######## mux_nway_stream ########
==> src/rtl/mux_nway_stream.sv <==
// N-way WIDTH-bit stream mux with a one-entry registered output stage. Grant is fixed-select or round-robin.
// Latency 1 cycle; IN_READY is withheld while the output holds an unaccepted beat. Optional macro: MUX_PKT_LOCK_EN.
module mux_nway_stream #(
    parameter int WIDTH = 16,
    parameter int N     = 8,
    parameter int SEL_W = $clog2(N)
) (
    input  logic               clk,
    input  logic               rst_n,
    input  logic [N*WIDTH-1:0] IN,
    input  logic [N-1:0]       IN_VALID,
    output logic [N-1:0]       IN_READY,
    input  logic [SEL_W-1:0]   s,
    input  logic               MODE,
    output logic [WIDTH-1:0]   OUT,
    output logic               OUT_VALID,
    input  logic               OUT_READY,
    output logic [SEL_W-1:0]   OUT_SRC
`ifdef MUX_PKT_LOCK_EN
    ,
    input  logic [N-1:0]       IN_LAST,
    output logic               OUT_LAST
`endif
);

    logic [WIDTH-1:0] out_q, out_d;
    logic             out_vld_q, out_vld_d;
    logic [SEL_W-1:0] out_src_q, out_src_d;
    logic [SEL_W-1:0] rr_ptr_q, rr_ptr_d;
    logic             load_en;
    logic             granted;
    logic [SEL_W-1:0] grant;
    logic             xfer;
`ifdef MUX_PKT_LOCK_EN
    logic             lock_q, lock_d;
    logic [SEL_W-1:0] lock_ch_q, lock_ch_d;
    logic             out_last_q, out_last_d;
`endif

    always_comb begin
        load_en = !out_vld_q || OUT_READY;
        granted = 1'b0;
        grant   = '0;
        if (MODE) begin
            for (int k = 1; k <= N; k++) begin
                if (!granted && IN_VALID[(int'(rr_ptr_q) + k) % N]) begin
                    granted = 1'b1;
                    grant   = SEL_W'((int'(rr_ptr_q) + k) % N);
                end
            end
        end else if (int'(s) < N) begin
            granted = IN_VALID[s];
            grant   = s;
        end
`ifdef MUX_PKT_LOCK_EN
        // A packet in progress owns the output regardless of MODE/s.
        if (lock_q) begin
            granted = IN_VALID[lock_ch_q];
            grant   = lock_ch_q;
        end
`endif
        xfer     = rst_n && load_en && granted;
        IN_READY = '0;
        if (xfer) IN_READY[grant] = 1'b1;

        out_d     = out_q;
        out_vld_d = out_vld_q;
        out_src_d = out_src_q;
        rr_ptr_d  = rr_ptr_q;
`ifdef MUX_PKT_LOCK_EN
        lock_d     = lock_q;
        lock_ch_d  = lock_ch_q;
        out_last_d = out_last_q;
`endif
        if (load_en) begin
            if (granted) begin
                out_d     = IN[int'(grant)*WIDTH +: WIDTH];
                out_vld_d = 1'b1;
                out_src_d = grant;
`ifdef MUX_PKT_LOCK_EN
                out_last_d = IN_LAST[grant];
                lock_d     = !IN_LAST[grant];
                lock_ch_d  = grant;
`endif
            end else begin
                out_vld_d = 1'b0;
            end
        end
        if (xfer && MODE) rr_ptr_d = grant;
    end

    always_ff @(posedge clk or negedge rst_n) begin
        if (!rst_n) begin
            out_q      <= '0;
            out_vld_q  <= 1'b0;
            out_src_q  <= '0;
            rr_ptr_q   <= SEL_W'(N - 1);
`ifdef MUX_PKT_LOCK_EN
            lock_q     <= 1'b0;
            lock_ch_q  <= '0;
            out_last_q <= 1'b0;
`endif
        end else begin
            out_q      <= out_d;
            out_vld_q  <= out_vld_d;
            out_src_q  <= out_src_d;
            rr_ptr_q   <= rr_ptr_d;
`ifdef MUX_PKT_LOCK_EN
            lock_q     <= lock_d;
            lock_ch_q  <= lock_ch_d;
            out_last_q <= out_last_d;
`endif
        end
    end

    assign OUT       = out_q;
    assign OUT_VALID = out_vld_q;
    assign OUT_SRC   = out_src_q;
`ifdef MUX_PKT_LOCK_EN
    assign OUT_LAST  = out_last_q;
`endif

endmodule

==> config.mk <==
export PLATFORM = sky130hd
export DESIGN_NAME = mux_nway_stream
export DESIGN_NICKNAME = d
export VERILOG_FILES = /design/src/rtl/mux_nway_stream.sv
export SDC_FILE = /design/constraint.sdc
export NUM_CORES = 1
export LEC_CHECK = 0
export CORE_UTILIZATION = 45
export CTS_CLUSTER_SIZE = 20
export DETAILED_ROUTE_END_ITERATION = 12
export HOLD_SLACK_MARGIN = 0.02
export PLACE_DENSITY = 0.94
export SETUP_SLACK_MARGIN = 0.15
export SKIP_LAST_GASP = 1
export SLEW_MARGIN = 10
export SYNTH_ARGS = -nofsm -noshare
export SYNTH_HDL_FRONTEND = slang
export SYNTH_SLANG_ARGS = --single-unit
==> constraint.sdc <==
create_clock -name clk -period 8.6 [get_ports clk]
set_input_delay 2.15 -clock clk [delete_from_list [all_inputs] [get_ports clk]]
set_output_delay 2.15 -clock clk [all_outputs]
set_load 0.02 [all_outputs]
==> results.yml <==
# flow metrics
sta:
  layout_setup_ws_ps: 467
  timing.final.setup_violations: 0
  max_slew_headroom: 0.261
  final.hold.worst_slack_ps: 500
  summed_negative_setup_slack_over_all_endpoints_ps: 0
  grt_setup_unrepaired: "false"
placement:
  placed_cell_area_um2: 5230
  post-dp-hpwl_um: 10700
  placed_cells_incl_taps: 643
  detailedPlace.worstSlack_ps: 342
  port_buffers: 170
route:
  ant_nets: 0
  met3RoutedLength_um: 1320
  vias_per_cell: 6.63
  topRoutingLayerUsed: "met4"
  detail_route.wirelength.met1_um: 5180
synthesis:
  syn_nets: 542
  synthDistinctLibCells: 59
  syn_area_per_cell_um2: 8.66
  synth.most_common_cell: "sky130_fd_sc_hd__mux2i_1"
  synth.cell_area_um2: 3440
  yosysCellCount: 397
  postSynthRegisterBits: 23
  post_synth_most_frequent_cells: "sky130_fd_sc_hd__mux2i_1, sky130_fd_sc_hd__nand2_1, sky130_fd_sc_hd__clkbuf_1, sky130_fd_sc_hd__inv_1, sky130_fd_sc_hd__dfrtp_1"
global_route:
  global_route_wire_length_before_repair_um: 19900
  gr-usage-all-layers: 0.326
  grt.busiest_layer: "met2"
  grt_overflow_total: 0
  antenna_found_initial: 0
cts:
  clock_sink_count: 23
  cts_tree: "built"
  ctsHtreeMaxLevel: 1
  cts_max_path_buffers: 2
pwr:
  comb_power_w: 0.00126
  p_switching_w: 0.000805
  power.density_nw_per_um2: 296
  p_clk_frac: 0.045
  power_frac_seq: 0.154
  total_power_w: 0.00157
  clockNetworkPower_w: 0.0000706
setup_path:
  crit_path_start: "IN_VALID[4]"
  rrSetupSlack_ps: 3440
  cp_max_fo: 9
  path_buffers: 2
  path_common_cell: "sky130_fd_sc_hd__clkdlybuf4s50_1"
  cp_slowest_stage_delay_ps: 630
  crit_path_start_kind: "input port"
cells_and_area:
  final_clock_cell_share: 0.00874
  final-nonclk-buf-share: 0.343
  utilization: 0.722
  layout.cell_area.non_filler_um2: 5290
  most-common-layout-cells: "sky130_fd_sc_hd__clkdlybuf4s50_1, sky130_fd_sc_hd__mux2i_1, sky130_fd_sc_hd__nand2_1"
  flow.area_growth_from_synthesis_pct: 53.9
  multi_input_comb_cells: 314
min_path:
  worst_hold_path.num_cells: 1
floorplanning:
  num_rows: 31
  fp.coreArea_um2: 7330
  tapcell.inserted: 99
  initial_core_util: 0.469
status:
  status: "completed"
cells by family (layout without fill, tap and decap cells):
| kind of cell | count (synthesis) | in the layout | share of synthesized area |
|---|---|---|---|
| xor+xnor | 3 | 3 | 0.00982 |
| buf+inv | 60 | 211 | 0.0706 |
| compound gates | 135 | 135 | 0.319 |
| simple gates | 102 | 102 | 0.151 |
| mux | 72 | 72 | 0.274 |
| fa+ha+maj | 2 | 2 | 0.00727 |
| flops | 23 | 23 | 0.168 |
state kept, by name, summed over array words and instances, names as in the netlist:
register,flops
OUT,16
OUT_SRC,3
OUT_VALID,1
rr_ptr_q,3
mux_nway_stream/clock_nets.png
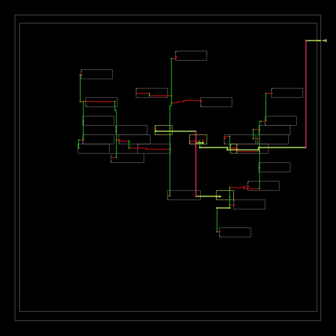
post-route clock skew: 9.26 ps
FF+latch count: 23

mux_nway_stream/gates.png
Bar = 20 um.
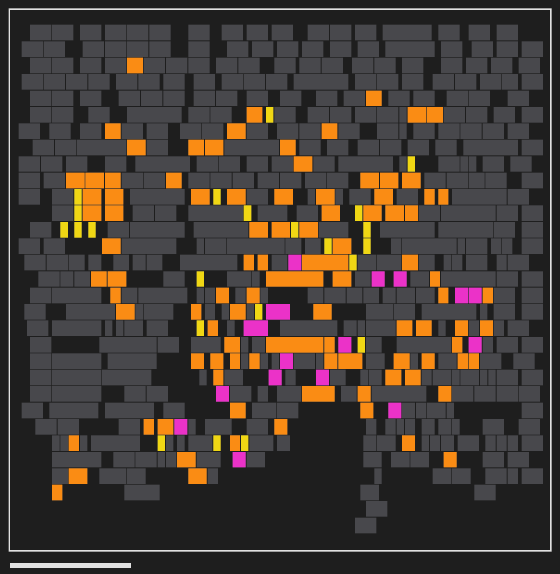
[inv cells] yellow | cells: 22 | most used: inv_1
[and/or cells] magenta | cells: 16 | most used: and3_1
[aoi and oai cells] orange | cells: 96 | most used: o21ai_0
most instantiated logic cell after routing: sky130_fd_sc_hd__clkdlybuf4s50_1
final instance count without filler cells: 647


######## mc_ctrl ########
[src/rtl/mc_ctrl.sv]
`default_nettype none
// +----------------------------------------------------------------------------+
// | mc_ctrl : multi-cycle MIPS control unit (IF/ID/EX/MEM/WB with mem stalls)  |
// | Revision: 1.0                                                              |
// +----------------------------------------------------------------------------+
module mc_ctrl #(
  parameter int TIMEOUT = 16,
  parameter int TO_W    = 8,
  parameter int RET_W   = 32
) (
  input  logic             clk,
  input  logic             rst,
  input  logic [5:0]       op,
  input  logic [5:0]       func,
  input  logic             zero,
  input  logic             imem_ready,
  input  logic             dmem_ready,
  output logic             imem_req,
  output logic             dmem_req,
  output logic             dmem_wr,
  output logic             pc_wr,
  output logic [1:0]       pc_src,
  output logic             ir_wr,
  output logic             reg_wr,
  output logic             reg_dst,
  output logic             mem_to_reg,
  output logic             alu_src,
  output logic             shf_op,
  output logic             ext_op,
  output logic [4:0]       alu_op,
  output logic [2:0]       state,
  output logic             trap,
  output logic [1:0]       trap_code,
  output logic [RET_W-1:0] retired
);

  typedef enum logic [2:0] {
    S_IF   = 3'd0,
    S_ID   = 3'd1,
    S_EX   = 3'd2,
    S_MEM  = 3'd3,
    S_WB   = 3'd4,
    S_TRAP = 3'd7
  } state_e;

  localparam logic [5:0] OP_R = 6'h00, OP_ADDIU = 6'h09, OP_ORI = 6'h0D,
                         OP_LW = 6'h23, OP_SW = 6'h2B, OP_BEQ = 6'h04, OP_J = 6'h02;
  localparam logic [5:0] FN_ADDU = 6'h21, FN_SUBU = 6'h23, FN_AND = 6'h24, FN_OR = 6'h25,
                         FN_SLT = 6'h2A, FN_SLL = 6'h00, FN_SRL = 6'h02, FN_SRA = 6'h03;
  localparam logic [4:0] ALU_ADD = 5'd0, ALU_SUB = 5'd1, ALU_AND = 5'd2, ALU_OR = 5'd3,
                         ALU_SLT = 5'd4, ALU_SLL = 5'd5, ALU_SRL = 5'd6, ALU_SRA = 5'd7;
  localparam logic [1:0] TC_ILLEGAL = 2'd1, TC_TIMEOUT = 2'd2;
  localparam logic [TO_W-1:0] TO_LAST = TO_W'(TIMEOUT - 1);

  state_e             state_q, state_d;
  logic [TO_W-1:0]    wcnt_q, wcnt_d;
  logic [1:0]         trap_code_q, trap_code_d;
  logic [RET_W-1:0]   retired_q, retired_d;

  logic       is_r, legal, is_shift, dec_alu_src, dec_ext_op, wait_expired;
  logic [4:0] dec_alu_op;

  // Instruction decode; only meaningful once IR holds the instruction (ID onward).
  always_comb begin
    is_r        = (op == OP_R);
    legal       = 1'b1;
    is_shift    = 1'b0;
    dec_alu_op  = ALU_ADD;
    dec_alu_src = 1'b0;
    dec_ext_op  = 1'b1;
    case (op)
      OP_R: begin
        case (func)
          FN_ADDU: dec_alu_op = ALU_ADD;
          FN_SUBU: dec_alu_op = ALU_SUB;
          FN_AND:  dec_alu_op = ALU_AND;
          FN_OR:   dec_alu_op = ALU_OR;
          FN_SLT:  dec_alu_op = ALU_SLT;
          FN_SLL:  begin dec_alu_op = ALU_SLL; is_shift = 1'b1; end
          FN_SRL:  begin dec_alu_op = ALU_SRL; is_shift = 1'b1; end
          FN_SRA:  begin dec_alu_op = ALU_SRA; is_shift = 1'b1; end
          default: legal = 1'b0;
        endcase
      end
      OP_ADDIU, OP_LW, OP_SW: dec_alu_src = 1'b1;
      OP_ORI: begin
        dec_alu_op  = ALU_OR;
        dec_alu_src = 1'b1;
        dec_ext_op  = 1'b0;
      end
      OP_BEQ:  dec_alu_op = ALU_SUB;
      OP_J:    ;
      default: legal = 1'b0;
    endcase
  end

  assign wait_expired = (TIMEOUT != 0) && (wcnt_q == TO_LAST);

  always_comb begin
    state_d     = state_q;
    wcnt_d      = '0;
    trap_code_d = trap_code_q;
    retired_d   = retired_q;
    imem_req    = 1'b0;
    dmem_req    = 1'b0;
    dmem_wr     = 1'b0;
    pc_wr       = 1'b0;
    pc_src      = 2'd0;
    ir_wr       = 1'b0;
    reg_wr      = 1'b0;
    reg_dst     = 1'b0;
    mem_to_reg  = 1'b0;
    alu_src     = 1'b0;
    shf_op      = 1'b0;
    ext_op      = 1'b0;
    alu_op      = ALU_ADD;
    case (state_q)
      S_IF: begin
        imem_req = 1'b1;
        if (imem_ready) begin
          ir_wr   = 1'b1;
          pc_wr   = 1'b1;
          state_d = S_ID;
        end else if (wait_expired) begin
          state_d     = S_TRAP;
          trap_code_d = TC_TIMEOUT;
        end else begin
          wcnt_d = wcnt_q + 1'b1;
        end
      end
      S_ID: begin
        if (!legal) begin
          state_d     = S_TRAP;
          trap_code_d = TC_ILLEGAL;
        end else if (op == OP_J) begin
          pc_wr     = 1'b1;
          pc_src    = 2'd2;
          retired_d = retired_q + 1'b1;
          state_d   = S_IF;
        end else begin
          state_d = S_EX;
        end
      end
      S_EX: begin
        alu_op  = dec_alu_op;
        alu_src = dec_alu_src;
        shf_op  = is_shift;
        ext_op  = dec_ext_op;
        if (op == OP_BEQ) begin
          pc_wr     = zero;
          pc_src    = 2'd1;
          retired_d = retired_q + 1'b1;
          state_d   = S_IF;
        end else if (op == OP_LW || op == OP_SW) begin
          state_d = S_MEM;
        end else begin
          state_d = S_WB;
        end
      end
      S_MEM: begin
        // ALU controls stay as in EX so the address path is stable for the whole access.
        alu_op   = dec_alu_op;
        alu_src  = dec_alu_src;
        ext_op   = dec_ext_op;
        dmem_req = 1'b1;
        dmem_wr  = (op == OP_SW);
        if (dmem_ready) begin
          if (op == OP_SW) begin
            retired_d = retired_q + 1'b1;
            state_d   = S_IF;
          end else begin
            state_d = S_WB;
          end
        end else if (wait_expired) begin
          state_d     = S_TRAP;
          trap_code_d = TC_TIMEOUT;
        end else begin
          wcnt_d = wcnt_q + 1'b1;
        end
      end
      S_WB: begin
        reg_wr     = 1'b1;
        reg_dst    = is_r;
        mem_to_reg = (op == OP_LW);
        retired_d  = retired_q + 1'b1;
        state_d    = S_IF;
      end
      S_TRAP: ;
      default: state_d = S_TRAP;
    endcase
  end

  always_ff @(posedge clk) begin
    if (rst) begin
      state_q     <= S_IF;
      wcnt_q      <= '0;
      trap_code_q <= 2'd0;
      retired_q   <= '0;
    end else begin
      state_q     <= state_d;
      wcnt_q      <= wcnt_d;
      trap_code_q <= trap_code_d;
      retired_q   <= retired_d;
    end
  end

  assign state     = state_q;
  assign trap      = (state_q == S_TRAP);
  assign trap_code = trap_code_q;
  assign retired   = retired_q;

endmodule
`default_nettype wire

[config.mk]
export PLATFORM = sky130hd
export DESIGN_NAME = mc_ctrl
export DESIGN_NICKNAME = d
export VERILOG_FILES = /design/src/rtl/mc_ctrl.sv
export SDC_FILE = /design/constraint.sdc
export NUM_CORES = 1
export LEC_CHECK = 0
export CAP_MARGIN = 25
export CORE_UTILIZATION = 45
export CTS_BUF_LIST = sky130_fd_sc_hd__clkbuf_4
export CTS_CLUSTER_SIZE = 12
export DETAILED_ROUTE_END_ITERATION = 7
export PLACE_DENSITY = 0.73
export SETUP_SLACK_MARGIN = 0.5
export SYNTH_ARGS = -nofsm -noshare
export SYNTH_HDL_FRONTEND = slang
export SYNTH_SLANG_ARGS = --single-unit
export TNS_END_PERCENT = 30
[constraint.sdc]
create_clock -name clk -period 6.2 [get_ports clk]
set_input_delay 1.24 -clock clk [delete_from_list [all_inputs] [get_ports clk]]
set_output_delay 1.24 -clock clk [all_outputs]
set_load 0.05 [all_outputs]
==> results.yml <==
# flow metrics
placement:
  port_buffers: 70
  detailedPlace.worstSlack_ps: 862
status:
  status: "completed"
route:
  drt_pre_antenna_iters: 4
  starting_drt_drc_count: 100
  ant_nets: 0
  drc_errors: 0
  drt_wl_total_um: 6250
  vias: 2532
  met3RoutedLength_um: 264
setup_path:
  critPathCaptureType: "output port"
  cp_max_fo: 6
  critPathRequiredTime_ps: 4960
  crit_path_start: "op[3]"
  path_buffers: 2
  arrival_time_worst_endpoint_ps: 4100
  path_common_cell: "sky130_fd_sc_hd__clkdlybuf4s50_1"
  timing.critical_path.cells: "clkdlybuf4s50_1 -> or4_4 -> or4_1 -> nor2_1 -> o21ai_0 -> a31oi_1 -> clkdlybuf4s50_1"
  reg2reg_from: "state[1]"
cells_and_area:
  final_nets: 411
  inverters: 9
  share_of_the_final_layout_cell_area_in_sequential_cells: 0.262
  largestClassByArea: "logic gates"
  clockBufferCount: 6
  layout.cell_area.non_filler_um2: 3440
  multiInputGateArea_um2: 1610
  multi_input_comb_cells: 258
  lay_top_count: "sky130_fd_sc_hd__clkdlybuf4s50_1"
  fraction_of_layout_instances_using_a_drive_strength_above_1: 0.0712
flow_run:
  max_cap_violations: 0
  log.warning_count: 26
min_path:
  hold_path.startpoint: "wcnt_q[0]"
pwr:
  p_switching_w: 0.000390
  power.density_nw_per_um2: 263
  comb_power_share: 0.408
  seq_power_w: 0.000351
  comb_power_w: 0.000370
cts:
  cts_tree: "built"
  cts.hold.buffers_added: 0
  clk_pin_slew_ps: 130
sta:
  summed_negative_setup_slack_over_all_endpoints_ps: 0
  final.hold.worst_slack_ps: 472
synthesis:
  synth.cell_area_um2: 2610
  synth.area.mux_share: 0
  synth_warnings: 0
floorplanning:
  num_rows: 27
  die_h_um: 78.2
global_route:
  gr-usage-all-layers: 0.207
  antenna_found_initial: 0
  global_route_wire_length_before_repair_um: 10200
[worst reg2reg max path: stages (launching register included)]
cell                       delay [ps]
sky130_fd_sc_hd__dfxtp_1          690
sky130_fd_sc_hd__nand2b_1         330
sky130_fd_sc_hd__nor4_4           420
sky130_fd_sc_hd__a21oi_2           60
sky130_fd_sc_hd__buf_4            260
sky130_fd_sc_hd__and2_1           290
sky130_fd_sc_hd__or3_1            370
sky130_fd_sc_hd__a21oi_1          150
mc_ctrl/clock_nets.png
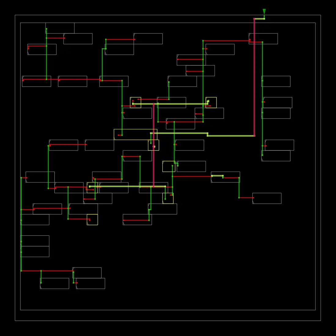
Inserted Clock Buffers: 5
total clock network power: 0.000185 W

mc_ctrl/gates.png
Bar = 20 um.
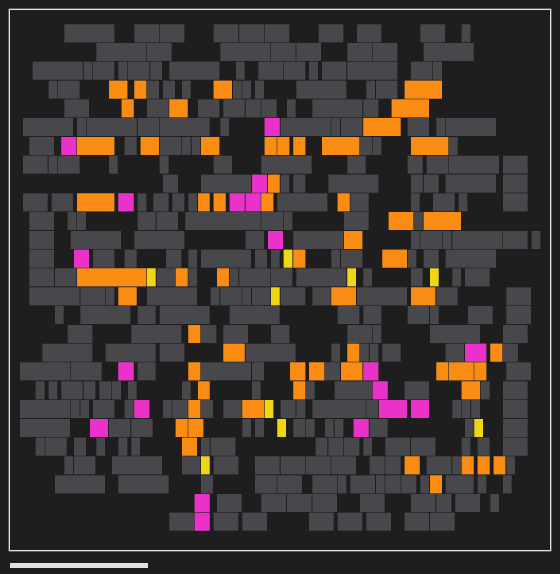
[inv cells] yellow | cells: 9 | most used: inv_1 | where: center
[aoi and oai cells] orange | cells: 57 | most used: a21oi_1 | where: spread over the die
[and/or cells] magenta | cells: 19 | most used: and3_1


######## tick_counter ########
tick_counter/clock_nets.png
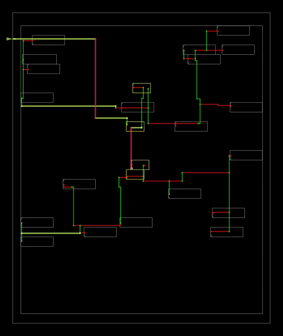
tick_counter/gates.png
Bar = 20 um.
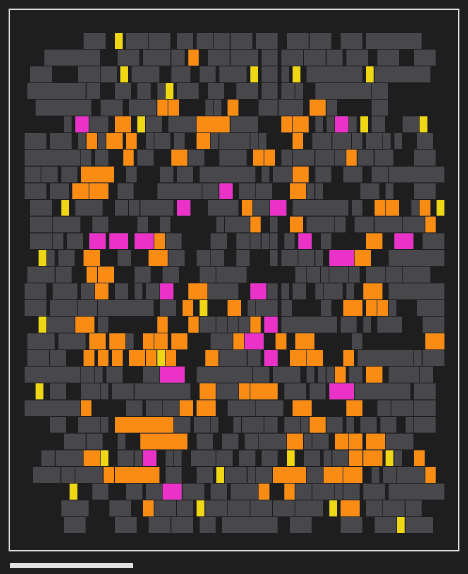
tick_counter/floorplan.png
Pins as bars on the die edge. Tap cells in gray.
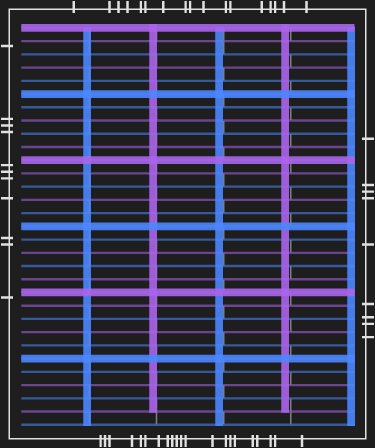
$ cat config.mk
export PLATFORM = sky130hd
export DESIGN_NAME = tick_counter
export DESIGN_NICKNAME = d
export VERILOG_FILES = /design/src/rtl/tick_counter.sv
export SDC_FILE = /design/constraint.sdc
export NUM_CORES = 1
export LEC_CHECK = 0
export CAP_MARGIN = 20
export CORE_AREA = 2 2 71 86
export CTS_BUF_LIST = sky130_fd_sc_hd__clkbuf_8
export DETAILED_ROUTE_END_ITERATION = 8
export DIE_AREA = 0 0 73 88
export HOLD_SLACK_MARGIN = 0.12
export PLACE_DENSITY = 0.86
export SYNTH_ARGS = -nofsm -noshare
export SYNTH_HDL_FRONTEND = slang
export SYNTH_SLANG_ARGS = --single-unit
$ cat constraint.sdc
create_clock -name clk -period 3 [get_ports clk]
set_input_delay 0.75 -clock clk [delete_from_list [all_inputs] [get_ports clk]]
set_output_delay 0.75 -clock clk [all_outputs]
set_load 0.02 [all_outputs]
$ cat src/rtl/tick_counter.sv
// Modulo-(max_val+1) up/down counter of rising edges on a divider output
// that is sampled as a level in the clk domain.
module tick_counter #(
    parameter int W = 16
) (
    input  logic         clk,
    input  logic         rst,
    input  logic         tick_in,
    input  logic         en,
    input  logic         up_dn,
    input  logic         ld,
    input  logic [W-1:0] ld_val,
    input  logic [W-1:0] max_val,
    input  logic         clr_flag,
    output logic [W-1:0] count,
    output logic         edge_seen,
    output logic         wrap,
    output logic         wrap_flag
);

    localparam logic [W-1:0] ONE = {{(W-1){1'b0}}, 1'b1};

    logic         r_tick_d;
    logic [W-1:0] r_count;
    logic         r_edge_seen;
    logic         r_wrap;
    logic         r_wrap_flag;

    logic         w_edge;
    logic         w_wrap;
    logic [W-1:0] w_count_nxt;

    assign w_edge = tick_in & ~r_tick_d;

    // Compare before increment, so count+1 never overflows; a count already
    // above a freshly lowered max_val wraps on the next up edge.
    always_comb begin
        w_count_nxt = r_count;
        w_wrap      = 1'b0;
        if (ld) begin
            w_count_nxt = (ld_val > max_val) ? max_val : ld_val;
        end else if (w_edge && en) begin
            if (up_dn) begin
                if (r_count >= max_val) begin
                    w_count_nxt = '0;
                    w_wrap      = 1'b1;
                end else begin
                    w_count_nxt = r_count + ONE;
                end
            end else begin
                if (r_count == '0) begin
                    w_count_nxt = max_val;
                    w_wrap      = 1'b1;
                end else begin
                    w_count_nxt = r_count - ONE;
                end
            end
        end
    end

    // tick_d resets high so a level already high at reset release is ignored.
    always_ff @(posedge clk or posedge rst) begin
        if (rst) begin
            r_tick_d    <= 1'b1;
            r_count     <= '0;
            r_edge_seen <= 1'b0;
            r_wrap      <= 1'b0;
            r_wrap_flag <= 1'b0;
        end else begin
            r_tick_d    <= tick_in;
            r_count     <= w_count_nxt;
            r_edge_seen <= w_edge;
            r_wrap      <= w_wrap;
            if (w_wrap)
                r_wrap_flag <= 1'b1;
            else if (clr_flag)
                r_wrap_flag <= 1'b0;
        end
    end

    assign count     = r_count;
    assign edge_seen = r_edge_seen;
    assign wrap      = r_wrap;
    assign wrap_flag = r_wrap_flag;

endmodule

==> results.yml <==
# flow metrics
setup_path:
  rrSetupSlack_ps: 430
  timing.critical_path.cells: "clkdlybuf4s50_1 -> inv_1 -> ha_1 -> a21oi_2 -> o21ai_1 -> a2111o_1 -> or3_1 -> a21o_1 -> a221oi_2"
  path_buffers: 2
  cp.depth: 9
  crit_path_start_kind: "input port"
route:
  starting_drt_drc_count: 441
  topRoutingLayerUsed: "met4"
  vias: 3700
pwr:
  total_power_w: 0.00146
sta:
  final.hold.worst_slack_ps: 502
  fin_crit_share: 0.976
cells_and_area:
  final.signal_buffer_count: 127
  final-nonclk-buf-share: 0.264
  nFillCells: 453
  flow.area_growth_from_synthesis_pct: 40.1
  fraction_of_layout_instances_using_a_drive_strength_above_1: 0.199
  largest_reg_flops: 16
global_route:
  antenna_found_initial: 0
  gr-usage-all-layers: 0.343
  grt_max_degree: 28
flow_run:
  log.warning_count: 28
  max_cap_violations: 0
synthesis:
  synthArstFlopShare: 1.00
  ff_type: "sky130_fd_sc_hd__dfrtp_1"
  syn_area_per_cell_um2: 7.68
cts:
  cts_tree: "built"
  clock_sink_count: 20
  ctsHtreeMaxLevel: 1
status:
  status: "completed"
placement:
  detailedPlace.worstSlack_ps: -316
floorplanning:
  num_rows: 30
About tick_counter/clock_nets.png:
Inserted Clock Buffers: 3
insertion delay at the late pin of the worst-skew pair: 270 ps
post-route clock skew: 4.79 ps
FF+latch count: 20
total clock network power: 0.000226 W

About tick_counter/gates.png:
[aoi and oai cells] orange | cells: 100 | most used: a21oi_1
[and/or cells] magenta | cells: 20 | most used: or3_1
[inv cells] yellow | cells: 24 | most used: inv_1 | where: spread over the die
Comb area share: 0.563
most instantiated logic cell after routing: sky130_fd_sc_hd__buf_4

About tick_counter/floorplan.png:
[VSS] blue
[VDD] purple
met4 straps: 5
met5 straps: 6

power by group through the flow:
stage / Combinational (W) / Clock [W] / Sequential (W)
after floorplan: 0.000436 / 0 / 0.000405
after global placement: 0.000736 / 0 / 0.000415
after detailed placement: 0.000758 / 0 / 0.000417
after CTS: 0.000769 / 0.000226 / 0.000412
after global routing: 0.000880 / 0.000234 / 0.000426
final: 0.000815 / 0.000226 / 0.000420
kinds of logic after synthesis:
logic type	synth area share
buffers and inverters	0.0860
AOI/OAI and AO/OA	0.277
adders and majority gates	0.146
and+or+nand+nor	0.258
muxes	0.0305
DFF	0.168
xor gates and xnor gates	0.0351

######## response_generator ########
===== src/rtl/response_generator.sv =====
// Single-outstanding request engine: pops a request packet, performs one
// memory read or write, and returns the matching AXI R or B response.
module response_generator #(
    parameter int ADDR_WIDTH     = 64,
    parameter int DATA_WIDTH     = 32,
    parameter int ID_WIDTH       = 16,
    parameter int INDEX_BIT_SIZE = 4
) (
    input  logic                      clk,
    input  logic                      rst_n,
    // request FIFO
    input  logic                      fifo_empty_i,
    output logic                      fifo_read_en_o,
    input  logic [127:0]              fifo_data_i,
    // memory
    output logic [INDEX_BIT_SIZE-1:0] mem_index_o,
    output logic                      mem_rd_en_o,
    input  logic [DATA_WIDTH-1:0]     mem_rdata_i,
    output logic                      mem_wr_en_o,
    output logic [DATA_WIDTH-1:0]     mem_wdata_o,
    // AXI W
    input  logic [DATA_WIDTH-1:0]     wdata_i,
    input  logic                      wvalid_i,
    output logic                      wready_o,
    // AXI R
    output logic [ID_WIDTH-1:0]       rid_o,
    output logic [DATA_WIDTH-1:0]     rdata_o,
    output logic [1:0]                rresp_o,
    output logic                      rlast_o,
    output logic                      rvalid_o,
    input  logic                      rready_i,
    // AXI B
    output logic [ID_WIDTH-1:0]       bid_o,
    output logic [1:0]                bresp_o,
    output logic                      bvalid_o,
    input  logic                      bready_i
);

    localparam logic [1:0] RESP_OKAY   = 2'b00;
    localparam logic [1:0] RESP_DECERR = 2'b11;

    typedef enum logic [2:0] {
        S_IDLE,
        S_POP,
        S_RD,
        S_RWAIT,
        S_RRESP,
        S_WDATA,
        S_BRESP
    } state_t;

    state_t                    state;
    logic [ID_WIDTH-1:0]       id_q;
    logic                      dec_err_q;

    // Packet fields, meaningful only while in S_POP
    logic                      pkt_rw;
    logic [ID_WIDTH-1:0]       pkt_id;
    logic [ADDR_WIDTH-1:0]     pkt_addr;
    logic                      pkt_err;
    logic                      unused_bits;

    assign pkt_rw      = fifo_data_i[0];
    assign pkt_id      = fifo_data_i[ID_WIDTH:1];
    assign pkt_addr    = fifo_data_i[ADDR_WIDTH+ID_WIDTH:ID_WIDTH+1];
    assign pkt_err     = |pkt_addr[ADDR_WIDTH-1:INDEX_BIT_SIZE];
    assign unused_bits = ^fifo_data_i[127:ADDR_WIDTH+ID_WIDTH+1];

    // Pop strobe and write-beat forwarding must act in the same cycle as
    // their inputs, so these are decoded from the state register directly.
    assign fifo_read_en_o = (state == S_IDLE) && !fifo_empty_i;
    assign mem_wr_en_o    = (state == S_WDATA) && wvalid_i && !dec_err_q;
    assign mem_wdata_o    = (state == S_WDATA) ? wdata_i : '0;

    // Request sequencing with registered response/strobe outputs
    always_ff @(posedge clk) begin
        if (!rst_n) begin
            state       <= S_IDLE;
            id_q        <= '0;
            dec_err_q   <= 1'b0;
            mem_index_o <= '0;
            mem_rd_en_o <= 1'b0;
            wready_o    <= 1'b0;
            rvalid_o    <= 1'b0;
            rid_o       <= '0;
            rdata_o     <= '0;
            rresp_o     <= '0;
            rlast_o     <= 1'b0;
            bvalid_o    <= 1'b0;
            bid_o       <= '0;
            bresp_o     <= '0;
        end else begin
            unique case (state)
                S_IDLE: begin
                    if (!fifo_empty_i) state <= S_POP;
                end
                S_POP: begin
                    id_q        <= pkt_id;
                    dec_err_q   <= pkt_err;
                    mem_index_o <= pkt_addr[INDEX_BIT_SIZE-1:0];
                    if (pkt_rw) begin
                        wready_o <= 1'b1;
                        state    <= S_WDATA;
                    end else if (pkt_err) begin
                        // Errored read skips memory; response loads straight from the packet
                        rvalid_o <= 1'b1;
                        rid_o    <= pkt_id;
                        rdata_o  <= '0;
                        rresp_o  <= RESP_DECERR;
                        rlast_o  <= 1'b1;
                        state    <= S_RRESP;
                    end else begin
                        mem_rd_en_o <= 1'b1;
                        state       <= S_RD;
                    end
                end
                S_RD: begin
                    mem_rd_en_o <= 1'b0;
                    state       <= S_RWAIT;
                end
                S_RWAIT: begin
                    rvalid_o <= 1'b1;
                    rid_o    <= id_q;
                    rdata_o  <= mem_rdata_i;
                    rresp_o  <= RESP_OKAY;
                    rlast_o  <= 1'b1;
                    state    <= S_RRESP;
                end
                S_RRESP: begin
                    if (rready_i) begin
                        rvalid_o <= 1'b0;
                        rlast_o  <= 1'b0;
                        state    <= S_IDLE;
                    end
                end
                S_WDATA: begin
                    if (wvalid_i) begin
                        wready_o <= 1'b0;
                        bvalid_o <= 1'b1;
                        bid_o    <= id_q;
                        bresp_o  <= dec_err_q ? RESP_DECERR : RESP_OKAY;
                        state    <= S_BRESP;
                    end
                end
                S_BRESP: begin
                    if (bready_i) begin
                        bvalid_o <= 1'b0;
                        state    <= S_IDLE;
                    end
                end
                default: state <= S_IDLE;
            endcase
        end
    end

endmodule

===== config.mk =====
export PLATFORM = sky130hd
export DESIGN_NAME = response_generator
export DESIGN_NICKNAME = d
export VERILOG_FILES = /design/src/rtl/response_generator.sv
export SDC_FILE = /design/constraint.sdc
export NUM_CORES = 1
export LEC_CHECK = 0
export CAP_MARGIN = 20
export CORE_MARGIN = 8
export CORE_UTILIZATION = 36
export CTS_CLUSTER_DIAMETER = 150
export CTS_CLUSTER_SIZE = 30
export DETAILED_ROUTE_END_ITERATION = 8
export GPL_TIMING_DRIVEN = 0
export PLACE_DENSITY = 0.95
export SLEW_MARGIN = 40
export SYNTH_ARGS = -nofsm -noshare
export SYNTH_HDL_FRONTEND = slang
export SYNTH_SLANG_ARGS = --single-unit

===== constraint.sdc =====
create_clock -name clk -period 3.9 [get_ports clk]
set_input_delay 0.39 -clock clk [delete_from_list [all_inputs] [get_ports clk]]
set_output_delay 0.39 -clock clk [all_outputs]
set_load 0.01 [all_outputs]

response_generator/gates.png
Bar = 20 um.
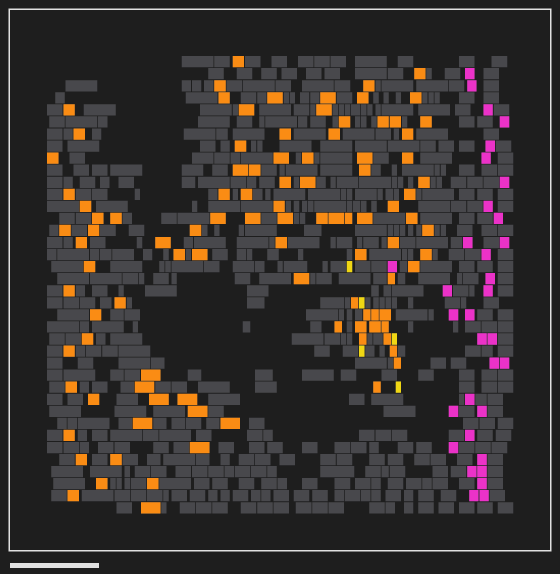
[and/or cells] magenta | cells: 33 | most used: and3_1 | where: a vertical strip on the right
[aoi and oai cells] orange | cells: 100 | most used: a21boi_0
[inv cells] yellow | cells: 5 | most used: inv_1

==> results.yml <==
# flow metrics
synthesis:
  netlist_top_cells_area: "sky130_fd_sc_hd__dfxtp_1, sky130_fd_sc_hd__nand2_1, sky130_fd_sc_hd__a21boi_0"
  postSynthRegisterBits: 94
  syn_area_per_cell_um2: 9.06
  synth_warnings: 0
  postSynthSeqShare: 0.467
  syn_nets: 643
  synth.cell_area_um2: 4030
  ff_type: "sky130_fd_sc_hd__dfxtp_1"
  synthesis.instances: 445
sta:
  summed_negative_setup_slack_over_all_endpoints_ps: 0
  fin_crit_share: 0.825
  final.hold.worst_slack_ps: 419
  grt_setup_unrepaired: "false"
  layout_setup_ws_ps: 683
setup_path:
  rrSetupSlack_ps: 1390
  cp_slowest_stage_delay_ps: 560
  r2r_end: "rdata_o[14]"
  timing_worst_setup_path_type: "reg -> out"
placement:
  place.gp.congestion: 0.884
  port_buffers: 260
cts:
  worstSkewPairLatency_ps: 370
  cts_max_path_buffers: 2
  cts.hold.buffers_added: 0
  clock-root-buffer: "sky130_fd_sc_hd__clkbuf_8"
  post-cts-setup-buffers: 0
  ctsHtreeMaxLevel: 3
pwr:
  internal_power_w: 0.00146
  p_switching_w: 0.000554
route:
  drc_errors: 0
  ant_nets: 0
  starting_drt_drc_count: 350
  vias_per_cell: 5.30
  vias: 4575
cells_and_area:
  nFillCells: 839
  n_antenna_cell: 2
  multiInputGateArea_um2: 1920
flow_run:
  log.warning_count: 73
min_path:
  hold_class: "in -> reg"
  worst_hold_path.num_cells: 2
floorplanning:
  fp.coreArea_um2: 10900
global_route:
  global_route_wire_length_before_repair_um: 25800
status:
  status: "completed"
response_generator/clock_wires.png
Bar = 20 um.
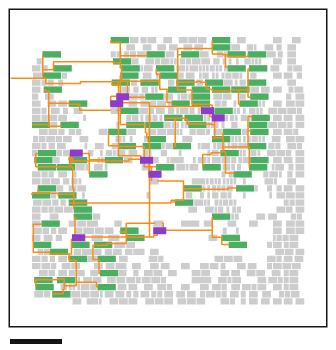
[flip-flops] green | count: 94
[clock-net drivers] purple | count: 9
[clock wires] orange | length: 1,120 um
routed clock nets: 10

per-layer routing:
layer	wire [um]	GRT usage	vias to the layer above
li1	-	-	2130
met1	6200	0.231	2114
met2	8370	0.386	301
met3	2010	0.0930	30
met4	475	0.0817	0
met5	0	0	-
state kept, by name (all words and copies together), names as in the netlist:
register	flops
bid_o	16
bresp_o	1
bvalid_o	1
dec_err_q	1
id_q	16
mem_index_o	4
mem_rd_en_o	1
rdata_o	32
rid_o	16
rresp_o	1
rvalid_o	1
state	3
wready_o	1

######## jtag_master ########
**config.mk**
```make
export PLATFORM = sky130hd
export DESIGN_NAME = jtag_master
export DESIGN_NICKNAME = d
export VERILOG_FILES = /design/src/rtl/jtag_master.sv
export SDC_FILE = /design/constraint.sdc
export NUM_CORES = 1
export LEC_CHECK = 0
export CAP_MARGIN = 25
export CORE_MARGIN = 5
export CORE_UTILIZATION = 50
export DETAILED_ROUTE_END_ITERATION = 16
export GPL_ROUTABILITY_DRIVEN = 1
export PLACE_DENSITY = 0.75
export SYNTH_ARGS = -nofsm -noshare
export SYNTH_HDL_FRONTEND = slang
export SYNTH_SLANG_ARGS = --single-unit
```
**constraint.sdc**
```tcl
create_clock -name clk -period 3.4 [get_ports clk]
set_input_delay 0.68 -clock clk [delete_from_list [all_inputs] [get_ports clk]]
set_output_delay 0.68 -clock clk [all_outputs]
set_load 0.005 [all_outputs]
```
**src/rtl/jtag_master.sv**
```systemverilog
// jtag_master: simple IEEE 1149.1 scan master.
//
// After reset it walks the target TAP into Run-Test/Idle. Each accepted command
// performs one DR or IR scan from Run-Test/Idle and returns to Run-Test/Idle.
// One FSM step is exactly one TCK period. TCK is low for the first half of the
// step and high for the second half.
//
// Ports
//   clk    : system clock, all logic on rising edge
//   rst    : asynchronous active-high reset
//   start  : command request, looked at only in IDLE
//   ir_sel : 0 = DR scan, 1 = IR scan (latched with start)
//   len    : scan length, 1..32; 0 or >32 means 32 (latched with start)
//   wdata  : shift-in data, LSB first (latched with start)
//   rdata  : captured TDO bits, bit 0 = first captured; unused upper bits are 0
//   busy   : reset sequence or command in progress
//   done   : one-clk pulse on command completion
//   tck    : generated JTAG clock, period 2*CLK_DIV clk cycles
//   tms    : JTAG mode select
//   tdi    : JTAG data to target
//   tdo    : JTAG data from target
module jtag_master #(
  parameter int CLK_DIV = 2
) (
  input  logic        clk,
  input  logic        rst,
  input  logic        start,
  input  logic        ir_sel,
  input  logic [5:0]  len,
  input  logic [31:0] wdata,
  output logic [31:0] rdata,
  output logic        busy,
  output logic        done,
  output logic        tck,
  output logic        tms,
  output logic        tdi,
  input  logic        tdo
);

  localparam logic [2:0] S_RST   = 3'd0;
  localparam logic [2:0] S_IDLE  = 3'd1;
  localparam logic [2:0] S_NAV   = 3'd2;
  localparam logic [2:0] S_SHIFT = 3'd3;
  localparam logic [2:0] S_EXIT  = 3'd4;
  localparam logic [2:0] S_DONE  = 3'd5;

  localparam logic [7:0] DIV_LAST = 8'(CLK_DIV - 1);

  logic [2:0]  r_state;
  logic [7:0]  r_div;
  logic        r_tck;
  logic [5:0]  r_step;
  logic        r_ir;
  logic [5:0]  r_len;
  logic [31:0] r_wdata;
  logic [31:0] r_cap;
  logic [31:0] r_rdata;

  logic        w_stepping;
  logic        w_rise;
  logic        w_fall;
  logic        w_step_last;
  logic        w_tms;
  logic        w_tdi;
  logic [5:0]  w_len_eff;

  assign w_len_eff  = (len == 6'd0 || len > 6'd32) ? 6'd32 : len;
  assign w_stepping = (r_state != S_IDLE) && (r_state != S_DONE);
  assign w_rise     = w_stepping && (r_div == DIV_LAST) && !r_tck;
  assign w_fall     = w_stepping && (r_div == DIV_LAST) && r_tck;

  // TMS/TDI are decoded from the current step, so they only move when the step
  // advances, which happens on the same clk edge that drops TCK.
  always_comb begin
    w_tms       = 1'b0;
    w_tdi       = 1'b0;
    w_step_last = 1'b0;
    case (r_state)
      S_RST: begin
        w_tms       = (r_step < 6'd5);
        w_step_last = (r_step == 6'd5);
      end
      S_NAV: begin
        // DR: Select-DR, Capture-DR, Shift-DR; IR adds Select-IR.
        w_tms       = r_ir ? (r_step < 6'd2) : (r_step == 6'd0);
        w_step_last = (r_step == (r_ir ? 6'd3 : 6'd2));
      end
      S_SHIFT: begin
        w_step_last = (r_step == r_len - 6'd1);
        w_tms       = w_step_last;
        w_tdi       = r_wdata[r_step[4:0]];
      end
      S_EXIT: begin
        w_tms       = (r_step == 6'd0);
        w_step_last = (r_step == 6'd1);
      end
      default: ;
    endcase
  end

  // Control: FSM, TCK divider, step counter, command attributes, result.
  always_ff @(posedge clk or posedge rst) begin
    if (rst) begin
      r_state <= S_RST;
      r_div   <= 8'd0;
      r_tck   <= 1'b0;
      r_step  <= 6'd0;
      r_ir    <= 1'b0;
      r_len   <= 6'd32;
      r_rdata <= 32'd0;
    end else begin
      case (r_state)
        S_IDLE: begin
          if (start) begin
            r_state <= S_NAV;
            r_ir    <= ir_sel;
            r_len   <= w_len_eff;
            r_step  <= 6'd0;
            r_div   <= 8'd0;
          end
        end
        S_DONE: r_state <= S_IDLE;
        default: begin
          if (r_div != DIV_LAST) begin
            r_div <= r_div + 8'd1;
          end else begin
            r_div <= 8'd0;
            r_tck <= ~r_tck;
            if (r_tck) begin
              if (!w_step_last) begin
                r_step <= r_step + 6'd1;
              end else begin
                r_step <= 6'd0;
                case (r_state)
                  S_RST:   r_state <= S_IDLE;
                  S_NAV:   r_state <= S_SHIFT;
                  S_SHIFT: r_state <= S_EXIT;
                  default: begin
                    r_state <= S_DONE;
                    r_rdata <= r_cap;
                  end
                endcase
              end
            end
          end
        end
      endcase
    end
  end

  // Data: shift-in word and capture register. The capture register is
  // cleared per command so bits beyond len read back as 0.
  always_ff @(posedge clk) begin
    if (r_state == S_IDLE && start) begin
      r_wdata <= wdata;
      r_cap   <= 32'd0;
    end else if (w_rise && r_state == S_SHIFT) begin
      r_cap[r_step[4:0]] <= tdo;
    end
  end

  assign tck   = r_tck;
  assign tms   = w_tms;
  assign tdi   = w_tdi;
  assign busy  = w_stepping;
  assign done  = (r_state == S_DONE);
  assign rdata = r_rdata;

  // w_fall is kept for readability of the step timing; it mirrors the
  // branch taken above when r_tck is high at the end of a half period.
  logic w_fall_unused;
  assign w_fall_unused = w_fall;

endmodule

```
jtag_master/gates.png
Bar = 20 um.
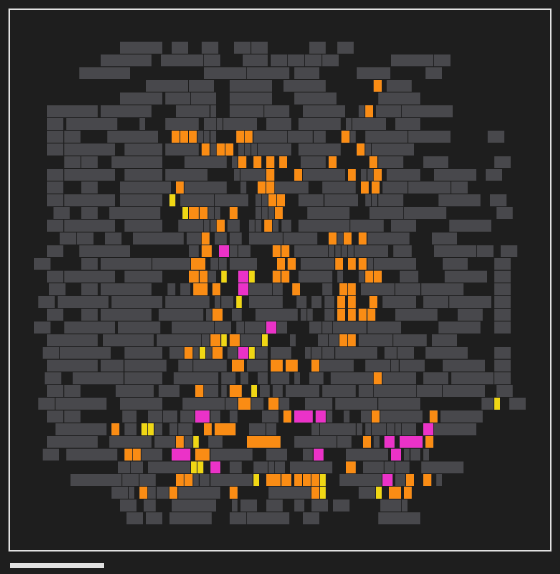
[inv cells] yellow | cells: 20 | most used: inv_1
[aoi and oai cells] orange | cells: 111 | most used: o21ai_0
[and/or cells] magenta | cells: 16 | most used: or3_1 | where: south
Comb area share: 0.323
final instance count without filler cells: 718
most instantiated logic cell after routing: sky130_fd_sc_hd__clkdlybuf4s50_1

==> results.yml <==
# flow metrics
status:
  status: "completed"
synthesis:
  synth.most_common_cell: "sky130_fd_sc_hd__dfrtp_1"
  ys_sh_xor: 0.0173
  yosysChipArea_um2: 5570
  postSynthRegisterBits: 121
  area_fraction_in_compound_gates: 0.115
  synthesis.instances: 482
  syn_area_per_cell_um2: 11.5
  yosysTopAreaCellShare: 0.252
  synth_warnings: 0
  ys_sh_simple: 0.139
  synthDistinctLibCells: 58
sta:
  max_freq_mhz: 302
  timing.final.setup_violations: 0
  max_slew_headroom: 0.516
  post-route-min-period_ps: 3310
  summed_negative_setup_slack_over_all_endpoints_ps: 0
  final.hold.worst_slack_ps: 478
floorplanning:
  die_h_um: 116
  die-area_um2: 13300
  initial_core_util: 0.511
cts:
  cts.hold.buffers_added: 0
  clk_pin_slew_ps: 60
  ctsHtreeMaxLevel: 4
  clock_sink_count: 121
pwr:
  power_frac_seq: 0.446
  top_power_group: "the clock network"
  p_clk_frac: 0.532
  p_switching_w: 0.000689
  comb_power_share: 0.022
  p_leak_nw: 2.78
setup_path:
  timing.critical_path.to: "tdi"
  critPathCaptureType: "output port"
  r2r_end: "rdata[24]"
  rrSetupSlack_ps: 780
  cp_max_fo: 5
  crit_path_start_kind: "register"
  timing_worst_setup_path_type: "reg -> out"
global_route:
  global_route_wire_length_before_repair_um: 20000
  grtUsageMet2: 0.307
  grtUsageMet1: 0.242
  grt_util_met3: 0.0668
  grt.busiest_layer: "met2"
min_path:
  hold_class: "reg -> reg"
  hold-path-endpoint: "r_cap[31]"
placement:
  place.gp.congestion: 0.911
  post-dp-hpwl_um: 8270
route:
  drt_pre_antenna_iters: 5
  detailroute.wirelength.met2_um: 5940
  ant_nets: 0
  post_drt_wl_per_cell_um: 17.1
  topRoutingLayerUsed: "met4"
  drc_errors: 0
  vias: 4087
  met3RoutedLength_um: 911
cells_and_area:
  most-common-layout-cells: "sky130_fd_sc_hd__clkdlybuf4s50_1, sky130_fd_sc_hd__dfrtp_1, sky130_fd_sc_hd__o21ai_0"
  utilization: 0.651
  multi_input_comb_cells: 312
  share_of_the_final_layout_cell_area_in_sequential_cells: 0.428
  flow.area_growth_from_synthesis_pct: 27.4
  final_nets: 616
  largestClassByArea: "registers"
  final.signal_buffer_count: 93
[critical path: stages, from the launching register on]
cell and delay (ps):
sky130_fd_sc_hd__dfrtp_2 420, sky130_fd_sc_hd__buf_4 160, sky130_fd_sc_hd__or3_1 420, sky130_fd_sc_hd__inv_1 180, sky130_fd_sc_hd__a221oi_1 100, sky130_fd_sc_hd__a31oi_1 250, sky130_fd_sc_hd__clkdlybuf4s50_1 560
[what timing repair did]
item | in CTS | in global routing
endpoints found under the setup margin | 1 | 2
cloned | 0 | 0
buffers inserted | 0 | 5
pin swaps | 0 | 2
resized | 5 | 3

######## ex_wb_stage ########
**config.mk**
```make
export PLATFORM = sky130hd
export DESIGN_NAME = ex_wb_stage
export DESIGN_NICKNAME = d
export VERILOG_FILES = /design/src/rtl/pipe_pkg.sv /design/src/rtl/ex_alu.sv /design/src/rtl/ex_wb_stage.sv
export SDC_FILE = /design/constraint.sdc
export NUM_CORES = 1
export LEC_CHECK = 0
export ABC_AREA = 1
export CAP_MARGIN = 25
export CORE_ASPECT_RATIO = 1.25
export CORE_MARGIN = 5
export CORE_UTILIZATION = 30
export DETAILED_ROUTE_END_ITERATION = 6
export PLACE_DENSITY = 0.67
export SYNTH_ARGS = -nofsm -noshare
export SYNTH_HDL_FRONTEND = slang
export SYNTH_SLANG_ARGS = --single-unit
```
**constraint.sdc**
```tcl
create_clock -name Clk -period 3 [get_ports Clk]
set_clock_uncertainty 0.05 [all_clocks]
set_input_delay 0.3 -clock Clk [delete_from_list [all_inputs] [get_ports Clk]]
set_output_delay 0.3 -clock Clk [all_outputs]
set_load 0.02 [all_outputs]
```
**src/rtl/pipe_pkg.sv**
```systemverilog
// Shared definitions for the 8-bit pipeline: datapath widths, ALU opcode
// encoding and the multiply sequencer state type.
package pipe_pkg;

   localparam int DATA_W    = 8;
   localparam int REG_NUM_W = 3;

   // ALU opcode as carried in the ID/EX ALUOp field
   typedef enum logic [1:0] {
      ALU_ADD   = 2'b00,
      ALU_SUB   = 2'b01,
      ALU_AND   = 2'b10,
      ALU_PASSB = 2'b11
   } alu_op_t;

   // Multiply sequencer states (only instantiated when MUL_EN is defined)
   typedef enum logic {
      ST_IDLE = 1'b0,
      ST_MUL  = 1'b1
   } mul_state_t;

endpackage

```
**src/rtl/ex_alu.sv**
```systemverilog
// Combinational ALU for the execute stage. Carry is the ADD carry-out or the
// SUB borrow; for AND/PASSB it is driven 0 and the caller holds its flag.
module ex_alu #(
   parameter int DATA_W = pipe_pkg::DATA_W
) (
   input  logic [DATA_W-1:0] a,
   input  logic [DATA_W-1:0] b,
   input  pipe_pkg::alu_op_t alu_op,
   output logic [DATA_W-1:0] result,
   output logic              carry
);
   import pipe_pkg::*;

   logic [DATA_W:0] sum;

   assign sum = {1'b0, a} + {1'b0, b};

   // Opcode decode; borrow is the unsigned a<b comparison
   always_comb begin
      result = '0;
      carry  = 1'b0;
      case (alu_op)
         ALU_ADD: begin
            result = sum[DATA_W-1:0];
            carry  = sum[DATA_W];
         end
         ALU_SUB: begin
            result = a - b;
            carry  = (a < b);
         end
         ALU_AND:   result = a & b;
         ALU_PASSB: result = b;
         default: begin
            result = '0;
            carry  = 1'b0;
         end
      endcase
   end

endmodule

```
**src/rtl/ex_wb_stage.sv**
```systemverilog
// Execute stage plus EX/WB pipeline register. Forwards the EX/WB result to
// either source operand, runs the ALU and keeps the Zero/Carry flags.
// Optional 2-cycle multiply sequencer enabled by defining MUL_EN.
// Handshake: Stall_Out is combinational; while it is 1 the upstream stage must
// hold ID/EX unchanged, and this stage re-reads the same instruction next cycle.
module ex_wb_stage #(
   parameter int DATA_W    = pipe_pkg::DATA_W,
   parameter int REG_NUM_W = pipe_pkg::REG_NUM_W
) (
   input  logic                 Clk,
   input  logic                 Reset,
   input  logic                 ID_EX_Valid,
   input  logic                 ID_EX_RegWrite,
   input  logic                 ID_EX_ALUSrc,
   input  logic [1:0]           ID_EX_ALUOp,
   input  logic                 ID_EX_Mul,
   input  logic [DATA_W-1:0]    ID_EX_Read_Data1,
   input  logic [DATA_W-1:0]    ID_EX_Read_Data2,
   input  logic [REG_NUM_W-1:0] ID_EX_Read_Reg_Num1,
   input  logic [REG_NUM_W-1:0] ID_EX_Read_Reg_Num2,
   input  logic [DATA_W-1:0]    ID_EX_Imm_Data,
   input  logic [REG_NUM_W-1:0] ID_EX_Write_Reg_Num,
   output logic                 EX_WB_Valid,
   output logic                 EX_WB_RegWrite,
   output logic [REG_NUM_W-1:0] EX_WB_Write_Reg_Num,
   output logic [DATA_W-1:0]    EX_WB_Result,
   output logic                 Zero_Flag,
   output logic                 Carry_Flag,
   output logic                 Stall_Out
);
   import pipe_pkg::*;

   logic                 fwd_a_hit;
   logic                 fwd_b_hit;
   logic [DATA_W-1:0]    op_a;
   logic [DATA_W-1:0]    op_b;
   alu_op_t              alu_op;
   logic [DATA_W-1:0]    alu_result;
   logic                 alu_carry;

   // Next-state of the EX/WB register and flags
   logic                 wb_load;
   logic                 wb_valid_d;
   logic                 wb_rw_d;
   logic [DATA_W-1:0]    wb_result_d;
   logic [REG_NUM_W-1:0] wb_dest_d;
   logic                 zero_upd;
   logic                 carry_upd;
   logic                 carry_d;
   logic                 stall;

   // Forwarding only from a real, register-writing EX/WB entry (R0 included)
   assign fwd_a_hit = EX_WB_Valid && EX_WB_RegWrite &&
                      (EX_WB_Write_Reg_Num == ID_EX_Read_Reg_Num1);
   assign fwd_b_hit = EX_WB_Valid && EX_WB_RegWrite &&
                      (EX_WB_Write_Reg_Num == ID_EX_Read_Reg_Num2);
   assign op_a      = fwd_a_hit ? EX_WB_Result : ID_EX_Read_Data1;
   assign op_b      = ID_EX_ALUSrc ? ID_EX_Imm_Data :
                      (fwd_b_hit ? EX_WB_Result : ID_EX_Read_Data2);
   assign alu_op    = alu_op_t'(ID_EX_ALUOp);

   ex_alu #(.DATA_W(DATA_W)) u_alu (
      .a      (op_a),
      .b      (op_b),
      .alu_op (alu_op),
      .result (alu_result),
      .carry  (alu_carry)
   );

`ifdef MUL_EN
   mul_state_t              state;
   mul_state_t              next_state;
   logic                    capture;
   logic [DATA_W-1:0]       cap_a;
   logic [DATA_W-1:0]       cap_b;
   logic [REG_NUM_W-1:0]    cap_dest;
   logic                    cap_rw;
   logic [2*DATA_W-1:0]     product;

   assign product = {{DATA_W{1'b0}}, cap_a} * {{DATA_W{1'b0}}, cap_b};

   // Sequencer state register; reset aborts any multiply in flight
   always_ff @(posedge Clk or negedge Reset) begin
      if (!Reset) state <= ST_IDLE;
      else        state <= next_state;
   end

   // Operand/destination capture at the start of a multiply
   always_ff @(posedge Clk or negedge Reset) begin
      if (!Reset) begin
         cap_a    <= '0;
         cap_b    <= '0;
         cap_dest <= '0;
         cap_rw   <= 1'b0;
      end else if (capture) begin
         cap_a    <= op_a;
         cap_b    <= op_b;
         cap_dest <= ID_EX_Write_Reg_Num;
         cap_rw   <= ID_EX_RegWrite;
      end
   end
`endif

   // Next-state logic for the EX/WB register, flags, stall and sequencer
   always_comb begin
      wb_load     = 1'b0;
      wb_valid_d  = 1'b0;
      wb_rw_d     = 1'b0;
      wb_result_d = alu_result;
      wb_dest_d   = ID_EX_Write_Reg_Num;
      zero_upd    = 1'b0;
      carry_upd   = 1'b0;
      carry_d     = alu_carry;
      stall       = 1'b0;
`ifdef MUL_EN
      next_state  = state;
      capture     = 1'b0;
      case (state)
         ST_IDLE: begin
            if (ID_EX_Valid && ID_EX_Mul) begin
               // Hold upstream one cycle and put a bubble into EX/WB
               stall      = 1'b1;
               capture    = 1'b1;
               next_state = ST_MUL;
            end else if (ID_EX_Valid) begin
               wb_load    = 1'b1;
               wb_valid_d = 1'b1;
               wb_rw_d    = ID_EX_RegWrite;
               zero_upd   = 1'b1;
               carry_upd  = (alu_op == ALU_ADD) || (alu_op == ALU_SUB);
            end
         end
         ST_MUL: begin
            // ID/EX is ignored here; the captured operands finish the multiply
            wb_load     = 1'b1;
            wb_valid_d  = 1'b1;
            wb_rw_d     = cap_rw;
            wb_result_d = product[DATA_W-1:0];
            wb_dest_d   = cap_dest;
            zero_upd    = 1'b1;
            carry_upd   = 1'b1;
            carry_d     = |product[2*DATA_W-1:DATA_W];
            next_state  = ST_IDLE;
         end
         default: next_state = ST_IDLE;
      endcase
`else
      if (ID_EX_Valid) begin
         wb_load    = 1'b1;
         wb_valid_d = 1'b1;
         wb_rw_d    = ID_EX_RegWrite;
         zero_upd   = 1'b1;
         carry_upd  = (alu_op == ALU_ADD) || (alu_op == ALU_SUB);
      end
`endif
   end

   assign Stall_Out = stall;

   // EX/WB register and flags; bubbles clear Valid/RegWrite and hold the rest
   always_ff @(posedge Clk or negedge Reset) begin
      if (!Reset) begin
         EX_WB_Valid         <= 1'b0;
         EX_WB_RegWrite      <= 1'b0;
         EX_WB_Write_Reg_Num <= '0;
         EX_WB_Result        <= '0;
         Zero_Flag           <= 1'b0;
         Carry_Flag          <= 1'b0;
      end else begin
         EX_WB_Valid    <= wb_valid_d;
         EX_WB_RegWrite <= wb_valid_d && wb_rw_d;
         if (wb_load) begin
            EX_WB_Result        <= wb_result_d;
            EX_WB_Write_Reg_Num <= wb_dest_d;
         end
         if (zero_upd)  Zero_Flag  <= (wb_result_d == '0);
         if (carry_upd) Carry_Flag <= carry_d;
      end
   end

endmodule

```
ex_wb_stage/clock_nets.png
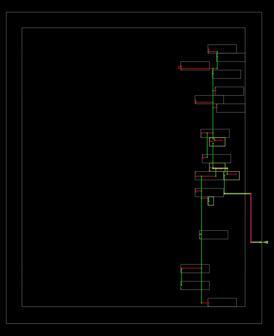
FF+latch count: 15
Inserted Clock Buffers: 3
total clock network power: 0.000164 W
clock sink count: 15
CLK BUF: 3

ex_wb_stage/class_map.png
Bar = 20 um.
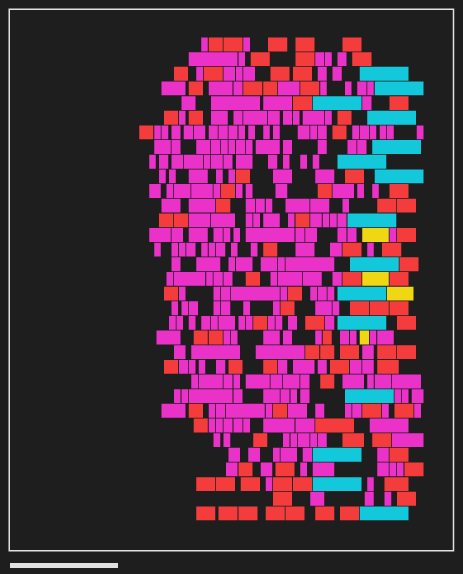
[registers] cyan | cells: 15 | share of their area: 12%
[clock drivers and dummy loads] yellow | cells: 4 | share of their area: 1.5%
[remaining logic cells] magenta | cells: 276 | share of their area: 58%
[remaining buffers and delay cells] red | cells: 93 | share of their area: 28%

ex_wb_stage/floorplan.png
Pins as bars on the die edge. Tap cells in gray.
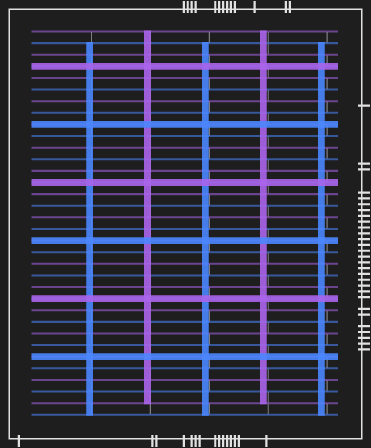
[VSS] blue
[VDD] purple
rows: 33
met4 straps: 5
signal pins: 57
tap cells: 87

==> results.yml <==
# flow metrics
placement:
  post-dp-hpwl_um: 5290
  detailedPlace.worstSlack_ps: -197
setup_path:
  critical-path-slowest-cell: "sky130_fd_sc_hd__clkdlybuf4s50_1"
  timing.critical_path.cells: "clkdlybuf4s50_1 -> a21oi_2 -> o2111ai_2 -> buf_2 -> nand2_1 -> o21ai_4 -> inv_1 -> ha_1 -> fa_1 -> nand3_1 -> nand2_1 -> xor2_1 -> nand2_1 -> nand3_2 -> nor2_2 -> nand3_2 -> o21bai_2"
  critPathCaptureType: "register"
  timing_worst_setup_path_type: "in -> reg"
  timing.critical_path.to: "Zero_Flag"
  rrSetupSlack_ps: 170
status:
  status: "completed"
synthesis:
  ys_sh_xor: 0.0314
  synthArstFlopShare: 1.00
  synthesis.instances: 298
cells_and_area:
  largest_reg_flops: 8
  final_nets: 449
  most-common-layout-cells: "sky130_fd_sc_hd__nand2_1, sky130_fd_sc_hd__clkdlybuf4s50_1, sky130_fd_sc_hd__nand3_1"
  biggestRegsByFlops: "EX_WB_Result (8), EX_WB_Write_Reg_Num (3)"
  layout.cell_area.non_filler_um2: 3160
floorplanning:
  die-area_um2: 8240
  pin_count: 57
global_route:
  global_route_wire_length_before_repair_um: 10000
  antenna_found_initial: 0
cts:
  post-cts-setup-buffers: 0
  number_of_resized_instances_in_the_post_cts_repair_step: 0
route:
  post_drt_wl_per_cell_um: 13.6
  drt_wl_total_um: 6460
  detail_route.wirelength.met1_um: 2500
sta:
  final_hold_viol_count: 0
pwr:
  ir_drop_mv: 0.213
-- through the flow --
step	utilization	setup TNS, ps
2_1_floorplan	-	0
3_3_place_gp	0.437	-410
3_5_place_dp	0.437	-696
4_1_cts	0.444	0
5_1_grt	0.491	-135
6_report	0.491	0
-- final cells by class --
| type | count | share of cell area |
|---|---|---|
| clock inverters | 1 | 0.00158 |
| well taps | 87 | 0.0344 |
| flip-flops and latches | 15 | 0.119 |
| multi-input cells | 234 | 0.513 |
| repair buffers | 93 | 0.270 |
| inverters | 42 | 0.0498 |
| clock buffers | 3 | 0.0130 |

######## pc_sequencer_flat ########
pc_sequencer_flat/gates.png
Bar = 20 um.
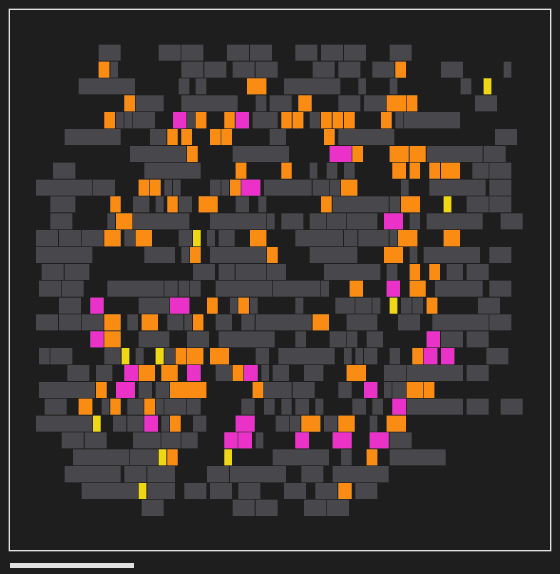
pc_sequencer_flat/floorplan.png
Pins as bars on the die edge. Tap cells in gray.
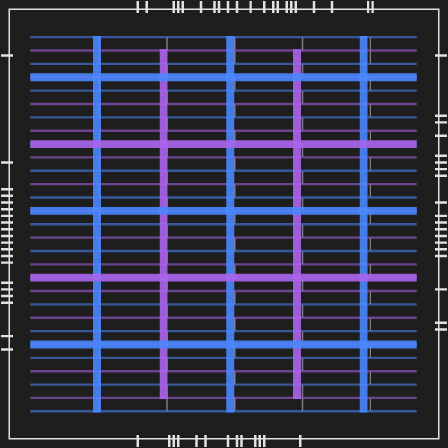
## config.mk

```make
export PLATFORM = sky130hd
export DESIGN_NAME = pc_sequencer_flat
export DESIGN_NICKNAME = d
export VERILOG_FILES = /design/src/rtl/pc_sequencer_if.sv /design/src/rtl/pc_sequencer.sv /design/src/flat_wrapper.sv
export SDC_FILE = /design/constraint.sdc
export NUM_CORES = 1
export LEC_CHECK = 0
export CAP_MARGIN = 20
export CORE_MARGIN = 4
export CORE_UTILIZATION = 41
export CTS_BUF_LIST = sky130_fd_sc_hd__clkbuf_4 sky130_fd_sc_hd__clkbuf_8
export DETAILED_ROUTE_END_ITERATION = 10
export MAX_ROUTING_LAYER = met4
export PLACE_DENSITY = 0.7
export RECOVER_POWER = 25
export SLEW_MARGIN = 15
export SYNTH_ARGS = -nofsm -noshare
export SYNTH_HDL_FRONTEND = slang
export SYNTH_SLANG_ARGS = --single-unit
export TNS_END_PERCENT = 5
```

## constraint.sdc

```tcl
create_clock -name clk -period 2.25 [get_ports clk]
set_input_delay 0.3375 -clock clk [delete_from_list [all_inputs] [get_ports clk]]
set_output_delay 0.3375 -clock clk [all_outputs]
set_load 0.005 [all_outputs]
```

## src/rtl/pc_sequencer_if.sv

```systemverilog
// Fetch-control bundle between pc_sequencer, instruction memory, execute-stage branch resolution and the PC.
// The master modport is the sequencer side; the slave modport is the surrounding pipeline/memory side.
interface pc_sequencer_if;
  logic [31:0] new_addr;
  logic        imem_req;
  logic        imem_ack;
  logic        stall;
  logic        br_valid;
  logic [31:0] br_target;
  logic        fetch_valid;
  logic        flush;
  logic        trap;

  modport master (
    output new_addr, imem_req, fetch_valid, flush, trap,
    input  imem_ack, stall, br_valid, br_target
  );

  modport slave (
    input  new_addr, imem_req, fetch_valid, flush, trap,
    output imem_ack, stall, br_valid, br_target
  );
endinterface

```

## src/rtl/pc_sequencer.sv

```systemverilog
// PC next-address sequencer: 1-cycle registered new_addr, redirects beat stall/ack, stall parks in HOLD with no request.
// Optional PC_SEQ_ALIGN_CHECK_EN: misaligned redirect targets go to TRAP_VECTOR and pulse trap.
module pc_sequencer #(
  parameter logic [31:0] RESET_VECTOR = 32'h0000_0000,
  parameter logic [31:0] INCR         = 32'd4,
  parameter logic [31:0] TRAP_VECTOR  = 32'h0000_0100
) (
  input  logic           clk,
  input  logic           rst,
  pc_sequencer_if.master bus
);

  typedef enum logic [1:0] {BOOT, FETCH, HOLD, REDIRECT} state_t;

  state_t      state_q, state_nxt;
  logic [31:0] addr_q, addr_nxt;
  logic        fetch_valid_q, fetch_valid_nxt;
  logic        flush_q, flush_nxt;
  logic        trap_q, trap_nxt;
  logic        squash_q, squash_nxt;
  logic        misaligned;
  logic [31:0] redirect_addr;

`ifdef PC_SEQ_ALIGN_CHECK_EN
  assign misaligned = (bus.br_target[1:0] != 2'b00);
`else
  assign misaligned = 1'b0;
`endif

  assign redirect_addr = misaligned ? TRAP_VECTOR : bus.br_target;

  always_ff @(posedge clk or posedge rst) begin
    if (rst) begin
      state_q       <= BOOT;
      addr_q        <= RESET_VECTOR;
      fetch_valid_q <= 1'b0;
      flush_q       <= 1'b0;
      trap_q        <= 1'b0;
      squash_q      <= 1'b0;
    end else begin
      state_q       <= state_nxt;
      addr_q        <= addr_nxt;
      fetch_valid_q <= fetch_valid_nxt;
      flush_q       <= flush_nxt;
      trap_q        <= trap_nxt;
      squash_q      <= squash_nxt;
    end
  end

  always_comb begin
    state_nxt       = state_q;
    addr_nxt        = addr_q;
    fetch_valid_nxt = 1'b0;
    flush_nxt       = 1'b0;
    trap_nxt        = 1'b0;
    squash_nxt      = squash_q;

    if (state_q == BOOT) begin
      state_nxt = FETCH;
    end else if (bus.br_valid) begin
      addr_nxt  = redirect_addr;
      flush_nxt = 1'b1;
      trap_nxt  = misaligned;
      state_nxt = REDIRECT;
      // An ack arriving with the redirect retires the outstanding request, so nothing is left to squash.
      if (state_q == FETCH) squash_nxt = !bus.imem_ack;
    end else begin
      case (state_q)
        FETCH: begin
          if (bus.imem_ack) begin
            if (squash_q) begin
              squash_nxt = 1'b0;
            end else if (!bus.stall) begin
              addr_nxt        = addr_q + INCR;
              fetch_valid_nxt = 1'b1;
            end else begin
              state_nxt = HOLD;
            end
          end
        end
        HOLD: begin
          if (!bus.stall) begin
            addr_nxt        = addr_q + INCR;
            fetch_valid_nxt = 1'b1;
            state_nxt       = FETCH;
          end
        end
        REDIRECT: state_nxt = FETCH;
        default:  state_nxt = BOOT;
      endcase
    end
  end

  assign bus.new_addr    = addr_q;
  assign bus.imem_req    = (state_q == FETCH);
  assign bus.fetch_valid = fetch_valid_q;
  assign bus.flush       = flush_q;
  assign bus.trap        = trap_q;

endmodule

```

## src/flat_wrapper.sv

```systemverilog
// flat-port wrapper written by rule: the top's interface ports become plain ports
module pc_sequencer_flat 
#(
  parameter logic [31:0] RESET_VECTOR = 32'h0000_0000,
  parameter logic [31:0] INCR         = 32'd4,
  parameter logic [31:0] TRAP_VECTOR  = 32'h0000_0100
)
  (clk, rst, bus_new_addr, bus_imem_req, bus_fetch_valid, bus_flush, bus_trap, bus_imem_ack, bus_stall, bus_br_valid, bus_br_target);
  pc_sequencer_if bus_i ();
  input  logic clk;
  input  logic rst;
  output wire logic [$bits(bus_i.new_addr)-1:0] bus_new_addr;
  output wire logic [$bits(bus_i.imem_req)-1:0] bus_imem_req;
  output wire logic [$bits(bus_i.fetch_valid)-1:0] bus_fetch_valid;
  output wire logic [$bits(bus_i.flush)-1:0] bus_flush;
  output wire logic [$bits(bus_i.trap)-1:0] bus_trap;
  input wire logic [$bits(bus_i.imem_ack)-1:0] bus_imem_ack;
  input wire logic [$bits(bus_i.stall)-1:0] bus_stall;
  input wire logic [$bits(bus_i.br_valid)-1:0] bus_br_valid;
  input wire logic [$bits(bus_i.br_target)-1:0] bus_br_target;
  assign bus_new_addr = bus_i.new_addr;
  assign bus_imem_req = bus_i.imem_req;
  assign bus_fetch_valid = bus_i.fetch_valid;
  assign bus_flush = bus_i.flush;
  assign bus_trap = bus_i.trap;
  assign bus_i.imem_ack = bus_imem_ack;
  assign bus_i.stall = bus_stall;
  assign bus_i.br_valid = bus_br_valid;
  assign bus_i.br_target = bus_br_target;
  pc_sequencer #(.RESET_VECTOR(RESET_VECTOR), .INCR(INCR), .TRAP_VECTOR(TRAP_VECTOR)) u_core (.clk(clk), .rst(rst), .bus(bus_i));
endmodule
```

==> results.yml <==
# flow metrics
status:
  status: "completed"
global_route:
  grt_max_degree: 51
  grtUsageMet2: 0.315
  gr-usage-all-layers: 0.211
  grt_overflow_total: 0
  grtUsageMet1: 0.306
  grt_util_met3: 0.0312
setup_path:
  critical_path.top_delay_family: "AND-OR/OR-AND gates"
  timing.reg2reg.worst_path_depth: 7
  cp.depth: 7
  crit_path_start: "u_core.state_q[0]"
  reg2reg_from: "u_core.state_q[0]"
  cp_max_fo: 16
  crit_path_start_kind: "register"
  path_buffers: 3
  path_common_cell: "sky130_fd_sc_hd__inv_1"
pwr:
  comb_power_share: 0.471
  total_power_w: 0.00351
  p_clk_frac: 0.150
  p_leak_nw: 1.37
  internal_power_w: 0.00209
  power_frac_seq: 0.379
  power.density_nw_per_um2: 1010
synthesis:
  syn_nets: 339
  synthAdderAreaFrac: 0.0244
  synth.most_common_cell: "sky130_fd_sc_hd__dfrtp_1"
  synthArstFlopShare: 1.00
  yosysCellCount: 297
  synthDistinctLibCells: 60
  syn_area_per_cell_um2: 8.64
  area_fraction_in_compound_gates: 0.246
  postSynthSeqShare: 0.361
  synth.area.mux_share: 0.0127
  synthesis.instances: 297
  yosysTopAreaCellShare: 0.361
floorplanning:
  die-width_um: 87.1
  fp.coreArea_um2: 5990
  pin_count: 73
  die-area_um2: 7590
sta:
  grt_setup_unrepaired: "false"
  max_freq_mhz: 484
  final.setup_skew_ps: 9.11
  final.hold.worst_slack_ps: 517
  post-route-min-period_ps: 2070
cts:
  number_of_resized_instances_in_the_post_cts_repair_step: 0
  clk_pin_slew_ps: 80
  post-cts-setup-buffers: 0
  cts_max_path_buffers: 2
  cts-buffers-inserted: 5
  clock_sink_count: 37
min_path:
  hold_path.startpoint: "u_core.bus.new_addr[0]"
  hold_class: "reg -> reg"
route:
  met3RoutedLength_um: 549
  ant_nets: 0
  detail_route.wirelength.met1_um: 3510
  drt_wl_total_um: 7670
  vias_per_cell: 5.92
  post_drt_wl_per_cell_um: 17.3
  detailroute.wirelength.met2_um: 3570
cells_and_area:
  fraction_of_layout_instances_using_a_drive_strength_above_1: 0.108
  final_nets: 410
  lay_top_count: "sky130_fd_sc_hd__clkdlybuf4s50_1"
placement:
  port_buffers: 71
  placed_cells_incl_taps: 436
  detailedPlace.worstSlack_ps: 180
## Picture notes: pc_sequencer_flat/gates.png
[aoi and oai cells] orange | cells: 84 | most used: a21oi_1
[inv cells] yellow | cells: 10 | most used: inv_1
[and/or cells] magenta | cells: 25 | most used: and3_1

## Picture notes: pc_sequencer_flat/floorplan.png
[VSS] blue
[VDD] purple
met1 rails: 29
met4 straps: 5
met5 straps: 5
signal pins: 73
tap cells: 75

power groups by stage:
stage	Clock (W)	Sequential, W	Combinational [W]
final	0.000526	0.00133	0.00165
after global routing	0.000577	0.00139	0.00182
after CTS	0.000537	0.00132	0.00166
after detailed placement	0	0.00134	0.00165
after global placement	0	0.00132	0.00162
after floorplan	0	0.00126	0.000856
layout make-up:
cell class	count	area, um^2
inverters	10	37.5
repair buffers	84	801
fillers	537	2510
multi-input cells	230	1520
clock inverters	1	5.00
clock buffers	7	96.3
well taps	75	93.8
flip-flops and latches	37	926

######## shift_load_controller ########
shift_load_controller/floorplan.png
Pins as bars on the die edge. Tap cells in gray.
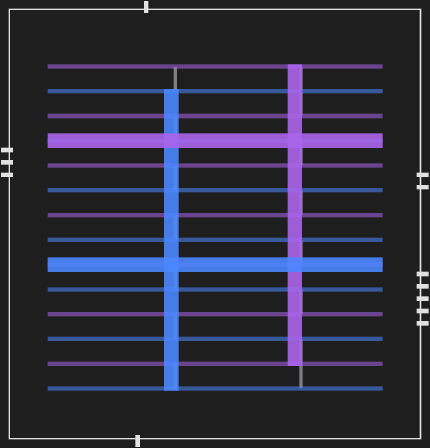
shift_load_controller/class_map.png
Bar = 10 um.
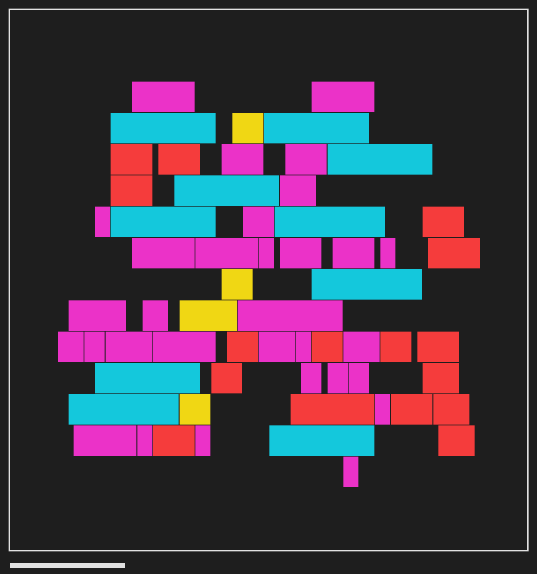
===== src/rtl/shift_ctrl_pkg.sv =====
// Shared types and defaults for the shift-register load controller.
package shift_ctrl_pkg;

    typedef enum logic [1:0] {
        IDLE  = 2'd0,
        SHIFT = 2'd1,
        GAP   = 2'd2
    } state_e;

    localparam int unsigned DEFAULT_WIDTH = 4;
    localparam int unsigned DEFAULT_HOLD  = 0;

endpackage


===== src/rtl/shift_bit_counter.sv =====
// Saturating up-counter with synchronous clear, enable and terminal-count flag.
module shift_bit_counter #(
    parameter int unsigned CNT_W     = 2,
    parameter int unsigned MAX_COUNT = 3
) (
    input  logic             clk,
    input  logic             rst,
    input  logic             clear,
    input  logic             enable,
    output logic [CNT_W-1:0] count,
    output logic             terminal
);

    localparam logic [CNT_W-1:0] MaxVal = CNT_W'(MAX_COUNT);

    assign terminal = (count == MaxVal);

    // Holds at MaxVal so a word can never wrap the count.
    always_ff @(posedge clk or posedge rst) begin
        if (rst) begin
            count <= '0;
        end else if (clear) begin
            count <= '0;
        end else if (enable && !terminal) begin
            count <= count + CNT_W'(1);
        end
    end

endmodule


===== src/rtl/shift_load_controller.sv =====
// Parallel-to-serial sequencer feeding a serial-in shift register.
// Build option SHIFT_MSB_FIRST_EN selects MSB-first bit order (default LSB-first).
module shift_load_controller
    import shift_ctrl_pkg::*;
#(
    parameter int unsigned WIDTH = DEFAULT_WIDTH,
    parameter int unsigned HOLD  = DEFAULT_HOLD
) (
    input  logic             Clock,
    input  logic             Reset,
    input  logic [WIDTH-1:0] Data_In,
    input  logic             Valid_In,
    output logic             Ready_Out,
    output logic             Ser_Out,
    output logic             Shift_En,
    output logic             Busy,
    output logic             Done
);

    localparam int unsigned CntW    = $clog2(WIDTH);
    localparam int unsigned HoldMax = (HOLD > 0) ? HOLD - 1 : 0;
    localparam int unsigned HoldW   = (HoldMax > 0) ? $clog2(HoldMax + 1) : 1;

    state_e           state;
    logic [WIDTH-1:0] word;
    logic [CntW-1:0]  bit_cnt;
    logic             bit_last;
    logic [HoldW-1:0] hold_cnt;
    logic             hold_last;
    logic             accept;

    assign accept = (state == IDLE) && Valid_In;

    function automatic logic pick_bit(input logic [WIDTH-1:0] w, input logic [CntW-1:0] idx);
`ifdef SHIFT_MSB_FIRST_EN
        return w[CntW'(WIDTH - 1) - idx];
`else
        return w[idx];
`endif
    endfunction

    shift_bit_counter #(
        .CNT_W     (CntW),
        .MAX_COUNT (WIDTH - 1)
    ) u_bit_cnt (
        .clk      (Clock),
        .rst      (Reset),
        .clear    (accept),
        .enable   (state == SHIFT),
        .count    (bit_cnt),
        .terminal (bit_last)
    );

    shift_bit_counter #(
        .CNT_W     (HoldW),
        .MAX_COUNT (HoldMax)
    ) u_hold_cnt (
        .clk      (Clock),
        .rst      (Reset),
        .clear    (state == SHIFT),
        .enable   (state == GAP),
        .count    (hold_cnt),
        .terminal (hold_last)
    );

    // Outputs are computed one edge ahead so every port is a flop.
    always_ff @(posedge Clock or posedge Reset) begin
        if (Reset) begin
            state     <= IDLE;
            word      <= '0;
            Ready_Out <= 1'b1;
            Ser_Out   <= 1'b0;
            Shift_En  <= 1'b0;
            Busy      <= 1'b0;
            Done      <= 1'b0;
        end else begin
            unique case (state)
                IDLE: begin
                    if (Valid_In) begin
                        state     <= SHIFT;
                        word      <= Data_In;
                        Ready_Out <= 1'b0;
                        Busy      <= 1'b1;
                        Shift_En  <= 1'b1;
                        Ser_Out   <= pick_bit(Data_In, '0);
                        Done      <= 1'b0;
                    end
                end
                SHIFT: begin
                    if (bit_last) begin
                        Shift_En <= 1'b0;
                        Ser_Out  <= 1'b0;
                        Done     <= 1'b0;
                        if (HOLD > 0) begin
                            state <= GAP;
                        end else begin
                            state     <= IDLE;
                            Busy      <= 1'b0;
                            Ready_Out <= 1'b1;
                        end
                    end else begin
                        Ser_Out <= pick_bit(word, bit_cnt + CntW'(1));
                        Done    <= (bit_cnt == CntW'(WIDTH - 2));
                    end
                end
                GAP: begin
                    if (hold_last) begin
                        state     <= IDLE;
                        Busy      <= 1'b0;
                        Ready_Out <= 1'b1;
                    end
                end
                default: begin
                    state     <= IDLE;
                    Ready_Out <= 1'b1;
                    Ser_Out   <= 1'b0;
                    Shift_En  <= 1'b0;
                    Busy      <= 1'b0;
                    Done      <= 1'b0;
                end
            endcase
        end
    end

    // The hold count must advance every gap cycle until it reaches its terminal value.
    hold_advances: assert property (@(posedge Clock) disable iff (Reset)
        (state == GAP && !hold_last) |=> (hold_cnt != '0));

endmodule


===== config.mk =====
export PLATFORM = sky130hd
export DESIGN_NAME = shift_load_controller
export DESIGN_NICKNAME = d
export VERILOG_FILES = /design/src/rtl/shift_ctrl_pkg.sv /design/src/rtl/shift_bit_counter.sv /design/src/rtl/shift_load_controller.sv
export SDC_FILE = /design/constraint.sdc
export NUM_CORES = 1
export LEC_CHECK = 0
export CORE_AREA = 4 4 41 43
export CTS_CLUSTER_DIAMETER = 40
export DETAILED_ROUTE_END_ITERATION = 16
export DIE_AREA = 0 0 45 47
export MAX_ROUTING_LAYER = met4
export PLACE_DENSITY_LB_ADDON = 0.12
export SYNTH_ARGS = -nofsm -noshare
export SYNTH_HDL_FRONTEND = slang
export SYNTH_HIERARCHICAL = 1
export SYNTH_SLANG_ARGS = --single-unit
export TNS_END_PERCENT = 30

===== constraint.sdc =====
create_clock -name Clock -period 1.4 [get_ports Clock]
set_input_delay 0.21 -clock Clock [delete_from_list [all_inputs] [get_ports Clock]]
set_output_delay 0.21 -clock Clock [all_outputs]
set_load 0.01 [all_outputs]

==> results.yml <==
# flow metrics
synthesis:
  yosysCellCount: 43
  yosysChipArea_um2: 532
  synthArstFlopShare: 1.00
  post_synth_most_frequent_cells: "sky130_fd_sc_hd__dfrtp_1, sky130_fd_sc_hd__mux2_4, sky130_fd_sc_hd__inv_1, sky130_fd_sc_hd__o21ai_0, sky130_fd_sc_hd__mux2i_1"
  syn_nets: 52
  postSynthSeqShare: 0.473
  synth.cell_area_um2: 532
  enable_flop_cells: 0
  synthesis.instances: 43
  synthDistinctLibCells: 20
  synth_warnings: 6
  synth.most_common_cell: "sky130_fd_sc_hd__dfrtp_1"
global_route:
  antenna_found_initial: 0
  grtUsageMet1: 0.151
  grt_overflow_total: 0
  grt_max_degree: 10
  global_route_wire_length_before_repair_um: 1770
route:
  drt_pre_antenna_iters: 3
  vias_per_cell: 4.86
  drt_wl_total_um: 1050
cts:
  clock-root-buffer: "sky130_fd_sc_hd__clkbuf_4"
  cts_tree: "built"
  clk_pin_slew_ps: 70
setup_path:
  crit_path_start: "Done"
  timing.critical_path.to: "Done"
  timing.reg2reg.worst_path_depth: 5
  cp.depth: 1
  critical-path-slowest-cell: "sky130_fd_sc_hd__clkdlybuf4s50_1"
  cp_slowest_stage_delay_ps: 530
sta:
  fin_crit_share: 0.965
  max_slew_headroom: 0.791
  worst_pin_slew_ps: 313
  grt_setup_unrepaired: "false"
  final.setup_skew_ps: 1.04
  post-route-min-period_ps: 1350
  final.hold.worst_slack_ps: 111
  final_hold_viol_count: 0
pwr:
  p_leak_nw: 0.355
  seq_power_w: 0.000569
  p_clk_frac: 0.157
  internal_power_w: 0.00114
  top_power_group: "combinational logic"
placement:
  placed_cell_area_um2: 684
cells_and_area:
  largest_reg_flops: 4
  area.sequential_um2: 254
  fraction_of_layout_instances_using_a_drive_strength_above_1: 0.377
  final.signal_buffer_count: 16
  final_clock_cell_share: 0.0487
  flow.area_growth_from_synthesis_pct: 40.0
  multi_input_comb_cells: 27
  inverters: 4
  most-common-layout-cells: "sky130_fd_sc_hd__dfrtp_1, sky130_fd_sc_hd__clkdlybuf4s50_1, sky130_fd_sc_hd__mux2_4"
flow_run:
  max_cap_violations: 0
  log.warning_count: 26
status:
  status: "completed"
floorplanning:
  pin_count: 12
  die-area_um2: 2120
About shift_load_controller/floorplan.png:
[VDD] purple
[VSS] blue
signal pins: 12
rows: 13
met5 straps: 2
floorplan core area: 1300 um^2
Die X: 45 um
DIE HEIGHT: 47 um
maximum vdd drop: 1.21 mV

About shift_load_controller/class_map.png:
[registers] cyan | cells: 10 | share of their area: 35%
[remaining logic cells] magenta | cells: 31 | share of their area: 38%
[clock drivers and dummy loads] yellow | cells: 4 | share of their area: 5.0%
[remaining buffers and delay cells] red | cells: 16 | share of their area: 22%
share of the final layout cell area in sequential cells: 0.341
post-route cell area: 744 um^2
Final Util: 0.572
total number of placement rows: 13

==> metrics by stage <==
step,setup TNS [ps],power [W],setup slack [ps],std cells
CTS,0,0.00168,8.05,75
global placement,-86.6,0.00136,-22.0,71
finish,0,0.00169,49.2,76
global route,0,0.00181,3.07,76
detailed placement,-160,0.00140,-36.4,71
floorplan,0,0.00110,83.1,43
==> cell families (layout without fill, tap and decap cells) <==
family,after synthesis,in the layout,share of synthesized area
and+or+nand+nor,11,11,0.148
DFF,10,10,0.473
muxes,8,8,0.198
adders and majority gates,2,2,0.0471
AOI/OAI and AO/OA,6,6,0.0706
buffers and inverters,6,24,0.0635

######## reg_space_arbiter_flat ########
reg_space_arbiter_flat/clock_nets.png
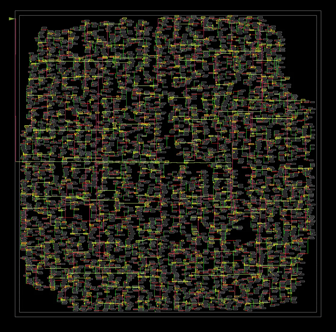
## config.mk

```make
export PLATFORM = sky130hd
export DESIGN_NAME = reg_space_arbiter_flat
export DESIGN_NICKNAME = d
export VERILOG_FILES = /design/src/rtl/reg_space_if.sv /design/src/rtl/reg_space_arbiter.sv /design/src/flat_wrapper.sv
export SDC_FILE = /design/constraint.sdc
export NUM_CORES = 2
export LEC_CHECK = 0
export CAP_MARGIN = 15
export CORE_MARGIN = 10
export CORE_UTILIZATION = 40
export CTS_CLUSTER_SIZE = 16
export DETAILED_ROUTE_END_ITERATION = 10
export GPL_ROUTABILITY_DRIVEN = 0
export PLACE_DENSITY_LB_ADDON = 0.05
export SYNTH_ARGS = -nofsm -noshare
export SYNTH_HDL_FRONTEND = slang
export SYNTH_SLANG_ARGS = --single-unit
```

## constraint.sdc

```tcl
create_clock -name clk -period 4.1 [get_ports clk]
set_input_delay 0.41 -clock clk [delete_from_list [all_inputs] [get_ports clk]]
set_output_delay 0.41 -clock clk [all_outputs]
set_load 0.005 [all_outputs]
```

## src/rtl/reg_space_if.sv

```systemverilog
// Bus bundle for reg_space_arbiter: TWP word-request port and cfg req/rdy host port.
// slave = the register-space arbiter, master = whatever drives TWP requests and cfg accesses.
interface reg_space_if #(
    parameter int AW = 8,
    parameter int DW = 16
);
    // twp_valid: single-cycle request pulse, never stalled (no ready); twp_rvalid answers reads.
    // cfg: cfg_req held with cmd/addr/wdata until cfg_rdy=1, then dropped; cfg_rdy falls after.
    logic          twp_valid;
    logic          twp_cmd;
    logic [AW-1:0] twp_addr;
    logic [DW-1:0] twp_wdata;
    logic          twp_rvalid;
    logic [DW-1:0] twp_rdata;
    logic          twp_ovf;
    logic          twp_err;
    logic          cfg_req;
    logic          cfg_cmd;
    logic [AW-1:0] cfg_addr;
    logic [DW-1:0] cfg_wdata;
    logic          cfg_rdy;
    logic [DW-1:0] cfg_rdata;

    modport slave (
        input  twp_valid, twp_cmd, twp_addr, twp_wdata,
        output twp_rvalid, twp_rdata, twp_ovf, twp_err,
        input  cfg_req, cfg_cmd, cfg_addr, cfg_wdata,
        output cfg_rdy, cfg_rdata
    );

    modport master (
        output twp_valid, twp_cmd, twp_addr, twp_wdata,
        input  twp_rvalid, twp_rdata, twp_ovf, twp_err,
        output cfg_req, cfg_cmd, cfg_addr, cfg_wdata,
        input  cfg_rdy, cfg_rdata
    );
endinterface

```

## src/rtl/reg_space_arbiter.sv

```systemverilog
// 2**AW x DW register space shared by the TWP deserializer and the cfg host, one access per cycle.
// Define REGARB_WPROT_EN to make TWP writes below PROT_TOP drop with a twp_err pulse.
module reg_space_arbiter #(
    parameter int AW       = 8,
    parameter int DW       = 16,
    parameter int MAX_WAIT = 4,
    parameter int PROT_TOP = 16
) (
    input  logic       clk,
    input  logic       reset_n,
    reg_space_if.slave bus,
    output logic [1:0] dbg_state
);
    typedef enum logic [1:0] {
        C_IDLE = 2'd0,
        C_PEND = 2'd1,
        C_DONE = 2'd2
    } cfg_state_t;

    localparam int         DEPTH    = 1 << AW;
    localparam logic [3:0] WAIT_MAX = 4'(MAX_WAIT);
    localparam logic [AW:0] PROT_LIM = (AW + 1)'(PROT_TOP);
`ifdef REGARB_WPROT_EN
    localparam bit WPROT_ON = 1'b1;
`else
    localparam bit WPROT_ON = 1'b0;
`endif

    cfg_state_t    state, state_nx;
    logic [3:0]    cfg_wait;
    logic          pend_v, b_cmd;
    logic [AW-1:0] b_addr;
    logic [DW-1:0] b_wdata;
    logic          c_cmd;
    logic [AW-1:0] c_addr;
    logic [DW-1:0] c_wdata;
    logic          grant_twp, grant_cfg, twp_blocked;
    logic [DW-1:0] mem [DEPTH];

    // TWP wins unless cfg has already waited MAX_WAIT cycles.
    always_comb begin
        grant_twp   = pend_v && !(state == C_PEND && cfg_wait == WAIT_MAX);
        grant_cfg   = !grant_twp && (state == C_PEND);
        twp_blocked = WPROT_ON && b_cmd && ({1'b0, b_addr} < PROT_LIM);
    end

    always_ff @(posedge clk or negedge reset_n) begin
        if (!reset_n) state <= C_IDLE;
        else          state <= state_nx;
    end

    always_comb begin
        state_nx = state;
        case (state)
            C_IDLE:  if (bus.cfg_req && !bus.cfg_rdy) state_nx = C_PEND;
            C_PEND:  if (grant_cfg) state_nx = C_DONE;
            C_DONE:  if (!bus.cfg_req) state_nx = C_IDLE;
            default: state_nx = C_IDLE;
        endcase
    end

    always_comb begin
        bus.cfg_rdy = (state == C_DONE);
        dbg_state   = state;
    end

    always_ff @(posedge clk or negedge reset_n) begin
        if (!reset_n) begin
            c_cmd    <= 1'b0;
            c_addr   <= '0;
            c_wdata  <= '0;
            cfg_wait <= '0;
        end else begin
            if (state == C_IDLE && state_nx == C_PEND) begin
                c_cmd   <= bus.cfg_cmd;
                c_addr  <= bus.cfg_addr;
                c_wdata <= bus.cfg_wdata;
            end
            if (grant_cfg)
                cfg_wait <= '0;
            else if (state == C_PEND && cfg_wait != WAIT_MAX)
                cfg_wait <= cfg_wait + 4'd1;
        end
    end

    // 1-deep TWP buffer; it may reload in the same cycle it is served.
    always_ff @(posedge clk or negedge reset_n) begin
        if (!reset_n) begin
            pend_v      <= 1'b0;
            b_cmd       <= 1'b0;
            b_addr      <= '0;
            b_wdata     <= '0;
            bus.twp_ovf <= 1'b0;
        end else if (bus.twp_valid && (!pend_v || grant_twp)) begin
            pend_v  <= 1'b1;
            b_cmd   <= bus.twp_cmd;
            b_addr  <= bus.twp_addr;
            b_wdata <= bus.twp_wdata;
        end else begin
            if (grant_twp)     pend_v      <= 1'b0;
            if (bus.twp_valid) bus.twp_ovf <= 1'b1;
        end
    end

    always_ff @(posedge clk) begin
        if (grant_twp && b_cmd && !twp_blocked)
            mem[b_addr] <= b_wdata;
        else if (grant_cfg && c_cmd)
            mem[c_addr] <= c_wdata;
    end

    always_ff @(posedge clk or negedge reset_n) begin
        if (!reset_n) begin
            bus.twp_rvalid <= 1'b0;
            bus.twp_rdata  <= '0;
            bus.twp_err    <= 1'b0;
            bus.cfg_rdata  <= '0;
        end else begin
            bus.twp_rvalid <= grant_twp && !b_cmd;
            bus.twp_err    <= grant_twp && twp_blocked;
            if (grant_twp && !b_cmd) bus.twp_rdata <= mem[b_addr];
            if (grant_cfg && !c_cmd) bus.cfg_rdata <= mem[c_addr];
        end
    end
endmodule

```

## src/flat_wrapper.sv

```systemverilog
// flat-port wrapper written by rule: the top's interface ports become plain ports
module reg_space_arbiter_flat 
#(
    parameter int AW       = 8,
    parameter int DW       = 16,
    parameter int MAX_WAIT = 4,
    parameter int PROT_TOP = 16
)
  (clk, reset_n, dbg_state, bus_twp_valid, bus_twp_cmd, bus_twp_addr, bus_twp_wdata, bus_twp_rvalid, bus_twp_rdata, bus_twp_ovf, bus_twp_err, bus_cfg_req, bus_cfg_cmd, bus_cfg_addr, bus_cfg_wdata, bus_cfg_rdy, bus_cfg_rdata);
  reg_space_if #(.AW(AW), .DW(DW)) bus_i ();
  input  logic clk;
  input  logic reset_n;
  output logic [1:0] dbg_state;
  input wire logic [$bits(bus_i.twp_valid)-1:0] bus_twp_valid;
  input wire logic [$bits(bus_i.twp_cmd)-1:0] bus_twp_cmd;
  input wire logic [$bits(bus_i.twp_addr)-1:0] bus_twp_addr;
  input wire logic [$bits(bus_i.twp_wdata)-1:0] bus_twp_wdata;
  output wire logic [$bits(bus_i.twp_rvalid)-1:0] bus_twp_rvalid;
  output wire logic [$bits(bus_i.twp_rdata)-1:0] bus_twp_rdata;
  output wire logic [$bits(bus_i.twp_ovf)-1:0] bus_twp_ovf;
  output wire logic [$bits(bus_i.twp_err)-1:0] bus_twp_err;
  input wire logic [$bits(bus_i.cfg_req)-1:0] bus_cfg_req;
  input wire logic [$bits(bus_i.cfg_cmd)-1:0] bus_cfg_cmd;
  input wire logic [$bits(bus_i.cfg_addr)-1:0] bus_cfg_addr;
  input wire logic [$bits(bus_i.cfg_wdata)-1:0] bus_cfg_wdata;
  output wire logic [$bits(bus_i.cfg_rdy)-1:0] bus_cfg_rdy;
  output wire logic [$bits(bus_i.cfg_rdata)-1:0] bus_cfg_rdata;
  assign bus_i.twp_valid = bus_twp_valid;
  assign bus_i.twp_cmd = bus_twp_cmd;
  assign bus_i.twp_addr = bus_twp_addr;
  assign bus_i.twp_wdata = bus_twp_wdata;
  assign bus_twp_rvalid = bus_i.twp_rvalid;
  assign bus_twp_rdata = bus_i.twp_rdata;
  assign bus_twp_ovf = bus_i.twp_ovf;
  assign bus_twp_err = bus_i.twp_err;
  assign bus_i.cfg_req = bus_cfg_req;
  assign bus_i.cfg_cmd = bus_cfg_cmd;
  assign bus_i.cfg_addr = bus_cfg_addr;
  assign bus_i.cfg_wdata = bus_cfg_wdata;
  assign bus_cfg_rdy = bus_i.cfg_rdy;
  assign bus_cfg_rdata = bus_i.cfg_rdata;
  reg_space_arbiter #(.AW(AW), .DW(DW), .MAX_WAIT(MAX_WAIT), .PROT_TOP(PROT_TOP)) u_core (.clk(clk), .reset_n(reset_n), .bus(bus_i), .dbg_state(dbg_state));
endmodule
```

==> results.yml <==
# flow metrics
route:
  ant_nets: 0
  drc_errors: 0
  drt_wl_total_um: 805000
  detailroute.wirelength.met2_um: 359000
  topRoutingLayerUsed: "met5"
  starting_drt_drc_count: 17500
synthesis:
  yosysCellCount: 10200
  enable_flop_cells: 4096
  netlist_top_cells_area: "sky130_fd_sc_hd__edfxtp_1, sky130_fd_sc_hd__mux4_2, sky130_fd_sc_hd__mux2i_1"
  yosysTopAreaCellShare: 0.636
  postSynthSeqShare: 0.648
  synth.cell_area_um2: 193000
  post_synth_most_frequent_cells: "sky130_fd_sc_hd__edfxtp_1, sky130_fd_sc_hd__mux4_2, sky130_fd_sc_hd__mux2i_1, sky130_fd_sc_hd__clkbuf_1, sky130_fd_sc_hd__nor2_1"
  postSynthRegisterBits: 4187
  synthDistinctLibCells: 71
  synth_top_cell_by_area: "sky130_fd_sc_hd__edfxtp_1"
cts:
  cts-buffers-inserted: 467
  cts.hold.buffers_added: 40
  post-cts-setup-buffers: 15
  number_of_resized_instances_in_the_post_cts_repair_step: 10
  clock-root-buffer: "sky130_fd_sc_hd__clkbuf_16"
global_route:
  grtUsageMet1: 0.418
  grt_overflow_total: 0
  grt.busiest_layer: "met2"
  grtUsageMet2: 0.462
setup_path:
  crit_path_start_kind: "register"
  critical_path.top_delay_family: "AND-OR/OR-AND gates"
  path_buffers: 4
  path_common_cell: "sky130_fd_sc_hd__buf_4"
  critPathRequiredTime_ps: 5040
  crit_path_start: "u_core.c_addr[1]"
  critical-path-slowest-cell: "sky130_fd_sc_hd__o221ai_1"
sta:
  layout_setup_ws_ps: -178
  timing.final.setup_violations: 6
  drv_slew: 0
  max_freq_mhz: 234
  worst_pin_slew_ps: 1260
cells_and_area:
  lay_top_count: "sky130_fd_sc_hd__edfxtp_1"
  utilization: 0.474
  largest_register: "u_core.mem"
  multiInputGateArea_um2: 64800
  area.sequential_um2: 125000
  nFillCells: 40300
  final_clock_cell_share: 0.0660
  inverters: 14
  fraction_of_layout_instances_using_a_drive_strength_above_1: 0.357
  final-nonclk-buf-share: 0.0666
  largest_reg_flops: 4096
  most-common-layout-cells: "sky130_fd_sc_hd__edfxtp_1, sky130_fd_sc_hd__mux4_2, sky130_fd_sc_hd__buf_4"
  n_antenna_cell: 32
  layout.cell_area.non_filler_um2: 229000
placement:
  placed_cell_area_um2: 213000
pwr:
  total_power_w: 0.145
  power.switching_fraction: 0.357
  power.density_nw_per_um2: 635
  comb_power_share: 0.359
min_path:
  hold-path-endpoint: "u_core.c_addr[6]"
flow_run:
  log.warning_count: 28
status:
  violated_checks: "negative setup slack"
  status: "finished with violations"
floorplanning:
  num_rows: 255
  die-area_um2: 512000
  die_h_um: 715
Notes on reg_space_arbiter_flat/clock_nets.png above:
FF+latch count: 4,187
CLK BUF: 600
post-route clock skew: 89.2 ps
insertion delay at the late pin of the worst-skew pair: 1080 ps
total clock network power: 0.0421 W

cells by family (layout without fill, tap and decap cells):
| logic type | count (synthesis) | in the layout | share of synthesized area |
|---|---|---|---|
| flops | 4187 | 4187 | 0.648 |
| mux | 2613 | 2613 | 0.247 |
| compound gates | 1449 | 1449 | 0.0549 |
| simple gates | 1061 | 1062 | 0.0264 |
| buf+inv | 864 | 2296 | 0.0241 |
| fa+ha+maj | 2 | 2 | 0.000129 |
| xor+xnor | 2 | 2 | 0.0000906 |
| other cells | 1 | 33 | 0.0000194 |

######## flag_unit_flat ########
==> src/rtl/flag_unit_if.sv <==
// Bundles the ALU writeback, flag-write, save-stack controls and flag outputs
// of flag_unit into one port. The master drives the controls; the slave is the flag unit.
interface flag_unit_if #(
   parameter int WIDTH = 8,
   parameter int DEPTH = 4
);
   localparam int CW = $clog2(DEPTH) + 1;

   logic             set_flags;
   logic             is_sub;
   logic [WIDTH-1:0] op_a;
   logic [WIDTH-1:0] op_b;
   logic [WIDTH-1:0] result;
   logic             carry_out;
   logic             flags_wr;
   logic [3:0]       flags_wdata;
   logic             push;
   logic             pop;
   logic             err_clr;
   logic             flagn;
   logic             flagz;
   logic             flagc;
   logic             flagv;
   logic [CW-1:0]    stack_count;
   logic             stack_full;
   logic             stack_empty;
   logic             stack_err;

   modport master (
      output set_flags, is_sub, op_a, op_b, result, carry_out,
             flags_wr, flags_wdata, push, pop, err_clr,
      input  flagn, flagz, flagc, flagv,
             stack_count, stack_full, stack_empty, stack_err
   );

   modport slave (
      input  set_flags, is_sub, op_a, op_b, result, carry_out,
             flags_wr, flags_wdata, push, pop, err_clr,
      output flagn, flagz, flagc, flagv,
             stack_count, stack_full, stack_empty, stack_err
   );
endinterface

==> src/rtl/flag_unit.sv <==
// Architectural N/Z/C/V flag register with a LIFO save stack used across
// call/return, plus a sticky overflow/underflow indicator.
module flag_unit #(
   parameter int WIDTH = 8,
   parameter int DEPTH = 4
) (
   input  logic        clk,
   input  logic        rst_n,
   flag_unit_if.slave  bus
);
   localparam int CW = $clog2(DEPTH) + 1;
   localparam int PW = $clog2(DEPTH);
   localparam logic [CW-1:0] FULL_CNT = CW'(DEPTH);

   // Flag word layout is {N,Z,C,V}.
   function automatic logic [3:0] calc_flags(input logic [WIDTH-1:0] r,
                                             input logic a_msb,
                                             input logic b_msb,
                                             input logic c,
                                             input logic sub);
      logic v;
      if (sub) v = (a_msb != b_msb) && (r[WIDTH-1] != a_msb);
      else     v = (a_msb == b_msb) && (r[WIDTH-1] != a_msb);
      return {r[WIDTH-1], (r == '0), c, v};
   endfunction

   logic [3:0]    flags_q, flags_d;
   logic [CW-1:0] count_q, count_d;
   logic          err_q, err_d;
   logic [3:0]    stack_q [DEPTH];
   logic [3:0]    stack_d [DEPTH];

   logic          full, empty;
   logic          push_only, pop_only, do_push, do_pop, err_new;
   logic [PW-1:0] push_idx, pop_idx;

   assign full      = (count_q == FULL_CNT);
   assign empty     = (count_q == '0);
   assign push_only = bus.push & ~bus.pop;
   assign pop_only  = bus.pop & ~bus.push;
   assign do_push   = push_only & ~full;
   assign do_pop    = pop_only & ~empty;
   assign err_new   = (push_only & full) | (pop_only & empty);
   assign push_idx  = count_q[PW-1:0];
   assign pop_idx   = count_q[PW-1:0] - PW'(1);

   always_comb begin
      flags_d = flags_q;
      count_d = count_q;
      err_d   = err_q;
      stack_d = stack_q;

      if (do_pop)            flags_d = stack_q[pop_idx];
      else if (bus.flags_wr) flags_d = bus.flags_wdata;
      else if (bus.set_flags)
         flags_d = calc_flags(bus.result, bus.op_a[WIDTH-1], bus.op_b[WIDTH-1],
                              bus.carry_out, bus.is_sub);

      // The saved value is the pre-update flags, so a same-cycle write does not leak in.
      if (do_push) begin
         stack_d[push_idx] = flags_q;
         count_d           = count_q + CW'(1);
      end else if (do_pop) begin
         count_d = count_q - CW'(1);
      end

      if (err_new)          err_d = 1'b1;
      else if (bus.err_clr) err_d = 1'b0;
   end

   always_ff @(posedge clk or negedge rst_n) begin
      if (!rst_n) begin
         flags_q <= 4'b0000;
         count_q <= '0;
         err_q   <= 1'b0;
      end else begin
         flags_q <= flags_d;
         count_q <= count_d;
         err_q   <= err_d;
      end
   end

   // Stack storage needs no reset; entries are only read below the valid count.
   always_ff @(posedge clk) begin
      stack_q <= stack_d;
   end

   assign bus.flagn       = flags_q[3];
   assign bus.flagz       = flags_q[2];
   assign bus.flagc       = flags_q[1];
   assign bus.flagv       = flags_q[0];
   assign bus.stack_count = count_q;
   assign bus.stack_full  = full;
   assign bus.stack_empty = empty;
   assign bus.stack_err   = err_q;
endmodule

==> src/flat_wrapper.sv <==
// flat-port wrapper written by rule: the top's interface ports become plain ports
module flag_unit_flat 
#(
   parameter int WIDTH = 8,
   parameter int DEPTH = 4
)
  (clk, rst_n, bus_set_flags, bus_is_sub, bus_op_a, bus_op_b, bus_result, bus_carry_out, bus_flags_wr, bus_flags_wdata, bus_push, bus_pop, bus_err_clr, bus_flagn, bus_flagz, bus_flagc, bus_flagv, bus_stack_count, bus_stack_full, bus_stack_empty, bus_stack_err);
  flag_unit_if #(.WIDTH(WIDTH), .DEPTH(DEPTH)) bus_i ();
  input  logic clk;
  input  logic rst_n;
  input wire logic [$bits(bus_i.set_flags)-1:0] bus_set_flags;
  input wire logic [$bits(bus_i.is_sub)-1:0] bus_is_sub;
  input wire logic [$bits(bus_i.op_a)-1:0] bus_op_a;
  input wire logic [$bits(bus_i.op_b)-1:0] bus_op_b;
  input wire logic [$bits(bus_i.result)-1:0] bus_result;
  input wire logic [$bits(bus_i.carry_out)-1:0] bus_carry_out;
  input wire logic [$bits(bus_i.flags_wr)-1:0] bus_flags_wr;
  input wire logic [$bits(bus_i.flags_wdata)-1:0] bus_flags_wdata;
  input wire logic [$bits(bus_i.push)-1:0] bus_push;
  input wire logic [$bits(bus_i.pop)-1:0] bus_pop;
  input wire logic [$bits(bus_i.err_clr)-1:0] bus_err_clr;
  output wire logic [$bits(bus_i.flagn)-1:0] bus_flagn;
  output wire logic [$bits(bus_i.flagz)-1:0] bus_flagz;
  output wire logic [$bits(bus_i.flagc)-1:0] bus_flagc;
  output wire logic [$bits(bus_i.flagv)-1:0] bus_flagv;
  output wire logic [$bits(bus_i.stack_count)-1:0] bus_stack_count;
  output wire logic [$bits(bus_i.stack_full)-1:0] bus_stack_full;
  output wire logic [$bits(bus_i.stack_empty)-1:0] bus_stack_empty;
  output wire logic [$bits(bus_i.stack_err)-1:0] bus_stack_err;
  assign bus_i.set_flags = bus_set_flags;
  assign bus_i.is_sub = bus_is_sub;
  assign bus_i.op_a = bus_op_a;
  assign bus_i.op_b = bus_op_b;
  assign bus_i.result = bus_result;
  assign bus_i.carry_out = bus_carry_out;
  assign bus_i.flags_wr = bus_flags_wr;
  assign bus_i.flags_wdata = bus_flags_wdata;
  assign bus_i.push = bus_push;
  assign bus_i.pop = bus_pop;
  assign bus_i.err_clr = bus_err_clr;
  assign bus_flagn = bus_i.flagn;
  assign bus_flagz = bus_i.flagz;
  assign bus_flagc = bus_i.flagc;
  assign bus_flagv = bus_i.flagv;
  assign bus_stack_count = bus_i.stack_count;
  assign bus_stack_full = bus_i.stack_full;
  assign bus_stack_empty = bus_i.stack_empty;
  assign bus_stack_err = bus_i.stack_err;
  flag_unit #(.WIDTH(WIDTH), .DEPTH(DEPTH)) u_core (.clk(clk), .rst_n(rst_n), .bus(bus_i));
endmodule
==> config.mk <==
export PLATFORM = sky130hd
export DESIGN_NAME = flag_unit_flat
export DESIGN_NICKNAME = d
export VERILOG_FILES = /design/src/rtl/flag_unit_if.sv /design/src/rtl/flag_unit.sv /design/src/flat_wrapper.sv
export SDC_FILE = /design/constraint.sdc
export NUM_CORES = 1
export LEC_CHECK = 0
export ABC_AREA = 1
export CAP_MARGIN = 0
export CORE_MARGIN = 2
export CORE_UTILIZATION = 40
export CTS_CLUSTER_DIAMETER = 50
export CTS_CLUSTER_SIZE = 12
export DETAILED_ROUTE_END_ITERATION = 12
export HOLD_SLACK_MARGIN = 0.1
export PLACE_DENSITY = 0.82
export SYNTH_ARGS = -nofsm -noshare
export SYNTH_HDL_FRONTEND = slang
export SYNTH_SLANG_ARGS = --single-unit
==> constraint.sdc <==
create_clock -name clk -period 5.06 [get_ports clk]
set_clock_uncertainty 0.05 [all_clocks]
set_input_delay 0.759 -clock clk [delete_from_list [all_inputs] [get_ports clk]]
set_output_delay 0.759 -clock clk [all_outputs]
set_load 0.1 [all_outputs]
flag_unit_flat/floorplan.png
Pins as bars on the die edge. Tap cells in gray.
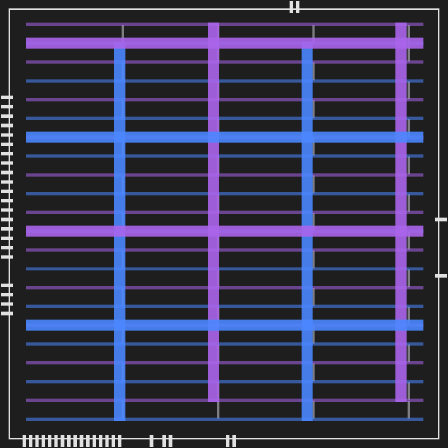
[VDD] purple
[VSS] blue
met1 rails: 22
met4 straps: 4

==> results.yml <==
# flow metrics
sta:
  worst_pin_slew_ps: 965
  drv_slew: 0
  timing.final.setup_violations: 0
  final_hold_viol_count: 0
  final.hold.worst_slack_ps: 533
  layout_setup_ws_ps: 1450
  summed_negative_setup_slack_over_all_endpoints_ps: 0
  fin_crit_share: 0.714
  grt_setup_unrepaired: "false"
setup_path:
  r2r_end: "u_core.bus.stack_count[2]"
  reg2reg_from: "u_core.bus.stack_count[0]"
  arrival_time_worst_endpoint_ps: 2810
  timing.reg2reg.worst_path_depth: 11
  timing_worst_setup_path_type: "reg -> out"
  crit_path_start: "u_core.bus.stack_count[0]"
  cp_max_fo: 13
  critPathRequiredTime_ps: 4250
  rrSetupSlack_ps: 2640
  critical-path-slowest-cell: "sky130_fd_sc_hd__clkdlybuf4s50_1"
  path_buffers: 3
  crit_path_start_kind: "register"
min_path:
  hold_path.startpoint: "u_core.flags_q[2]"
  hold-path-endpoint: "u_core.stack_q[10]"
  worst_hold_path.num_cells: 0
synthesis:
  synthesis.instances: 153
  synth_top_cell_by_area: "sky130_fd_sc_hd__edfxtp_1"
  postSynthSeqShare: 0.507
  synthTopLogicFamily: "simple AND/OR/NAND/NOR gates"
  yosysCellCount: 153
  postSynthRegisterBits: 24
  netlist_top_cells_area: "sky130_fd_sc_hd__edfxtp_1, sky130_fd_sc_hd__dfrtp_1, sky130_fd_sc_hd__nand2_1"
  synthDistinctLibCells: 27
  yosysTopAreaCellShare: 0.358
  synth.area.mux_share: 0
  syn_area_per_cell_um2: 8.77
  area_fraction_in_compound_gates: 0.0475
  ff_type: "sky130_fd_sc_hd__edfxtp_1"
pwr:
  p_clk_frac: 0.087
  total_power_w: 0.000964
  p_switching_w: 0.000521
  power_frac_seq: 0.331
  power.switching_fraction: 0.540
global_route:
  grtUsageMet1: 0.201
  grt_util_met3: 0.0145
  grt.busiest_layer: "met2"
  number_of_global_route_vias_before_repair: 931
  grt_max_degree: 14
  gr-usage-all-layers: 0.147
route:
  vias_per_cell: 4.53
  met3RoutedLength_um: 82
  drt_wl_total_um: 2400
  vias: 1059
  topRoutingLayerUsed: "met4"
  drc_errors: 0
  detail_route.wirelength.met1_um: 1100
cts:
  cts_tree: "built"
  cts-buffers-inserted: 3
  number_of_resized_instances_in_the_post_cts_repair_step: 0
  post-cts-setup-buffers: 0
  clk_pin_slew_ps: 130
floorplanning:
  die-width_um: 61.9
  die_h_um: 61.9
status:
  status: "completed"
cells_and_area:
  final_cell_count_no_fill: 234
  flow.area_growth_from_synthesis_pct: 29.5
  layout.cell_area.non_filler_um2: 1740
  n_antenna_cell: 0
placement:
  place.gp.congestion: 0.752
  post-dp-hpwl_um: 1960
flow_run:
  max_cap_violations: 0
flag_unit_flat/clock_wires.png
Bar = 20 um.
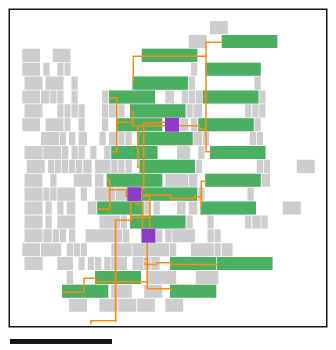
[flip-flops] green | count: 24
[clock wires] orange | length: 252 um
[clock-net drivers] purple | count: 3
routed clock nets: 4

==> cell type report <==
| type | count | area (um^2) | area share |
|---|---|---|---|
| Sequential cell | 24 | 681 | 0.391 |
| Timing Repair Buffer | 32 | 320 | 0.184 |
| Multi-Input combinational cell | 100 | 539 | 0.310 |
| Clock buffer | 3 | 22.5 | 0.0129 |
| Clock inverter | 1 | 3.75 | 0.00216 |
| Inverter | 28 | 115 | 0.0662 |
| Tap cell | 46 | 57.6 | 0.0331 |
==> state kept, by name, summed over array words and instances (netlist names) <==
register                cells
u_core.bus.stack_count      3
u_core.stack_q             16
u_core.flags_q              4
u_core.bus.stack_err        1

######## csr_master_agent ########
csr_master_agent/gates.png
Bar = 20 um.
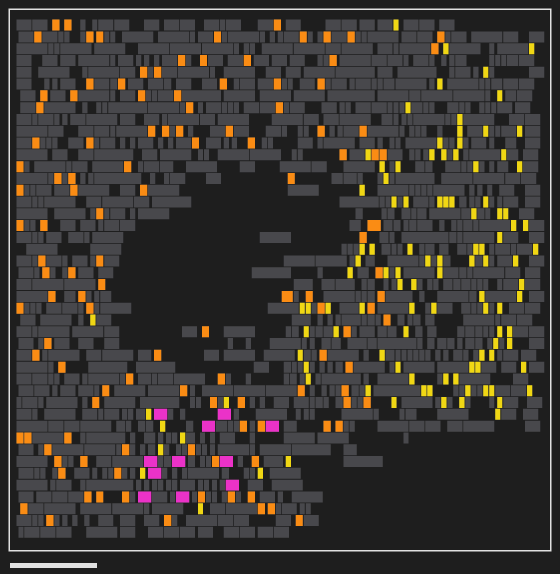
csr_master_agent/clock_wires.png
Bar = 20 um.
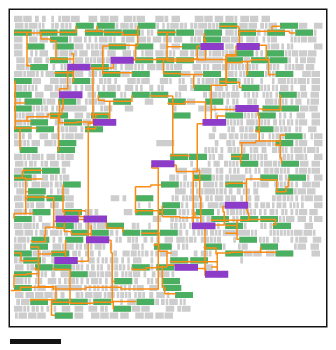
**config.mk**
```make
export PLATFORM = sky130hd
export DESIGN_NAME = csr_master_agent
export DESIGN_NICKNAME = d
export VERILOG_FILES = /design/src/rtl/csr_master_agent.sv
export SDC_FILE = /design/constraint.sdc
export NUM_CORES = 1
export LEC_CHECK = 0
export ABC_AREA = 1
export CAP_MARGIN = 20
export CORE_UTILIZATION = 43
export CTS_BUF_LIST = sky130_fd_sc_hd__clkbuf_8 sky130_fd_sc_hd__clkbuf_16
export CTS_CLUSTER_DIAMETER = 60
export DETAILED_ROUTE_END_ITERATION = 8
export PLACE_DENSITY = 0.91
export SLEW_MARGIN = 30
export SYNTH_ARGS = -nofsm -noshare
export SYNTH_HDL_FRONTEND = slang
export SYNTH_SLANG_ARGS = --single-unit
```
**constraint.sdc**
```tcl
create_clock -name clk -period 4.7 [get_ports clk]
set_input_delay 0.47 -clock clk [delete_from_list [all_inputs] [get_ports clk]]
set_output_delay 0.47 -clock clk [all_outputs]
set_load 0.02 [all_outputs]
```
**src/rtl/csr_master_agent.sv**
```systemverilog
// CSR transaction master: runs one read/write command at a time on the CSR
// request/response channel, with a local timeout, plus a CAI doorbell monitor.
module csr_master_agent #(
   parameter int ADDR_W  = 12,
   parameter int TIMEOUT = 1024
) (
   input  logic              clk,
   input  logic              rst,

   input  logic              cmd_valid,
   output logic              cmd_ready,
   input  logic              cmd_write,
   input  logic [ADDR_W-1:0] cmd_addr,
   input  logic [31:0]       cmd_wdata,
   input  logic [3:0]        cmd_wstrb,
   input  logic [1:0]        cmd_priv,

   output logic              res_valid,
   output logic [31:0]       res_rdata,
   output logic              res_fault,

   output logic              csr_req_valid,
   input  logic              csr_req_ready,
   output logic              csr_req_write,
   output logic [ADDR_W-1:0] csr_req_addr,
   output logic [31:0]       csr_req_wdata,
   output logic [3:0]        csr_req_wstrb,
   output logic [1:0]        csr_req_priv,

   input  logic              csr_rsp_valid,
   output logic              csr_rsp_ready,
   input  logic [31:0]       csr_rsp_rdata,
   input  logic              csr_rsp_fault,

   input  logic              cai_submit_doorbell,
   input  logic [31:0]       cai_submit_ring_mask,
   output logic              cai_submit_seen,
   output logic [15:0]       cai_doorbell_count,
   output logic [31:0]       cai_ring_mask_q
);

   localparam logic [1:0] S_IDLE = 2'd0;
   localparam logic [1:0] S_REQ  = 2'd1;
   localparam logic [1:0] S_RSP  = 2'd2;
   localparam logic [1:0] S_DONE = 2'd3;

   localparam int              CNT_W       = $clog2(TIMEOUT + 1);
   localparam logic [CNT_W-1:0] TIMEOUT_VAL = CNT_W'(TIMEOUT);

   logic [1:0]        state_reg, state_next;
   logic [CNT_W-1:0]  cnt_reg, cnt_next;
   logic [31:0]       rdata_reg, rdata_next;
   logic              fault_reg, fault_next;
   logic              cmd_take;
   logic              timeout_hit;

   logic              write_reg;
   logic [ADDR_W-1:0] addr_reg;
   logic [31:0]       wdata_reg;
   logic [3:0]        wstrb_reg;
   logic [1:0]        priv_reg;

   logic              seen_reg;
   logic [15:0]       count_reg;
   logic [31:0]       mask_reg;

   // The counter runs through both REQ and RSP, so a stalled request and a
   // missing response share one budget measured from REQ entry.
   assign timeout_hit = ((state_reg == S_REQ) || (state_reg == S_RSP)) &&
                        (cnt_reg == TIMEOUT_VAL);

   always_comb begin
      state_next = state_reg;
      cnt_next   = cnt_reg;
      rdata_next = rdata_reg;
      fault_next = fault_reg;
      cmd_take   = 1'b0;
      case (state_reg)
         S_IDLE: begin
            if (cmd_valid) begin
               cmd_take = 1'b1;
               cnt_next = '0;
               if (cmd_write && (cmd_wstrb == 4'h0)) begin
                  state_next = S_DONE;
                  fault_next = 1'b1;
                  rdata_next = 32'h0;
               end else begin
                  state_next = S_REQ;
               end
            end
         end
         S_REQ: begin
            cnt_next = cnt_reg + CNT_W'(1);
            if (timeout_hit) begin
               state_next = S_DONE;
               fault_next = 1'b1;
               rdata_next = 32'h0;
            end else if (csr_req_ready) begin
               state_next = S_RSP;
            end
         end
         S_RSP: begin
            cnt_next = cnt_reg + CNT_W'(1);
            if (timeout_hit) begin
               state_next = S_DONE;
               fault_next = 1'b1;
               rdata_next = 32'h0;
            end else if (csr_rsp_valid) begin
               state_next = S_DONE;
               fault_next = csr_rsp_fault;
               rdata_next = (write_reg || csr_rsp_fault) ? 32'h0 : csr_rsp_rdata;
            end
         end
         default: begin
            state_next = S_IDLE;
         end
      endcase
   end

   always_ff @(posedge clk) begin
      if (rst) begin
         state_reg <= S_IDLE;
         cnt_reg   <= '0;
         rdata_reg <= 32'h0;
         fault_reg <= 1'b0;
         write_reg <= 1'b0;
         addr_reg  <= '0;
         wdata_reg <= 32'h0;
         wstrb_reg <= 4'h0;
         priv_reg  <= 2'b00;
      end else begin
         state_reg <= state_next;
         cnt_reg   <= cnt_next;
         rdata_reg <= rdata_next;
         fault_reg <= fault_next;
         if (cmd_take) begin
            write_reg <= cmd_write;
            addr_reg  <= cmd_addr;
            wdata_reg <= cmd_wdata;
            wstrb_reg <= cmd_wstrb;
            priv_reg  <= cmd_priv;
         end
      end
   end

   // Doorbell monitor is independent of the command FSM.
   always_ff @(posedge clk) begin
      if (rst) begin
         seen_reg  <= 1'b0;
         count_reg <= 16'h0;
         mask_reg  <= 32'h0;
      end else if (cai_submit_doorbell) begin
         seen_reg <= 1'b1;
         if (count_reg != 16'hFFFF) begin
            count_reg <= count_reg + 16'h1;
         end
         mask_reg <= cai_submit_ring_mask;
      end
   end

   assign cmd_ready     = (state_reg == S_IDLE);
   assign csr_req_valid = (state_reg == S_REQ) && !timeout_hit;
   assign csr_rsp_ready = (state_reg == S_RSP) && !timeout_hit;
   assign csr_req_write = write_reg;
   assign csr_req_addr  = addr_reg;
   assign csr_req_wdata = wdata_reg;
   assign csr_req_wstrb = wstrb_reg;
   assign csr_req_priv  = priv_reg;

   assign res_valid = (state_reg == S_DONE);
   assign res_rdata = rdata_reg;
   assign res_fault = fault_reg;

   assign cai_submit_seen    = seen_reg;
   assign cai_doorbell_count = count_reg;
   assign cai_ring_mask_q    = mask_reg;

endmodule

```
==> results.yml <==
# flow metrics
route:
  met3RoutedLength_um: 1780
  starting_drt_drc_count: 518
  vias: 6851
  vias_per_cell: 5.00
  post_drt_wl_per_cell_um: 13.9
setup_path:
  path_common_cell: "sky130_fd_sc_hd__inv_1"
  critPathCaptureType: "output port"
  timing_worst_setup_path_type: "reg -> out"
  crit_path_start_kind: "register"
pwr:
  clockNetworkPower_w: 0.00151
  power.switching_fraction: 0.366
  p_leak_nw: 4.03
  total_power_w: 0.00525
  power_frac_seq: 0.314
  top_power_group: "combinational logic"
  p_switching_w: 0.00192
placement:
  port_buffers: 258
  placed_cells_incl_taps: 1339
  place.gp.congestion: 0.864
  placed_cell_area_um2: 9080
  post-dp-hpwl_um: 13100
  detailedPlace.worstSlack_ps: 1600
sta:
  summed_negative_setup_slack_over_all_endpoints_ps: 0
  max_freq_mhz: 298
  timing.final.setup_violations: 0
  layout_setup_ws_ps: 1340
  final_hold_viol_count: 0
  post-route-min-period_ps: 3360
cells_and_area:
  area.sequential_um2: 2920
  inverters: 107
  final.signal_buffer_count: 264
  final_cell_count_no_fill: 1371
  flops: 146
  multi_input_comb_cells: 638
  final-nonclk-buf-share: 0.271
  share_of_the_final_layout_cell_area_in_sequential_cells: 0.300
  most-common-layout-cells: "sky130_fd_sc_hd__nor2_1, sky130_fd_sc_hd__clkdlybuf4s50_1, sky130_fd_sc_hd__dfxtp_1"
  fraction_of_layout_instances_using_a_drive_strength_above_1: 0.0463
  final_nets: 1303
global_route:
  grtUsageMet2: 0.422
  grt_overflow_total: 0
  grtUsageMet1: 0.274
  gr-usage-all-layers: 0.247
  antenna_found_initial: 0
synthesis:
  postSynthSeqShare: 0.453
  synth.area.mux_share: 0
  synthesis.instances: 944
  synth.most_common_cell: "sky130_fd_sc_hd__nor2_1"
  synthDistinctLibCells: 30
  syn_area_per_cell_um2: 6.84
  synthAdderAreaFrac: 0.0136
  synth_top_cell_by_area: "sky130_fd_sc_hd__dfxtp_1"
  yosysCellCount: 944
  ys_sh_xor: 0.0149
  netlist_top_cells_area: "sky130_fd_sc_hd__dfxtp_1, sky130_fd_sc_hd__nor2_1, sky130_fd_sc_hd__nand2_1"
cts:
  cts_tree: "built"
  cts_max_path_buffers: 2
  clock-root-buffer: "sky130_fd_sc_hd__clkbuf_16"
  clk_pin_slew_ps: 60
  clock_sink_count: 146
floorplanning:
  tapcell.inserted: 184
  pin_count: 259
  initial_core_util: 0.442
  die_h_um: 125
status:
  status: "completed"
Notes on csr_master_agent/gates.png above:
[inv cells] yellow | cells: 107 | most used: inv_1
[xor and xnor cells] magenta | cells: 11 | most used: xor2_1
[aoi and oai cells] orange | cells: 119 | most used: o21ai_0

Notes on csr_master_agent/clock_wires.png above:
[clock-net drivers] purple | count: 17
[clock wires] orange | length: 1,850 um
[flip-flops] green | count: 146
flops lie: spread over the die
post-route clock skew: 16.7 ps
insertion delay at the late pin of the worst-skew pair: 430 ps

[worst paths after layout]
kind / from / slack (ps) / depth (start not counted) / endpoint
worst max register to register: state_reg[1] / 1880 / 10 / res_rdata[13]
worst min-delay path: cai_submit_seen / 480 / 2 / cai_submit_seen
worst max-delay path: state_reg[0] / 1340 / 8 / csr_rsp_ready
worst min register to register: cai_submit_seen / 480 / 2 / cai_submit_seen

######## imem_arbiter ########
## src/rtl/imem_arbiter.sv

```systemverilog
// -----------------------------------------------------------------------------
// imem_arbiter
//   Two-requester arbiter in front of a single-port, synchronous-read
//   instruction memory. One read is issued per cycle. Read data comes back
//   one cycle later on the port that issued it.
//
//   Configuration macro: IMEM_ARB_RR_EN
//     defined   -> round-robin on contention (the port not granted most
//                  recently wins)
//     undefined -> fixed priority, port 0 always wins contention
//
// Parameters
//   DATA_WIDTH  instruction word width
//   ADDR_WIDTH  word address width of the shared memory
//
// Ports
//   clk                 rising-edge clock
//   rst                 asynchronous, active-low reset
//   req_valid_0/1       read request from requester 0/1
//   req_addr_0/1        word address, valid with req_valid_x
//   req_ready_0/1       request accepted this cycle (combinational grant)
//   rsp_valid_0/1       one-cycle pulse: read data returned to requester
//   rsp_data_0/1        read data; zero when the port is not responding
//   mem_addr            address to the memory (granted address, else held)
//   mem_data            memory read data, valid one cycle after mem_addr
//   busy                a response is in flight (read issued last cycle)
// -----------------------------------------------------------------------------
module imem_arbiter #(
    parameter int DATA_WIDTH = 32,
    parameter int ADDR_WIDTH = 10
) (
    input  logic                  clk,
    input  logic                  rst,
    input  logic                  req_valid_0,
    input  logic [ADDR_WIDTH-1:0] req_addr_0,
    output logic                  req_ready_0,
    output logic                  rsp_valid_0,
    output logic [DATA_WIDTH-1:0] rsp_data_0,
    input  logic                  req_valid_1,
    input  logic [ADDR_WIDTH-1:0] req_addr_1,
    output logic                  req_ready_1,
    output logic                  rsp_valid_1,
    output logic [DATA_WIDTH-1:0] rsp_data_1,
    output logic [ADDR_WIDTH-1:0] mem_addr,
    input  logic [DATA_WIDTH-1:0] mem_data,
    output logic                  busy
);

    logic [1:0]            req_valid;
    logic [1:0]            grant;
    logic                  transfer;
    logic                  grant_id;

    // Issue-stage pipeline register: which port's read is in flight.
    logic                  issued_valid_reg;
    logic                  issued_id_reg;
    logic [ADDR_WIDTH-1:0] held_addr_reg;

    logic [1:0]            rsp_valid;
    logic [DATA_WIDTH-1:0] rsp_data [2];

    assign req_valid = {req_valid_1, req_valid_0};

`ifdef IMEM_ARB_RR_EN
    // Id of the port that won the most recent transfer. Reset value 1 makes
    // port 0 the winner of the first contention after reset.
    logic last_id_reg;

    always_comb begin
        grant = req_valid;
        if (req_valid == 2'b11) begin
            grant = last_id_reg ? 2'b01 : 2'b10;
        end
        // No grant can be issued while reset is held.
        if (!rst) begin
            grant = 2'b00;
        end
    end

    always_ff @(posedge clk or negedge rst) begin
        if (!rst) begin
            last_id_reg <= 1'b1;
        end else if (transfer) begin
            last_id_reg <= grant_id;
        end
    end
`else
    always_comb begin
        grant    = 2'b00;
        grant[0] = req_valid[0];
        grant[1] = req_valid[1] & ~req_valid[0];
        if (!rst) begin
            grant = 2'b00;
        end
    end
`endif

    assign transfer = |grant;
    assign grant_id = grant[1];

    assign req_ready_0 = grant[0];
    assign req_ready_1 = grant[1];

    // The memory sees the granted address directly so data is ready next
    // cycle; between grants the last address is held to keep the bus stable.
    always_comb begin
        mem_addr = held_addr_reg;
        if (grant[0]) begin
            mem_addr = req_addr_0;
        end else if (grant[1]) begin
            mem_addr = req_addr_1;
        end
    end

    // Asynchronous clear drops any in-flight response so it is never
    // delivered after reset release.
    always_ff @(posedge clk or negedge rst) begin
        if (!rst) begin
            issued_valid_reg <= 1'b0;
            issued_id_reg    <= 1'b0;
            held_addr_reg    <= '0;
        end else begin
            issued_valid_reg <= transfer;
            if (transfer) begin
                issued_id_reg <= grant_id;
                held_addr_reg <= mem_addr;
            end
        end
    end

    // Response routing depends only on the recorded issuer, never on the
    // current cycle's grant, so back-to-back issues stay correctly ordered.
    for (genvar gi = 0; gi < 2; gi++) begin : g_rsp
        assign rsp_valid[gi] = issued_valid_reg && (issued_id_reg == 1'(gi));
        assign rsp_data[gi]  = rsp_valid[gi] ? mem_data : '0;
    end

    assign rsp_valid_0 = rsp_valid[0];
    assign rsp_valid_1 = rsp_valid[1];
    assign rsp_data_0  = rsp_data[0];
    assign rsp_data_1  = rsp_data[1];
    assign busy        = issued_valid_reg;

endmodule

```

## config.mk

```make
export PLATFORM = sky130hd
export DESIGN_NAME = imem_arbiter
export DESIGN_NICKNAME = d
export VERILOG_FILES = /design/src/rtl/imem_arbiter.sv
export SDC_FILE = /design/constraint.sdc
export NUM_CORES = 1
export LEC_CHECK = 0
export CORE_MARGIN = 5
export CORE_UTILIZATION = 30
export DETAILED_ROUTE_END_ITERATION = 8
export HOLD_SLACK_MARGIN = 0.12
export PLACE_DENSITY = 0.92
export SLEW_MARGIN = 10
export SYNTH_ARGS = -nofsm -noshare
export SYNTH_HDL_FRONTEND = slang
export SYNTH_SLANG_ARGS = --single-unit
```

## constraint.sdc

```tcl
create_clock -name clk -period 3.29 [get_ports clk]
set_input_delay 0.658 -clock clk [delete_from_list [all_inputs] [get_ports clk]]
set_output_delay 0.658 -clock clk [all_outputs]
set_load 0.02 [all_outputs]
```

imem_arbiter/clock_nets.png
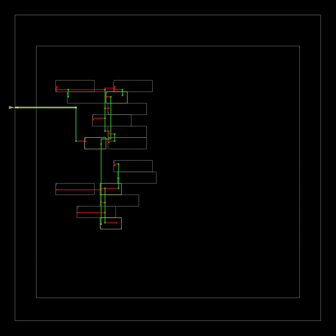
total clock network power: 0.000156 W
CLK BUF: 4
insertion delay at the late pin of the worst-skew pair: 230 ps
post-route clock skew: 0 ps

imem_arbiter/gates.png
Bar = 20 um.
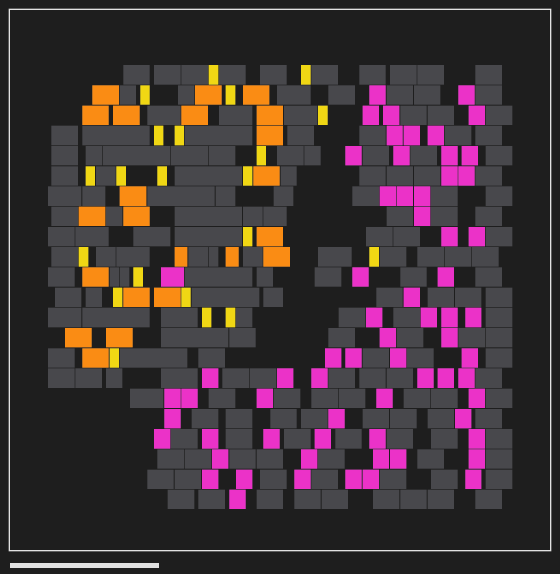
[and/or cells] magenta | cells: 66 | most used: and2_1
[inv cells] yellow | cells: 21 | most used: inv_1
[aoi and oai cells] orange | cells: 22 | most used: a222oi_1

imem_arbiter/floorplan.png
Pins as bars on the die edge. Tap cells in gray.
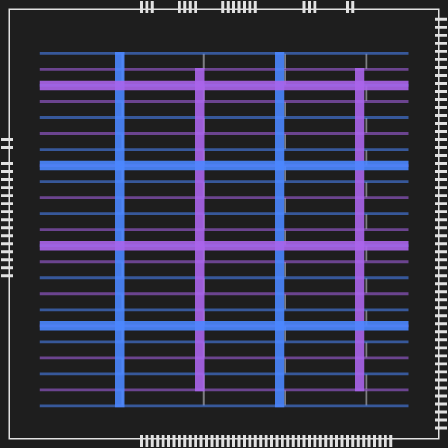
[VSS] blue
[VDD] purple
met1 rails: 23
signal pins: 135

==> results.yml <==
# flow metrics
status:
  status: "completed"
synthesis:
  postSynthRegisterBits: 12
  area_fraction_in_compound_gates: 0.179
  postSynthSeqShare: 0.255
  synthAdderAreaFrac: 0
  synth_top_cell_by_area: "sky130_fd_sc_hd__dfrtp_1"
  yosysCellCount: 152
setup_path:
  r2r_end: "held_addr_reg[6]"
  arrival_time_worst_endpoint_ps: 2320
pwr:
  p_leak_nw: 1.26
min_path:
  hold-path-endpoint: "held_addr_reg[3]"
cts:
  cts.hold.buffers_added: 0
  clock_sink_count: 12
  cts_tree: "built"
global_route:
  global_route_wire_length_before_repair_um: 8030
cells_and_area:
  flow.area_growth_from_synthesis_pct: 124
  nFillCells: 302
  flops: 12
  final_nets: 339
floorplanning:
  num_rows: 22
route:
  vias: 1628
-- where the power goes --
| part | switching (W) | internal (W) |
|---|---|---|
| registers | 0.00000651 | 0.000166 |
| logic | 0.000187 | 0.000202 |
| clock network | 0.0000507 | 0.000105 |
| total | 0.000244 | 0.000473 |
-- metal layers --
layer / vias to the layer above / GRT usage / routed length (um)
met3: 4 / 0.0331 / 474
met4: 0 / 0.0512 / 63
met2: 96 / 0.344 / 2770
met5: - / 0 / 0
met1: 723 / 0.235 / 2100
li1: 805 / - / -

######## fp32_vec_mac_seq ########
fp32_vec_mac_seq/clock_nets.png
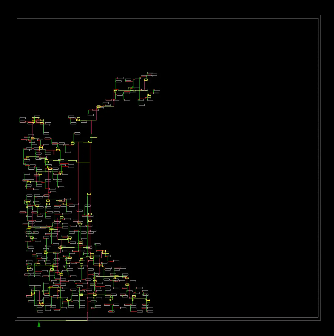
fp32_vec_mac_seq/clock_wires.png
Bar = 100 um.
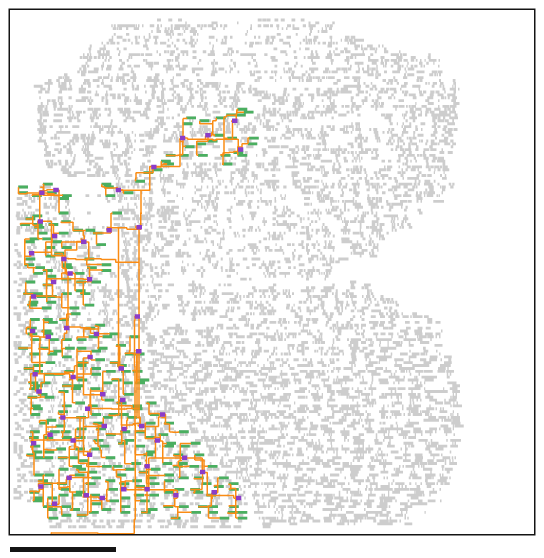
fp32_vec_mac_seq/class_map.png
Bar = 100 um.
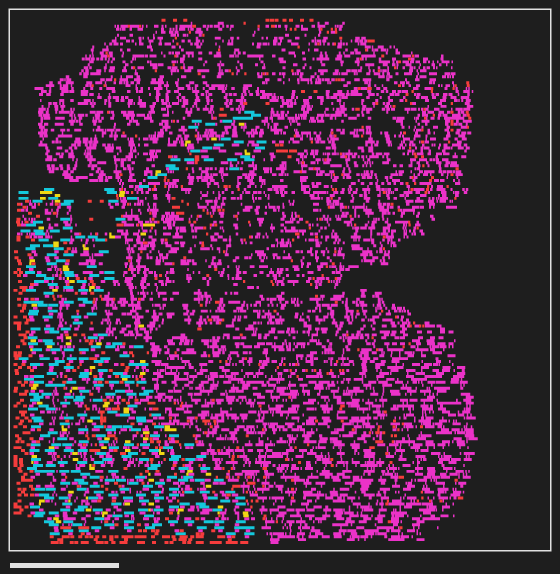
$ cat config.mk
export PLATFORM = sky130hd
export DESIGN_NAME = fp32_vec_mac_seq
export DESIGN_NICKNAME = d
export VERILOG_FILES = /design/src/rtl/fp32_vec_mac_seq.sv
export SDC_FILE = /design/constraint.sdc
export NUM_CORES = 2
export LEC_CHECK = 0
export ABC_CLOCK_PERIOD_IN_PS = 41800
export CORE_MARGIN = 3
export CORE_UTILIZATION = 24
export CTS_BUF_LIST = sky130_fd_sc_hd__clkbuf_8
export CTS_CLUSTER_SIZE = 8
export DETAILED_ROUTE_END_ITERATION = 10
export GPL_TIMING_DRIVEN = 0
export PLACE_DENSITY = 0.38
export SLEW_MARGIN = 10
export SYNTH_ARGS = -nofsm -noshare
export SYNTH_HDL_FRONTEND = slang
export SYNTH_SLANG_ARGS = --single-unit
$ cat constraint.sdc
create_clock -name CLK_I -period 41.8 [get_ports CLK_I]
set_clock_uncertainty 0.05 [all_clocks]
set_input_delay 6.27 -clock CLK_I [delete_from_list [all_inputs] [get_ports CLK_I]]
set_output_delay 6.27 -clock CLK_I [all_outputs]
set_load 0.01 [all_outputs]
$ cat src/rtl/fp32_vec_mac_seq.sv
// fp32_vec_mac_seq: time-multiplexed FP32 dot-product engine sharing one multiplier/adder pair.
// Optional macro FP32_VMAC_NAN_FLAG_EN adds a sticky NaN flag output NAN_O.
module fp32_vec_mac_seq #(
  parameter int LANES         = 4,
  parameter int SETTLE_CYCLES = 2,
  parameter int BEAT_W        = 16
) (
  input  logic                  CLK_I,
  input  logic                  RSTL_I,
  input  logic                  IN_VALID_I,
  output logic                  IN_READY_O,
  input  logic                  IN_LAST_I,
  input  logic [32*LANES-1:0]   ALPHA_I,
  input  logic [32*LANES-1:0]   BRAVO_I,
`ifdef FP32_VMAC_NAN_FLAG_EN
  output logic                  NAN_O,
`endif
  output logic                  OUT_VALID_O,
  input  logic                  OUT_READY_I,
  output logic [31:0]           RESULT_O,
  output logic [BEAT_W-1:0]     BEATS_O
);

  localparam int LANE_W   = (LANES > 1) ? $clog2(LANES) : 1;
  localparam int SETTLE_W = (SETTLE_CYCLES > 1) ? $clog2(SETTLE_CYCLES) : 1;
  localparam logic [LANE_W-1:0]   LANE_LAST   = LANE_W'(LANES - 1);
  localparam logic [SETTLE_W-1:0] SETTLE_LAST = SETTLE_W'(SETTLE_CYCLES - 1);

  function automatic logic is_nan(input logic [31:0] x);
    return (x[30:23] == 8'hFF) && (x[22:0] != 23'd0);
  endfunction

  function automatic logic is_inf(input logic [31:0] x);
    return (x[30:23] == 8'hFF) && (x[22:0] == 23'd0);
  endfunction

  // Round-to-nearest-even multiply; subnormal inputs and results flush to signed zero.
  function automatic logic [31:0] fp_mul(input logic [31:0] a, input logic [31:0] b);
    logic              s;
    logic [47:0]       p;
    logic [22:0]       frac;
    logic              g;
    logic              st;
    logic [23:0]       mr;
    logic signed [9:0] e;
    logic              a_zero;
    logic              b_zero;
    logic [31:0]       r;
    s      = a[31] ^ b[31];
    a_zero = (a[30:23] == 8'd0);
    b_zero = (b[30:23] == 8'd0);
    p      = {1'b1, a[22:0]} * {1'b1, b[22:0]};
    e      = $signed({2'b00, a[30:23]}) + $signed({2'b00, b[30:23]}) - 10'sd127
             + $signed({9'd0, p[47]});
    frac   = p[47] ? p[46:24] : p[45:23];
    g      = p[47] ? p[23] : p[22];
    st     = p[47] ? (|p[22:0]) : (|p[21:0]);
    mr     = {1'b0, frac} + {23'd0, g & (st | frac[0])};
    if (mr[23]) begin
      e = e + 10'sd1;
    end else begin
      e = e;
    end
    if (is_nan(a) || is_nan(b) || (is_inf(a) && b_zero) || (is_inf(b) && a_zero)) begin
      r = 32'h7FC0_0000;
    end else if (is_inf(a) || is_inf(b)) begin
      r = {s, 8'hFF, 23'd0};
    end else if (a_zero || b_zero) begin
      r = {s, 31'd0};
    end else if (e >= 10'sd255) begin
      r = {s, 8'hFF, 23'd0};
    end else if (e <= 10'sd0) begin
      r = {s, 31'd0};
    end else begin
      r = {s, e[7:0], mr[22:0]};
    end
    return r;
  endfunction

  // Round-to-nearest-even add with guard/round/sticky; subnormals flush to zero.
  function automatic logic [31:0] fp_add(input logic [31:0] a, input logic [31:0] b);
    logic [31:0]       x;
    logic [31:0]       y;
    logic [7:0]        d;
    logic [26:0]       mx;
    logic [26:0]       my;
    logic [27:0]       s;
    logic              st;
    logic [23:0]       mr;
    logic signed [9:0] e;
    logic [31:0]       r;
    if (a[30:0] >= b[30:0]) begin
      x = a; y = b;
    end else begin
      x = b; y = a;
    end
    d  = x[30:23] - y[30:23];
    mx = {1'b1, x[22:0], 3'b000};
    my = {1'b1, y[22:0], 3'b000};
    st = 1'b0;
    if (d >= 8'd27) begin
      my = 27'd1;
    end else begin
      for (int i = 0; i < 27; i++) begin
        st = st | ((i < int'(d)) & my[i]);
      end
      my = (my >> d) | {26'd0, st};
    end
    e = $signed({2'b00, x[30:23]});
    if (x[31] == y[31]) begin
      s = {1'b0, mx} + {1'b0, my};
      if (s[27]) begin
        s = {1'b0, s[27:2], s[1] | s[0]};
        e = e + 10'sd1;
      end else begin
        s = s;
      end
    end else begin
      s = {1'b0, mx} - {1'b0, my};
      for (int i = 0; i < 26; i++) begin
        if (!s[26] && (s != 28'd0)) begin
          s = s << 1;
          e = e - 10'sd1;
        end else begin
          s = s;
        end
      end
    end
    mr = {1'b0, s[25:3]} + {23'd0, s[2] & (s[1] | s[0] | s[3])};
    if (mr[23]) begin
      e = e + 10'sd1;
    end else begin
      e = e;
    end
    if (is_nan(a) || is_nan(b) || (is_inf(a) && is_inf(b) && (a[31] != b[31]))) begin
      r = 32'h7FC0_0000;
    end else if (is_inf(a)) begin
      r = a;
    end else if (is_inf(b)) begin
      r = b;
    end else if ((a[30:23] == 8'd0) && (b[30:23] == 8'd0)) begin
      r = {a[31] & b[31], 31'd0};
    end else if (a[30:23] == 8'd0) begin
      r = b;
    end else if (b[30:23] == 8'd0) begin
      r = a;
    end else if (s == 28'd0) begin
      r = 32'h0000_0000;
    end else if (e >= 10'sd255) begin
      r = {x[31], 8'hFF, 23'd0};
    end else if (e <= 10'sd0) begin
      r = {x[31], 31'd0};
    end else begin
      r = {x[31], e[7:0], mr[22:0]};
    end
    return r;
  endfunction

  typedef enum logic [1:0] {S_IDLE, S_CALC, S_DONE} state_t;

  state_t                state_q;
  logic [32*LANES-1:0]   alpha_q;
  logic [32*LANES-1:0]   bravo_q;
  logic                  last_q;
  logic [LANE_W-1:0]     lane_q;
  logic [SETTLE_W-1:0]   settle_q;
  logic [31:0]           acc_q;
  logic [BEAT_W-1:0]     beats_q;
  logic                  in_ready_q;
  logic                  out_valid_q;
  logic [31:0]           op_a_s;
  logic [31:0]           op_b_s;
  logic [31:0]           prod_s;
  logic [31:0]           acc_d;
  logic                  acc_wr_s;
  logic                  out_xfer_s;

  // Select the latched operand pair for the lane currently being settled.
  always_comb begin
    op_a_s = 32'd0;
    op_b_s = 32'd0;
    for (int i = 0; i < LANES; i++) begin
      op_a_s = (int'(lane_q) == i) ? alpha_q[32*i +: 32] : op_a_s;
      op_b_s = (int'(lane_q) == i) ? bravo_q[32*i +: 32] : op_b_s;
    end
  end

  assign prod_s     = fp_mul(op_a_s, op_b_s);
  assign acc_d      = fp_add(prod_s, acc_q);
  assign acc_wr_s   = (state_q == S_CALC) && (settle_q == SETTLE_LAST);
  assign out_xfer_s = (state_q == S_DONE) && OUT_READY_I;

  // Sequencer: IDLE latches a beat, CALC walks lanes, DONE holds the result until taken.
  always_ff @(posedge CLK_I or negedge RSTL_I) begin
    if (!RSTL_I) begin
      state_q     <= S_IDLE;
      alpha_q     <= '0;
      bravo_q     <= '0;
      last_q      <= 1'b0;
      lane_q      <= '0;
      settle_q    <= '0;
      acc_q       <= 32'd0;
      beats_q     <= '0;
      in_ready_q  <= 1'b1;
      out_valid_q <= 1'b0;
    end else begin
      case (state_q)
        S_IDLE: begin
          if (IN_VALID_I) begin
            alpha_q    <= ALPHA_I;
            bravo_q    <= BRAVO_I;
            last_q     <= IN_LAST_I;
            lane_q     <= '0;
            settle_q   <= '0;
            in_ready_q <= 1'b0;
            state_q    <= S_CALC;
          end
        end
        S_CALC: begin
          if (acc_wr_s) begin
            acc_q    <= acc_d;
            settle_q <= '0;
            if (lane_q == LANE_LAST) begin
              lane_q <= '0;
              if (beats_q != {BEAT_W{1'b1}}) begin
                beats_q <= beats_q + BEAT_W'(1);
              end
              if (last_q) begin
                out_valid_q <= 1'b1;
                state_q     <= S_DONE;
              end else begin
                in_ready_q <= 1'b1;
                state_q    <= S_IDLE;
              end
            end else begin
              lane_q <= lane_q + LANE_W'(1);
            end
          end else begin
            settle_q <= settle_q + SETTLE_W'(1);
          end
        end
        S_DONE: begin
          if (out_xfer_s) begin
            acc_q       <= 32'd0;
            beats_q     <= '0;
            out_valid_q <= 1'b0;
            in_ready_q  <= 1'b1;
            state_q     <= S_IDLE;
          end
        end
        default: begin
          state_q     <= S_IDLE;
          in_ready_q  <= 1'b1;
          out_valid_q <= 1'b0;
        end
      endcase
    end
  end

`ifdef FP32_VMAC_NAN_FLAG_EN
  logic nan_q;

  // Sticky NaN flag: set on any NaN accumulator write, cleared with the accumulator.
  always_ff @(posedge CLK_I or negedge RSTL_I) begin
    if (!RSTL_I) begin
      nan_q <= 1'b0;
    end else if (out_xfer_s) begin
      nan_q <= 1'b0;
    end else if (acc_wr_s && is_nan(acc_d)) begin
      nan_q <= 1'b1;
    end else begin
      nan_q <= nan_q;
    end
  end

  assign NAN_O = nan_q;
`endif

  assign IN_READY_O  = in_ready_q;
  assign OUT_VALID_O = out_valid_q;
  assign RESULT_O    = acc_q;
  assign BEATS_O     = beats_q;

endmodule

==> results.yml <==
# flow metrics
sta:
  post-route-min-period_ps: 40130
  final_hold_viol_count: 0
  fin_crit_share: 0.960
  layout_setup_ws_ps: 1670
  final.hold.worst_slack_ps: 457
  worst_pin_slew_ps: 1230
  max_freq_mhz: 24.9
  summed_negative_setup_slack_over_all_endpoints_ps: 0
  max_slew_headroom: 0.170
route:
  starting_drt_drc_count: 4879
  met3RoutedLength_um: 18700
  detail_route.wirelength.met1_um: 137000
  vias: 57500
  ant_nets: 0
  post_drt_wl_per_cell_um: 25.5
  drc_errors: 0
  detailroute.wirelength.met2_um: 119000
synthesis:
  yosysCellCount: 7324
  yosysChipArea_um2: 57400
  ff_type: "sky130_fd_sc_hd__dfrtp_1"
  synth_warnings: 0
  postSynthRegisterBits: 312
  synth.area.mux_share: 0.0844
  ys_sh_xor: 0.0565
  postSynthSeqShare: 0.136
  enable_flop_cells: 0
  synthesis.instances: 7324
  yosysTopAreaCellShare: 0.169
  syn_nets: 8373
  post_synth_most_frequent_cells: "sky130_fd_sc_hd__nand2_1, sky130_fd_sc_hd__nor2_1, sky130_fd_sc_hd__inv_1, sky130_fd_sc_hd__fa_1, sky130_fd_sc_hd__a21oi_1"
  synth.most_common_cell: "sky130_fd_sc_hd__nand2_1"
cts:
  cts_max_path_buffers: 3
  clk_pin_slew_ps: 70
setup_path:
  critPathRequiredTime_ps: 42340
  path_common_cell: "sky130_fd_sc_hd__ha_1"
  timing.critical_path.to: "RESULT_O[4]"
  critical-path-slowest-cell: "sky130_fd_sc_hd__or4b_4"
  crit_path_start_kind: "register"
  timing.reg2reg.worst_path_depth: 164
  path_buffers: 35
  r2r_end: "RESULT_O[4]"
  timing_worst_setup_path_type: "reg -> reg"
min_path:
  hold_class: "reg -> reg"
  hold_path.startpoint: "bravo_q[88]"
placement:
  post-dp-hpwl_um: 232000
  placed_cells_incl_taps: 10800
flow_run:
  max_cap_violations: 0
  log.warning_count: 54
cells_and_area:
  multi_input_comb_cells: 5902
  final_cell_count_no_fill: 10900
  lay_top_count: "sky130_fd_sc_hd__nand2_1"
  multiInputGateArea_um2: 46400
  final_nets: 8787
  final_clock_cell_share: 0.0174
  largestClassByArea: "logic gates"
  n_antenna_cell: 15
  fraction_of_layout_instances_using_a_drive_strength_above_1: 0.134
floorplanning:
  tapcell.inserted: 3150
  initial_core_util: 0.243
  die-width_um: 495
global_route:
  gr-usage-all-layers: 0.221
status:
  status: "completed"
## Picture notes: fp32_vec_mac_seq/clock_nets.png
FF+latch count: 312
CLK BUF: 70
insertion delay at the late pin of the worst-skew pair: 720 ps
clock sink count: 312

## Picture notes: fp32_vec_mac_seq/clock_wires.png
[clock wires] orange | length: 5,790 um
[flip-flops] green | count: 312
[clock-net drivers] purple | count: 56
routed clock nets: 57

## Picture notes: fp32_vec_mac_seq/class_map.png
[clock drivers and dummy loads] yellow | cells: 99 | share of their area: 1.8%
[registers] cyan | cells: 312 | share of their area: 12%
[remaining buffers and delay cells] red | cells: 752 | share of their area: 9.0%
[remaining logic cells] magenta | cells: 6,616 | share of their area: 77%
total number of placement rows: 178
post-route cell area: 67,900 um^2
share of the final layout cell area in sequential cells: 0.115
Final Util: 0.287
floorplan core area: 237,000 um^2

==> state kept, by name (all words and copies together) (netlist names), 2 cells and up <==
register	count
bravo_q	128
state_q	2
lane_q	2
RESULT_O	32
alpha_q	128
BEATS_O	16
==> timing repair <==
item                                    CTS  global route
hold buffers                              0             0
pin swaps                                11            19
hold endpoints to repair                  0             0
buffers inserted                         22            25
gates resized                           320           243
endpoints found under the setup margin   32            31
==> routing by layer <==
layer / vias up / GRT usage
met2: 1958 / 0.336
li1: 26200 / -
met1: 29100 / 0.332
met5: - / 0
met4: 30 / 0.0336
met3: 254 / 0.0372

######## audio_i2s_tx ########
audio_i2s_tx/clock_wires.png
Bar = 20 um.
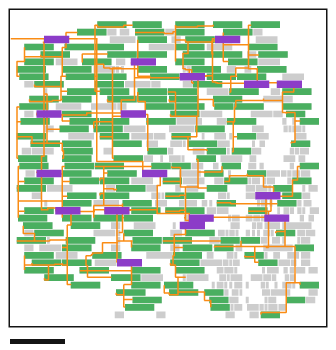
audio_i2s_tx/class_map.png
Bar = 20 um.
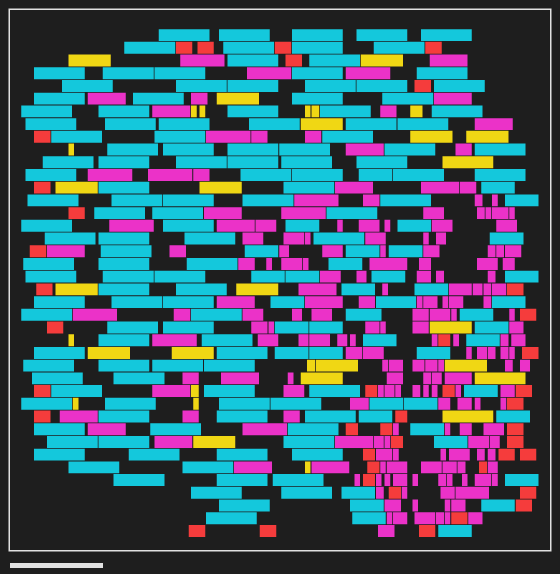
audio_i2s_tx/clock_nets.png
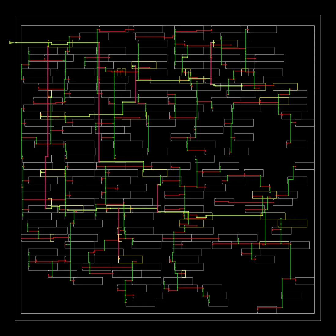
**src/rtl/audio_pkg.sv**
```systemverilog
// Shared constants for the audio output path: slot geometry and LRCK encoding.
package audio_pkg;

  // Width of one PCM sample and of one I2S slot, in bits.
  localparam int SAMPLE_W = 16;

  // One stereo I2S frame is a left slot followed by a right slot.
  localparam int FRAME_BITS = 2 * SAMPLE_W;

  // Word-select encoding seen by the codec.
  localparam logic LRCK_LEFT  = 1'b0;
  localparam logic LRCK_RIGHT = 1'b1;

endpackage

```
**src/rtl/sample_fifo.sv**
```systemverilog
// Synchronous first-word-fall-through FIFO holding PCM samples.
// A write while full is accepted only if a read frees a slot in the same cycle.
module sample_fifo #(
  parameter int WIDTH = 16,
  parameter int DEPTH = 8
) (
  input  logic                     clock,
  input  logic                     reset_n,
  input  logic                     wr_en,
  input  logic [WIDTH-1:0]         wr_data,
  input  logic                     rd_en,
  output logic [WIDTH-1:0]         rd_data,
  output logic [$clog2(DEPTH):0]   level,
  output logic                     full,
  output logic                     empty
);

  localparam int PTR_W = $clog2(DEPTH);
  localparam logic [PTR_W:0] FULL_LVL = (PTR_W + 1)'(DEPTH);

  logic [WIDTH-1:0] mem [DEPTH];
  logic [PTR_W-1:0] wr_ptr;
  logic [PTR_W-1:0] rd_ptr;
  logic             do_wr;
  logic             do_rd;

  assign full    = (level == FULL_LVL);
  assign empty   = (level == '0);
  assign do_rd   = rd_en && !empty;
  assign do_wr   = wr_en && (!full || do_rd);
  assign rd_data = mem[rd_ptr];

  // Sample storage; contents are only observed while level is non-zero.
  always_ff @(posedge clock) begin
    if (do_wr) begin
      mem[wr_ptr] <= wr_data;
    end
  end

  // Pointers wrap naturally because DEPTH is a power of two; level tracks occupancy.
  always_ff @(posedge clock) begin
    if (!reset_n) begin
      wr_ptr <= '0;
      rd_ptr <= '0;
      level  <= '0;
    end else begin
      if (do_wr) begin
        wr_ptr <= wr_ptr + 1'b1;
      end
      if (do_rd) begin
        rd_ptr <= rd_ptr + 1'b1;
      end
      if (do_wr && !do_rd) begin
        level <= level + 1'b1;
      end else if (do_rd && !do_wr) begin
        level <= level - 1'b1;
      end
    end
  end

endmodule

```
**src/rtl/audio_i2s_tx.sv**
```systemverilog
// I2S master transmitter: buffers mono samples and sends each one on both
// the left and right slot of a frame, generating BCLK and LRCK itself.
//
// Write interface: wr is a one-cycle strobe with no back-pressure. A strobe
// is always consumed on the cycle it is high; if the FIFO is full and no
// frame load frees a slot that cycle, the sample is dropped and overflow
// latches until reset. full/level are advisory for the producer.
module audio_i2s_tx
  import audio_pkg::*;
#(
  parameter int SAMPLE_W = audio_pkg::SAMPLE_W,
  parameter int DEPTH    = 8,
  parameter int BCLK_DIV = 16
) (
  input  logic                   clock,
  input  logic                   reset_n,
  input  logic [SAMPLE_W-1:0]    sample,
  input  logic                   wr,
  output logic                   full,
  output logic                   empty,
  output logic [$clog2(DEPTH):0] level,
  output logic                   overflow,
  output logic                   underrun,
  output logic                   i2s_bclk,
  output logic                   i2s_lrck,
  output logic                   i2s_sdata
);

  localparam int FRAME_W = 2 * SAMPLE_W;
  localparam int DIV_W   = (BCLK_DIV > 1) ? $clog2(BCLK_DIV) : 1;
  localparam int BC_W    = $clog2(FRAME_W);

  localparam logic [DIV_W-1:0] DIV_LAST = DIV_W'(BCLK_DIV - 1);
  localparam logic [BC_W-1:0]  BC_LAST  = BC_W'(FRAME_W - 1);
  localparam logic [BC_W-1:0]  BC_HALF  = BC_W'(SAMPLE_W);

  logic [DIV_W-1:0]    div_cnt;
  logic [BC_W-1:0]     bit_cnt;
  logic [BC_W-1:0]     bit_cnt_nxt;
  logic [FRAME_W-1:0]  frame_word;
  logic [FRAME_W-1:0]  load_word;
  logic [SAMPLE_W-1:0] last_sample;
  logic [SAMPLE_W-1:0] head;
  logic [SAMPLE_W-1:0] load_sample;
  logic                fall_evt;
  logic                load_evt;
  logic                pop;

  // Serial state only moves on the BCLK falling event so the codec sees
  // stable LRCK/SDATA at every rising edge.
  assign fall_evt    = (div_cnt == DIV_LAST) && i2s_bclk;
  assign bit_cnt_nxt = (bit_cnt == BC_LAST) ? '0 : bit_cnt + 1'b1;
  assign load_evt    = fall_evt && (bit_cnt == '0);
  assign pop         = load_evt && !empty;
  assign load_sample = pop ? head : last_sample;
  assign load_word   = {load_sample, load_sample};

  sample_fifo #(
    .WIDTH (SAMPLE_W),
    .DEPTH (DEPTH)
  ) u_fifo (
    .clock   (clock),
    .reset_n (reset_n),
    .wr_en   (wr),
    .wr_data (sample),
    .rd_en   (pop),
    .rd_data (head),
    .level   (level),
    .full    (full),
    .empty   (empty)
  );

  // BCLK divider: toggle the bit clock each time div_cnt wraps.
  always_ff @(posedge clock) begin
    if (!reset_n) begin
      div_cnt  <= '0;
      i2s_bclk <= 1'b0;
    end else if (div_cnt == DIV_LAST) begin
      div_cnt  <= '0;
      i2s_bclk <= ~i2s_bclk;
    end else begin
      div_cnt <= div_cnt + 1'b1;
    end
  end

  // Frame sequencer: bit counter, LRCK, frame load and one-bit-delayed SDATA.
  always_ff @(posedge clock) begin
    if (!reset_n) begin
      bit_cnt     <= '0;
      frame_word  <= '0;
      last_sample <= '0;
      i2s_lrck    <= LRCK_LEFT;
      i2s_sdata   <= 1'b0;
    end else if (fall_evt) begin
      bit_cnt  <= bit_cnt_nxt;
      i2s_lrck <= (bit_cnt_nxt >= BC_HALF) ? LRCK_RIGHT : LRCK_LEFT;
      if (load_evt) begin
        // New frame: the left-slot MSB goes out immediately after the load.
        frame_word  <= load_word;
        last_sample <= load_sample;
        i2s_sdata   <= load_word[FRAME_W-1];
      end else begin
        // Bit for the new count is frame_word[top - (new-1)] = [top - old].
        i2s_sdata <= frame_word[BC_LAST - bit_cnt];
      end
    end
  end

  // Status flags: underrun pulses on a load that found the FIFO empty;
  // overflow latches on a dropped write.
  always_ff @(posedge clock) begin
    if (!reset_n) begin
      overflow <= 1'b0;
      underrun <= 1'b0;
    end else begin
      underrun <= load_evt && empty;
      if (wr && full && !pop) begin
        overflow <= 1'b1;
      end
    end
  end

endmodule

```
**config.mk**
```make
export PLATFORM = sky130hd
export DESIGN_NAME = audio_i2s_tx
export DESIGN_NICKNAME = d
export VERILOG_FILES = /design/src/rtl/audio_pkg.sv /design/src/rtl/sample_fifo.sv /design/src/rtl/audio_i2s_tx.sv
export SDC_FILE = /design/constraint.sdc
export NUM_CORES = 1
export LEC_CHECK = 0
export CAP_MARGIN = 30
export CORE_MARGIN = 2
export CORE_UTILIZATION = 55
export CTS_CLUSTER_SIZE = 16
export DETAILED_ROUTE_END_ITERATION = 12
export PLACE_DENSITY = 0.73
export SLEW_MARGIN = 20
export SYNTH_ARGS = -nofsm -noshare
export SYNTH_HDL_FRONTEND = slang
export SYNTH_SLANG_ARGS = --single-unit
```
**constraint.sdc**
```tcl
create_clock -name clock -period 8.5 [get_ports clock]
set_input_delay 2.55 -clock clock [delete_from_list [all_inputs] [get_ports clock]]
set_output_delay 2.55 -clock clock [all_outputs]
set_load 0.05 [all_outputs]
```
==> results.yml <==
# flow metrics
route:
  post_drt_wl_per_cell_um: 19.6
  detailroute.wirelength.met2_um: 5900
cts:
  ctsHtreeMaxLevel: 4
  number_of_resized_instances_in_the_post_cts_repair_step: 0
  clk_pin_slew_ps: 60
  cts.hold.buffers_added: 0
  clock-root-buffer: "sky130_fd_sc_hd__clkbuf_16"
  cts_max_path_buffers: 2
floorplanning:
  die_h_um: 116
  die-area_um2: 13300
global_route:
  grt_util_met3: 0.0502
  antenna_found_initial: 0
sta:
  fin_crit_share: 0.569
  worst_pin_slew_ps: 860
  post-route-min-period_ps: 4840
  layout_setup_ws_ps: 3660
  drv_slew: 0
status:
  status: "completed"
pwr:
  ir_drop_mv: 0.168
  clockNetworkPower_w: 0.000744
setup_path:
  critPathRequiredTime_ps: 5950
  timing_worst_setup_path_type: "reg -> out"
  critical-path-slowest-cell: "sky130_fd_sc_hd__clkdlybuf4s50_1"
  arrival_time_worst_endpoint_ps: 2290
  critPathCaptureType: "output port"
  cp_slowest_stage_delay_ps: 910
synthesis:
  ys_sh_xor: 0.0115
  yosysTopAreaCellShare: 0.562
  ys_sh_simple: 0.0563
  synthArstFlopShare: 0
  syn_area_per_cell_um2: 17.7
  ff_type: "sky130_fd_sc_hd__edfxtp_1"
  synth.cell_area_um2: 6840
min_path:
  hold_class: "reg -> reg"
cells_and_area:
  nFillCells: 826
  most-common-layout-cells: "sky130_fd_sc_hd__edfxtp_1, sky130_fd_sc_hd__dfxtp_1, sky130_fd_sc_hd__nor2_1"
  share_of_the_final_layout_cell_area_in_sequential_cells: 0.595
placement:
  placed_cells_incl_taps: 575
  place.gp.congestion: 0.727
Notes on audio_i2s_tx/clock_wires.png above:
[clock wires] orange | length: 1,800 um
[clock-net drivers] purple | count: 17
[flip-flops] green | count: 170
routed clock nets: 18
flops lie: spread over the die

Notes on audio_i2s_tx/class_map.png above:
[remaining buffers and delay cells] red | cells: 41 | share of their area: 4.9%
[registers] cyan | cells: 170 | share of their area: 61%
[clock drivers and dummy loads] yellow | cells: 32 | share of their area: 7.4%
[remaining logic cells] magenta | cells: 197 | share of their area: 27%

Notes on audio_i2s_tx/clock_nets.png above:
FF+latch count: 170
Inserted Clock Buffers: 17
clock sink count: 170
insertion delay at the late pin of the worst-skew pair: 420 ps
CLK BUF: 21

==> flip-flops by register name, summed over array words and instances (netlist names), named ones only <==
register,count
u_fifo.mem,128
frame_word,16
bit_cnt,4
div_cnt,4
u_fifo.level,4
u_fifo.rd_ptr,3
u_fifo.wr_ptr,3
i2s_bclk,1
i2s_lrck,1
i2s_sdata,1
overflow,1
underrun,1
==> critical path, delay by kind of cell, from the launching register on <==
kind,cells,cell delay (ps)
flops,1,380
buf+inv,1,910
simple gates,1,580

######## cmd_timing_gate ########
<file path="src/rtl/cmd_timing_gate.sv">
// cmd_timing_gate: issue stage in front of cmd_handler. Holds commands until
// per-bank and global DRAM timing is met, drops illegal commands with an
// error flag, and opens a one-cycle mask bubble after every WDM.

package cmd_timing_gate_pkg;

  typedef enum logic [4:0] {
    NOP1   = 5'd0,
    ACT    = 5'd1,
    PREPB  = 5'd2,
    PREAB  = 5'd3,
    RD     = 5'd4,
    WOM    = 5'd5,
    WDM    = 5'd6,
    MACSB  = 5'd7,
    RDCP   = 5'd8,
    WRCP   = 5'd9,
    EWMUL  = 5'd10,
    REFPB  = 5'd11,
    REFAB  = 5'd12,
    WCK2CK = 5'd13,
    MRS    = 5'd14,
    LDFF   = 5'd15,
    NDME   = 5'd16,
    ACTAB  = 5'd17,
    MACAB  = 5'd18,
    AFAB   = 5'd19
  } cmd_t;

  typedef struct packed {
    logic [3:0]  bk_addr;
    logic [14:0] row;
    logic [5:0]  col;
    logic [15:0] mask;
  } pkt_t;

endpackage

module cmd_timing_gate
  import cmd_timing_gate_pkg::*;
#(
  parameter int T_RCD = 6,
  parameter int T_RAS = 14,
  parameter int T_RP  = 6,
  parameter int T_RRD = 3,
  parameter int T_CCD = 2,
  parameter int T_RFC = 20
) (
  input  logic        clk,
  input  logic        rst_n,
  input  logic        in_valid,
  output logic        in_ready,
  input  pkt_t        in_pkt,
  input  cmd_t        in_cmd,
  input  logic        intf_rdy,
  output pkt_t        pkt,
  output cmd_t        cmd,
  output logic        pkt_valid,
  output logic [15:0] bank_open,
  output logic        err_pulse,
  output logic        err_sticky
);

  localparam int NB = 16;

  // Counters are sized for the largest timing value so any load fits.
  localparam int MAX_A = (T_RCD > T_RAS) ? T_RCD : T_RAS;
  localparam int MAX_B = (T_RP > T_RRD) ? T_RP : T_RRD;
  localparam int MAX_C = (T_CCD > T_RFC) ? T_CCD : T_RFC;
  localparam int MAX_AB = (MAX_A > MAX_B) ? MAX_A : MAX_B;
  localparam int TMAX = (MAX_AB > MAX_C) ? MAX_AB : MAX_C;
  localparam int CW = $clog2(TMAX + 1);

  localparam logic [CW-1:0] LD_RCD = CW'(T_RCD - 1);
  localparam logic [CW-1:0] LD_RAS = CW'(T_RAS - 1);
  localparam logic [CW-1:0] LD_RP  = CW'(T_RP - 1);
  localparam logic [CW-1:0] LD_RRD = CW'(T_RRD - 1);
  localparam logic [CW-1:0] LD_CCD = CW'(T_CCD - 1);
  localparam logic [CW-1:0] LD_RFC = CW'(T_RFC - 1);

  typedef enum logic [2:0] {
    CLS_PASS,
    CLS_ACT,
    CLS_PRE_PB,
    CLS_PRE_AB,
    CLS_COL,
    CLS_REF_PB,
    CLS_REF_AB
  } cmd_class_t;

  typedef enum logic {
    GATE_RUN,
    GATE_BUBBLE
  } gate_state_t;

  gate_state_t state_q, state_d;

  logic [CW-1:0] rcdCnt_q [NB];
  logic [CW-1:0] rcdCnt_d [NB];
  logic [CW-1:0] rasCnt_q [NB];
  logic [CW-1:0] rasCnt_d [NB];
  logic [CW-1:0] rpCnt_q  [NB];
  logic [CW-1:0] rpCnt_d  [NB];
  logic [CW-1:0] rfcCnt_q [NB];
  logic [CW-1:0] rfcCnt_d [NB];
  logic [CW-1:0] rrdCnt_q, rrdCnt_d;
  logic [CW-1:0] ccdCnt_q, ccdCnt_d;
  logic [CW-1:0] rfcabCnt_q, rfcabCnt_d;
  logic [NB-1:0] bankOpen_q, bankOpen_d;

  pkt_t pkt_q;
  cmd_t cmd_q;
  logic pktValid_q;
  logic errPulse_q;
  logic errSticky_q;

  cmd_class_t cmdClass;
  logic [3:0] bank;
  logic       bubble;
  logic       eligible;
  logic       legal;
  logic       accept;
  logic       issue;
  logic       rasClearOpen;
  logic       rpRfcClearAll;

  assign bank      = in_pkt.bk_addr;
  assign bubble    = (state_q == GATE_BUBBLE);
  assign in_ready  = rst_n & intf_rdy & ~bubble & eligible;
  assign accept    = in_valid & in_ready;
  assign issue     = accept & legal;

  assign pkt       = pkt_q;
  assign cmd       = cmd_q;
  assign pkt_valid = pktValid_q;
  assign bank_open = bankOpen_q;
  assign err_pulse = errPulse_q;
  assign err_sticky = errSticky_q;

  // Summarise all-bank conditions needed by PREAB and REFAB eligibility.
  always_comb begin
    rasClearOpen  = 1'b1;
    rpRfcClearAll = 1'b1;
    for (int i = 0; i < NB; i++) begin
      if (bankOpen_q[i] && (rasCnt_q[i] != '0)) rasClearOpen = 1'b0;
      if ((rpCnt_q[i] != '0) || (rfcCnt_q[i] != '0)) rpRfcClearAll = 1'b0;
    end
  end

  // Classify the incoming command and decide its timing eligibility and legality.
  always_comb begin
    cmdClass = CLS_PASS;
    eligible = 1'b1;
    legal    = 1'b1;
    case (in_cmd)
      ACT:                                   cmdClass = CLS_ACT;
      PREPB:                                 cmdClass = CLS_PRE_PB;
      PREAB:                                 cmdClass = CLS_PRE_AB;
      RD, WOM, WDM, MACSB, RDCP, WRCP, EWMUL: cmdClass = CLS_COL;
      REFPB:                                 cmdClass = CLS_REF_PB;
      REFAB:                                 cmdClass = CLS_REF_AB;
      default:                               cmdClass = CLS_PASS;
    endcase
    case (cmdClass)
      CLS_ACT: begin
        eligible = (rpCnt_q[bank] == '0) && (rfcCnt_q[bank] == '0) &&
                   (rrdCnt_q == '0) && (rfcabCnt_q == '0);
        legal    = ~bankOpen_q[bank];
      end
      CLS_COL: begin
        eligible = (rcdCnt_q[bank] == '0) && (ccdCnt_q == '0) && (rfcabCnt_q == '0);
        legal    = bankOpen_q[bank];
      end
      CLS_PRE_PB: eligible = (rasCnt_q[bank] == '0);
      CLS_PRE_AB: eligible = rasClearOpen;
      CLS_REF_PB: begin
        eligible = (rpCnt_q[bank] == '0) && (rfcCnt_q[bank] == '0);
        legal    = ~bankOpen_q[bank];
      end
      CLS_REF_AB: begin
        eligible = rpRfcClearAll && (rfcabCnt_q == '0);
        legal    = (bankOpen_q == '0);
      end
      default: begin
        eligible = 1'b1;
        legal    = 1'b1;
      end
    endcase
  end

  // Counters count down to zero; an issued command reloads the ones it governs.
  always_comb begin
    for (int i = 0; i < NB; i++) begin
      rcdCnt_d[i] = (rcdCnt_q[i] == '0) ? '0 : rcdCnt_q[i] - 1'b1;
      rasCnt_d[i] = (rasCnt_q[i] == '0) ? '0 : rasCnt_q[i] - 1'b1;
      rpCnt_d[i]  = (rpCnt_q[i] == '0) ? '0 : rpCnt_q[i] - 1'b1;
      rfcCnt_d[i] = (rfcCnt_q[i] == '0) ? '0 : rfcCnt_q[i] - 1'b1;
    end
    rrdCnt_d   = (rrdCnt_q == '0) ? '0 : rrdCnt_q - 1'b1;
    ccdCnt_d   = (ccdCnt_q == '0) ? '0 : ccdCnt_q - 1'b1;
    rfcabCnt_d = (rfcabCnt_q == '0) ? '0 : rfcabCnt_q - 1'b1;
    bankOpen_d = bankOpen_q;
    if (issue) begin
      case (cmdClass)
        CLS_ACT: begin
          bankOpen_d[bank] = 1'b1;
          rcdCnt_d[bank]   = LD_RCD;
          rasCnt_d[bank]   = LD_RAS;
          rrdCnt_d         = LD_RRD;
        end
        CLS_PRE_PB: begin
          bankOpen_d[bank] = 1'b0;
          rpCnt_d[bank]    = LD_RP;
        end
        CLS_PRE_AB: begin
          bankOpen_d = '0;
          for (int i = 0; i < NB; i++) rpCnt_d[i] = LD_RP;
        end
        CLS_COL:    ccdCnt_d = LD_CCD;
        CLS_REF_PB: rfcCnt_d[bank] = LD_RFC;
        CLS_REF_AB: rfcabCnt_d = LD_RFC;
        default: ;
      endcase
    end
  end

  // Accepting a WDM opens exactly one bubble cycle for the mask transfer.
  always_comb begin
    state_d = GATE_RUN;
    if (accept && (in_cmd == WDM)) state_d = GATE_BUBBLE;
  end

  // Timing counters, bank state and the bubble state register.
  always_ff @(posedge clk) begin
    if (!rst_n) begin
      for (int i = 0; i < NB; i++) begin
        rcdCnt_q[i] <= '0;
        rasCnt_q[i] <= '0;
        rpCnt_q[i]  <= '0;
        rfcCnt_q[i] <= '0;
      end
      rrdCnt_q   <= '0;
      ccdCnt_q   <= '0;
      rfcabCnt_q <= '0;
      bankOpen_q <= '0;
      state_q    <= GATE_RUN;
    end else begin
      for (int i = 0; i < NB; i++) begin
        rcdCnt_q[i] <= rcdCnt_d[i];
        rasCnt_q[i] <= rasCnt_d[i];
        rpCnt_q[i]  <= rpCnt_d[i];
        rfcCnt_q[i] <= rfcCnt_d[i];
      end
      rrdCnt_q   <= rrdCnt_d;
      ccdCnt_q   <= ccdCnt_d;
      rfcabCnt_q <= rfcabCnt_d;
      bankOpen_q <= bankOpen_d;
      state_q    <= state_d;
    end
  end

  // Registered issue port and error flags toward cmd_handler.
  always_ff @(posedge clk) begin
    if (!rst_n) begin
      pkt_q       <= '0;
      cmd_q       <= NOP1;
      pktValid_q  <= 1'b0;
      errPulse_q  <= 1'b0;
      errSticky_q <= 1'b0;
    end else begin
      pktValid_q <= issue;
      if (issue) begin
        pkt_q <= in_pkt;
        cmd_q <= in_cmd;
      end
      errPulse_q <= accept & ~legal;
      if (accept && !legal) errSticky_q <= 1'b1;
    end
  end

endmodule
</file>
<file path="config.mk">
export PLATFORM = sky130hd
export DESIGN_NAME = cmd_timing_gate
export DESIGN_NICKNAME = d
export VERILOG_FILES = /design/src/rtl/cmd_timing_gate.sv
export SDC_FILE = /design/constraint.sdc
export NUM_CORES = 1
export LEC_CHECK = 0
export ABC_AREA = 1
export CAP_MARGIN = 10
export CORE_MARGIN = 1.5
export CORE_UTILIZATION = 55
export CTS_CLUSTER_SIZE = 14
export DETAILED_ROUTE_END_ITERATION = 10
export HOLD_SLACK_MARGIN = 0.03
export PLACE_DENSITY = 0.77
export SYNTH_ARGS = -nofsm -noshare
export SYNTH_HDL_FRONTEND = slang
export SYNTH_SLANG_ARGS = --single-unit
</file>
<file path="constraint.sdc">
create_clock -name clk -period 3.3 [get_ports clk]
set_input_delay 0.99 -clock clk [delete_from_list [all_inputs] [get_ports clk]]
set_output_delay 0.99 -clock clk [all_outputs]
set_load 0.1 [all_outputs]
</file>
cmd_timing_gate/clock_nets.png
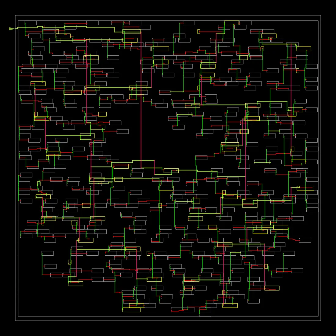
Inserted Clock Buffers: 44
post-route clock skew: 12.8 ps
total clock network power: 0.00526 W
clock sink count: 401
insertion delay at the late pin of the worst-skew pair: 550 ps

cmd_timing_gate/clock_wires.png
Bar = 50 um.
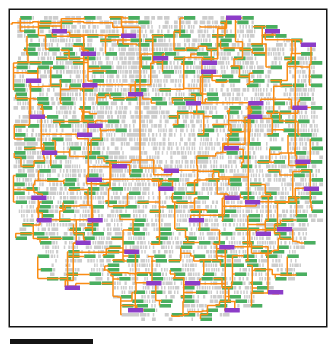
[clock wires] orange | length: 4,930 um
[clock-net drivers] purple | count: 44
[flip-flops] green | count: 401
flops lie: spread over the die
routed clock nets: 45

==> results.yml <==
# flow metrics
status:
  status: "finished with violations"
  violated_checks: "negative setup slack"
floorplanning:
  die_h_um: 191
  fp.coreArea_um2: 34700
  tapcell.inserted: 455
  die-area_um2: 36500
  num_rows: 68
global_route:
  number_of_global_route_vias_before_repair: 17600
  grt_util_met3: 0.0626
  grtUsageMet1: 0.350
  gr-usage-all-layers: 0.294
setup_path:
  rrSetupSlack_ps: 330
  cp_max_fo: 5
  path_buffers: 4
  reg2reg_from: "rpCnt_q[8][0]"
  cp_slowest_stage_delay_ps: 650
  crit_path_start: "in_pkt[40]"
  critical_path.top_delay_family: "buffers and inverters"
  crit_path_start_kind: "input port"
route:
  detail_route.wirelength.met1_um: 21700
  starting_drt_drc_count: 1537
  vias_per_cell: 5.41
  topRoutingLayerUsed: "met4"
  vias: 18600
  ant_nets: 0
placement:
  port_buffers: 115
  place.gp.congestion: 0.950
  placed_cells_incl_taps: 3338
cells_and_area:
  final_nets: 3069
  share_of_the_final_layout_cell_area_in_sequential_cells: 0.341
  final_clock_cell_share: 0.0659
  most-common-layout-cells: "sky130_fd_sc_hd__nand2_1, sky130_fd_sc_hd__dfxtp_1, sky130_fd_sc_hd__nor2_1"
  multi_input_comb_cells: 1891
  flops: 401
  final.signal_buffer_count: 251
  flow.area_growth_from_synthesis_pct: 21.1
min_path:
  hold-path-endpoint: "rrdCnt_q[0]"
  hold_path.startpoint: "rrdCnt_q[0]"
  worst_hold_path.num_cells: 1
synthesis:
  syn_nets: 2854
  synth.most_common_cell: "sky130_fd_sc_hd__nand2_1"
  post_synth_most_frequent_cells: "sky130_fd_sc_hd__nand2_1, sky130_fd_sc_hd__dfxtp_1, sky130_fd_sc_hd__nor2_1, sky130_fd_sc_hd__inv_1, sky130_fd_sc_hd__a21oi_1"
  synthArstFlopShare: 0
  synth_warnings: 0
  yosysChipArea_um2: 19400
  syn_area_per_cell_um2: 7.14
  postSynthSeqShare: 0.413
  ff_type: "sky130_fd_sc_hd__dfxtp_1"
  ys_sh_xor: 0.0545
  synthesis.instances: 2723
  netlist_top_cells_area: "sky130_fd_sc_hd__dfxtp_1, sky130_fd_sc_hd__nand2_1, sky130_fd_sc_hd__nor2_1"
flow_run:
  log.warning_count: 47
  max_cap_violations: 0
pwr:
  power_frac_seq: 0.327
  power.density_nw_per_um2: 935
sta:
  timing.final.setup_violations: 1
  grt_setup_unrepaired: "true"
  final_hold_viol_count: 0
  layout_setup_ws_ps: -523
  post-route-min-period_ps: 3820
  max_freq_mhz: 262
cts:
  cts.hold.buffers_added: 0
  number_of_resized_instances_in_the_post_cts_repair_step: 43
[power by group through the flow]
stage          Clock (W)  Combinational, W  Sequential (W)
2_1_floorplan          0           0.00693         0.00717
3_3_place_gp           0           0.00882         0.00717
3_5_place_dp           0           0.00929         0.00722
4_1_cts          0.00531           0.00944         0.00715
5_1_grt          0.00550            0.0109         0.00735
6_report         0.00526           0.00958         0.00719

######## frame_config_sequencer_flat ########
--- config.mk ---
export PLATFORM = sky130hd
export DESIGN_NAME = frame_config_sequencer_flat
export DESIGN_NICKNAME = d
export VERILOG_FILES = /design/src/rtl/frame_config_sequencer_pkg.sv /design/src/rtl/frame_config_sequencer_if.sv /design/src/rtl/frame_config_sequencer_strobe_decoder.sv /design/src/rtl/frame_config_sequencer.sv /design/src/flat_wrapper.sv
export SDC_FILE = /design/constraint.sdc
export NUM_CORES = 1
export LEC_CHECK = 0
export CORE_AREA = 2 2 336 338
export DETAILED_ROUTE_END_ITERATION = 10
export DIE_AREA = 0 0 338 340
export GPL_TIMING_DRIVEN = 0
export HOLD_SLACK_MARGIN = 0.1
export PLACE_DENSITY = 0.54
export SLEW_MARGIN = 20
export SYNTH_ARGS = -nofsm -noshare
export SYNTH_HDL_FRONTEND = slang
export SYNTH_SLANG_ARGS = --single-unit
--- constraint.sdc ---
create_clock -name CLK -period 7.05 [get_ports CLK]
set_clock_uncertainty 0.05 [all_clocks]
set_input_delay 1.0575 -clock CLK [delete_from_list [all_inputs] [get_ports CLK]]
set_output_delay 1.0575 -clock CLK [all_outputs]
set_load 0.01 [all_outputs]
--- src/rtl/frame_config_sequencer_pkg.sv ---
// Shared types and header layout for the frame configuration sequencer.
package frame_cfg_pkg;

  typedef enum logic [2:0] {
    IDLE    = 3'd0,
    LOAD    = 3'd1,
    STROBE  = 3'd2,
    DONE    = 3'd3,
    DISCARD = 3'd4
  } cfg_state_t;

  localparam logic [7:0] SYNC_BYTE     = 8'hFA;
  localparam int         HDR_SYNC_LSB  = 24;
  localparam int         HDR_COL_LSB   = 16;
  localparam int         HDR_NUM_LSB   = 8;
  localparam int         HDR_FIRST_LSB = 0;

endpackage

--- src/rtl/frame_config_sequencer_if.sv ---
// Valid/ready word stream from the bitstream front-end.
interface frame_config_sequencer_if;
  logic [31:0] s_data;
  logic        s_valid;
  logic        s_ready;

  modport master (output s_data, s_valid, input s_ready);
  modport slave  (input s_data, s_valid, output s_ready);
endinterface

--- src/rtl/frame_config_sequencer_strobe_decoder.sv ---
// Column/frame index to one-hot frame strobe; bit index is col*MAX_FRAMES+frame.
module frame_strobe_decoder #(
  parameter int NUM_COLUMNS = 16,
  parameter int MAX_FRAMES  = 20,
  parameter int COL_W       = $clog2(NUM_COLUMNS),
  parameter int FR_W        = $clog2(MAX_FRAMES + 1)
) (
  input  logic [COL_W-1:0]                  column,
  input  logic [FR_W-1:0]                   frame,
  input  logic                              en,
  output logic [NUM_COLUMNS*MAX_FRAMES-1:0] strobe
);

  for (genvar c = 0; c < NUM_COLUMNS; c++) begin : g_col
    for (genvar f = 0; f < MAX_FRAMES; f++) begin : g_frm
      assign strobe[c*MAX_FRAMES+f] = en && (column == COL_W'(c)) && (frame == FR_W'(f));
    end
  end

endmodule

--- src/rtl/frame_config_sequencer.sv ---
// Assembles ROWS-word configuration frames from a header-led packet stream and
// pulses one frame strobe per completed frame while FrameData is held stable.
module frame_config_sequencer
  import frame_cfg_pkg::*;
#(
  parameter int ROWS        = 16,
  parameter int NUM_COLUMNS = 16,
  parameter int MAX_FRAMES  = 20
) (
  input  logic                              CLK,
  input  logic                              resetn,
  frame_config_sequencer_if.slave           s,
  input  logic                              err_clr,
  output logic [ROWS*32-1:0]                FrameData,
  output logic [NUM_COLUMNS*MAX_FRAMES-1:0] FrameStrobe,
  output logic                              busy,
  output logic                              cfg_done,
  output logic                              error
);

  localparam int WC_W  = $clog2(ROWS);
  localparam int FR_W  = $clog2(MAX_FRAMES + 1);
  localparam int COL_W = $clog2(NUM_COLUMNS);
  localparam int DC_W  = $clog2(MAX_FRAMES * ROWS + 1);

  cfg_state_t             state;
  logic [ROWS-1:0][31:0]  frame_q;
  logic [WC_W-1:0]        wcnt;
  logic [FR_W-1:0]        fidx;
  logic [FR_W-1:0]        frem;
  logic [COL_W-1:0]       col;
  logic [DC_W-1:0]        dcnt;

  logic       acc, hdr_acc, hdr_bad, hdr_disc;
  logic [7:0] hdr_col, hdr_num, hdr_first;
  logic [8:0] hdr_end;

  assign acc       = s.s_valid && s.s_ready;
  assign hdr_col   = s.s_data[HDR_COL_LSB +: 8];
  assign hdr_num   = s.s_data[HDR_NUM_LSB +: 8];
  assign hdr_first = s.s_data[HDR_FIRST_LSB +: 8];
  assign hdr_end   = {1'b0, hdr_first} + {1'b0, hdr_num};
  assign hdr_acc   = (state == IDLE) && acc && (s.s_data[HDR_SYNC_LSB +: 8] == SYNC_BYTE);
  assign hdr_bad   = ({1'b0, hdr_col} >= 9'(NUM_COLUMNS)) || (hdr_num == 8'd0) ||
                     (hdr_end > 9'(MAX_FRAMES));
  // A bad header whose count is still plausible carries a payload we must swallow.
  assign hdr_disc  = (hdr_num != 8'd0) && ({1'b0, hdr_num} <= 9'(MAX_FRAMES));

  assign s.s_ready = (state == IDLE) || (state == LOAD) || (state == DISCARD);
  assign busy      = (state != IDLE);
  assign cfg_done  = (state == DONE);
  assign FrameData = frame_q;

  frame_strobe_decoder #(
    .NUM_COLUMNS(NUM_COLUMNS),
    .MAX_FRAMES (MAX_FRAMES)
  ) u_dec (
    .column(col),
    .frame (fidx),
    .en    (state == STROBE),
    .strobe(FrameStrobe)
  );

  always_ff @(posedge CLK or negedge resetn) begin
    if (!resetn) begin
      state   <= IDLE;
      frame_q <= '0;
      wcnt    <= '0;
      fidx    <= '0;
      frem    <= '0;
      col     <= '0;
      dcnt    <= '0;
      error   <= 1'b0;
    end else begin
      if (hdr_acc && hdr_bad) error <= 1'b1;
      else if (err_clr)       error <= 1'b0;

      case (state)
        IDLE: if (hdr_acc) begin
          if (!hdr_bad) begin
            col   <= hdr_col[COL_W-1:0];
            fidx  <= FR_W'(hdr_first);
            frem  <= FR_W'(hdr_num);
            wcnt  <= '0;
            state <= LOAD;
          end else if (hdr_disc) begin
            dcnt  <= DC_W'(hdr_num) * DC_W'(ROWS);
            state <= DISCARD;
          end
        end
        LOAD: if (acc) begin
          frame_q[wcnt] <= s.s_data;
          wcnt          <= wcnt + 1'b1;
          if (wcnt == WC_W'(ROWS - 1)) state <= STROBE;
        end
        STROBE: begin
          wcnt <= '0;
          if (frem == FR_W'(1)) begin
            state <= DONE;
          end else begin
            fidx  <= fidx + 1'b1;
            frem  <= frem - 1'b1;
            state <= LOAD;
          end
        end
        DONE: state <= IDLE;
        DISCARD: if (acc) begin
          dcnt <= dcnt - 1'b1;
          if (dcnt == DC_W'(1)) state <= IDLE;
        end
        default: state <= IDLE;
      endcase
    end
  end

endmodule

--- src/flat_wrapper.sv ---
// flat-port wrapper written by rule: the top's interface ports become plain ports
module frame_config_sequencer_flat import frame_cfg_pkg::*;
#(
  parameter int ROWS        = 16,
  parameter int NUM_COLUMNS = 16,
  parameter int MAX_FRAMES  = 20
)
  (CLK, resetn, err_clr, FrameData, FrameStrobe, busy, cfg_done, error, s_s_data, s_s_valid, s_s_ready);
  frame_config_sequencer_if s_i ();
  input  logic CLK;
  input  logic resetn;
  input  logic err_clr;
  output logic [ROWS*32-1:0] FrameData;
  output logic [NUM_COLUMNS*MAX_FRAMES-1:0] FrameStrobe;
  output logic busy;
  output logic cfg_done;
  output logic error;
  input wire logic [$bits(s_i.s_data)-1:0] s_s_data;
  input wire logic [$bits(s_i.s_valid)-1:0] s_s_valid;
  output wire logic [$bits(s_i.s_ready)-1:0] s_s_ready;
  assign s_i.s_data = s_s_data;
  assign s_i.s_valid = s_s_valid;
  assign s_s_ready = s_i.s_ready;
  frame_config_sequencer #(.ROWS(ROWS), .NUM_COLUMNS(NUM_COLUMNS), .MAX_FRAMES(MAX_FRAMES)) u_core (.CLK(CLK), .resetn(resetn), .s(s_i), .err_clr(err_clr), .FrameData(FrameData), .FrameStrobe(FrameStrobe), .busy(busy), .cfg_done(cfg_done), .error(error));
endmodule
frame_config_sequencer_flat/floorplan.png
Pins as bars on the die edge. Tap cells in gray.
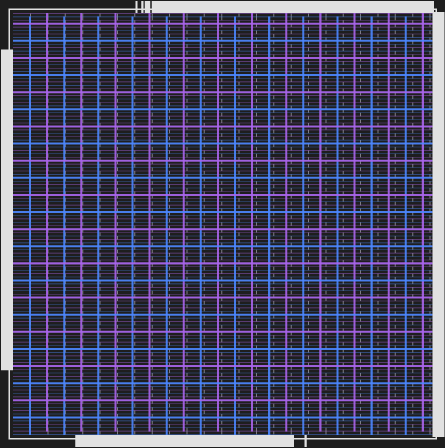
[VSS] blue
[VDD] purple
signal pins: 872
met1 rails: 124

frame_config_sequencer_flat/gates.png
Bar = 100 um.
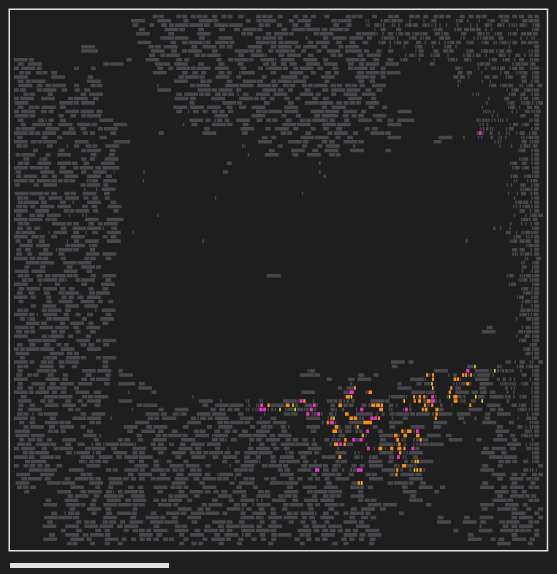
[and/or cells] magenta | cells: 28 | most used: and2_1
[aoi and oai cells] orange | cells: 72 | most used: a21oi_1 | where: south-east
[inv cells] yellow | cells: 17 | most used: inv_1
final instance count without filler cells: 4,351
most instantiated logic cell after routing: sky130_fd_sc_hd__clkdlybuf4s50_1
Comb area share: 0.245

==> results.yml <==
# flow metrics
status:
  status: "completed"
synthesis:
  ys_sh_xor: 0
  synth_warnings: 0
  synth.area.mux_share: 0.252
  ff_type: "sky130_fd_sc_hd__dfrtp_1"
  synthAdderAreaFrac: 0.0122
  syn_area_per_cell_um2: 12.5
  synthesis.instances: 1851
  yosysCellCount: 1851
  area_fraction_in_compound_gates: 0.0262
  yosysChipArea_um2: 23100
  yosysTopAreaCellShare: 0.587
  netlist_top_cells_area: "sky130_fd_sc_hd__dfrtp_1, sky130_fd_sc_hd__mux2_2, sky130_fd_sc_hd__nor2_1"
cells_and_area:
  inverters: 17
  fraction_of_layout_instances_using_a_drive_strength_above_1: 0.232
  final.signal_buffer_count: 1035
  most-common-layout-cells: "sky130_fd_sc_hd__clkdlybuf4s50_1, sky130_fd_sc_hd__dfrtp_1, sky130_fd_sc_hd__mux2_2"
  multiInputGateArea_um2: 8870
  multi_input_comb_cells: 1134
  n_antenna_cell: 4
  nFillCells: 11300
  flow.area_growth_from_synthesis_pct: 56.7
global_route:
  grtUsageMet2: 0.301
  number_of_global_route_vias_before_repair: 18300
  antenna_found_initial: 16
  grt_overflow_total: 0
  grt.busiest_layer: "met2"
  gr-usage-all-layers: 0.173
  global_route_wire_length_before_repair_um: 142000
route:
  drt_pre_antenna_iters: 5
  ant_nets: 0
  detail_route.wirelength.met1_um: 39300
  starting_drt_drc_count: 1068
  detailroute.wirelength.met2_um: 51000
  drt_wl_total_um: 103000
  vias_per_cell: 4.24
  topRoutingLayerUsed: "met5"
setup_path:
  r2r_end: "u_core.FrameData[11]"
  critPathRequiredTime_ps: 5940
  timing_worst_setup_path_type: "reg -> out"
  timing.critical_path.cells: "clkbuf_1 -> nor2_1 -> nand2_1 -> nor3_1 -> nand2_1 -> clkbuf_1 -> nor2_1 -> clkdlybuf4s50_1"
  critical_path.top_delay_family: "simple AND/OR/NAND/NOR gates"
  arrival_time_worst_endpoint_ps: 3850
  cp_slowest_stage_delay_ps: 610
  timing.reg2reg.worst_path_depth: 10
  crit_path_start_kind: "register"
cts:
  number_of_resized_instances_in_the_post_cts_repair_step: 0
  cts-buffers-inserted: 67
  post-cts-setup-buffers: 0
pwr:
  p_switching_w: 0.00468
  total_power_w: 0.0147
  comb_power_w: 0.00590
  comb_power_share: 0.402
  ir_drop_mv: 0.244
  p_clk_frac: 0.245
  internal_power_w: 0.00999
  seq_power_w: 0.00518
sta:
  post-route-min-period_ps: 4960
  summed_negative_setup_slack_over_all_endpoints_ps: 0
  grt_setup_unrepaired: "false"
  layout_setup_ws_ps: 2090
  drv_slew: 0
floorplanning:
  die_h_um: 340
  fp.coreArea_um2: 112000
placement:
  placed_cell_area_um2: 33900
  port_buffers: 871
  post-dp-hpwl_um: 79400
-- registers in the layout (all words and copies together) (netlist names) --
register          flops
u_core.wcnt           4
u_core.error          1
u_core.fidx           5
u_core.FrameData    512
u_core.dcnt           9
u_core.col            4
u_core.frem           5
u_core.state          3
-- metrics by stage --
stage	utilization	hold WS, ps	instances
after floorplan	-	439	1851
after global placement	0.302	436	4222
after detailed placement	0.304	442	4229
after CTS	0.325	280	4347
after global routing	0.325	312	4347
final	0.325	309	4351

######## tcam_match_encoder ########
`config.mk`:
```
export PLATFORM = sky130hd
export DESIGN_NAME = tcam_match_encoder
export DESIGN_NICKNAME = d
export VERILOG_FILES = /design/src/rtl/tcam_pkg.sv /design/src/rtl/tcam_prio_enc.sv /design/src/rtl/tcam_match_encoder.sv
export SDC_FILE = /design/constraint.sdc
export NUM_CORES = 1
export LEC_CHECK = 0
export ABC_AREA = 1
export CAP_MARGIN = 5
export CORE_MARGIN = 2
export CORE_UTILIZATION = 42
export DETAILED_ROUTE_END_ITERATION = 10
export GPL_ROUTABILITY_DRIVEN = 0
export PLACE_DENSITY = 0.81
export SYNTH_ARGS = -nofsm -noshare
export SYNTH_HDL_FRONTEND = slang
export SYNTH_HIERARCHICAL = 1
export SYNTH_SLANG_ARGS = --single-unit
```
`constraint.sdc`:
```
create_clock -name in_clk -period 6.8 [get_ports in_clk]
set_clock_uncertainty 0.05 [all_clocks]
set_input_delay 2.04 -clock in_clk [delete_from_list [all_inputs] [get_ports in_clk]]
set_output_delay 2.04 -clock in_clk [all_outputs]
set_load 0.05 [all_outputs]
```
`src/rtl/tcam_pkg.sv`:
```
// tcam_pkg: shared types and constants for the TCAM match-encoder slice.
//   state_e         - encoder FSM states
//   TCAM_ROWS       - rows per tcam7x64 slice (match-vector width)
//   TCAM_SLICE_BITS - key bits covered by one slice
package tcam_pkg;

  localparam int TCAM_ROWS       = 64;
  localparam int TCAM_SLICE_BITS = 7;

  typedef enum logic [1:0] {
    IDLE = 2'd0,
    WAIT = 2'd1,
    ENC  = 2'd2,
    DONE = 2'd3
  } state_e;

endpackage

```
`src/rtl/tcam_prio_enc.sv`:
```
// tcam_prio_enc: combinational priority encoder + popcount over one match vector.
//   vec  in   ROWS      AND-reduced row-match vector
//   hit  out  1         any row matched
//   addr out  ADDR_W    lowest set row index (row 0 wins); 0 when no hit
//   cnt  out  ADDR_W+1  number of set rows (0..ROWS)
module tcam_prio_enc
  import tcam_pkg::*;
#(
  parameter  int ROWS   = TCAM_ROWS,
  localparam int ADDR_W = $clog2(ROWS)
) (
  input  logic [ROWS-1:0]   vec,
  output logic              hit,
  output logic [ADDR_W-1:0] addr,
  output logic [ADDR_W:0]   cnt
);

  always_comb begin
    hit  = |vec;
    addr = '0;
    cnt  = '0;
    // Scan high to low so the last write left standing is the lowest row.
    for (int i = ROWS - 1; i >= 0; i--) begin
      if (vec[i]) addr = ADDR_W'(i);
    end
    for (int i = 0; i < ROWS; i++) begin
      cnt = cnt + (ADDR_W + 1)'(vec[i]);
    end
  end

endmodule

```
`src/rtl/tcam_match_encoder.sv`:
```
// tcam_match_encoder: combines per-slice TCAM match vectors into one search result.
//   in_clk / in_rstn            clock, synchronous active-low reset
//   in_search_vld/out_search_rdy search request handshake (accepted in IDLE only)
//   in_rdata                    NUM_BLOCKS slice vectors, slice k = [k*ROWS +: ROWS]
//   out_csb                     active-low slice chip select, low in the accept cycle
//   out_vld / in_rdy            result handshake
//   out_match_hit/multi_hit/addr/cnt  registered result, held until the next result
module tcam_match_encoder
  import tcam_pkg::*;
#(
  parameter  int NUM_BLOCKS = 4,
  parameter  int ROWS       = TCAM_ROWS,
  parameter  int RD_LATENCY = 1,
  localparam int ADDR_W     = $clog2(ROWS)
) (
  input  logic                       in_clk,
  input  logic                       in_rstn,
  input  logic                       in_search_vld,
  output logic                       out_search_rdy,
  input  logic [NUM_BLOCKS*ROWS-1:0] in_rdata,
  output logic                       out_csb,
  output logic                       out_vld,
  input  logic                       in_rdy,
  output logic                       out_match_hit,
  output logic                       out_multi_hit,
  output logic [ADDR_W-1:0]          out_match_addr,
  output logic [ADDR_W:0]            out_match_cnt
);

  localparam int CNT_W = (RD_LATENCY > 1) ? $clog2(RD_LATENCY) : 1;

  state_e                           state, state_nxt;
  logic   [CNT_W-1:0]               wait_cnt;
  logic   [ROWS-1:0]                match_vec;
  logic   [NUM_BLOCKS:0][ROWS-1:0]  and_chain;
  logic                             accept;
  logic                             enc_hit;
  logic   [ADDR_W-1:0]              enc_addr;
  logic   [ADDR_W:0]                enc_cnt;

  // A row survives only if every key slice matched it.
  assign and_chain[0] = '1;
  for (genvar k = 0; k < NUM_BLOCKS; k++) begin : g_and
    assign and_chain[k+1] = and_chain[k] & in_rdata[k*ROWS +: ROWS];
  end

  assign accept = (state == IDLE) && in_search_vld;

  tcam_prio_enc #(.ROWS(ROWS)) u_enc (
    .vec  (match_vec),
    .hit  (enc_hit),
    .addr (enc_addr),
    .cnt  (enc_cnt)
  );

  // State register
  always_ff @(posedge in_clk) begin
    if (!in_rstn) state <= IDLE;
    else          state <= state_nxt;
  end

  // Next-state logic
  always_comb begin
    state_nxt = state;
    unique case (state)
      IDLE: if (in_search_vld)     state_nxt = WAIT;
      WAIT: if (wait_cnt == '0)    state_nxt = ENC;
      ENC:                         state_nxt = DONE;
      DONE: if (in_rdy)            state_nxt = IDLE;
      default:                     state_nxt = IDLE;
    endcase
  end

  // Wait counter, captured vector and result registers
  always_ff @(posedge in_clk) begin
    if (!in_rstn) begin
      wait_cnt       <= '0;
      match_vec      <= '0;
      out_match_hit  <= 1'b0;
      out_multi_hit  <= 1'b0;
      out_match_addr <= '0;
      out_match_cnt  <= '0;
    end else begin
      unique case (state)
        IDLE: if (accept) wait_cnt <= CNT_W'(RD_LATENCY - 1);
        WAIT: begin
          if (wait_cnt != '0) wait_cnt  <= wait_cnt - 1'b1;
          else                match_vec <= and_chain[NUM_BLOCKS];
        end
        ENC: begin
          out_match_hit  <= enc_hit;
          out_multi_hit  <= enc_cnt > (ADDR_W + 1)'(1);
          out_match_addr <= enc_addr;
          out_match_cnt  <= enc_cnt;
        end
        default: ;
      endcase
    end
  end

  // Outputs; chip select is gated by reset so a held request never strobes the slices.
  always_comb begin
    out_search_rdy = (state == IDLE);
    out_vld        = (state == DONE);
    out_csb        = !(accept && in_rstn);
  end

endmodule

```
tcam_match_encoder/floorplan.png
Pins as bars on the die edge. Tap cells in gray.
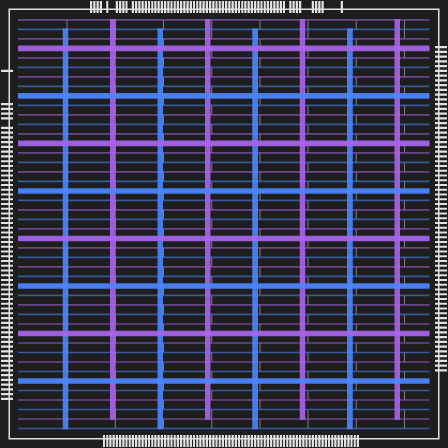
[VSS] blue
[VDD] purple
signal pins: 278
met4 straps: 8
tap cells: 180
met1 rails: 44
floorplan core area: 13,800 um^2

==> results.yml <==
# flow metrics
status:
  status: "completed"
sta:
  timing.final.setup_violations: 0
  summed_negative_setup_slack_over_all_endpoints_ps: 0
  final.hold.worst_slack_ps: 461
  drv_slew: 0
setup_path:
  timing.reg2reg.worst_path_depth: 26
  crit_path_start_kind: "register"
  cp.depth: 26
  path_buffers: 7
  timing.critical_path.to: "out_multi_hit"
  critPathRequiredTime_ps: 6990
  timing_worst_setup_path_type: "reg -> reg"
  path_common_cell: "sky130_fd_sc_hd__fa_1"
  arrival_time_worst_endpoint_ps: 6590
global_route:
  grt_max_degree: 82
  antenna_found_initial: 0
  number_of_global_route_vias_before_repair: 5772
flow_run:
  log.warning_count: 33
synthesis:
  synthDistinctLibCells: 28
  postSynthSeqShare: 0.275
  yosysCellCount: 748
  syn_nets: 1083
  area_fraction_in_compound_gates: 0.156
  synthTopLogicFamily: "adder cells"
  yosysTopAreaCellShare: 0.275
  post_synth_most_frequent_cells: "sky130_fd_sc_hd__inv_1, sky130_fd_sc_hd__nand2_1, sky130_fd_sc_hd__dfxtp_1, sky130_fd_sc_hd__nor2_1, sky130_fd_sc_hd__nand4_1"
placement:
  detailedPlace.worstSlack_ps: 546
route:
  vias_per_cell: 4.95
  drt_wl_total_um: 16800
  vias: 5925
floorplanning:
  die-area_um2: 15000
cts:
  ctsHtreeMaxLevel: 3
  clock-root-buffer: "sky130_fd_sc_hd__clkbuf_16"
cells_and_area:
  utilization: 0.659
  flow.area_growth_from_synthesis_pct: 53.9
  final_cell_count_no_fill: 1197
  fraction_of_layout_instances_using_a_drive_strength_above_1: 0.0737
min_path:
  hold_class: "reg -> reg"
  worst_hold_path.num_cells: 2
  hold_path.startpoint: "out_match_addr[0]"
tcam_match_encoder/class_map.png
Bar = 20 um.
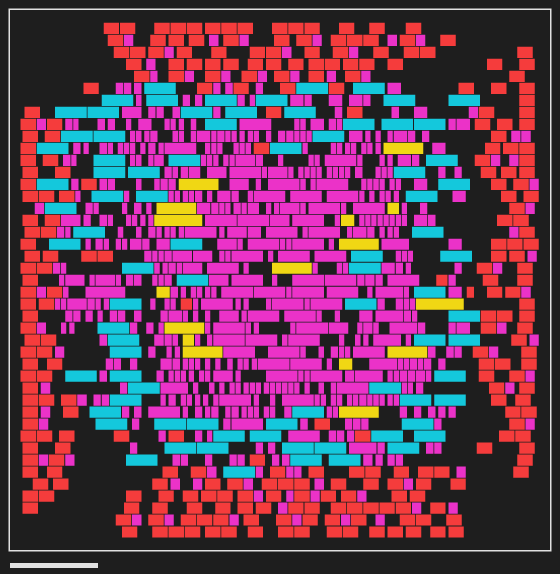
[remaining buffers and delay cells] red | cells: 279 | share of their area: 31%
[registers] cyan | cells: 81 | share of their area: 18%
[clock drivers and dummy loads] yellow | cells: 16 | share of their area: 3.7%
[remaining logic cells] magenta | cells: 641 | share of their area: 47%

==> metal layers <==
layer	routed length (um)	part of all wire	up-vias	global-route usage
li1	-	-	2971	-
met1	6760	0.40	2715	0.274
met2	8410	0.50	215	0.397
met3	1400	0.084	24	0.0479
met4	235	0.014	0	0.0625
met5	0	0	-	0
==> sequential cells by signal (all words and copies together) (netlist names) <==
name	cells
out_match_hit	1
out_match_cnt	7
match_vec	64
out_multi_hit	1
out_match_addr	6
state	2

######## sm_frame_max_flat ########
===== src/rtl/sm_frame_max_if.sv =====
// Stream, result and status signals between sm_frame_max and its neighbours.
// The master side drives the frame and the ack; the slave side is the block itself.
interface sm_frame_max_if #(
    parameter int N = 8,
    parameter int L = 4
);
    logic         in_start;
    logic [L-1:0] in_len;
    logic [N-1:0] in_data;
    logic         in_valid;
    logic         o_ready;
    logic [N-1:0] o_max;
    logic [L-1:0] o_idx;
    logic         o_done;
    logic         in_ack;
    logic         o_busy;

    modport master (
        output in_start, in_len, in_data, in_valid, in_ack,
        input  o_ready, o_max, o_idx, o_done, o_busy
    );

    modport slave (
        input  in_start, in_len, in_data, in_valid, in_ack,
        output o_ready, o_max, o_idx, o_done, o_busy
    );
endinterface


===== src/rtl/sm_frame_max.sv =====
// Running maximum and index of a frame of sign-magnitude samples,
// handed to the next stage with a done/ack handshake.
module sm_frame_max #(
    parameter int N = 8,
    parameter int L = 4
) (
    input  logic           in_clk,
    input  logic           in_rst_n,
    sm_frame_max_if.slave  bus
);

    typedef enum logic [1:0] {IDLE, COLLECT, DONE} state_t;

    localparam logic [L-1:0] ONE = L'(1);

    state_t       state, state_next;
    logic [L-1:0] count, len_q, last_idx;
    logic [N-1:0] max_q;
    logic [L-1:0] idx_q;
    logic         accept, start_ok;

    // +0 and -0 compare equal; negatives order by inverted magnitude.
    function automatic logic ge(input logic [N-1:0] a, input logic [N-1:0] b);
        logic [N-2:0] ma;
        logic [N-2:0] mb;
        ma = a[N-2:0];
        mb = b[N-2:0];
        if (ma == '0 && mb == '0)
            return 1'b1;
        else if (a[N-1] != b[N-1])
            return ~a[N-1];
        else if (!a[N-1])
            return ma >= mb;
        else
            return ma <= mb;
    endfunction

    assign accept   = bus.in_valid && (state == COLLECT);
    assign start_ok = (state == IDLE) && bus.in_start && (bus.in_len != '0);
    assign last_idx = len_q - ONE;

    always_comb begin
        state_next = state;
        case (state)
            IDLE:    if (start_ok) state_next = COLLECT;
            COLLECT: if (accept && count == last_idx) state_next = DONE;
            DONE:    if (bus.in_ack) state_next = IDLE;
            default: state_next = IDLE;
        endcase
    end

    always_ff @(posedge in_clk) begin
        if (!in_rst_n)
            state <= IDLE;
        else
            state <= state_next;
    end

    always_ff @(posedge in_clk) begin
        if (!in_rst_n) begin
            count <= '0;
            len_q <= '0;
            max_q <= '0;
            idx_q <= '0;
        end else begin
            if (start_ok) begin
                len_q <= bus.in_len;
                count <= '0;
            end
            if (accept) begin
                count <= count + ONE;
                // Strictly greater replaces, so ties keep the earlier index.
                if (count == '0 || !ge(max_q, bus.in_data)) begin
                    max_q <= bus.in_data;
                    idx_q <= count;
                end
            end
        end
    end

    assign bus.o_ready = (state == COLLECT);
    assign bus.o_done  = (state == DONE);
    assign bus.o_busy  = (state != IDLE);
    assign bus.o_max   = max_q;
    assign bus.o_idx   = idx_q;

endmodule


===== src/flat_wrapper.sv =====
// flat-port wrapper written by rule: the top's interface ports become plain ports
module sm_frame_max_flat 
#(
    parameter int N = 8,
    parameter int L = 4
)
  (in_clk, in_rst_n, bus_in_start, bus_in_len, bus_in_data, bus_in_valid, bus_in_ack, bus_o_ready, bus_o_max, bus_o_idx, bus_o_done, bus_o_busy);
  sm_frame_max_if #(.N(N), .L(L)) bus_i ();
  input  logic in_clk;
  input  logic in_rst_n;
  input wire logic [$bits(bus_i.in_start)-1:0] bus_in_start;
  input wire logic [$bits(bus_i.in_len)-1:0] bus_in_len;
  input wire logic [$bits(bus_i.in_data)-1:0] bus_in_data;
  input wire logic [$bits(bus_i.in_valid)-1:0] bus_in_valid;
  input wire logic [$bits(bus_i.in_ack)-1:0] bus_in_ack;
  output wire logic [$bits(bus_i.o_ready)-1:0] bus_o_ready;
  output wire logic [$bits(bus_i.o_max)-1:0] bus_o_max;
  output wire logic [$bits(bus_i.o_idx)-1:0] bus_o_idx;
  output wire logic [$bits(bus_i.o_done)-1:0] bus_o_done;
  output wire logic [$bits(bus_i.o_busy)-1:0] bus_o_busy;
  assign bus_i.in_start = bus_in_start;
  assign bus_i.in_len = bus_in_len;
  assign bus_i.in_data = bus_in_data;
  assign bus_i.in_valid = bus_in_valid;
  assign bus_i.in_ack = bus_in_ack;
  assign bus_o_ready = bus_i.o_ready;
  assign bus_o_max = bus_i.o_max;
  assign bus_o_idx = bus_i.o_idx;
  assign bus_o_done = bus_i.o_done;
  assign bus_o_busy = bus_i.o_busy;
  sm_frame_max #(.N(N), .L(L)) u_core (.in_clk(in_clk), .in_rst_n(in_rst_n), .bus(bus_i));
endmodule

===== config.mk =====
export PLATFORM = sky130hd
export DESIGN_NAME = sm_frame_max_flat
export DESIGN_NICKNAME = d
export VERILOG_FILES = /design/src/rtl/sm_frame_max_if.sv /design/src/rtl/sm_frame_max.sv /design/src/flat_wrapper.sv
export SDC_FILE = /design/constraint.sdc
export NUM_CORES = 1
export LEC_CHECK = 0
export ABC_AREA = 1
export ABC_CLOCK_PERIOD_IN_PS = 1600
export CORE_MARGIN = 5
export CORE_UTILIZATION = 44
export DETAILED_ROUTE_END_ITERATION = 8
export PLACE_DENSITY = 0.75
export SLEW_MARGIN = 40
export SYNTH_ARGS = -nofsm -noshare
export SYNTH_HDL_FRONTEND = slang
export SYNTH_SLANG_ARGS = --single-unit

===== constraint.sdc =====
create_clock -name in_clk -period 1.6 [get_ports in_clk]
set_clock_uncertainty 0.05 [all_clocks]
set_input_delay 0.32 -clock in_clk [delete_from_list [all_inputs] [get_ports in_clk]]
set_output_delay 0.32 -clock in_clk [all_outputs]
set_load 0.02 [all_outputs]

sm_frame_max_flat/floorplan.png
Pins as bars on the die edge. Tap cells in gray.
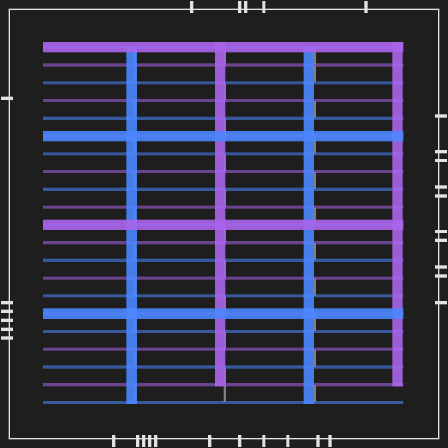
[VDD] purple
[VSS] blue
met1 rails: 21
rows: 20
met5 straps: 4

sm_frame_max_flat/class_map.png
Bar = 20 um.
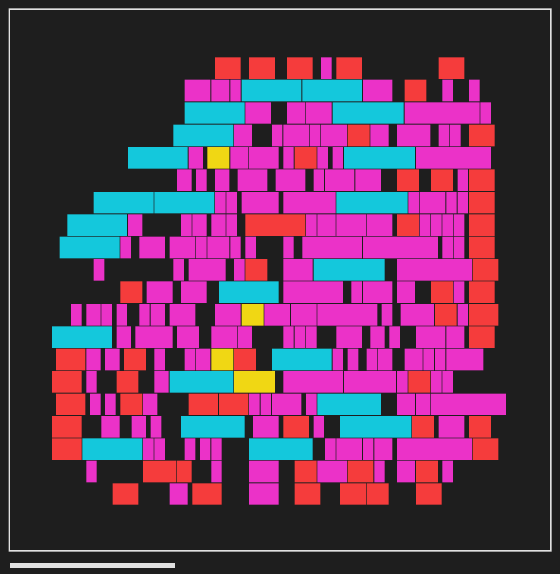
[registers] cyan | cells: 22 | share of their area: 22%
[remaining logic cells] magenta | cells: 165 | share of their area: 55%
[remaining buffers and delay cells] red | cells: 52 | share of their area: 22%
[clock drivers and dummy loads] yellow | cells: 4 | share of their area: 1.7%
total number of placement rows: 20
Final Util: 0.711
floorplan core area: 3000 um^2
share of the final layout cell area in sequential cells: 0.217

sm_frame_max_flat/gates.png
Bar = 20 um.
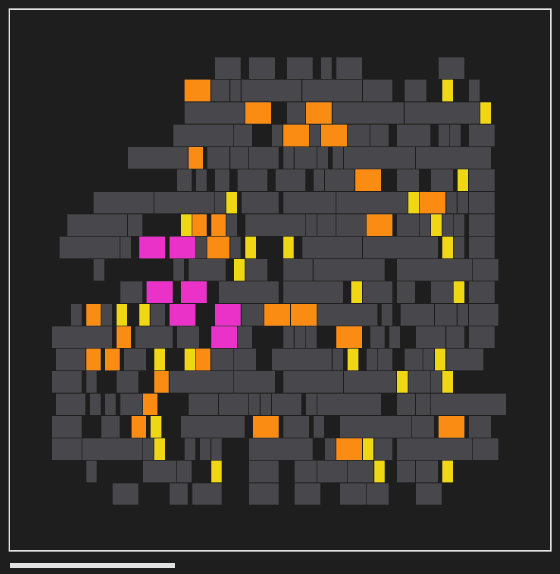
[aoi and oai cells] orange | cells: 26 | most used: a21oi_2
[xor and xnor cells] magenta | cells: 7 | most used: xnor2_1
[inv cells] yellow | cells: 27 | most used: inv_1
final instance count without filler cells: 276
most instantiated logic cell after routing: sky130_fd_sc_hd__nand2_1
Comb area share: 0.487

==> results.yml <==
# flow metrics
status:
  status: "finished with violations"
  violated_checks: "negative setup slack"
cts:
  cts_tree: "built"
  clk_pin_slew_ps: 110
  cts-buffers-inserted: 3
sta:
  max_slew_headroom: 0.718
  fin_crit_share: 1.13
  timing.final.setup_violations: 12
  layout_setup_ws_ps: -214
  post-route-min-period_ps: 1810
placement:
  post-dp-hpwl_um: 2320
  port_buffers: 31
  detailedPlace.worstSlack_ps: -680
min_path:
  hold_class: "reg -> reg"
route:
  drt_wl_total_um: 3500
setup_path:
  critPathRequiredTime_ps: 1750
global_route:
  gr-usage-all-layers: 0.173
  grtUsageMet2: 0.319
pwr:
  p_switching_w: 0.000469
cells_and_area:
  final-nonclk-buf-share: 0.211
  fraction_of_layout_instances_using_a_drive_strength_above_1: 0.395
  multi_input_comb_cells: 138
  layout.cell_area.non_filler_um2: 2140
synthesis:
  syn_area_per_cell_um2: 7.11
  enable_flop_cells: 0
==> flip-flops by register name, indices dropped and copies added (netlist names) <==
| register | count |
|---|---|
| u_core.bus.o_idx | 4 |
| u_core.bus.o_max | 8 |
| u_core.count | 4 |
| u_core.len_q | 4 |
| u_core.state | 2 |
==> repair_timing <==
item,CTS,global route
cloned,3,0
setup endpoints to repair,27,16
pin swaps,15,5
resized,58,14
==> critical path, delay by kind of cell, from the launching register on <==
kind	cells	cell delay, ps
adder cells (fa/ha/maj)	1	270
flip-flops	1	370
AND/OR/NAND/NOR	11	1030

######## i2c_reg_bank ########
**src/rtl/i2c_reg_bank.sv**
```systemverilog
// i2c_reg_bank: 16 x 8-bit register file shared by an I2C target core (toggle handshakes) and a host port.
// Core events are resynchronised into clk and act on the 3rd clk edge after the toggle; host port is same-cycle.
// Optional pointer auto-increment after each data write/read: define I2C_REG_BANK_AUTOINC_EN.
module i2c_reg_bank (
  input  logic       clk,
  input  logic       rst_n,
  input  logic       start_tgl,
  input  logic       stop_tgl,
  input  logic       rw_n,
  input  logic       wbyte_tgl,
  input  logic [7:0] wbyte,
  input  logic       rreq_tgl,
  output logic [7:0] rd_data,
  output logic       rd_ack_tgl,
  input  logic       host_we,
  input  logic [3:0] host_addr,
  input  logic [7:0] host_wdata,
  output logic [7:0] host_rdata,
  output logic       i2c_wr_stb,
  output logic [3:0] i2c_wr_addr
);

  typedef enum logic [1:0] {ST_IDLE, ST_PTR, ST_WDATA, ST_RDATA} state_e;

  // Bit positions of the four core events inside the synchroniser vectors.
  localparam int EV_START = 0;
  localparam int EV_STOP  = 1;
  localparam int EV_WBYTE = 2;
  localparam int EV_RREQ  = 3;

`ifdef I2C_REG_BANK_AUTOINC_EN
  localparam logic [3:0] PTR_STEP = 4'd1;
`else
  localparam logic [3:0] PTR_STEP = 4'd0;
`endif

  logic [3:0] tgl_in;
  logic [3:0] sync1_q, sync2_q, edge_q;
  logic [3:0] ev;
  logic [1:0] arm_q;

  state_e     state_q, state_d;
  logic [3:0] ptr_q, ptr_d;
  logic [7:0] regs_q [16];
  logic [7:0] rd_data_q, rd_data_d;
  logic       rd_ack_q, rd_ack_d;
  logic       wr_stb_q, wr_stb_d;
  logic [3:0] wr_addr_q, wr_addr_d;
  logic       i2c_we;

  assign tgl_in = {rreq_tgl, wbyte_tgl, stop_tgl, start_tgl};

  // Two-flop synchroniser followed by the edge-detect reference flop for each toggle.
  always_ff @(posedge clk or negedge rst_n) begin
    if (!rst_n) begin
      sync1_q <= 4'b0000;
      sync2_q <= 4'b0000;
      edge_q  <= 4'b0000;
    end else begin
      sync1_q <= tgl_in;
      sync2_q <= sync1_q;
      edge_q  <= sync2_q;
    end
  end

  // After reset the edge flop must first catch up with the live toggle levels, so events stay masked until the pipe is full.
  always_ff @(posedge clk or negedge rst_n) begin
    if (!rst_n) begin
      arm_q <= 2'd0;
    end else if (arm_q != 2'd3) begin
      arm_q <= arm_q + 2'd1;
    end
  end

  assign ev = (arm_q == 2'd3) ? (sync2_q ^ edge_q) : 4'b0000;

  // Transaction FSM: stop beats start beats byte/read-request; dropped events leave no trace.
  always_comb begin
    state_d   = state_q;
    ptr_d     = ptr_q;
    rd_data_d = rd_data_q;
    rd_ack_d  = rd_ack_q;
    wr_stb_d  = 1'b0;
    wr_addr_d = wr_addr_q;
    i2c_we    = 1'b0;
    if (ev[EV_STOP]) begin
      state_d = ST_IDLE;
    end else if (ev[EV_START]) begin
      state_d = rw_n ? ST_RDATA : ST_PTR;
    end else begin
      if (ev[EV_WBYTE]) begin
        case (state_q)
          ST_PTR: begin
            ptr_d   = wbyte[3:0];
            state_d = ST_WDATA;
          end
          ST_WDATA: begin
            i2c_we    = 1'b1;
            wr_stb_d  = 1'b1;
            wr_addr_d = ptr_q;
            ptr_d     = ptr_q + PTR_STEP;
          end
          default: ;
        endcase
      end
      if (ev[EV_RREQ]) begin
        rd_ack_d = ~rd_ack_q;
        if (state_q == ST_RDATA) begin
          rd_data_d = regs_q[ptr_q];
          ptr_d     = ptr_q + PTR_STEP;
        end else begin
          rd_data_d = 8'hFF;
        end
      end
    end
  end

  // FSM, pointer and core-facing output registers.
  always_ff @(posedge clk or negedge rst_n) begin
    if (!rst_n) begin
      state_q   <= ST_IDLE;
      ptr_q     <= 4'h0;
      rd_data_q <= 8'h00;
      rd_ack_q  <= 1'b0;
      wr_stb_q  <= 1'b0;
      wr_addr_q <= 4'h0;
    end else begin
      state_q   <= state_d;
      ptr_q     <= ptr_d;
      rd_data_q <= rd_data_d;
      rd_ack_q  <= rd_ack_d;
      wr_stb_q  <= wr_stb_d;
      wr_addr_q <= wr_addr_d;
    end
  end

  // Register file: host write is issued last so it wins a same-index collision with an I2C write.
  always_ff @(posedge clk or negedge rst_n) begin
    if (!rst_n) begin
      for (int i = 0; i < 16; i++) begin
        regs_q[i] <= 8'h00;
      end
    end else begin
      if (i2c_we) begin
        regs_q[ptr_q] <= wbyte;
      end
      if (host_we) begin
        regs_q[host_addr] <= host_wdata;
      end
    end
  end

  assign rd_data     = rd_data_q;
  assign rd_ack_tgl  = rd_ack_q;
  assign i2c_wr_stb  = wr_stb_q;
  assign i2c_wr_addr = wr_addr_q;
  assign host_rdata  = regs_q[host_addr];

endmodule

```
**config.mk**
```make
export PLATFORM = sky130hd
export DESIGN_NAME = i2c_reg_bank
export DESIGN_NICKNAME = d
export VERILOG_FILES = /design/src/rtl/i2c_reg_bank.sv
export SDC_FILE = /design/constraint.sdc
export NUM_CORES = 1
export LEC_CHECK = 0
export CAP_MARGIN = 5
export CORE_MARGIN = 5
export CORE_UTILIZATION = 36
export CTS_CLUSTER_DIAMETER = 120
export DETAILED_ROUTE_END_ITERATION = 10
export DONT_BUFFER_PORTS = 1
export PLACE_DENSITY = 0.52
export SETUP_SLACK_MARGIN = 0.4
export SLEW_MARGIN = 30
export SYNTH_ARGS = -nofsm -noshare
export SYNTH_HDL_FRONTEND = slang
export SYNTH_SLANG_ARGS = --single-unit
```
**constraint.sdc**
```tcl
create_clock -name clk -period 4.5 [get_ports clk]
set_input_delay 0.45 -clock clk [delete_from_list [all_inputs] [get_ports clk]]
set_output_delay 0.45 -clock clk [all_outputs]
set_load 0.01 [all_outputs]
```
i2c_reg_bank/gates.png
Bar = 50 um.
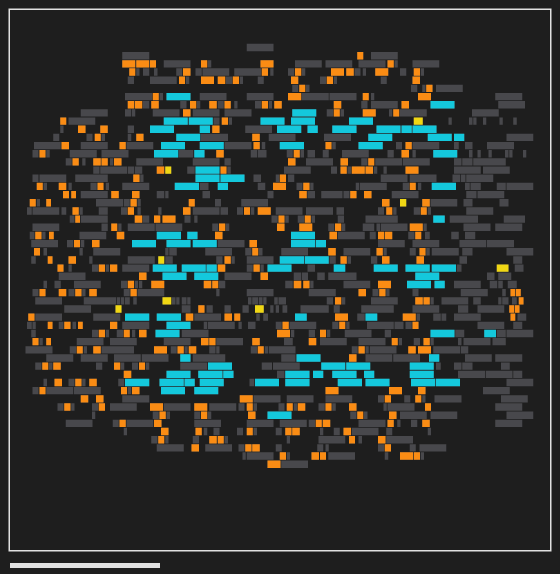
[mux cells] cyan | cells: 93 | most used: mux4_2
[and/or cells] yellow | cells: 8
[aoi and oai cells] orange | cells: 262 | most used: a31oi_1 | where: spread over the die

i2c_reg_bank/clock_wires.png
Bar = 50 um.
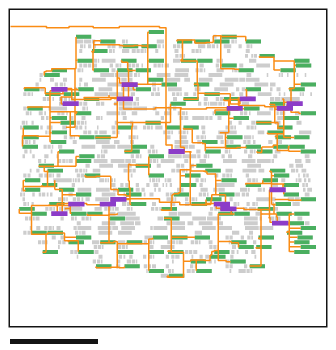
[flip-flops] green | count: 162
[clock-net drivers] purple | count: 17
[clock wires] orange | length: 2,520 um
routed clock nets: 18

==> results.yml <==
# flow metrics
global_route:
  grtUsageMet2: 0.324
route:
  detailroute.wirelength.met2_um: 16300
setup_path:
  reg2reg_from: "ptr_q[0]"
  crit_path_start: "ptr_q[0]"
  timing.reg2reg.worst_path_depth: 5
  rrSetupSlack_ps: 2000
  cp_max_fo: 17
  critical-path-slowest-cell: "sky130_fd_sc_hd__nor2_2"
pwr:
  power.density_nw_per_um2: 629
cells_and_area:
  flow.area_growth_from_synthesis_pct: 6.76
synthesis:
  synthAdderAreaFrac: 0.00121
  synthesis.instances: 1021
sta:
  max_slew_headroom: 0.309
  final.hold.worst_slack_ps: -288
  drv_slew: 0
  final_hold_viol_count: 162
status:
  status: "finished with violations"
  violated_checks: "negative hold slack"
floorplanning:
  initial_core_util: 0.364
## registers in the layout, summed over array words and instances (netlist names)
register	count
regs_q	128
i2c_wr_addr	4
rd_data	8
edge_q	4
rd_ack_tgl	1
i2c_wr_stb	1
sync2_q	4
sync1_q	4
arm_q	2
state_q	2
ptr_q	4
## how the worst min path moves through the flow
stage	start	end	slack [ps]
6_report	rst_n	sync1_q[3]	-290
5_1_grt	rst_n	regs_q[48]	-310
4_1_cts	rst_n	regs_q[36]	-310
3_5_place_dp	rst_n	sync1_q[3]	170
3_3_place_gp	rst_n	sync2_q[3]	170
2_1_floorplan	rst_n	arm_q[0]	150

######## zx_cartridge ########
--- src/rtl/zx_cart_pkg.sv ---
// Shared constants for the ZX Spectrum cartridge controller.
package zx_cart_pkg;

    localparam int unsigned CR_ROM_AW   = 6;
    localparam logic [2:0]  LOW_ROM_WIN = 3'b000;

endpackage

--- src/rtl/zx_cart_port_strobe.sv ---
// Synchronises IORQ/A7 into clk and emits a 1-clk pulse on each IORQ falling edge with A7=0.
module zx_cart_port_strobe
    import zx_cart_pkg::*;
(
    input  logic clk,
    input  logic reset_n,
    input  logic i_iorq_n,
    input  logic i_a7,
    output logic o_inc
);

    logic       r_iorq_s1;
    logic       r_iorq_s2;
    logic       r_iorq_hist;
    logic       r_a7_s1;
    logic       r_a7_s2;
    logic [2:0] r_vld;

    always_ff @(posedge clk) begin
        if (!reset_n) begin
            r_iorq_s1   <= 1'b1;
            r_iorq_s2   <= 1'b1;
            r_iorq_hist <= 1'b1;
            r_a7_s1     <= 1'b1;
            r_a7_s2     <= 1'b1;
            r_vld       <= '0;
        end else begin
            r_iorq_s1   <= i_iorq_n;
            r_iorq_s2   <= r_iorq_s1;
            r_iorq_hist <= r_iorq_s2;
            r_a7_s1     <= i_a7;
            r_a7_s2     <= r_a7_s1;
            r_vld       <= {r_vld[1:0], 1'b1};
        end
    end

    // r_vld marks when the history flop holds a real sample, so an IORQ held low
    // across reset release is not seen as a falling edge against the idle value.
    assign o_inc = r_vld[2] & r_iorq_hist & ~r_iorq_s2 & ~r_a7_s2;

endmodule

--- src/rtl/zx_cartridge.sv ---
// Cartridge controller: bank counter with self-lock and lower-ROM bus decode.
module zx_cartridge
    import zx_cart_pkg::*;
#(
    parameter int unsigned SELF_LOCK_VAL = 63
) (
    input  logic                 clk,
    input  logic                 reset_n,
    input  logic                 iorq_n,
    input  logic                 rd_n,
    input  logic                 mreq_n,
    input  logic                 A7,
    input  logic                 A13,
    input  logic                 A14,
    input  logic                 A15,
    output logic                 ZX_ROM_blk,
    output logic                 CR_ROM_oe_n,
    output logic [CR_ROM_AW-1:0] CR_ROM_A
);

    logic [CR_ROM_AW-1:0] r_bank;
    logic                 w_inc;
    logic                 w_lock;
    logic                 w_cr_sel;

    zx_cart_port_strobe u_strobe (
        .clk      (clk),
        .reset_n  (reset_n),
        .i_iorq_n (iorq_n),
        .i_a7     (A7),
        .o_inc    (w_inc)
    );

    assign w_lock = (r_bank == CR_ROM_AW'(SELF_LOCK_VAL));

    always_ff @(posedge clk) begin
        if (!reset_n) begin
            r_bank <= '0;
        end else if (w_inc && !w_lock) begin
            r_bank <= r_bank + 1'b1;
        end
    end

    always_comb begin
        w_cr_sel = ~mreq_n & ~rd_n & ({A15, A14, A13} == LOW_ROM_WIN) & ~w_lock;
    end

    assign CR_ROM_oe_n = ~w_cr_sel;
    assign ZX_ROM_blk  = w_cr_sel;
    assign CR_ROM_A    = r_bank;

endmodule

--- config.mk ---
export PLATFORM = sky130hd
export DESIGN_NAME = zx_cartridge
export DESIGN_NICKNAME = d
export VERILOG_FILES = /design/src/rtl/zx_cart_pkg.sv /design/src/rtl/zx_cart_port_strobe.sv /design/src/rtl/zx_cartridge.sv
export SDC_FILE = /design/constraint.sdc
export NUM_CORES = 1
export LEC_CHECK = 0
export CAP_MARGIN = 20
export CELL_PAD_IN_SITES_DETAIL_PLACEMENT = 1
export CELL_PAD_IN_SITES_GLOBAL_PLACEMENT = 1
export CORE_UTILIZATION = 35
export CTS_BUF_LIST = sky130_fd_sc_hd__clkbuf_2 sky130_fd_sc_hd__clkbuf_4 sky130_fd_sc_hd__clkbuf_8
export DETAILED_ROUTE_END_ITERATION = 10
export GPL_TIMING_DRIVEN = 0
export HOLD_SLACK_MARGIN = 0.12
export PLACE_DENSITY_LB_ADDON = 0.1
export SYNTH_ARGS = -nofsm -noshare
export SYNTH_HDL_FRONTEND = slang
export SYNTH_SLANG_ARGS = --single-unit
--- constraint.sdc ---
create_clock -name clk -period 1.6 [get_ports clk]
set_input_delay 0.24 -clock clk [delete_from_list [all_inputs] [get_ports clk]]
set_output_delay 0.24 -clock clk [all_outputs]
set_load 0.05 [all_outputs]
zx_cartridge/clock_wires.png
Bar = 10 um.
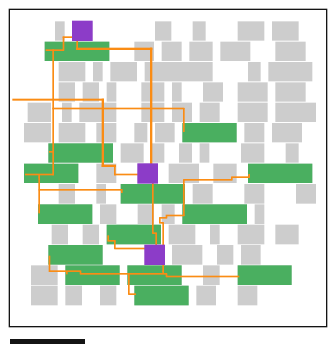
[clock wires] orange | length: 200 um
[clock-net drivers] purple | count: 3
[flip-flops] green | count: 14
routed clock nets: 4

zx_cartridge/floorplan.png
Pins as bars on the die edge. Tap cells in gray.
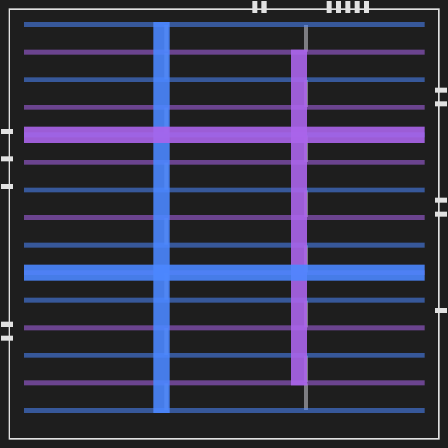
[VDD] purple
[VSS] blue
signal pins: 17
tap cells: 16
met1 rails: 15

==> results.yml <==
# flow metrics
sta:
  final.setup_skew_ps: 1.11
  timing.final.setup_violations: 2
  layout_setup_ws_ps: -107
global_route:
  grt_max_degree: 11
  grt.busiest_layer: "met2"
  grt_overflow_total: 0
  grtUsageMet2: 0.335
setup_path:
  critPathRequiredTime_ps: 1360
  rrSetupSlack_ps: 150
  timing.critical_path.cells: "and3_4 -> and3_4 -> or3_4 -> buf_8"
  timing.critical_path.to: "CR_ROM_oe_n"
pwr:
  comb_power_w: 0.0000444
  power_frac_seq: 0.534
  ir_drop_mv: 0.490
status:
  violated_checks: "negative setup slack"
  status: "finished with violations"
flow_run:
  max_cap_violations: 0
synthesis:
  yosysTopAreaCellShare: 0.494
  synth.most_common_cell: "sky130_fd_sc_hd__dfxtp_1"
  synthesis.instances: 57
  synth.area.mux_share: 0.0706
  synthAdderAreaFrac: 0.0221
  postSynthSeqShare: 0.494
floorplanning:
  pin_count: 17
placement:
  detailedPlace.worstSlack_ps: -881
cells_and_area:
  flow.area_growth_from_synthesis_pct: 63.8
cts:
  post-cts-setup-buffers: 7
  clock-root-buffer: "sky130_fd_sc_hd__clkbuf_4"
min_path:
  hold-path-endpoint: "u_strobe.r_a7_s2"
zx_cartridge/class_map.png
Bar = 10 um.
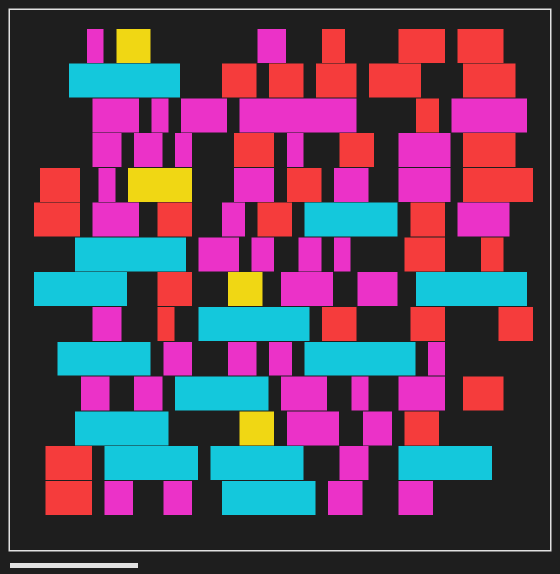
[remaining buffers and delay cells] red | cells: 30 | share of their area: 28%
[registers] cyan | cells: 14 | share of their area: 33%
[clock drivers and dummy loads] yellow | cells: 4 | share of their area: 4.0%
[remaining logic cells] magenta | cells: 42 | share of their area: 35%
Final Util: 0.616
post-route cell area: 928 um^2
floorplan core area: 1510 um^2

==> metrics by stage <==
| stage | hold slack, ps | utilization |
|---|---|---|
| floorplan | 268 | - |
| global placement | 391 | 0.512 |
| detailed placement | 405 | 0.512 |
| CTS | 431 | 0.584 |
| global route | 451 | 0.616 |
| finish | 431 | 0.616 |
==> layout make-up <==
cell class                      count  area share
Multi-Input combinational cell     40       0.338
Sequential cell                    14       0.322
Timing Repair Buffer               29       0.267
Clock buffer                        4      0.0391
Tap cell                           16      0.0216
Inverter                            2     0.00809
Buffer                              1     0.00404

######## rtype_encoder ########
rtype_encoder/gates.png
Bar = 50 um.
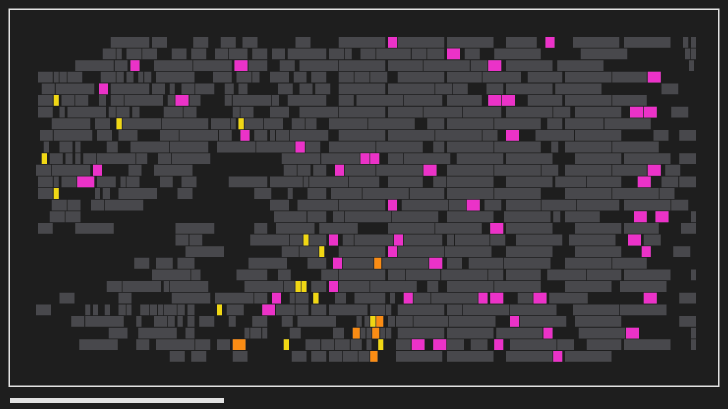
rtype_encoder/clock_nets.png
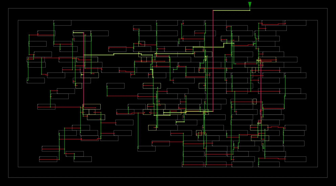
**config.mk**
```make
export PLATFORM = sky130hd
export DESIGN_NAME = rtype_encoder
export DESIGN_NICKNAME = d
export VERILOG_FILES = /design/src/rtl/rtype_encoder.sv
export SDC_FILE = /design/constraint.sdc
export NUM_CORES = 1
export LEC_CHECK = 0
export CAP_MARGIN = 20
export CORE_ASPECT_RATIO = 0.5
export CORE_MARGIN = 5
export CORE_UTILIZATION = 53
export DETAILED_ROUTE_END_ITERATION = 12
export PLACE_DENSITY = 0.9
export SYNTH_ARGS = -nofsm -noshare
export SYNTH_HDL_FRONTEND = slang
export SYNTH_SLANG_ARGS = --single-unit
```
**constraint.sdc**
```tcl
create_clock -name clk -period 2.4 [get_ports clk]
set_input_delay 0.48 -clock clk [delete_from_list [all_inputs] [get_ports clk]]
set_output_delay 0.48 -clock clk [all_outputs]
set_load 0.05 [all_outputs]
```
**src/rtl/rtype_encoder.sv**
```systemverilog
// rtype_encoder: builds MIPS32 R-type instruction words from an operation
// selector plus register fields and queues them in a small FIFO. Words leave
// on a valid/ready port, tagged with a running word address that starts at
// BASE_ADDR and advances by 4 on every pop.
//
// Optional feature: define RTYPE_ENC_JUMP_EN to make jr (14) and jalr (15)
// legal. Without it, both are rejected like any other illegal selector.

module rtype_encoder #(
    parameter int          DEPTH     = 4,
    parameter logic [31:0] BASE_ADDR = 32'h0000_0000
) (
    input  logic        clk,
    input  logic        rst_n,
    input  logic        op_valid,
    output logic        op_ready,
    input  logic [4:0]  op,
    input  logic [4:0]  rs,
    input  logic [4:0]  rt,
    input  logic [4:0]  rd,
    input  logic [4:0]  shamt,
    output logic        instr_valid,
    input  logic        instr_ready,
    output logic [31:0] instr,
    output logic [31:0] instr_addr,
    output logic        err_illegal,
    output logic [7:0]  err_count
);

    localparam int             PW       = (DEPTH > 1) ? $clog2(DEPTH) : 1;
    localparam logic [PW:0]    FULL_CNT = (PW + 1)'(DEPTH);
    localparam logic [PW:0]    CNT_ONE  = (PW + 1)'(1);
    localparam logic [PW-1:0]  PTR_ONE  = PW'(1);

    logic [31:0]   mem_q [DEPTH];
    logic [PW-1:0] wr_ptr_q, wr_ptr_d;
    logic [PW-1:0] rd_ptr_q, rd_ptr_d;
    logic [PW:0]   count_q,  count_d;
    logic [31:0]   addr_q,   addr_d;
    logic          err_q,    err_d;
    logic [7:0]    err_cnt_q, err_cnt_d;

    logic          accept;
    logic          legal;
    logic          push;
    logic          pop;
    logic [5:0]    funct;
    logic [4:0]    rs_f, rt_f, rd_f, sh_f;
    logic [31:0]   word;

    // Ready depends only on registered occupancy, never on instr_ready.
    assign op_ready    = (count_q != FULL_CNT);
    assign instr_valid = (count_q != '0);
    assign accept      = op_valid && op_ready;
    assign push        = accept && legal;
    assign pop         = instr_valid && instr_ready;

    // Operation decode: funct lookup plus per-op field forcing.
    always_comb begin
        funct = 6'h00;
        legal = 1'b1;
        rs_f  = rs;
        rt_f  = rt;
        rd_f  = rd;
        sh_f  = 5'd0;
        case (op)
            5'd0:  funct = 6'h21;
            5'd1:  funct = 6'h23;
            5'd2:  funct = 6'h2A;
            5'd3:  funct = 6'h2B;
            5'd4:  funct = 6'h24;
            5'd5:  funct = 6'h25;
            5'd6:  funct = 6'h26;
            5'd7:  funct = 6'h27;
            5'd8: begin
                funct = 6'h00;
                rs_f  = 5'd0;
                sh_f  = shamt;
            end
            5'd9: begin
                funct = 6'h02;
                rs_f  = 5'd0;
                sh_f  = shamt;
            end
            5'd10: begin
                funct = 6'h03;
                rs_f  = 5'd0;
                sh_f  = shamt;
            end
            5'd11: funct = 6'h04;
            5'd12: funct = 6'h06;
            5'd13: funct = 6'h07;
`ifdef RTYPE_ENC_JUMP_EN
            5'd14: begin
                funct = 6'h08;
                rt_f  = 5'd0;
                rd_f  = 5'd0;
            end
            5'd15: begin
                funct = 6'h09;
                rt_f  = 5'd0;
            end
`endif
            default: legal = 1'b0;
        endcase
    end

    assign word = {6'b000000, rs_f, rt_f, rd_f, sh_f, funct};

    // Next-state for pointers, occupancy, address tag and error tracking.
    always_comb begin
        wr_ptr_d  = wr_ptr_q;
        rd_ptr_d  = rd_ptr_q;
        count_d   = count_q;
        addr_d    = addr_q;
        err_d     = accept && !legal;
        err_cnt_d = err_cnt_q;
        if (push) begin
            wr_ptr_d = wr_ptr_q + PTR_ONE;
        end
        if (pop) begin
            rd_ptr_d = rd_ptr_q + PTR_ONE;
            addr_d   = addr_q + 32'd4;
        end
        case ({push, pop})
            2'b10:   count_d = count_q + CNT_ONE;
            2'b01:   count_d = count_q - CNT_ONE;
            default: count_d = count_q;
        endcase
        if (accept && !legal && (err_cnt_q != 8'hFF)) begin
            err_cnt_d = err_cnt_q + 8'd1;
        end
    end

    // Control state register; reset discards any queued words.
    always_ff @(posedge clk or negedge rst_n) begin
        if (!rst_n) begin
            wr_ptr_q  <= '0;
            rd_ptr_q  <= '0;
            count_q   <= '0;
            addr_q    <= BASE_ADDR;
            err_q     <= 1'b0;
            err_cnt_q <= 8'd0;
        end else begin
            wr_ptr_q  <= wr_ptr_d;
            rd_ptr_q  <= rd_ptr_d;
            count_q   <= count_d;
            addr_q    <= addr_d;
            err_q     <= err_d;
            err_cnt_q <= err_cnt_d;
        end
    end

    // FIFO storage; contents are masked by occupancy, so no reset is needed.
    always_ff @(posedge clk) begin
        if (push) begin
            mem_q[wr_ptr_q] <= word;
        end
    end

    // Head word comes straight from storage; forced to zero while empty.
    assign instr       = instr_valid ? mem_q[rd_ptr_q] : 32'h0000_0000;
    assign instr_addr  = addr_q;
    assign err_illegal = err_q;
    assign err_count   = err_cnt_q;

endmodule

```
==> results.yml <==
# flow metrics
status:
  status: "finished with violations"
  violated_checks: "negative setup slack"
setup_path:
  arrival_time_worst_endpoint_ps: 1970
  cp.depth: 4
  cp_slowest_stage_delay_ps: 530
  critPathCaptureType: "output port"
  r2r_end: "count_q[2]"
  crit_path_start_kind: "register"
  critPathRequiredTime_ps: 1920
  cp_max_fo: 6
sta:
  worst_pin_slew_ps: 702
  timing.final.setup_violations: 16
  layout_setup_ws_ps: -48.2
  post-route-min-period_ps: 2450
  grt_setup_unrepaired: "true"
cells_and_area:
  multiInputGateArea_um2: 2110
  lay_top_count: "sky130_fd_sc_hd__edfxtp_1"
  flow.area_growth_from_synthesis_pct: 30.3
  n_antenna_cell: 0
  area.sequential_um2: 4160
  most-common-layout-cells: "sky130_fd_sc_hd__edfxtp_1, sky130_fd_sc_hd__clkdlybuf4s50_1, sky130_fd_sc_hd__dfrtp_1"
pwr:
  seq_power_w: 0.00331
synthesis:
  post_synth_most_frequent_cells: "sky130_fd_sc_hd__edfxtp_1, sky130_fd_sc_hd__dfrtp_1, sky130_fd_sc_hd__and2_1, sky130_fd_sc_hd__xor2_1, sky130_fd_sc_hd__mux4_2"
  ys_sh_simple: 0.134
  synth.area.mux_share: 0.0979
floorplanning:
  fp.coreArea_um2: 11800
  die-area_um2: 14500
placement:
  place.gp.congestion: 0.789
  post-dp-hpwl_um: 8110
## Picture notes: rtype_encoder/gates.png
[inv cells] yellow | cells: 14 | most used: inv_1
[and/or cells] magenta | cells: 51 | most used: and2_4
[aoi and oai cells] orange | cells: 6 | most used: a21oi_1 | where: south
final instance count without filler cells: 704
Comb area share: 0.252

## Picture notes: rtype_encoder/clock_nets.png
total clock network power: 0.00251 W
insertion delay at the late pin of the worst-skew pair: 420 ps
clock sink count: 146
post-route clock skew: 19.0 ps
Inserted Clock Buffers: 17

==> cell families after synthesis <==
group | count (synthesis)
DFF | 146
and+or+nand+nor | 133
buffers and inverters | 43
xor gates and xnor gates | 41
muxes | 31
AOI/OAI and AO/OA | 9
adders and majority gates | 8
other | 1
==> metal layers <==
metal,GRT usage,vias up
met2,0.328,131
met3,0.0512,20
met1,0.256,1905
met5,0,-
li1,-,1720
met4,0.0838,0
==> state kept, by name, indices dropped and copies added (netlist names) <==
signal and flops:
rd_ptr_q 2, wr_ptr_q 2, instr_addr 30, count_q 3, mem_q 100, err_count 8, err_illegal 1

######## tft_spi_sniffer ########
tft_spi_sniffer/floorplan.png
Pins as bars on the die edge. Tap cells in gray.
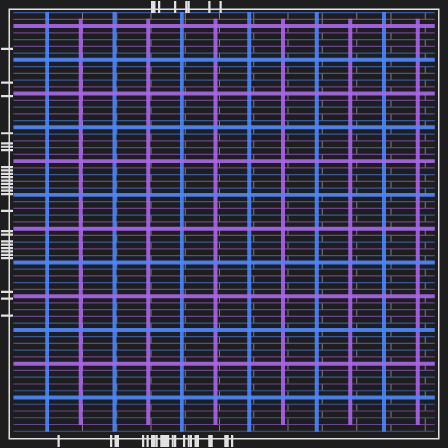
File: src/rtl/tft_spi_sniffer.sv
// Passive sniffer for a 4-wire SPI TFT panel bus: recovers bytes, commands and
// addressed RGB565 pixels from CASET/PASET/RAMWR traffic in the clk domain.
module tft_spi_sniffer #(
    parameter int X_MAX = 319,
    parameter int Y_MAX = 479
) (
    input  logic        clk,
    input  logic        rst,
    input  logic        spi_clk,
    input  logic        spi_mosi,
    input  logic        spi_dc,
    input  logic        spi_cs,
    output logic        byte_valid,
    output logic [7:0]  byte_data,
    output logic        byte_dc,
    output logic        cmd_valid,
    output logic [7:0]  cmd_code,
    output logic        pixel_valid,
    output logic [8:0]  pixel_x,
    output logic [8:0]  pixel_y,
    output logic [15:0] pixel_color,
    output logic        error
);

    typedef enum logic [2:0] {IDLE, CASET, PASET, RAMWR, SKIP} state_t;

    logic [1:0] clk_sync, mosi_sync, dc_sync, cs_sync;
    logic       clk_prev;
    logic       sclk_rise;

    // cs synchronizer resets to deselected so no bits are taken before the bus is seen
    always_ff @(posedge clk or posedge rst) begin
        if (rst) begin
            clk_sync  <= 2'b00;
            mosi_sync <= 2'b00;
            dc_sync   <= 2'b00;
            cs_sync   <= 2'b11;
            clk_prev  <= 1'b0;
        end else begin
            clk_sync  <= {clk_sync[0], spi_clk};
            mosi_sync <= {mosi_sync[0], spi_mosi};
            dc_sync   <= {dc_sync[0], spi_dc};
            cs_sync   <= {cs_sync[0], spi_cs};
            clk_prev  <= clk_sync[1];
        end
    end

    assign sclk_rise = clk_sync[1] & ~clk_prev;

    logic [2:0] bit_cnt;
    logic [6:0] shreg;

    always_ff @(posedge clk or posedge rst) begin
        if (rst) begin
            bit_cnt    <= 3'd0;
            shreg      <= 7'd0;
            byte_valid <= 1'b0;
            byte_data  <= 8'd0;
            byte_dc    <= 1'b0;
            cmd_valid  <= 1'b0;
            cmd_code   <= 8'd0;
        end else begin
            byte_valid <= 1'b0;
            cmd_valid  <= 1'b0;
            if (cs_sync[1]) begin
                bit_cnt <= 3'd0;
            end else if (sclk_rise) begin
                if (bit_cnt == 3'd7) begin
                    byte_valid <= 1'b1;
                    byte_data  <= {shreg, mosi_sync[1]};
                    byte_dc    <= dc_sync[1];
                    if (!dc_sync[1]) begin
                        cmd_valid <= 1'b1;
                        cmd_code  <= {shreg, mosi_sync[1]};
                    end
                end
                shreg   <= {shreg[5:0], mosi_sync[1]};
                bit_cnt <= bit_cnt + 3'd1;
            end
        end
    end

    state_t      state;
    logic [1:0]  arg_cnt;
    logic [23:0] arg;
    logic [15:0] xs, xe, ys, ye;
    logic [15:0] cur_x, cur_y;
    logic        half;
    logic [7:0]  hi;
    logic [15:0] win_lo, win_hi;

    // first three window bytes are held in arg; the fourth arrives as byte_data
    assign win_lo = arg[23:8];
    assign win_hi = {arg[7:0], byte_data};

    always_ff @(posedge clk or posedge rst) begin
        if (rst) begin
            state       <= IDLE;
            arg_cnt     <= 2'd0;
            arg         <= 24'd0;
            xs          <= 16'd0;
            xe          <= 16'(X_MAX);
            ys          <= 16'd0;
            ye          <= 16'(Y_MAX);
            cur_x       <= 16'd0;
            cur_y       <= 16'd0;
            half        <= 1'b0;
            hi          <= 8'd0;
            pixel_valid <= 1'b0;
            pixel_x     <= 9'd0;
            pixel_y     <= 9'd0;
            pixel_color <= 16'd0;
            error       <= 1'b0;
        end else begin
            pixel_valid <= 1'b0;
            if (byte_valid && !byte_dc) begin
                half    <= 1'b0;
                arg_cnt <= 2'd0;
                case (byte_data)
                    8'h2A:   state <= CASET;
                    8'h2B:   state <= PASET;
                    8'h2C: begin
                        state <= RAMWR;
                        cur_x <= xs;
                        cur_y <= ys;
                    end
                    8'h00:   state <= IDLE;
                    default: state <= SKIP;
                endcase
            end else if (byte_valid) begin
                case (state)
                    IDLE: error <= 1'b1;
                    CASET, PASET: begin
                        if (arg_cnt == 2'd3) begin
                            state   <= IDLE;
                            arg_cnt <= 2'd0;
                            if (win_lo > win_hi) begin
                                error <= 1'b1;
                            end else if (state == CASET) begin
                                xs <= win_lo;
                                xe <= win_hi;
                            end else begin
                                ys <= win_lo;
                                ye <= win_hi;
                            end
                        end else begin
                            arg     <= {arg[15:0], byte_data};
                            arg_cnt <= arg_cnt + 2'd1;
                        end
                    end
                    RAMWR: begin
                        if (!half) begin
                            hi   <= byte_data;
                            half <= 1'b1;
                        end else begin
                            half        <= 1'b0;
                            pixel_valid <= 1'b1;
                            pixel_color <= {hi, byte_data};
                            pixel_x     <= cur_x[8:0];
                            pixel_y     <= cur_y[8:0];
                            if (cur_x == xe) begin
                                cur_x <= xs;
                                cur_y <= (cur_y == ye) ? ys : cur_y + 16'd1;
                            end else begin
                                cur_x <= cur_x + 16'd1;
                            end
                        end
                    end
                    default: ;
                endcase
            end
        end
    end

endmodule
File: config.mk
export PLATFORM = sky130hd
export DESIGN_NAME = tft_spi_sniffer
export DESIGN_NICKNAME = d
export VERILOG_FILES = /design/src/rtl/tft_spi_sniffer.sv
export SDC_FILE = /design/constraint.sdc
export NUM_CORES = 1
export LEC_CHECK = 0
export ABC_AREA = 1
export CAP_MARGIN = 0
export CORE_UTILIZATION = 35
export CTS_BUF_LIST = sky130_fd_sc_hd__clkbuf_8
export CTS_CLUSTER_SIZE = 10
export DETAILED_ROUTE_END_ITERATION = 10
export HOLD_SLACK_MARGIN = 0.12
export SYNTH_ARGS = -nofsm -noshare
export SYNTH_HDL_FRONTEND = slang
export SYNTH_SLANG_ARGS = --single-unit
File: constraint.sdc
create_clock -name clk -period 8.15 [get_ports clk]
set_input_delay 2.0375 -clock clk [delete_from_list [all_inputs] [get_ports clk]]
set_output_delay 2.0375 -clock clk [all_outputs]
set_load 0.01 [all_outputs]
==> results.yml <==
# flow metrics
global_route:
  grtUsageMet2: 0.285
  grtUsageMet1: 0.233
synthesis:
  netlist_top_cells_area: "sky130_fd_sc_hd__dfrtp_1, sky130_fd_sc_hd__nand2_1, sky130_fd_sc_hd__inv_1"
  synth.area.mux_share: 0
  postSynthSeqShare: 0.514
  yosysTopAreaCellShare: 0.470
  synthesis.instances: 1266
  ys_sh_simple: 0.272
min_path:
  hold_class: "reg -> reg"
sta:
  max_slew_headroom: 0.229
  post-route-min-period_ps: 3670
  drv_slew: 0
  final.hold.worst_slack_ps: 347
  grt_setup_unrepaired: "false"
status:
  status: "completed"
setup_path:
  rrSetupSlack_ps: 4480
  timing_worst_setup_path_type: "in -> async"
  timing.reg2reg.worst_path_depth: 14
  reg2reg_from: "byte_data[7]"
  crit_path_start: "rst"
pwr:
  comb_power_w: 0.0000356
  power_frac_seq: 0.513
route:
  vias_per_cell: 4.77
  drc_errors: 0
  ant_nets: 0
placement:
  post-dp-hpwl_um: 16900
cts:
  post-cts-setup-buffers: 0
About tft_spi_sniffer/floorplan.png:
[VSS] blue
[VDD] purple
met4 straps: 12
met1 rails: 63
signal pins: 61
met5 straps: 12

==> layout make-up <==
type | count | area [um^2]
multi-input combinational | 858 | 4100
clock buffer | 49 | 674
timing repair buffer | 67 | 653
clock inverter | 16 | 68.8
tap | 384 | 480
sequential | 208 | 5230
fill | 2898 | 16800
inverter | 151 | 574
==> per-stage QoR <==
stage	cell area [um^2]	power, W	setup slack [ps]	util
after floorplan	10200	0.00109	460	-
after global placement	11000	0.00110	3810	0.386
after detailed placement	11000	0.00110	3840	0.386
after CTS	11800	0.00208	4400	0.412
after global routing	11800	0.00212	4020	0.412
final	11800	0.00204	4480	0.412

######## lif_param_serializer ########
==> config.mk <==
export PLATFORM = sky130hd
export DESIGN_NAME = lif_param_serializer
export DESIGN_NICKNAME = d
export VERILOG_FILES = /design/src/rtl/lif_param_pkg.sv /design/src/rtl/lif_param_serializer_piso8.sv /design/src/rtl/lif_param_serializer.sv
export SDC_FILE = /design/constraint.sdc
export NUM_CORES = 1
export LEC_CHECK = 0
export ABC_CLOCK_PERIOD_IN_PS = 2300
export CORE_MARGIN = 2
export CORE_UTILIZATION = 35
export CTS_BUF_LIST = sky130_fd_sc_hd__clkbuf_2 sky130_fd_sc_hd__clkbuf_4 sky130_fd_sc_hd__clkbuf_8
export DETAILED_ROUTE_END_ITERATION = 6
export GPL_TIMING_DRIVEN = 0
export SLEW_MARGIN = 20
export SYNTH_ARGS = -nofsm -noshare
export SYNTH_HDL_FRONTEND = slang
export SYNTH_HIERARCHICAL = 1
export SYNTH_SLANG_ARGS = --single-unit
==> constraint.sdc <==
create_clock -name clk -period 2.3 [get_ports clk]
set_input_delay 0.46 -clock clk [delete_from_list [all_inputs] [get_ports clk]]
set_output_delay 0.46 -clock clk [all_outputs]
set_load 0.02 [all_outputs]
==> src/rtl/lif_param_pkg.sv <==
// Shared constants, field layout and FSM state type for the neuron parameter serial link.
package lif_param_pkg;

    localparam int FIELD_W    = 8;
    localparam int NUM_FIELDS = 6;

    localparam logic [2:0] FLD_WA    = 3'd0;
    localparam logic [2:0] FLD_LR1   = 3'd1;
    localparam logic [2:0] FLD_LR2   = 3'd2;
    localparam logic [2:0] FLD_THMIN = 3'd3;
    localparam logic [2:0] FLD_LC1   = 3'd4;
    localparam logic [2:0] FLD_LC2   = 3'd5;

    localparam int WA_W    = 3;
    localparam int LR1_W   = 8;
    localparam int LR2_W   = 8;
    localparam int THMIN_W = 8;
    localparam int LC1_W   = 4;
    localparam int LC2_W   = 4;

    localparam logic [WA_W-1:0]    WA_DEFAULT    = 3'd2;
    localparam logic [LR1_W-1:0]   LR1_DEFAULT   = 8'd2;
    localparam logic [LR2_W-1:0]   LR2_DEFAULT   = 8'd1;
    localparam logic [THMIN_W-1:0] THMIN_DEFAULT = 8'd30;
    localparam logic [LC1_W-1:0]   LC1_DEFAULT   = 4'd2;
    localparam logic [LC2_W-1:0]   LC2_DEFAULT   = 4'd4;

    typedef enum logic [1:0] {
        ST_IDLE    = 2'd0,
        ST_HEADER  = 2'd1,
        ST_SHIFT   = 2'd2,
        ST_RELEASE = 2'd3
    } ser_state_t;

    typedef struct packed {
        logic [WA_W-1:0]    weight_a;
        logic [LR1_W-1:0]   leak_rate_1;
        logic [LR2_W-1:0]   leak_rate_2;
        logic [THMIN_W-1:0] threshold_min;
        logic [LC1_W-1:0]   leak_cycles_1;
        logic [LC2_W-1:0]   leak_cycles_2;
    } param_set_t;

    // Wire encoding of one field; out-of-range indices read as zero.
    function automatic logic [FIELD_W-1:0] field_value(input param_set_t p, input logic [2:0] idx);
        logic [FIELD_W-1:0] v;
        v = '0;
        case (idx)
            FLD_WA:    v = {5'b0, p.weight_a};
            FLD_LR1:   v = p.leak_rate_1;
            FLD_LR2:   v = p.leak_rate_2;
            FLD_THMIN: v = p.threshold_min;
            FLD_LC1:   v = {4'b0, p.leak_cycles_1};
            FLD_LC2:   v = {4'b0, p.leak_cycles_2};
            default:   v = '0;
        endcase
        return v;
    endfunction

endpackage

==> src/rtl/lif_param_serializer_piso8.sv <==
// 8-bit parallel-load, MSB-first shift register with load/shift/hold, advanced only on enable.
module lif_piso8
    import lif_param_pkg::*;
(
    input  logic               clk,
    input  logic               reset,
    input  logic               enable,
    input  logic               load,
    input  logic               shift,
    input  logic [FIELD_W-1:0] din,
    output logic               msb
);

    logic [FIELD_W-1:0] sr;

    always_ff @(posedge clk) begin
        if (reset) begin
            sr <= '0;
        end else if (enable) begin
            if (load) begin
                sr <= din;
            end else if (shift) begin
                sr <= {sr[FIELD_W-2:0], 1'b0};
            end
        end
    end

    assign msb = sr[FIELD_W-1];

endmodule

==> src/rtl/lif_param_serializer.sv <==
// Transmit end of the neuron parameter link: snapshots six fields on start and frames them serially.
// Optional abort support is compiled in with PARAM_SER_ABORT_EN.
module lif_param_serializer
    import lif_param_pkg::*;
(
    input  logic         clk,
    input  logic         reset,
    input  logic         enable,
    input  logic         start,
    input  logic         abort,
    input  logic [2:0]   weight_a_in,
    input  logic [7:0]   leak_rate_1_in,
    input  logic [7:0]   leak_rate_2_in,
    input  logic [7:0]   threshold_min_in,
    input  logic [3:0]   leak_cycles_1_in,
    input  logic [3:0]   leak_cycles_2_in,
    output logic         serial_data_out,
    output logic         load_enable_out,
    output logic         busy,
    output logic         done,
    output ser_state_t   fsm_state
);

    localparam logic [2:0] LAST_FIELD = 3'(NUM_FIELDS - 1);

    ser_state_t   state, state_nx;
    logic [2:0]   field_idx, field_idx_nx;
    logic [2:0]   bit_idx, bit_idx_nx;
    param_set_t   snap, snap_nx;
    logic         serial_nx, load_en_nx, busy_nx, done_nx;
    logic         piso_load, piso_shift, piso_msb;
    logic [FIELD_W-1:0] piso_din;
    logic         abort_hit;

`ifdef PARAM_SER_ABORT_EN
    assign abort_hit = abort;
`else
    logic abort_unused;
    assign abort_unused = abort;
    assign abort_hit    = 1'b0;
`endif

    always_ff @(posedge clk) begin
        if (reset) begin
            state           <= ST_IDLE;
            field_idx       <= '0;
            bit_idx         <= '0;
            snap            <= '0;
            serial_data_out <= 1'b0;
            load_enable_out <= 1'b0;
            busy            <= 1'b0;
            done            <= 1'b0;
        end else if (enable) begin
            state           <= state_nx;
            field_idx       <= field_idx_nx;
            bit_idx         <= bit_idx_nx;
            snap            <= snap_nx;
            serial_data_out <= serial_nx;
            load_enable_out <= load_en_nx;
            busy            <= busy_nx;
            done            <= done_nx;
        end
    end

    // The shifter always holds the bit to drive next; it is reloaded with the
    // following field on the edge that puts bit 0 of the current field on the wire.
    always_comb begin
        state_nx     = state;
        field_idx_nx = field_idx;
        bit_idx_nx   = bit_idx;
        snap_nx      = snap;
        serial_nx    = serial_data_out;
        load_en_nx   = load_enable_out;
        busy_nx      = busy;
        done_nx      = done;
        piso_load    = 1'b0;
        piso_shift   = 1'b0;
        piso_din     = field_value(snap, field_idx + 3'd1);

        case (state)
            ST_IDLE: begin
                done_nx = 1'b0;
                if (start) begin
                    snap_nx    = {weight_a_in, leak_rate_1_in, leak_rate_2_in,
                                  threshold_min_in, leak_cycles_1_in, leak_cycles_2_in};
                    load_en_nx = 1'b1;
                    serial_nx  = 1'b0;
                    busy_nx    = 1'b1;
                    piso_load  = 1'b1;
                    piso_din   = {5'b0, weight_a_in};
                    state_nx   = ST_HEADER;
                end
            end
            ST_HEADER: begin
                if (abort_hit) begin
                    load_en_nx = 1'b0;
                    serial_nx  = 1'b0;
                    busy_nx    = 1'b0;
                    state_nx   = ST_IDLE;
                end else begin
                    serial_nx    = piso_msb;
                    field_idx_nx = FLD_WA;
                    bit_idx_nx   = 3'd7;
                    piso_shift   = 1'b1;
                    state_nx     = ST_SHIFT;
                end
            end
            ST_SHIFT: begin
                if (abort_hit) begin
                    load_en_nx = 1'b0;
                    serial_nx  = 1'b0;
                    busy_nx    = 1'b0;
                    state_nx   = ST_IDLE;
                end else if (bit_idx == 3'd0 && field_idx == LAST_FIELD) begin
                    load_en_nx = 1'b0;
                    serial_nx  = 1'b0;
                    state_nx   = ST_RELEASE;
                end else if (bit_idx == 3'd0) begin
                    field_idx_nx = field_idx + 3'd1;
                    bit_idx_nx   = 3'd7;
                    serial_nx    = piso_msb;
                    piso_shift   = 1'b1;
                end else begin
                    bit_idx_nx = bit_idx - 3'd1;
                    serial_nx  = piso_msb;
                    if (bit_idx == 3'd1) begin
                        piso_load = 1'b1;
                    end else begin
                        piso_shift = 1'b1;
                    end
                end
            end
            ST_RELEASE: begin
                busy_nx  = 1'b0;
                done_nx  = 1'b1;
                state_nx = ST_IDLE;
            end
            default: begin
                state_nx = ST_IDLE;
            end
        endcase
    end

    lif_piso8 u_piso (
        .clk    (clk),
        .reset  (reset),
        .enable (enable),
        .load   (piso_load),
        .shift  (piso_shift),
        .din    (piso_din),
        .msb    (piso_msb)
    );

    assign fsm_state = state;

endmodule

==> results.yml <==
# flow metrics
pwr:
  power_frac_seq: 0.465
  ir_drop_mv: 0.246
  p_clk_frac: 0.344
  top_power_group: "sequential cells"
flow_run:
  max_cap_violations: 0
route:
  met3RoutedLength_um: 265
status:
  status: "completed"
global_route:
  global_route_wire_length_before_repair_um: 11000
  number_of_global_route_vias_before_repair: 2254
synthesis:
  yosysTopAreaCellShare: 0.404
  syn_nets: 383
  synthAdderAreaFrac: 0.0597
sta:
  final.setup_skew_ps: 6.80
placement:
  detailedPlace.worstSlack_ps: 44.3
setup_path:
  arrival_time_worst_endpoint_ps: 2320
  cp_slowest_stage_delay_ps: 440
repair_timing:
item                                    in CTS  in global routing
gates resized                                0                  1
endpoints found under the setup margin       0                  3
buffers inserted                             0                  2
layout make-up:
type / count / area [um^2]
buffer: 21 / 111
clock buffer: 5 / 68.8
clock inverter: 3 / 71.3
fill: 764 / 4200
inverter: 10 / 37.5
multi-input combinational: 244 / 1480
sequential: 55 / 1100
tap: 102 / 128
timing repair buffer: 45 / 445
lif_param_serializer/gates.png
Bar = 20 um.
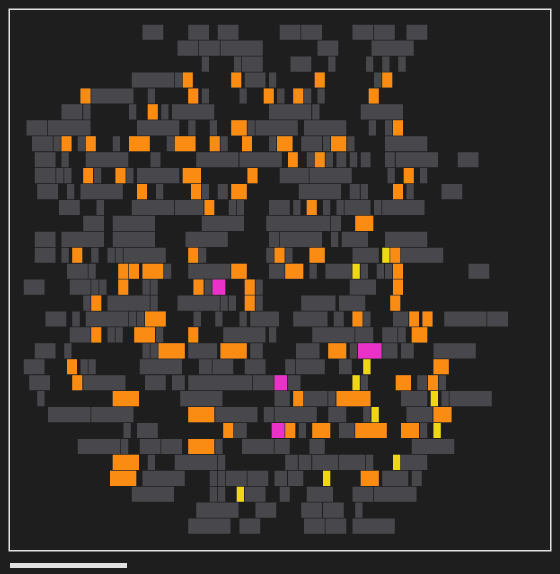
[aoi and oai cells] orange | cells: 82 | most used: a21oi_1
[inv cells] yellow | cells: 10 | most used: inv_1
[and/or cells] magenta | cells: 4 | most used: and3_1
Comb area share: 0.430
final instance count without filler cells: 485
most instantiated logic cell after routing: sky130_fd_sc_hd__nand2_1

lif_param_serializer/clock_wires.png
Bar = 20 um.
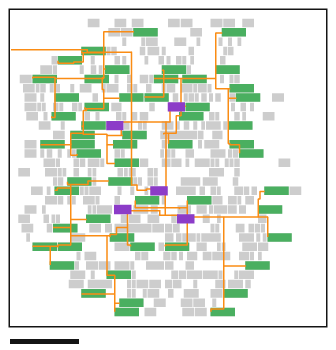
[flip-flops] green | count: 55
[clock wires] orange | length: 656 um
[clock-net drivers] purple | count: 5
routed clock nets: 6


######## updown_mod_counter ########
updown_mod_counter/clock_nets.png
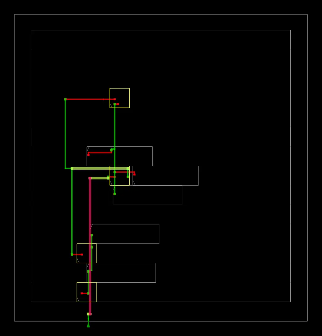
updown_mod_counter/floorplan.png
Pins as bars on the die edge. Tap cells in gray.
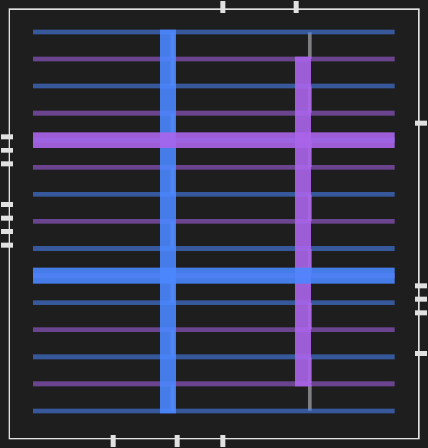
updown_mod_counter/gates.png
Bar = 10 um.
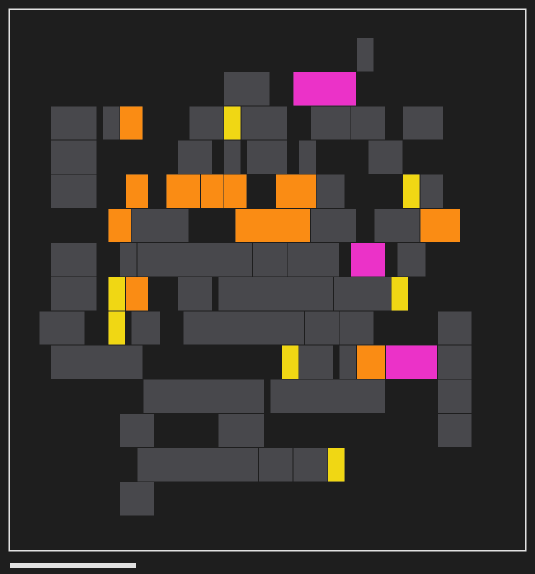
<file path="config.mk">
export PLATFORM = sky130hd
export DESIGN_NAME = updown_mod_counter
export DESIGN_NICKNAME = d
export VERILOG_FILES = /design/src/rtl/updown_mod_counter.sv
export SDC_FILE = /design/constraint.sdc
export NUM_CORES = 1
export LEC_CHECK = 0
export CORE_AREA = 2 2 39 41
export CTS_BUF_LIST = sky130_fd_sc_hd__clkbuf_4
export DETAILED_ROUTE_END_ITERATION = 16
export DIE_AREA = 0 0 41 43
export SLEW_MARGIN = 20
export SYNTH_ARGS = -nofsm -noshare
export SYNTH_HDL_FRONTEND = slang
export SYNTH_SLANG_ARGS = --single-unit
</file>
<file path="constraint.sdc">
create_clock -name clk -period 1.9 [get_ports clk]
set_input_delay 0.475 -clock clk [delete_from_list [all_inputs] [get_ports clk]]
set_output_delay 0.475 -clock clk [all_outputs]
set_load 0.05 [all_outputs]
</file>
<file path="src/rtl/updown_mod_counter.sv">
// Up/down modulo counter with synchronous clear/load, a combinational
// terminal count for cascading, and one-cycle wrap / bad-load pulses.
module updown_mod_counter #(
    parameter int              WIDTH  = 4,   // 2..32
    parameter longint unsigned MODULO = 16   // 2..2**WIDTH
) (
    input  logic             clk,
    input  logic             rst,        // async, active low
    input  logic             en,
    input  logic             up_dn,      // 1 = up, 0 = down
    input  logic             clr,
    input  logic             load,
    input  logic [WIDTH-1:0] load_val,
    output logic [WIDTH-1:0] counter,
    output logic             tc,
    output logic             wrap,
    output logic             load_err
);

    // Modulus held one bit wider so MODULO == 2**WIDTH is representable;
    // in that case no load value can be out of range.
    localparam logic [WIDTH:0]   MODV = (WIDTH+1)'(MODULO);
    localparam logic [WIDTH-1:0] MAXV = WIDTH'(MODULO - 64'd1);

    logic             at_max;
    logic             at_zero;
    logic             load_oob;
    logic [WIDTH-1:0] cnt_d;
    logic             wrap_d;
    logic             lerr_d;

    assign at_max   = (counter == MAXV);
    assign at_zero  = (counter == '0);
    assign load_oob = ({1'b0, load_val} >= MODV);

    // Terminal count is left unregistered so it can enable the next digit
    // on the very same edge.
    assign tc = en & ((up_dn & at_max) | (~up_dn & at_zero));

    // Next-state: clear beats load beats count beats hold; pulses default low.
    always_comb begin
        cnt_d  = counter;
        wrap_d = 1'b0;
        lerr_d = 1'b0;
        if (clr) begin
            cnt_d = '0;
        end else if (load) begin
            if (load_oob) begin
                cnt_d  = MAXV;   // saturate so the count never leaves range
                lerr_d = 1'b1;
            end else begin
                cnt_d = load_val;
            end
        end else if (en) begin
            if (up_dn) begin
                if (at_max) begin
                    cnt_d  = '0;
                    wrap_d = 1'b1;
                end else begin
                    cnt_d = counter + WIDTH'(1);
                end
            end else begin
                if (at_zero) begin
                    cnt_d  = MAXV;
                    wrap_d = 1'b1;
                end else begin
                    cnt_d = counter - WIDTH'(1);
                end
            end
        end
    end

    // State register; reset clears count and any pulse in flight.
    always_ff @(posedge clk or negedge rst) begin
        if (!rst) begin
            counter  <= '0;
            wrap     <= 1'b0;
            load_err <= 1'b0;
        end else begin
            counter  <= cnt_d;
            wrap     <= wrap_d;
            load_err <= lerr_d;
        end
    end

endmodule

</file>
==> results.yml <==
# flow metrics
route:
  post_drt_wl_per_cell_um: 11.9
  detail_route.wirelength.met1_um: 442
  ant_nets: 0
  drt_wl_total_um: 1050
synthesis:
  syn_nets: 61
  synthTopLogicFamily: "AND-OR/OR-AND gates"
  synthArstFlopShare: 1.00
  synthDistinctLibCells: 28
  enable_flop_cells: 0
  synth.area.mux_share: 0.0478
sta:
  post-route-min-period_ps: 2120
  final_hold_viol_count: 0
  layout_setup_ws_ps: -223
  timing.final.setup_violations: 1
global_route:
  gr-usage-all-layers: 0.144
  global_route_wire_length_before_repair_um: 1630
  number_of_global_route_vias_before_repair: 405
  grtUsageMet2: 0.228
  grtUsageMet1: 0.158
cells_and_area:
  nFillCells: 129
  final-nonclk-buf-share: 0.294
  area.sequential_um2: 129
  final_nets: 85
  fraction_of_layout_instances_using_a_drive_strength_above_1: 0.389
  flow.area_growth_from_synthesis_pct: 61.5
  largestClassByArea: "logic gates"
  flops: 5
floorplanning:
  num_rows: 14
  initial_core_util: 0.303
pwr:
  top_power_group: "combinational logic"
cts:
  ctsHtreeMaxLevel: 1
  clock_sink_count: 5
  worstSkewPairLatency_ps: 240
status:
  status: "finished with violations"
  violated_checks: "negative setup slack"
min_path:
  hold_class: "in -> async"
placement:
  detailedPlace.worstSlack_ps: -347
  place.gp.congestion: 0.751
setup_path:
  cp_slowest_stage_delay_ps: 480
  crit_path_start_kind: "register"
  critical-path-slowest-cell: "sky130_fd_sc_hd__or4b_4"
  path_buffers: 2
  timing.critical_path.to: "tc"
  reg2reg_from: "counter[0]"
flow_run:
  max_cap_violations: 0
  log.warning_count: 30
## Picture notes: updown_mod_counter/clock_nets.png
CLK BUF: 4
post-route clock skew: 4.58 ps

## Picture notes: updown_mod_counter/floorplan.png
[VSS] blue
[VDD] purple
met4 straps: 2
signal pins: 17
rows: 14

## Picture notes: updown_mod_counter/gates.png
[aoi and oai cells] orange | cells: 11 | most used: a21oi_1
[and/or cells] magenta | cells: 3
[inv cells] yellow | cells: 7 | most used: inv_1
final instance count without filler cells: 88
Comb area share: 0.403
most instantiated logic cell after routing: sky130_fd_sc_hd__buf_4

==> cell usage after synthesis, drive strengths merged (2+ instances only) <==
library cell | instances | share of area
mux2i | 2 | 0.048
xnor2 | 2 | 0.042
a21oi | 6 | 0.081
nor2 | 3 | 0.027
nand2 | 2 | 0.018
ha | 2 | 0.060
inv | 7 | 0.063
dfrtp | 5 | 0.30
buf | 3 | 0.048
==> registers in the layout, indices dropped and copies added, names as in the netlist <==
register,cells
wrap,1
counter,4


==> gallery <==
Selected gate families.
panel A
Bar = 20 um.
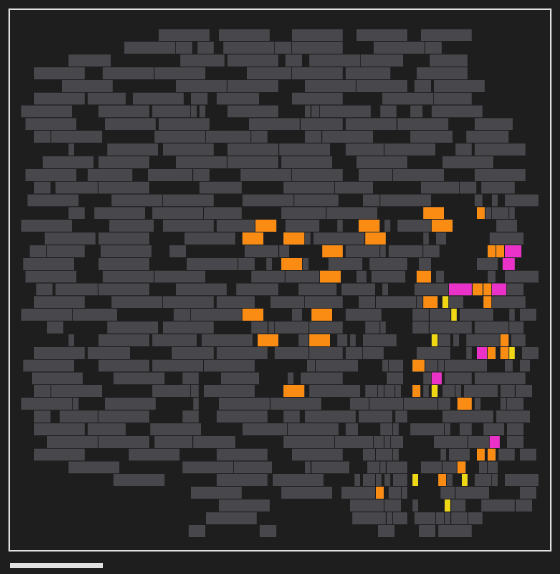
panel B
Bar = 20 um.
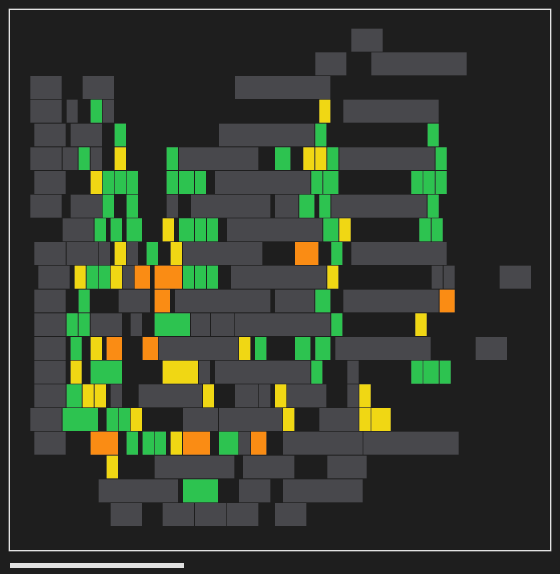
panel C
Bar = 50 um.
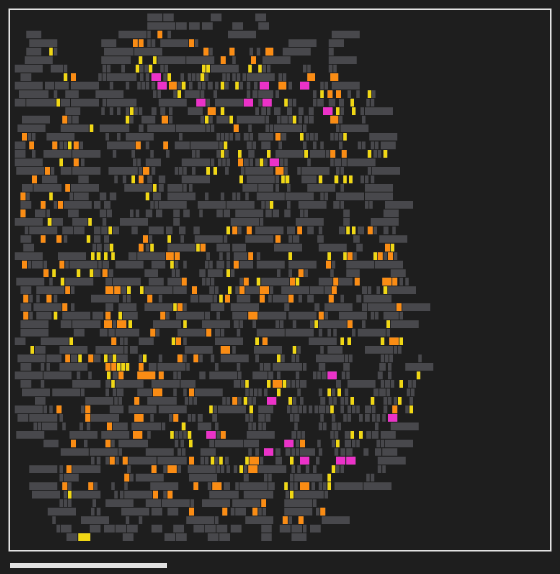
panel D
Bar = 20 um.
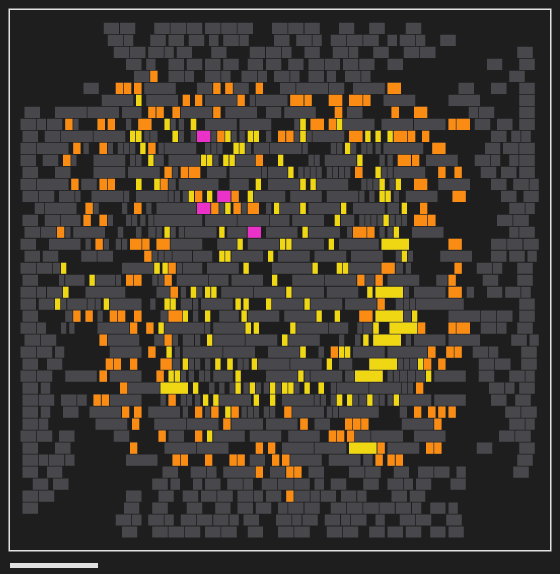
panel E
Bar = 10 um.
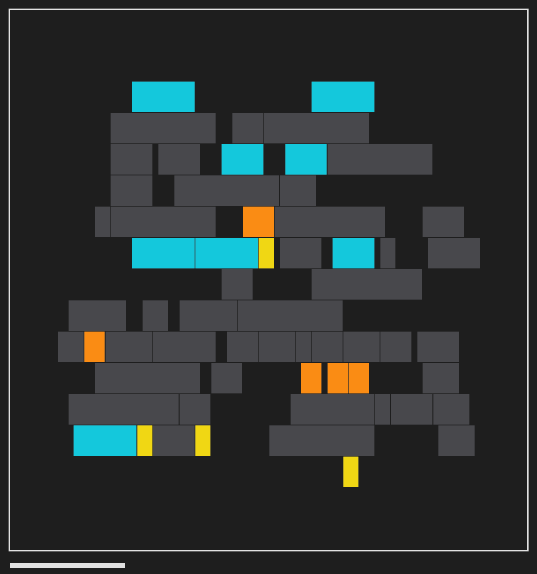
panel F
Bar = 50 um.
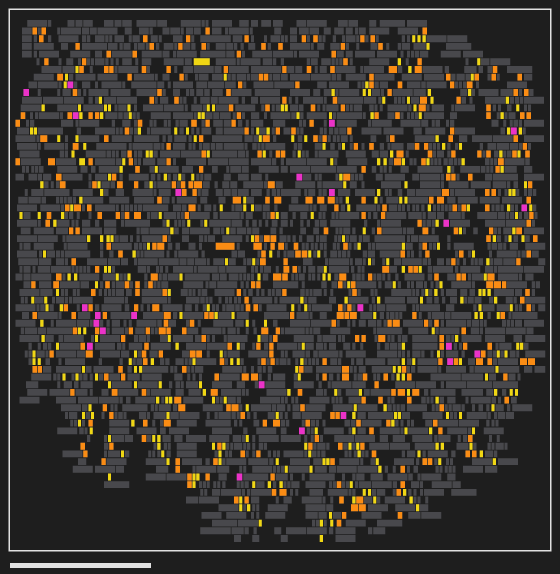
| from | picture |
|---|---|
| audio_i2s_tx | panel A |
| tcam_match_encoder | panel D |
| cmd_timing_gate | panel F |
| tft_spi_sniffer | panel C |
| shift_load_controller | panel E |
| flag_unit_flat | panel B |
- largest die: panel F
- smallest die: panel E


==> screenshots <==
Cells colored by class.
image #1
Bar = 50 um.
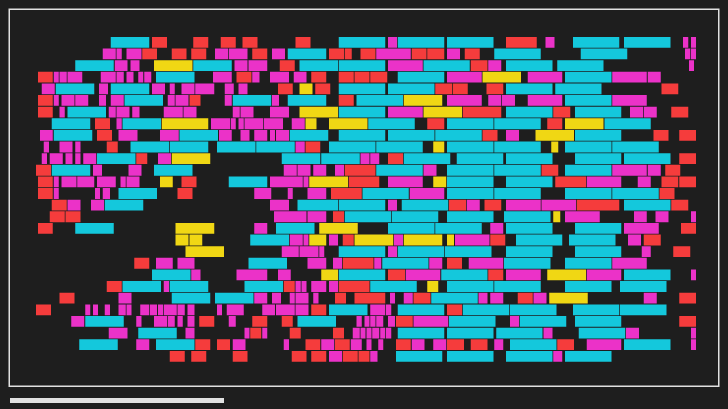
image #2
Bar = 20 um.
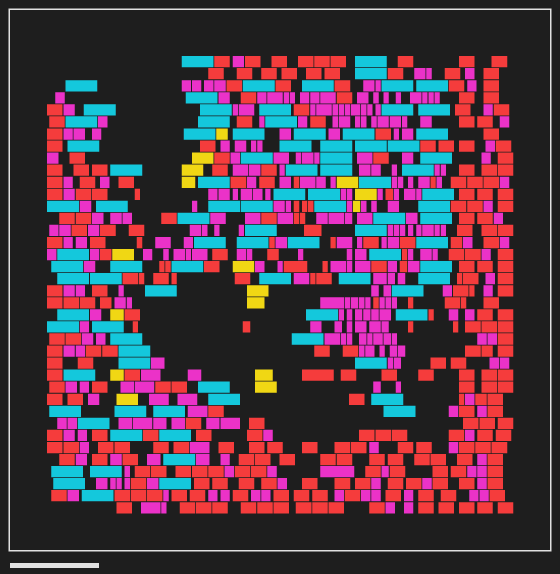
response_generator -> image #2
rtype_encoder -> image #1
- most sequential cells: image #1

Key to image #1:
[registers] cyan | cells: 146 | share of their area: 51%
[remaining logic cells] magenta | cells: 245 | share of their area: 26%
[clock drivers and dummy loads] yellow | cells: 31 | share of their area: 6.9%
[remaining buffers and delay cells] red | cells: 117 | share of their area: 16%

No activity file was given, so power comes from the tool's default toggle rates.
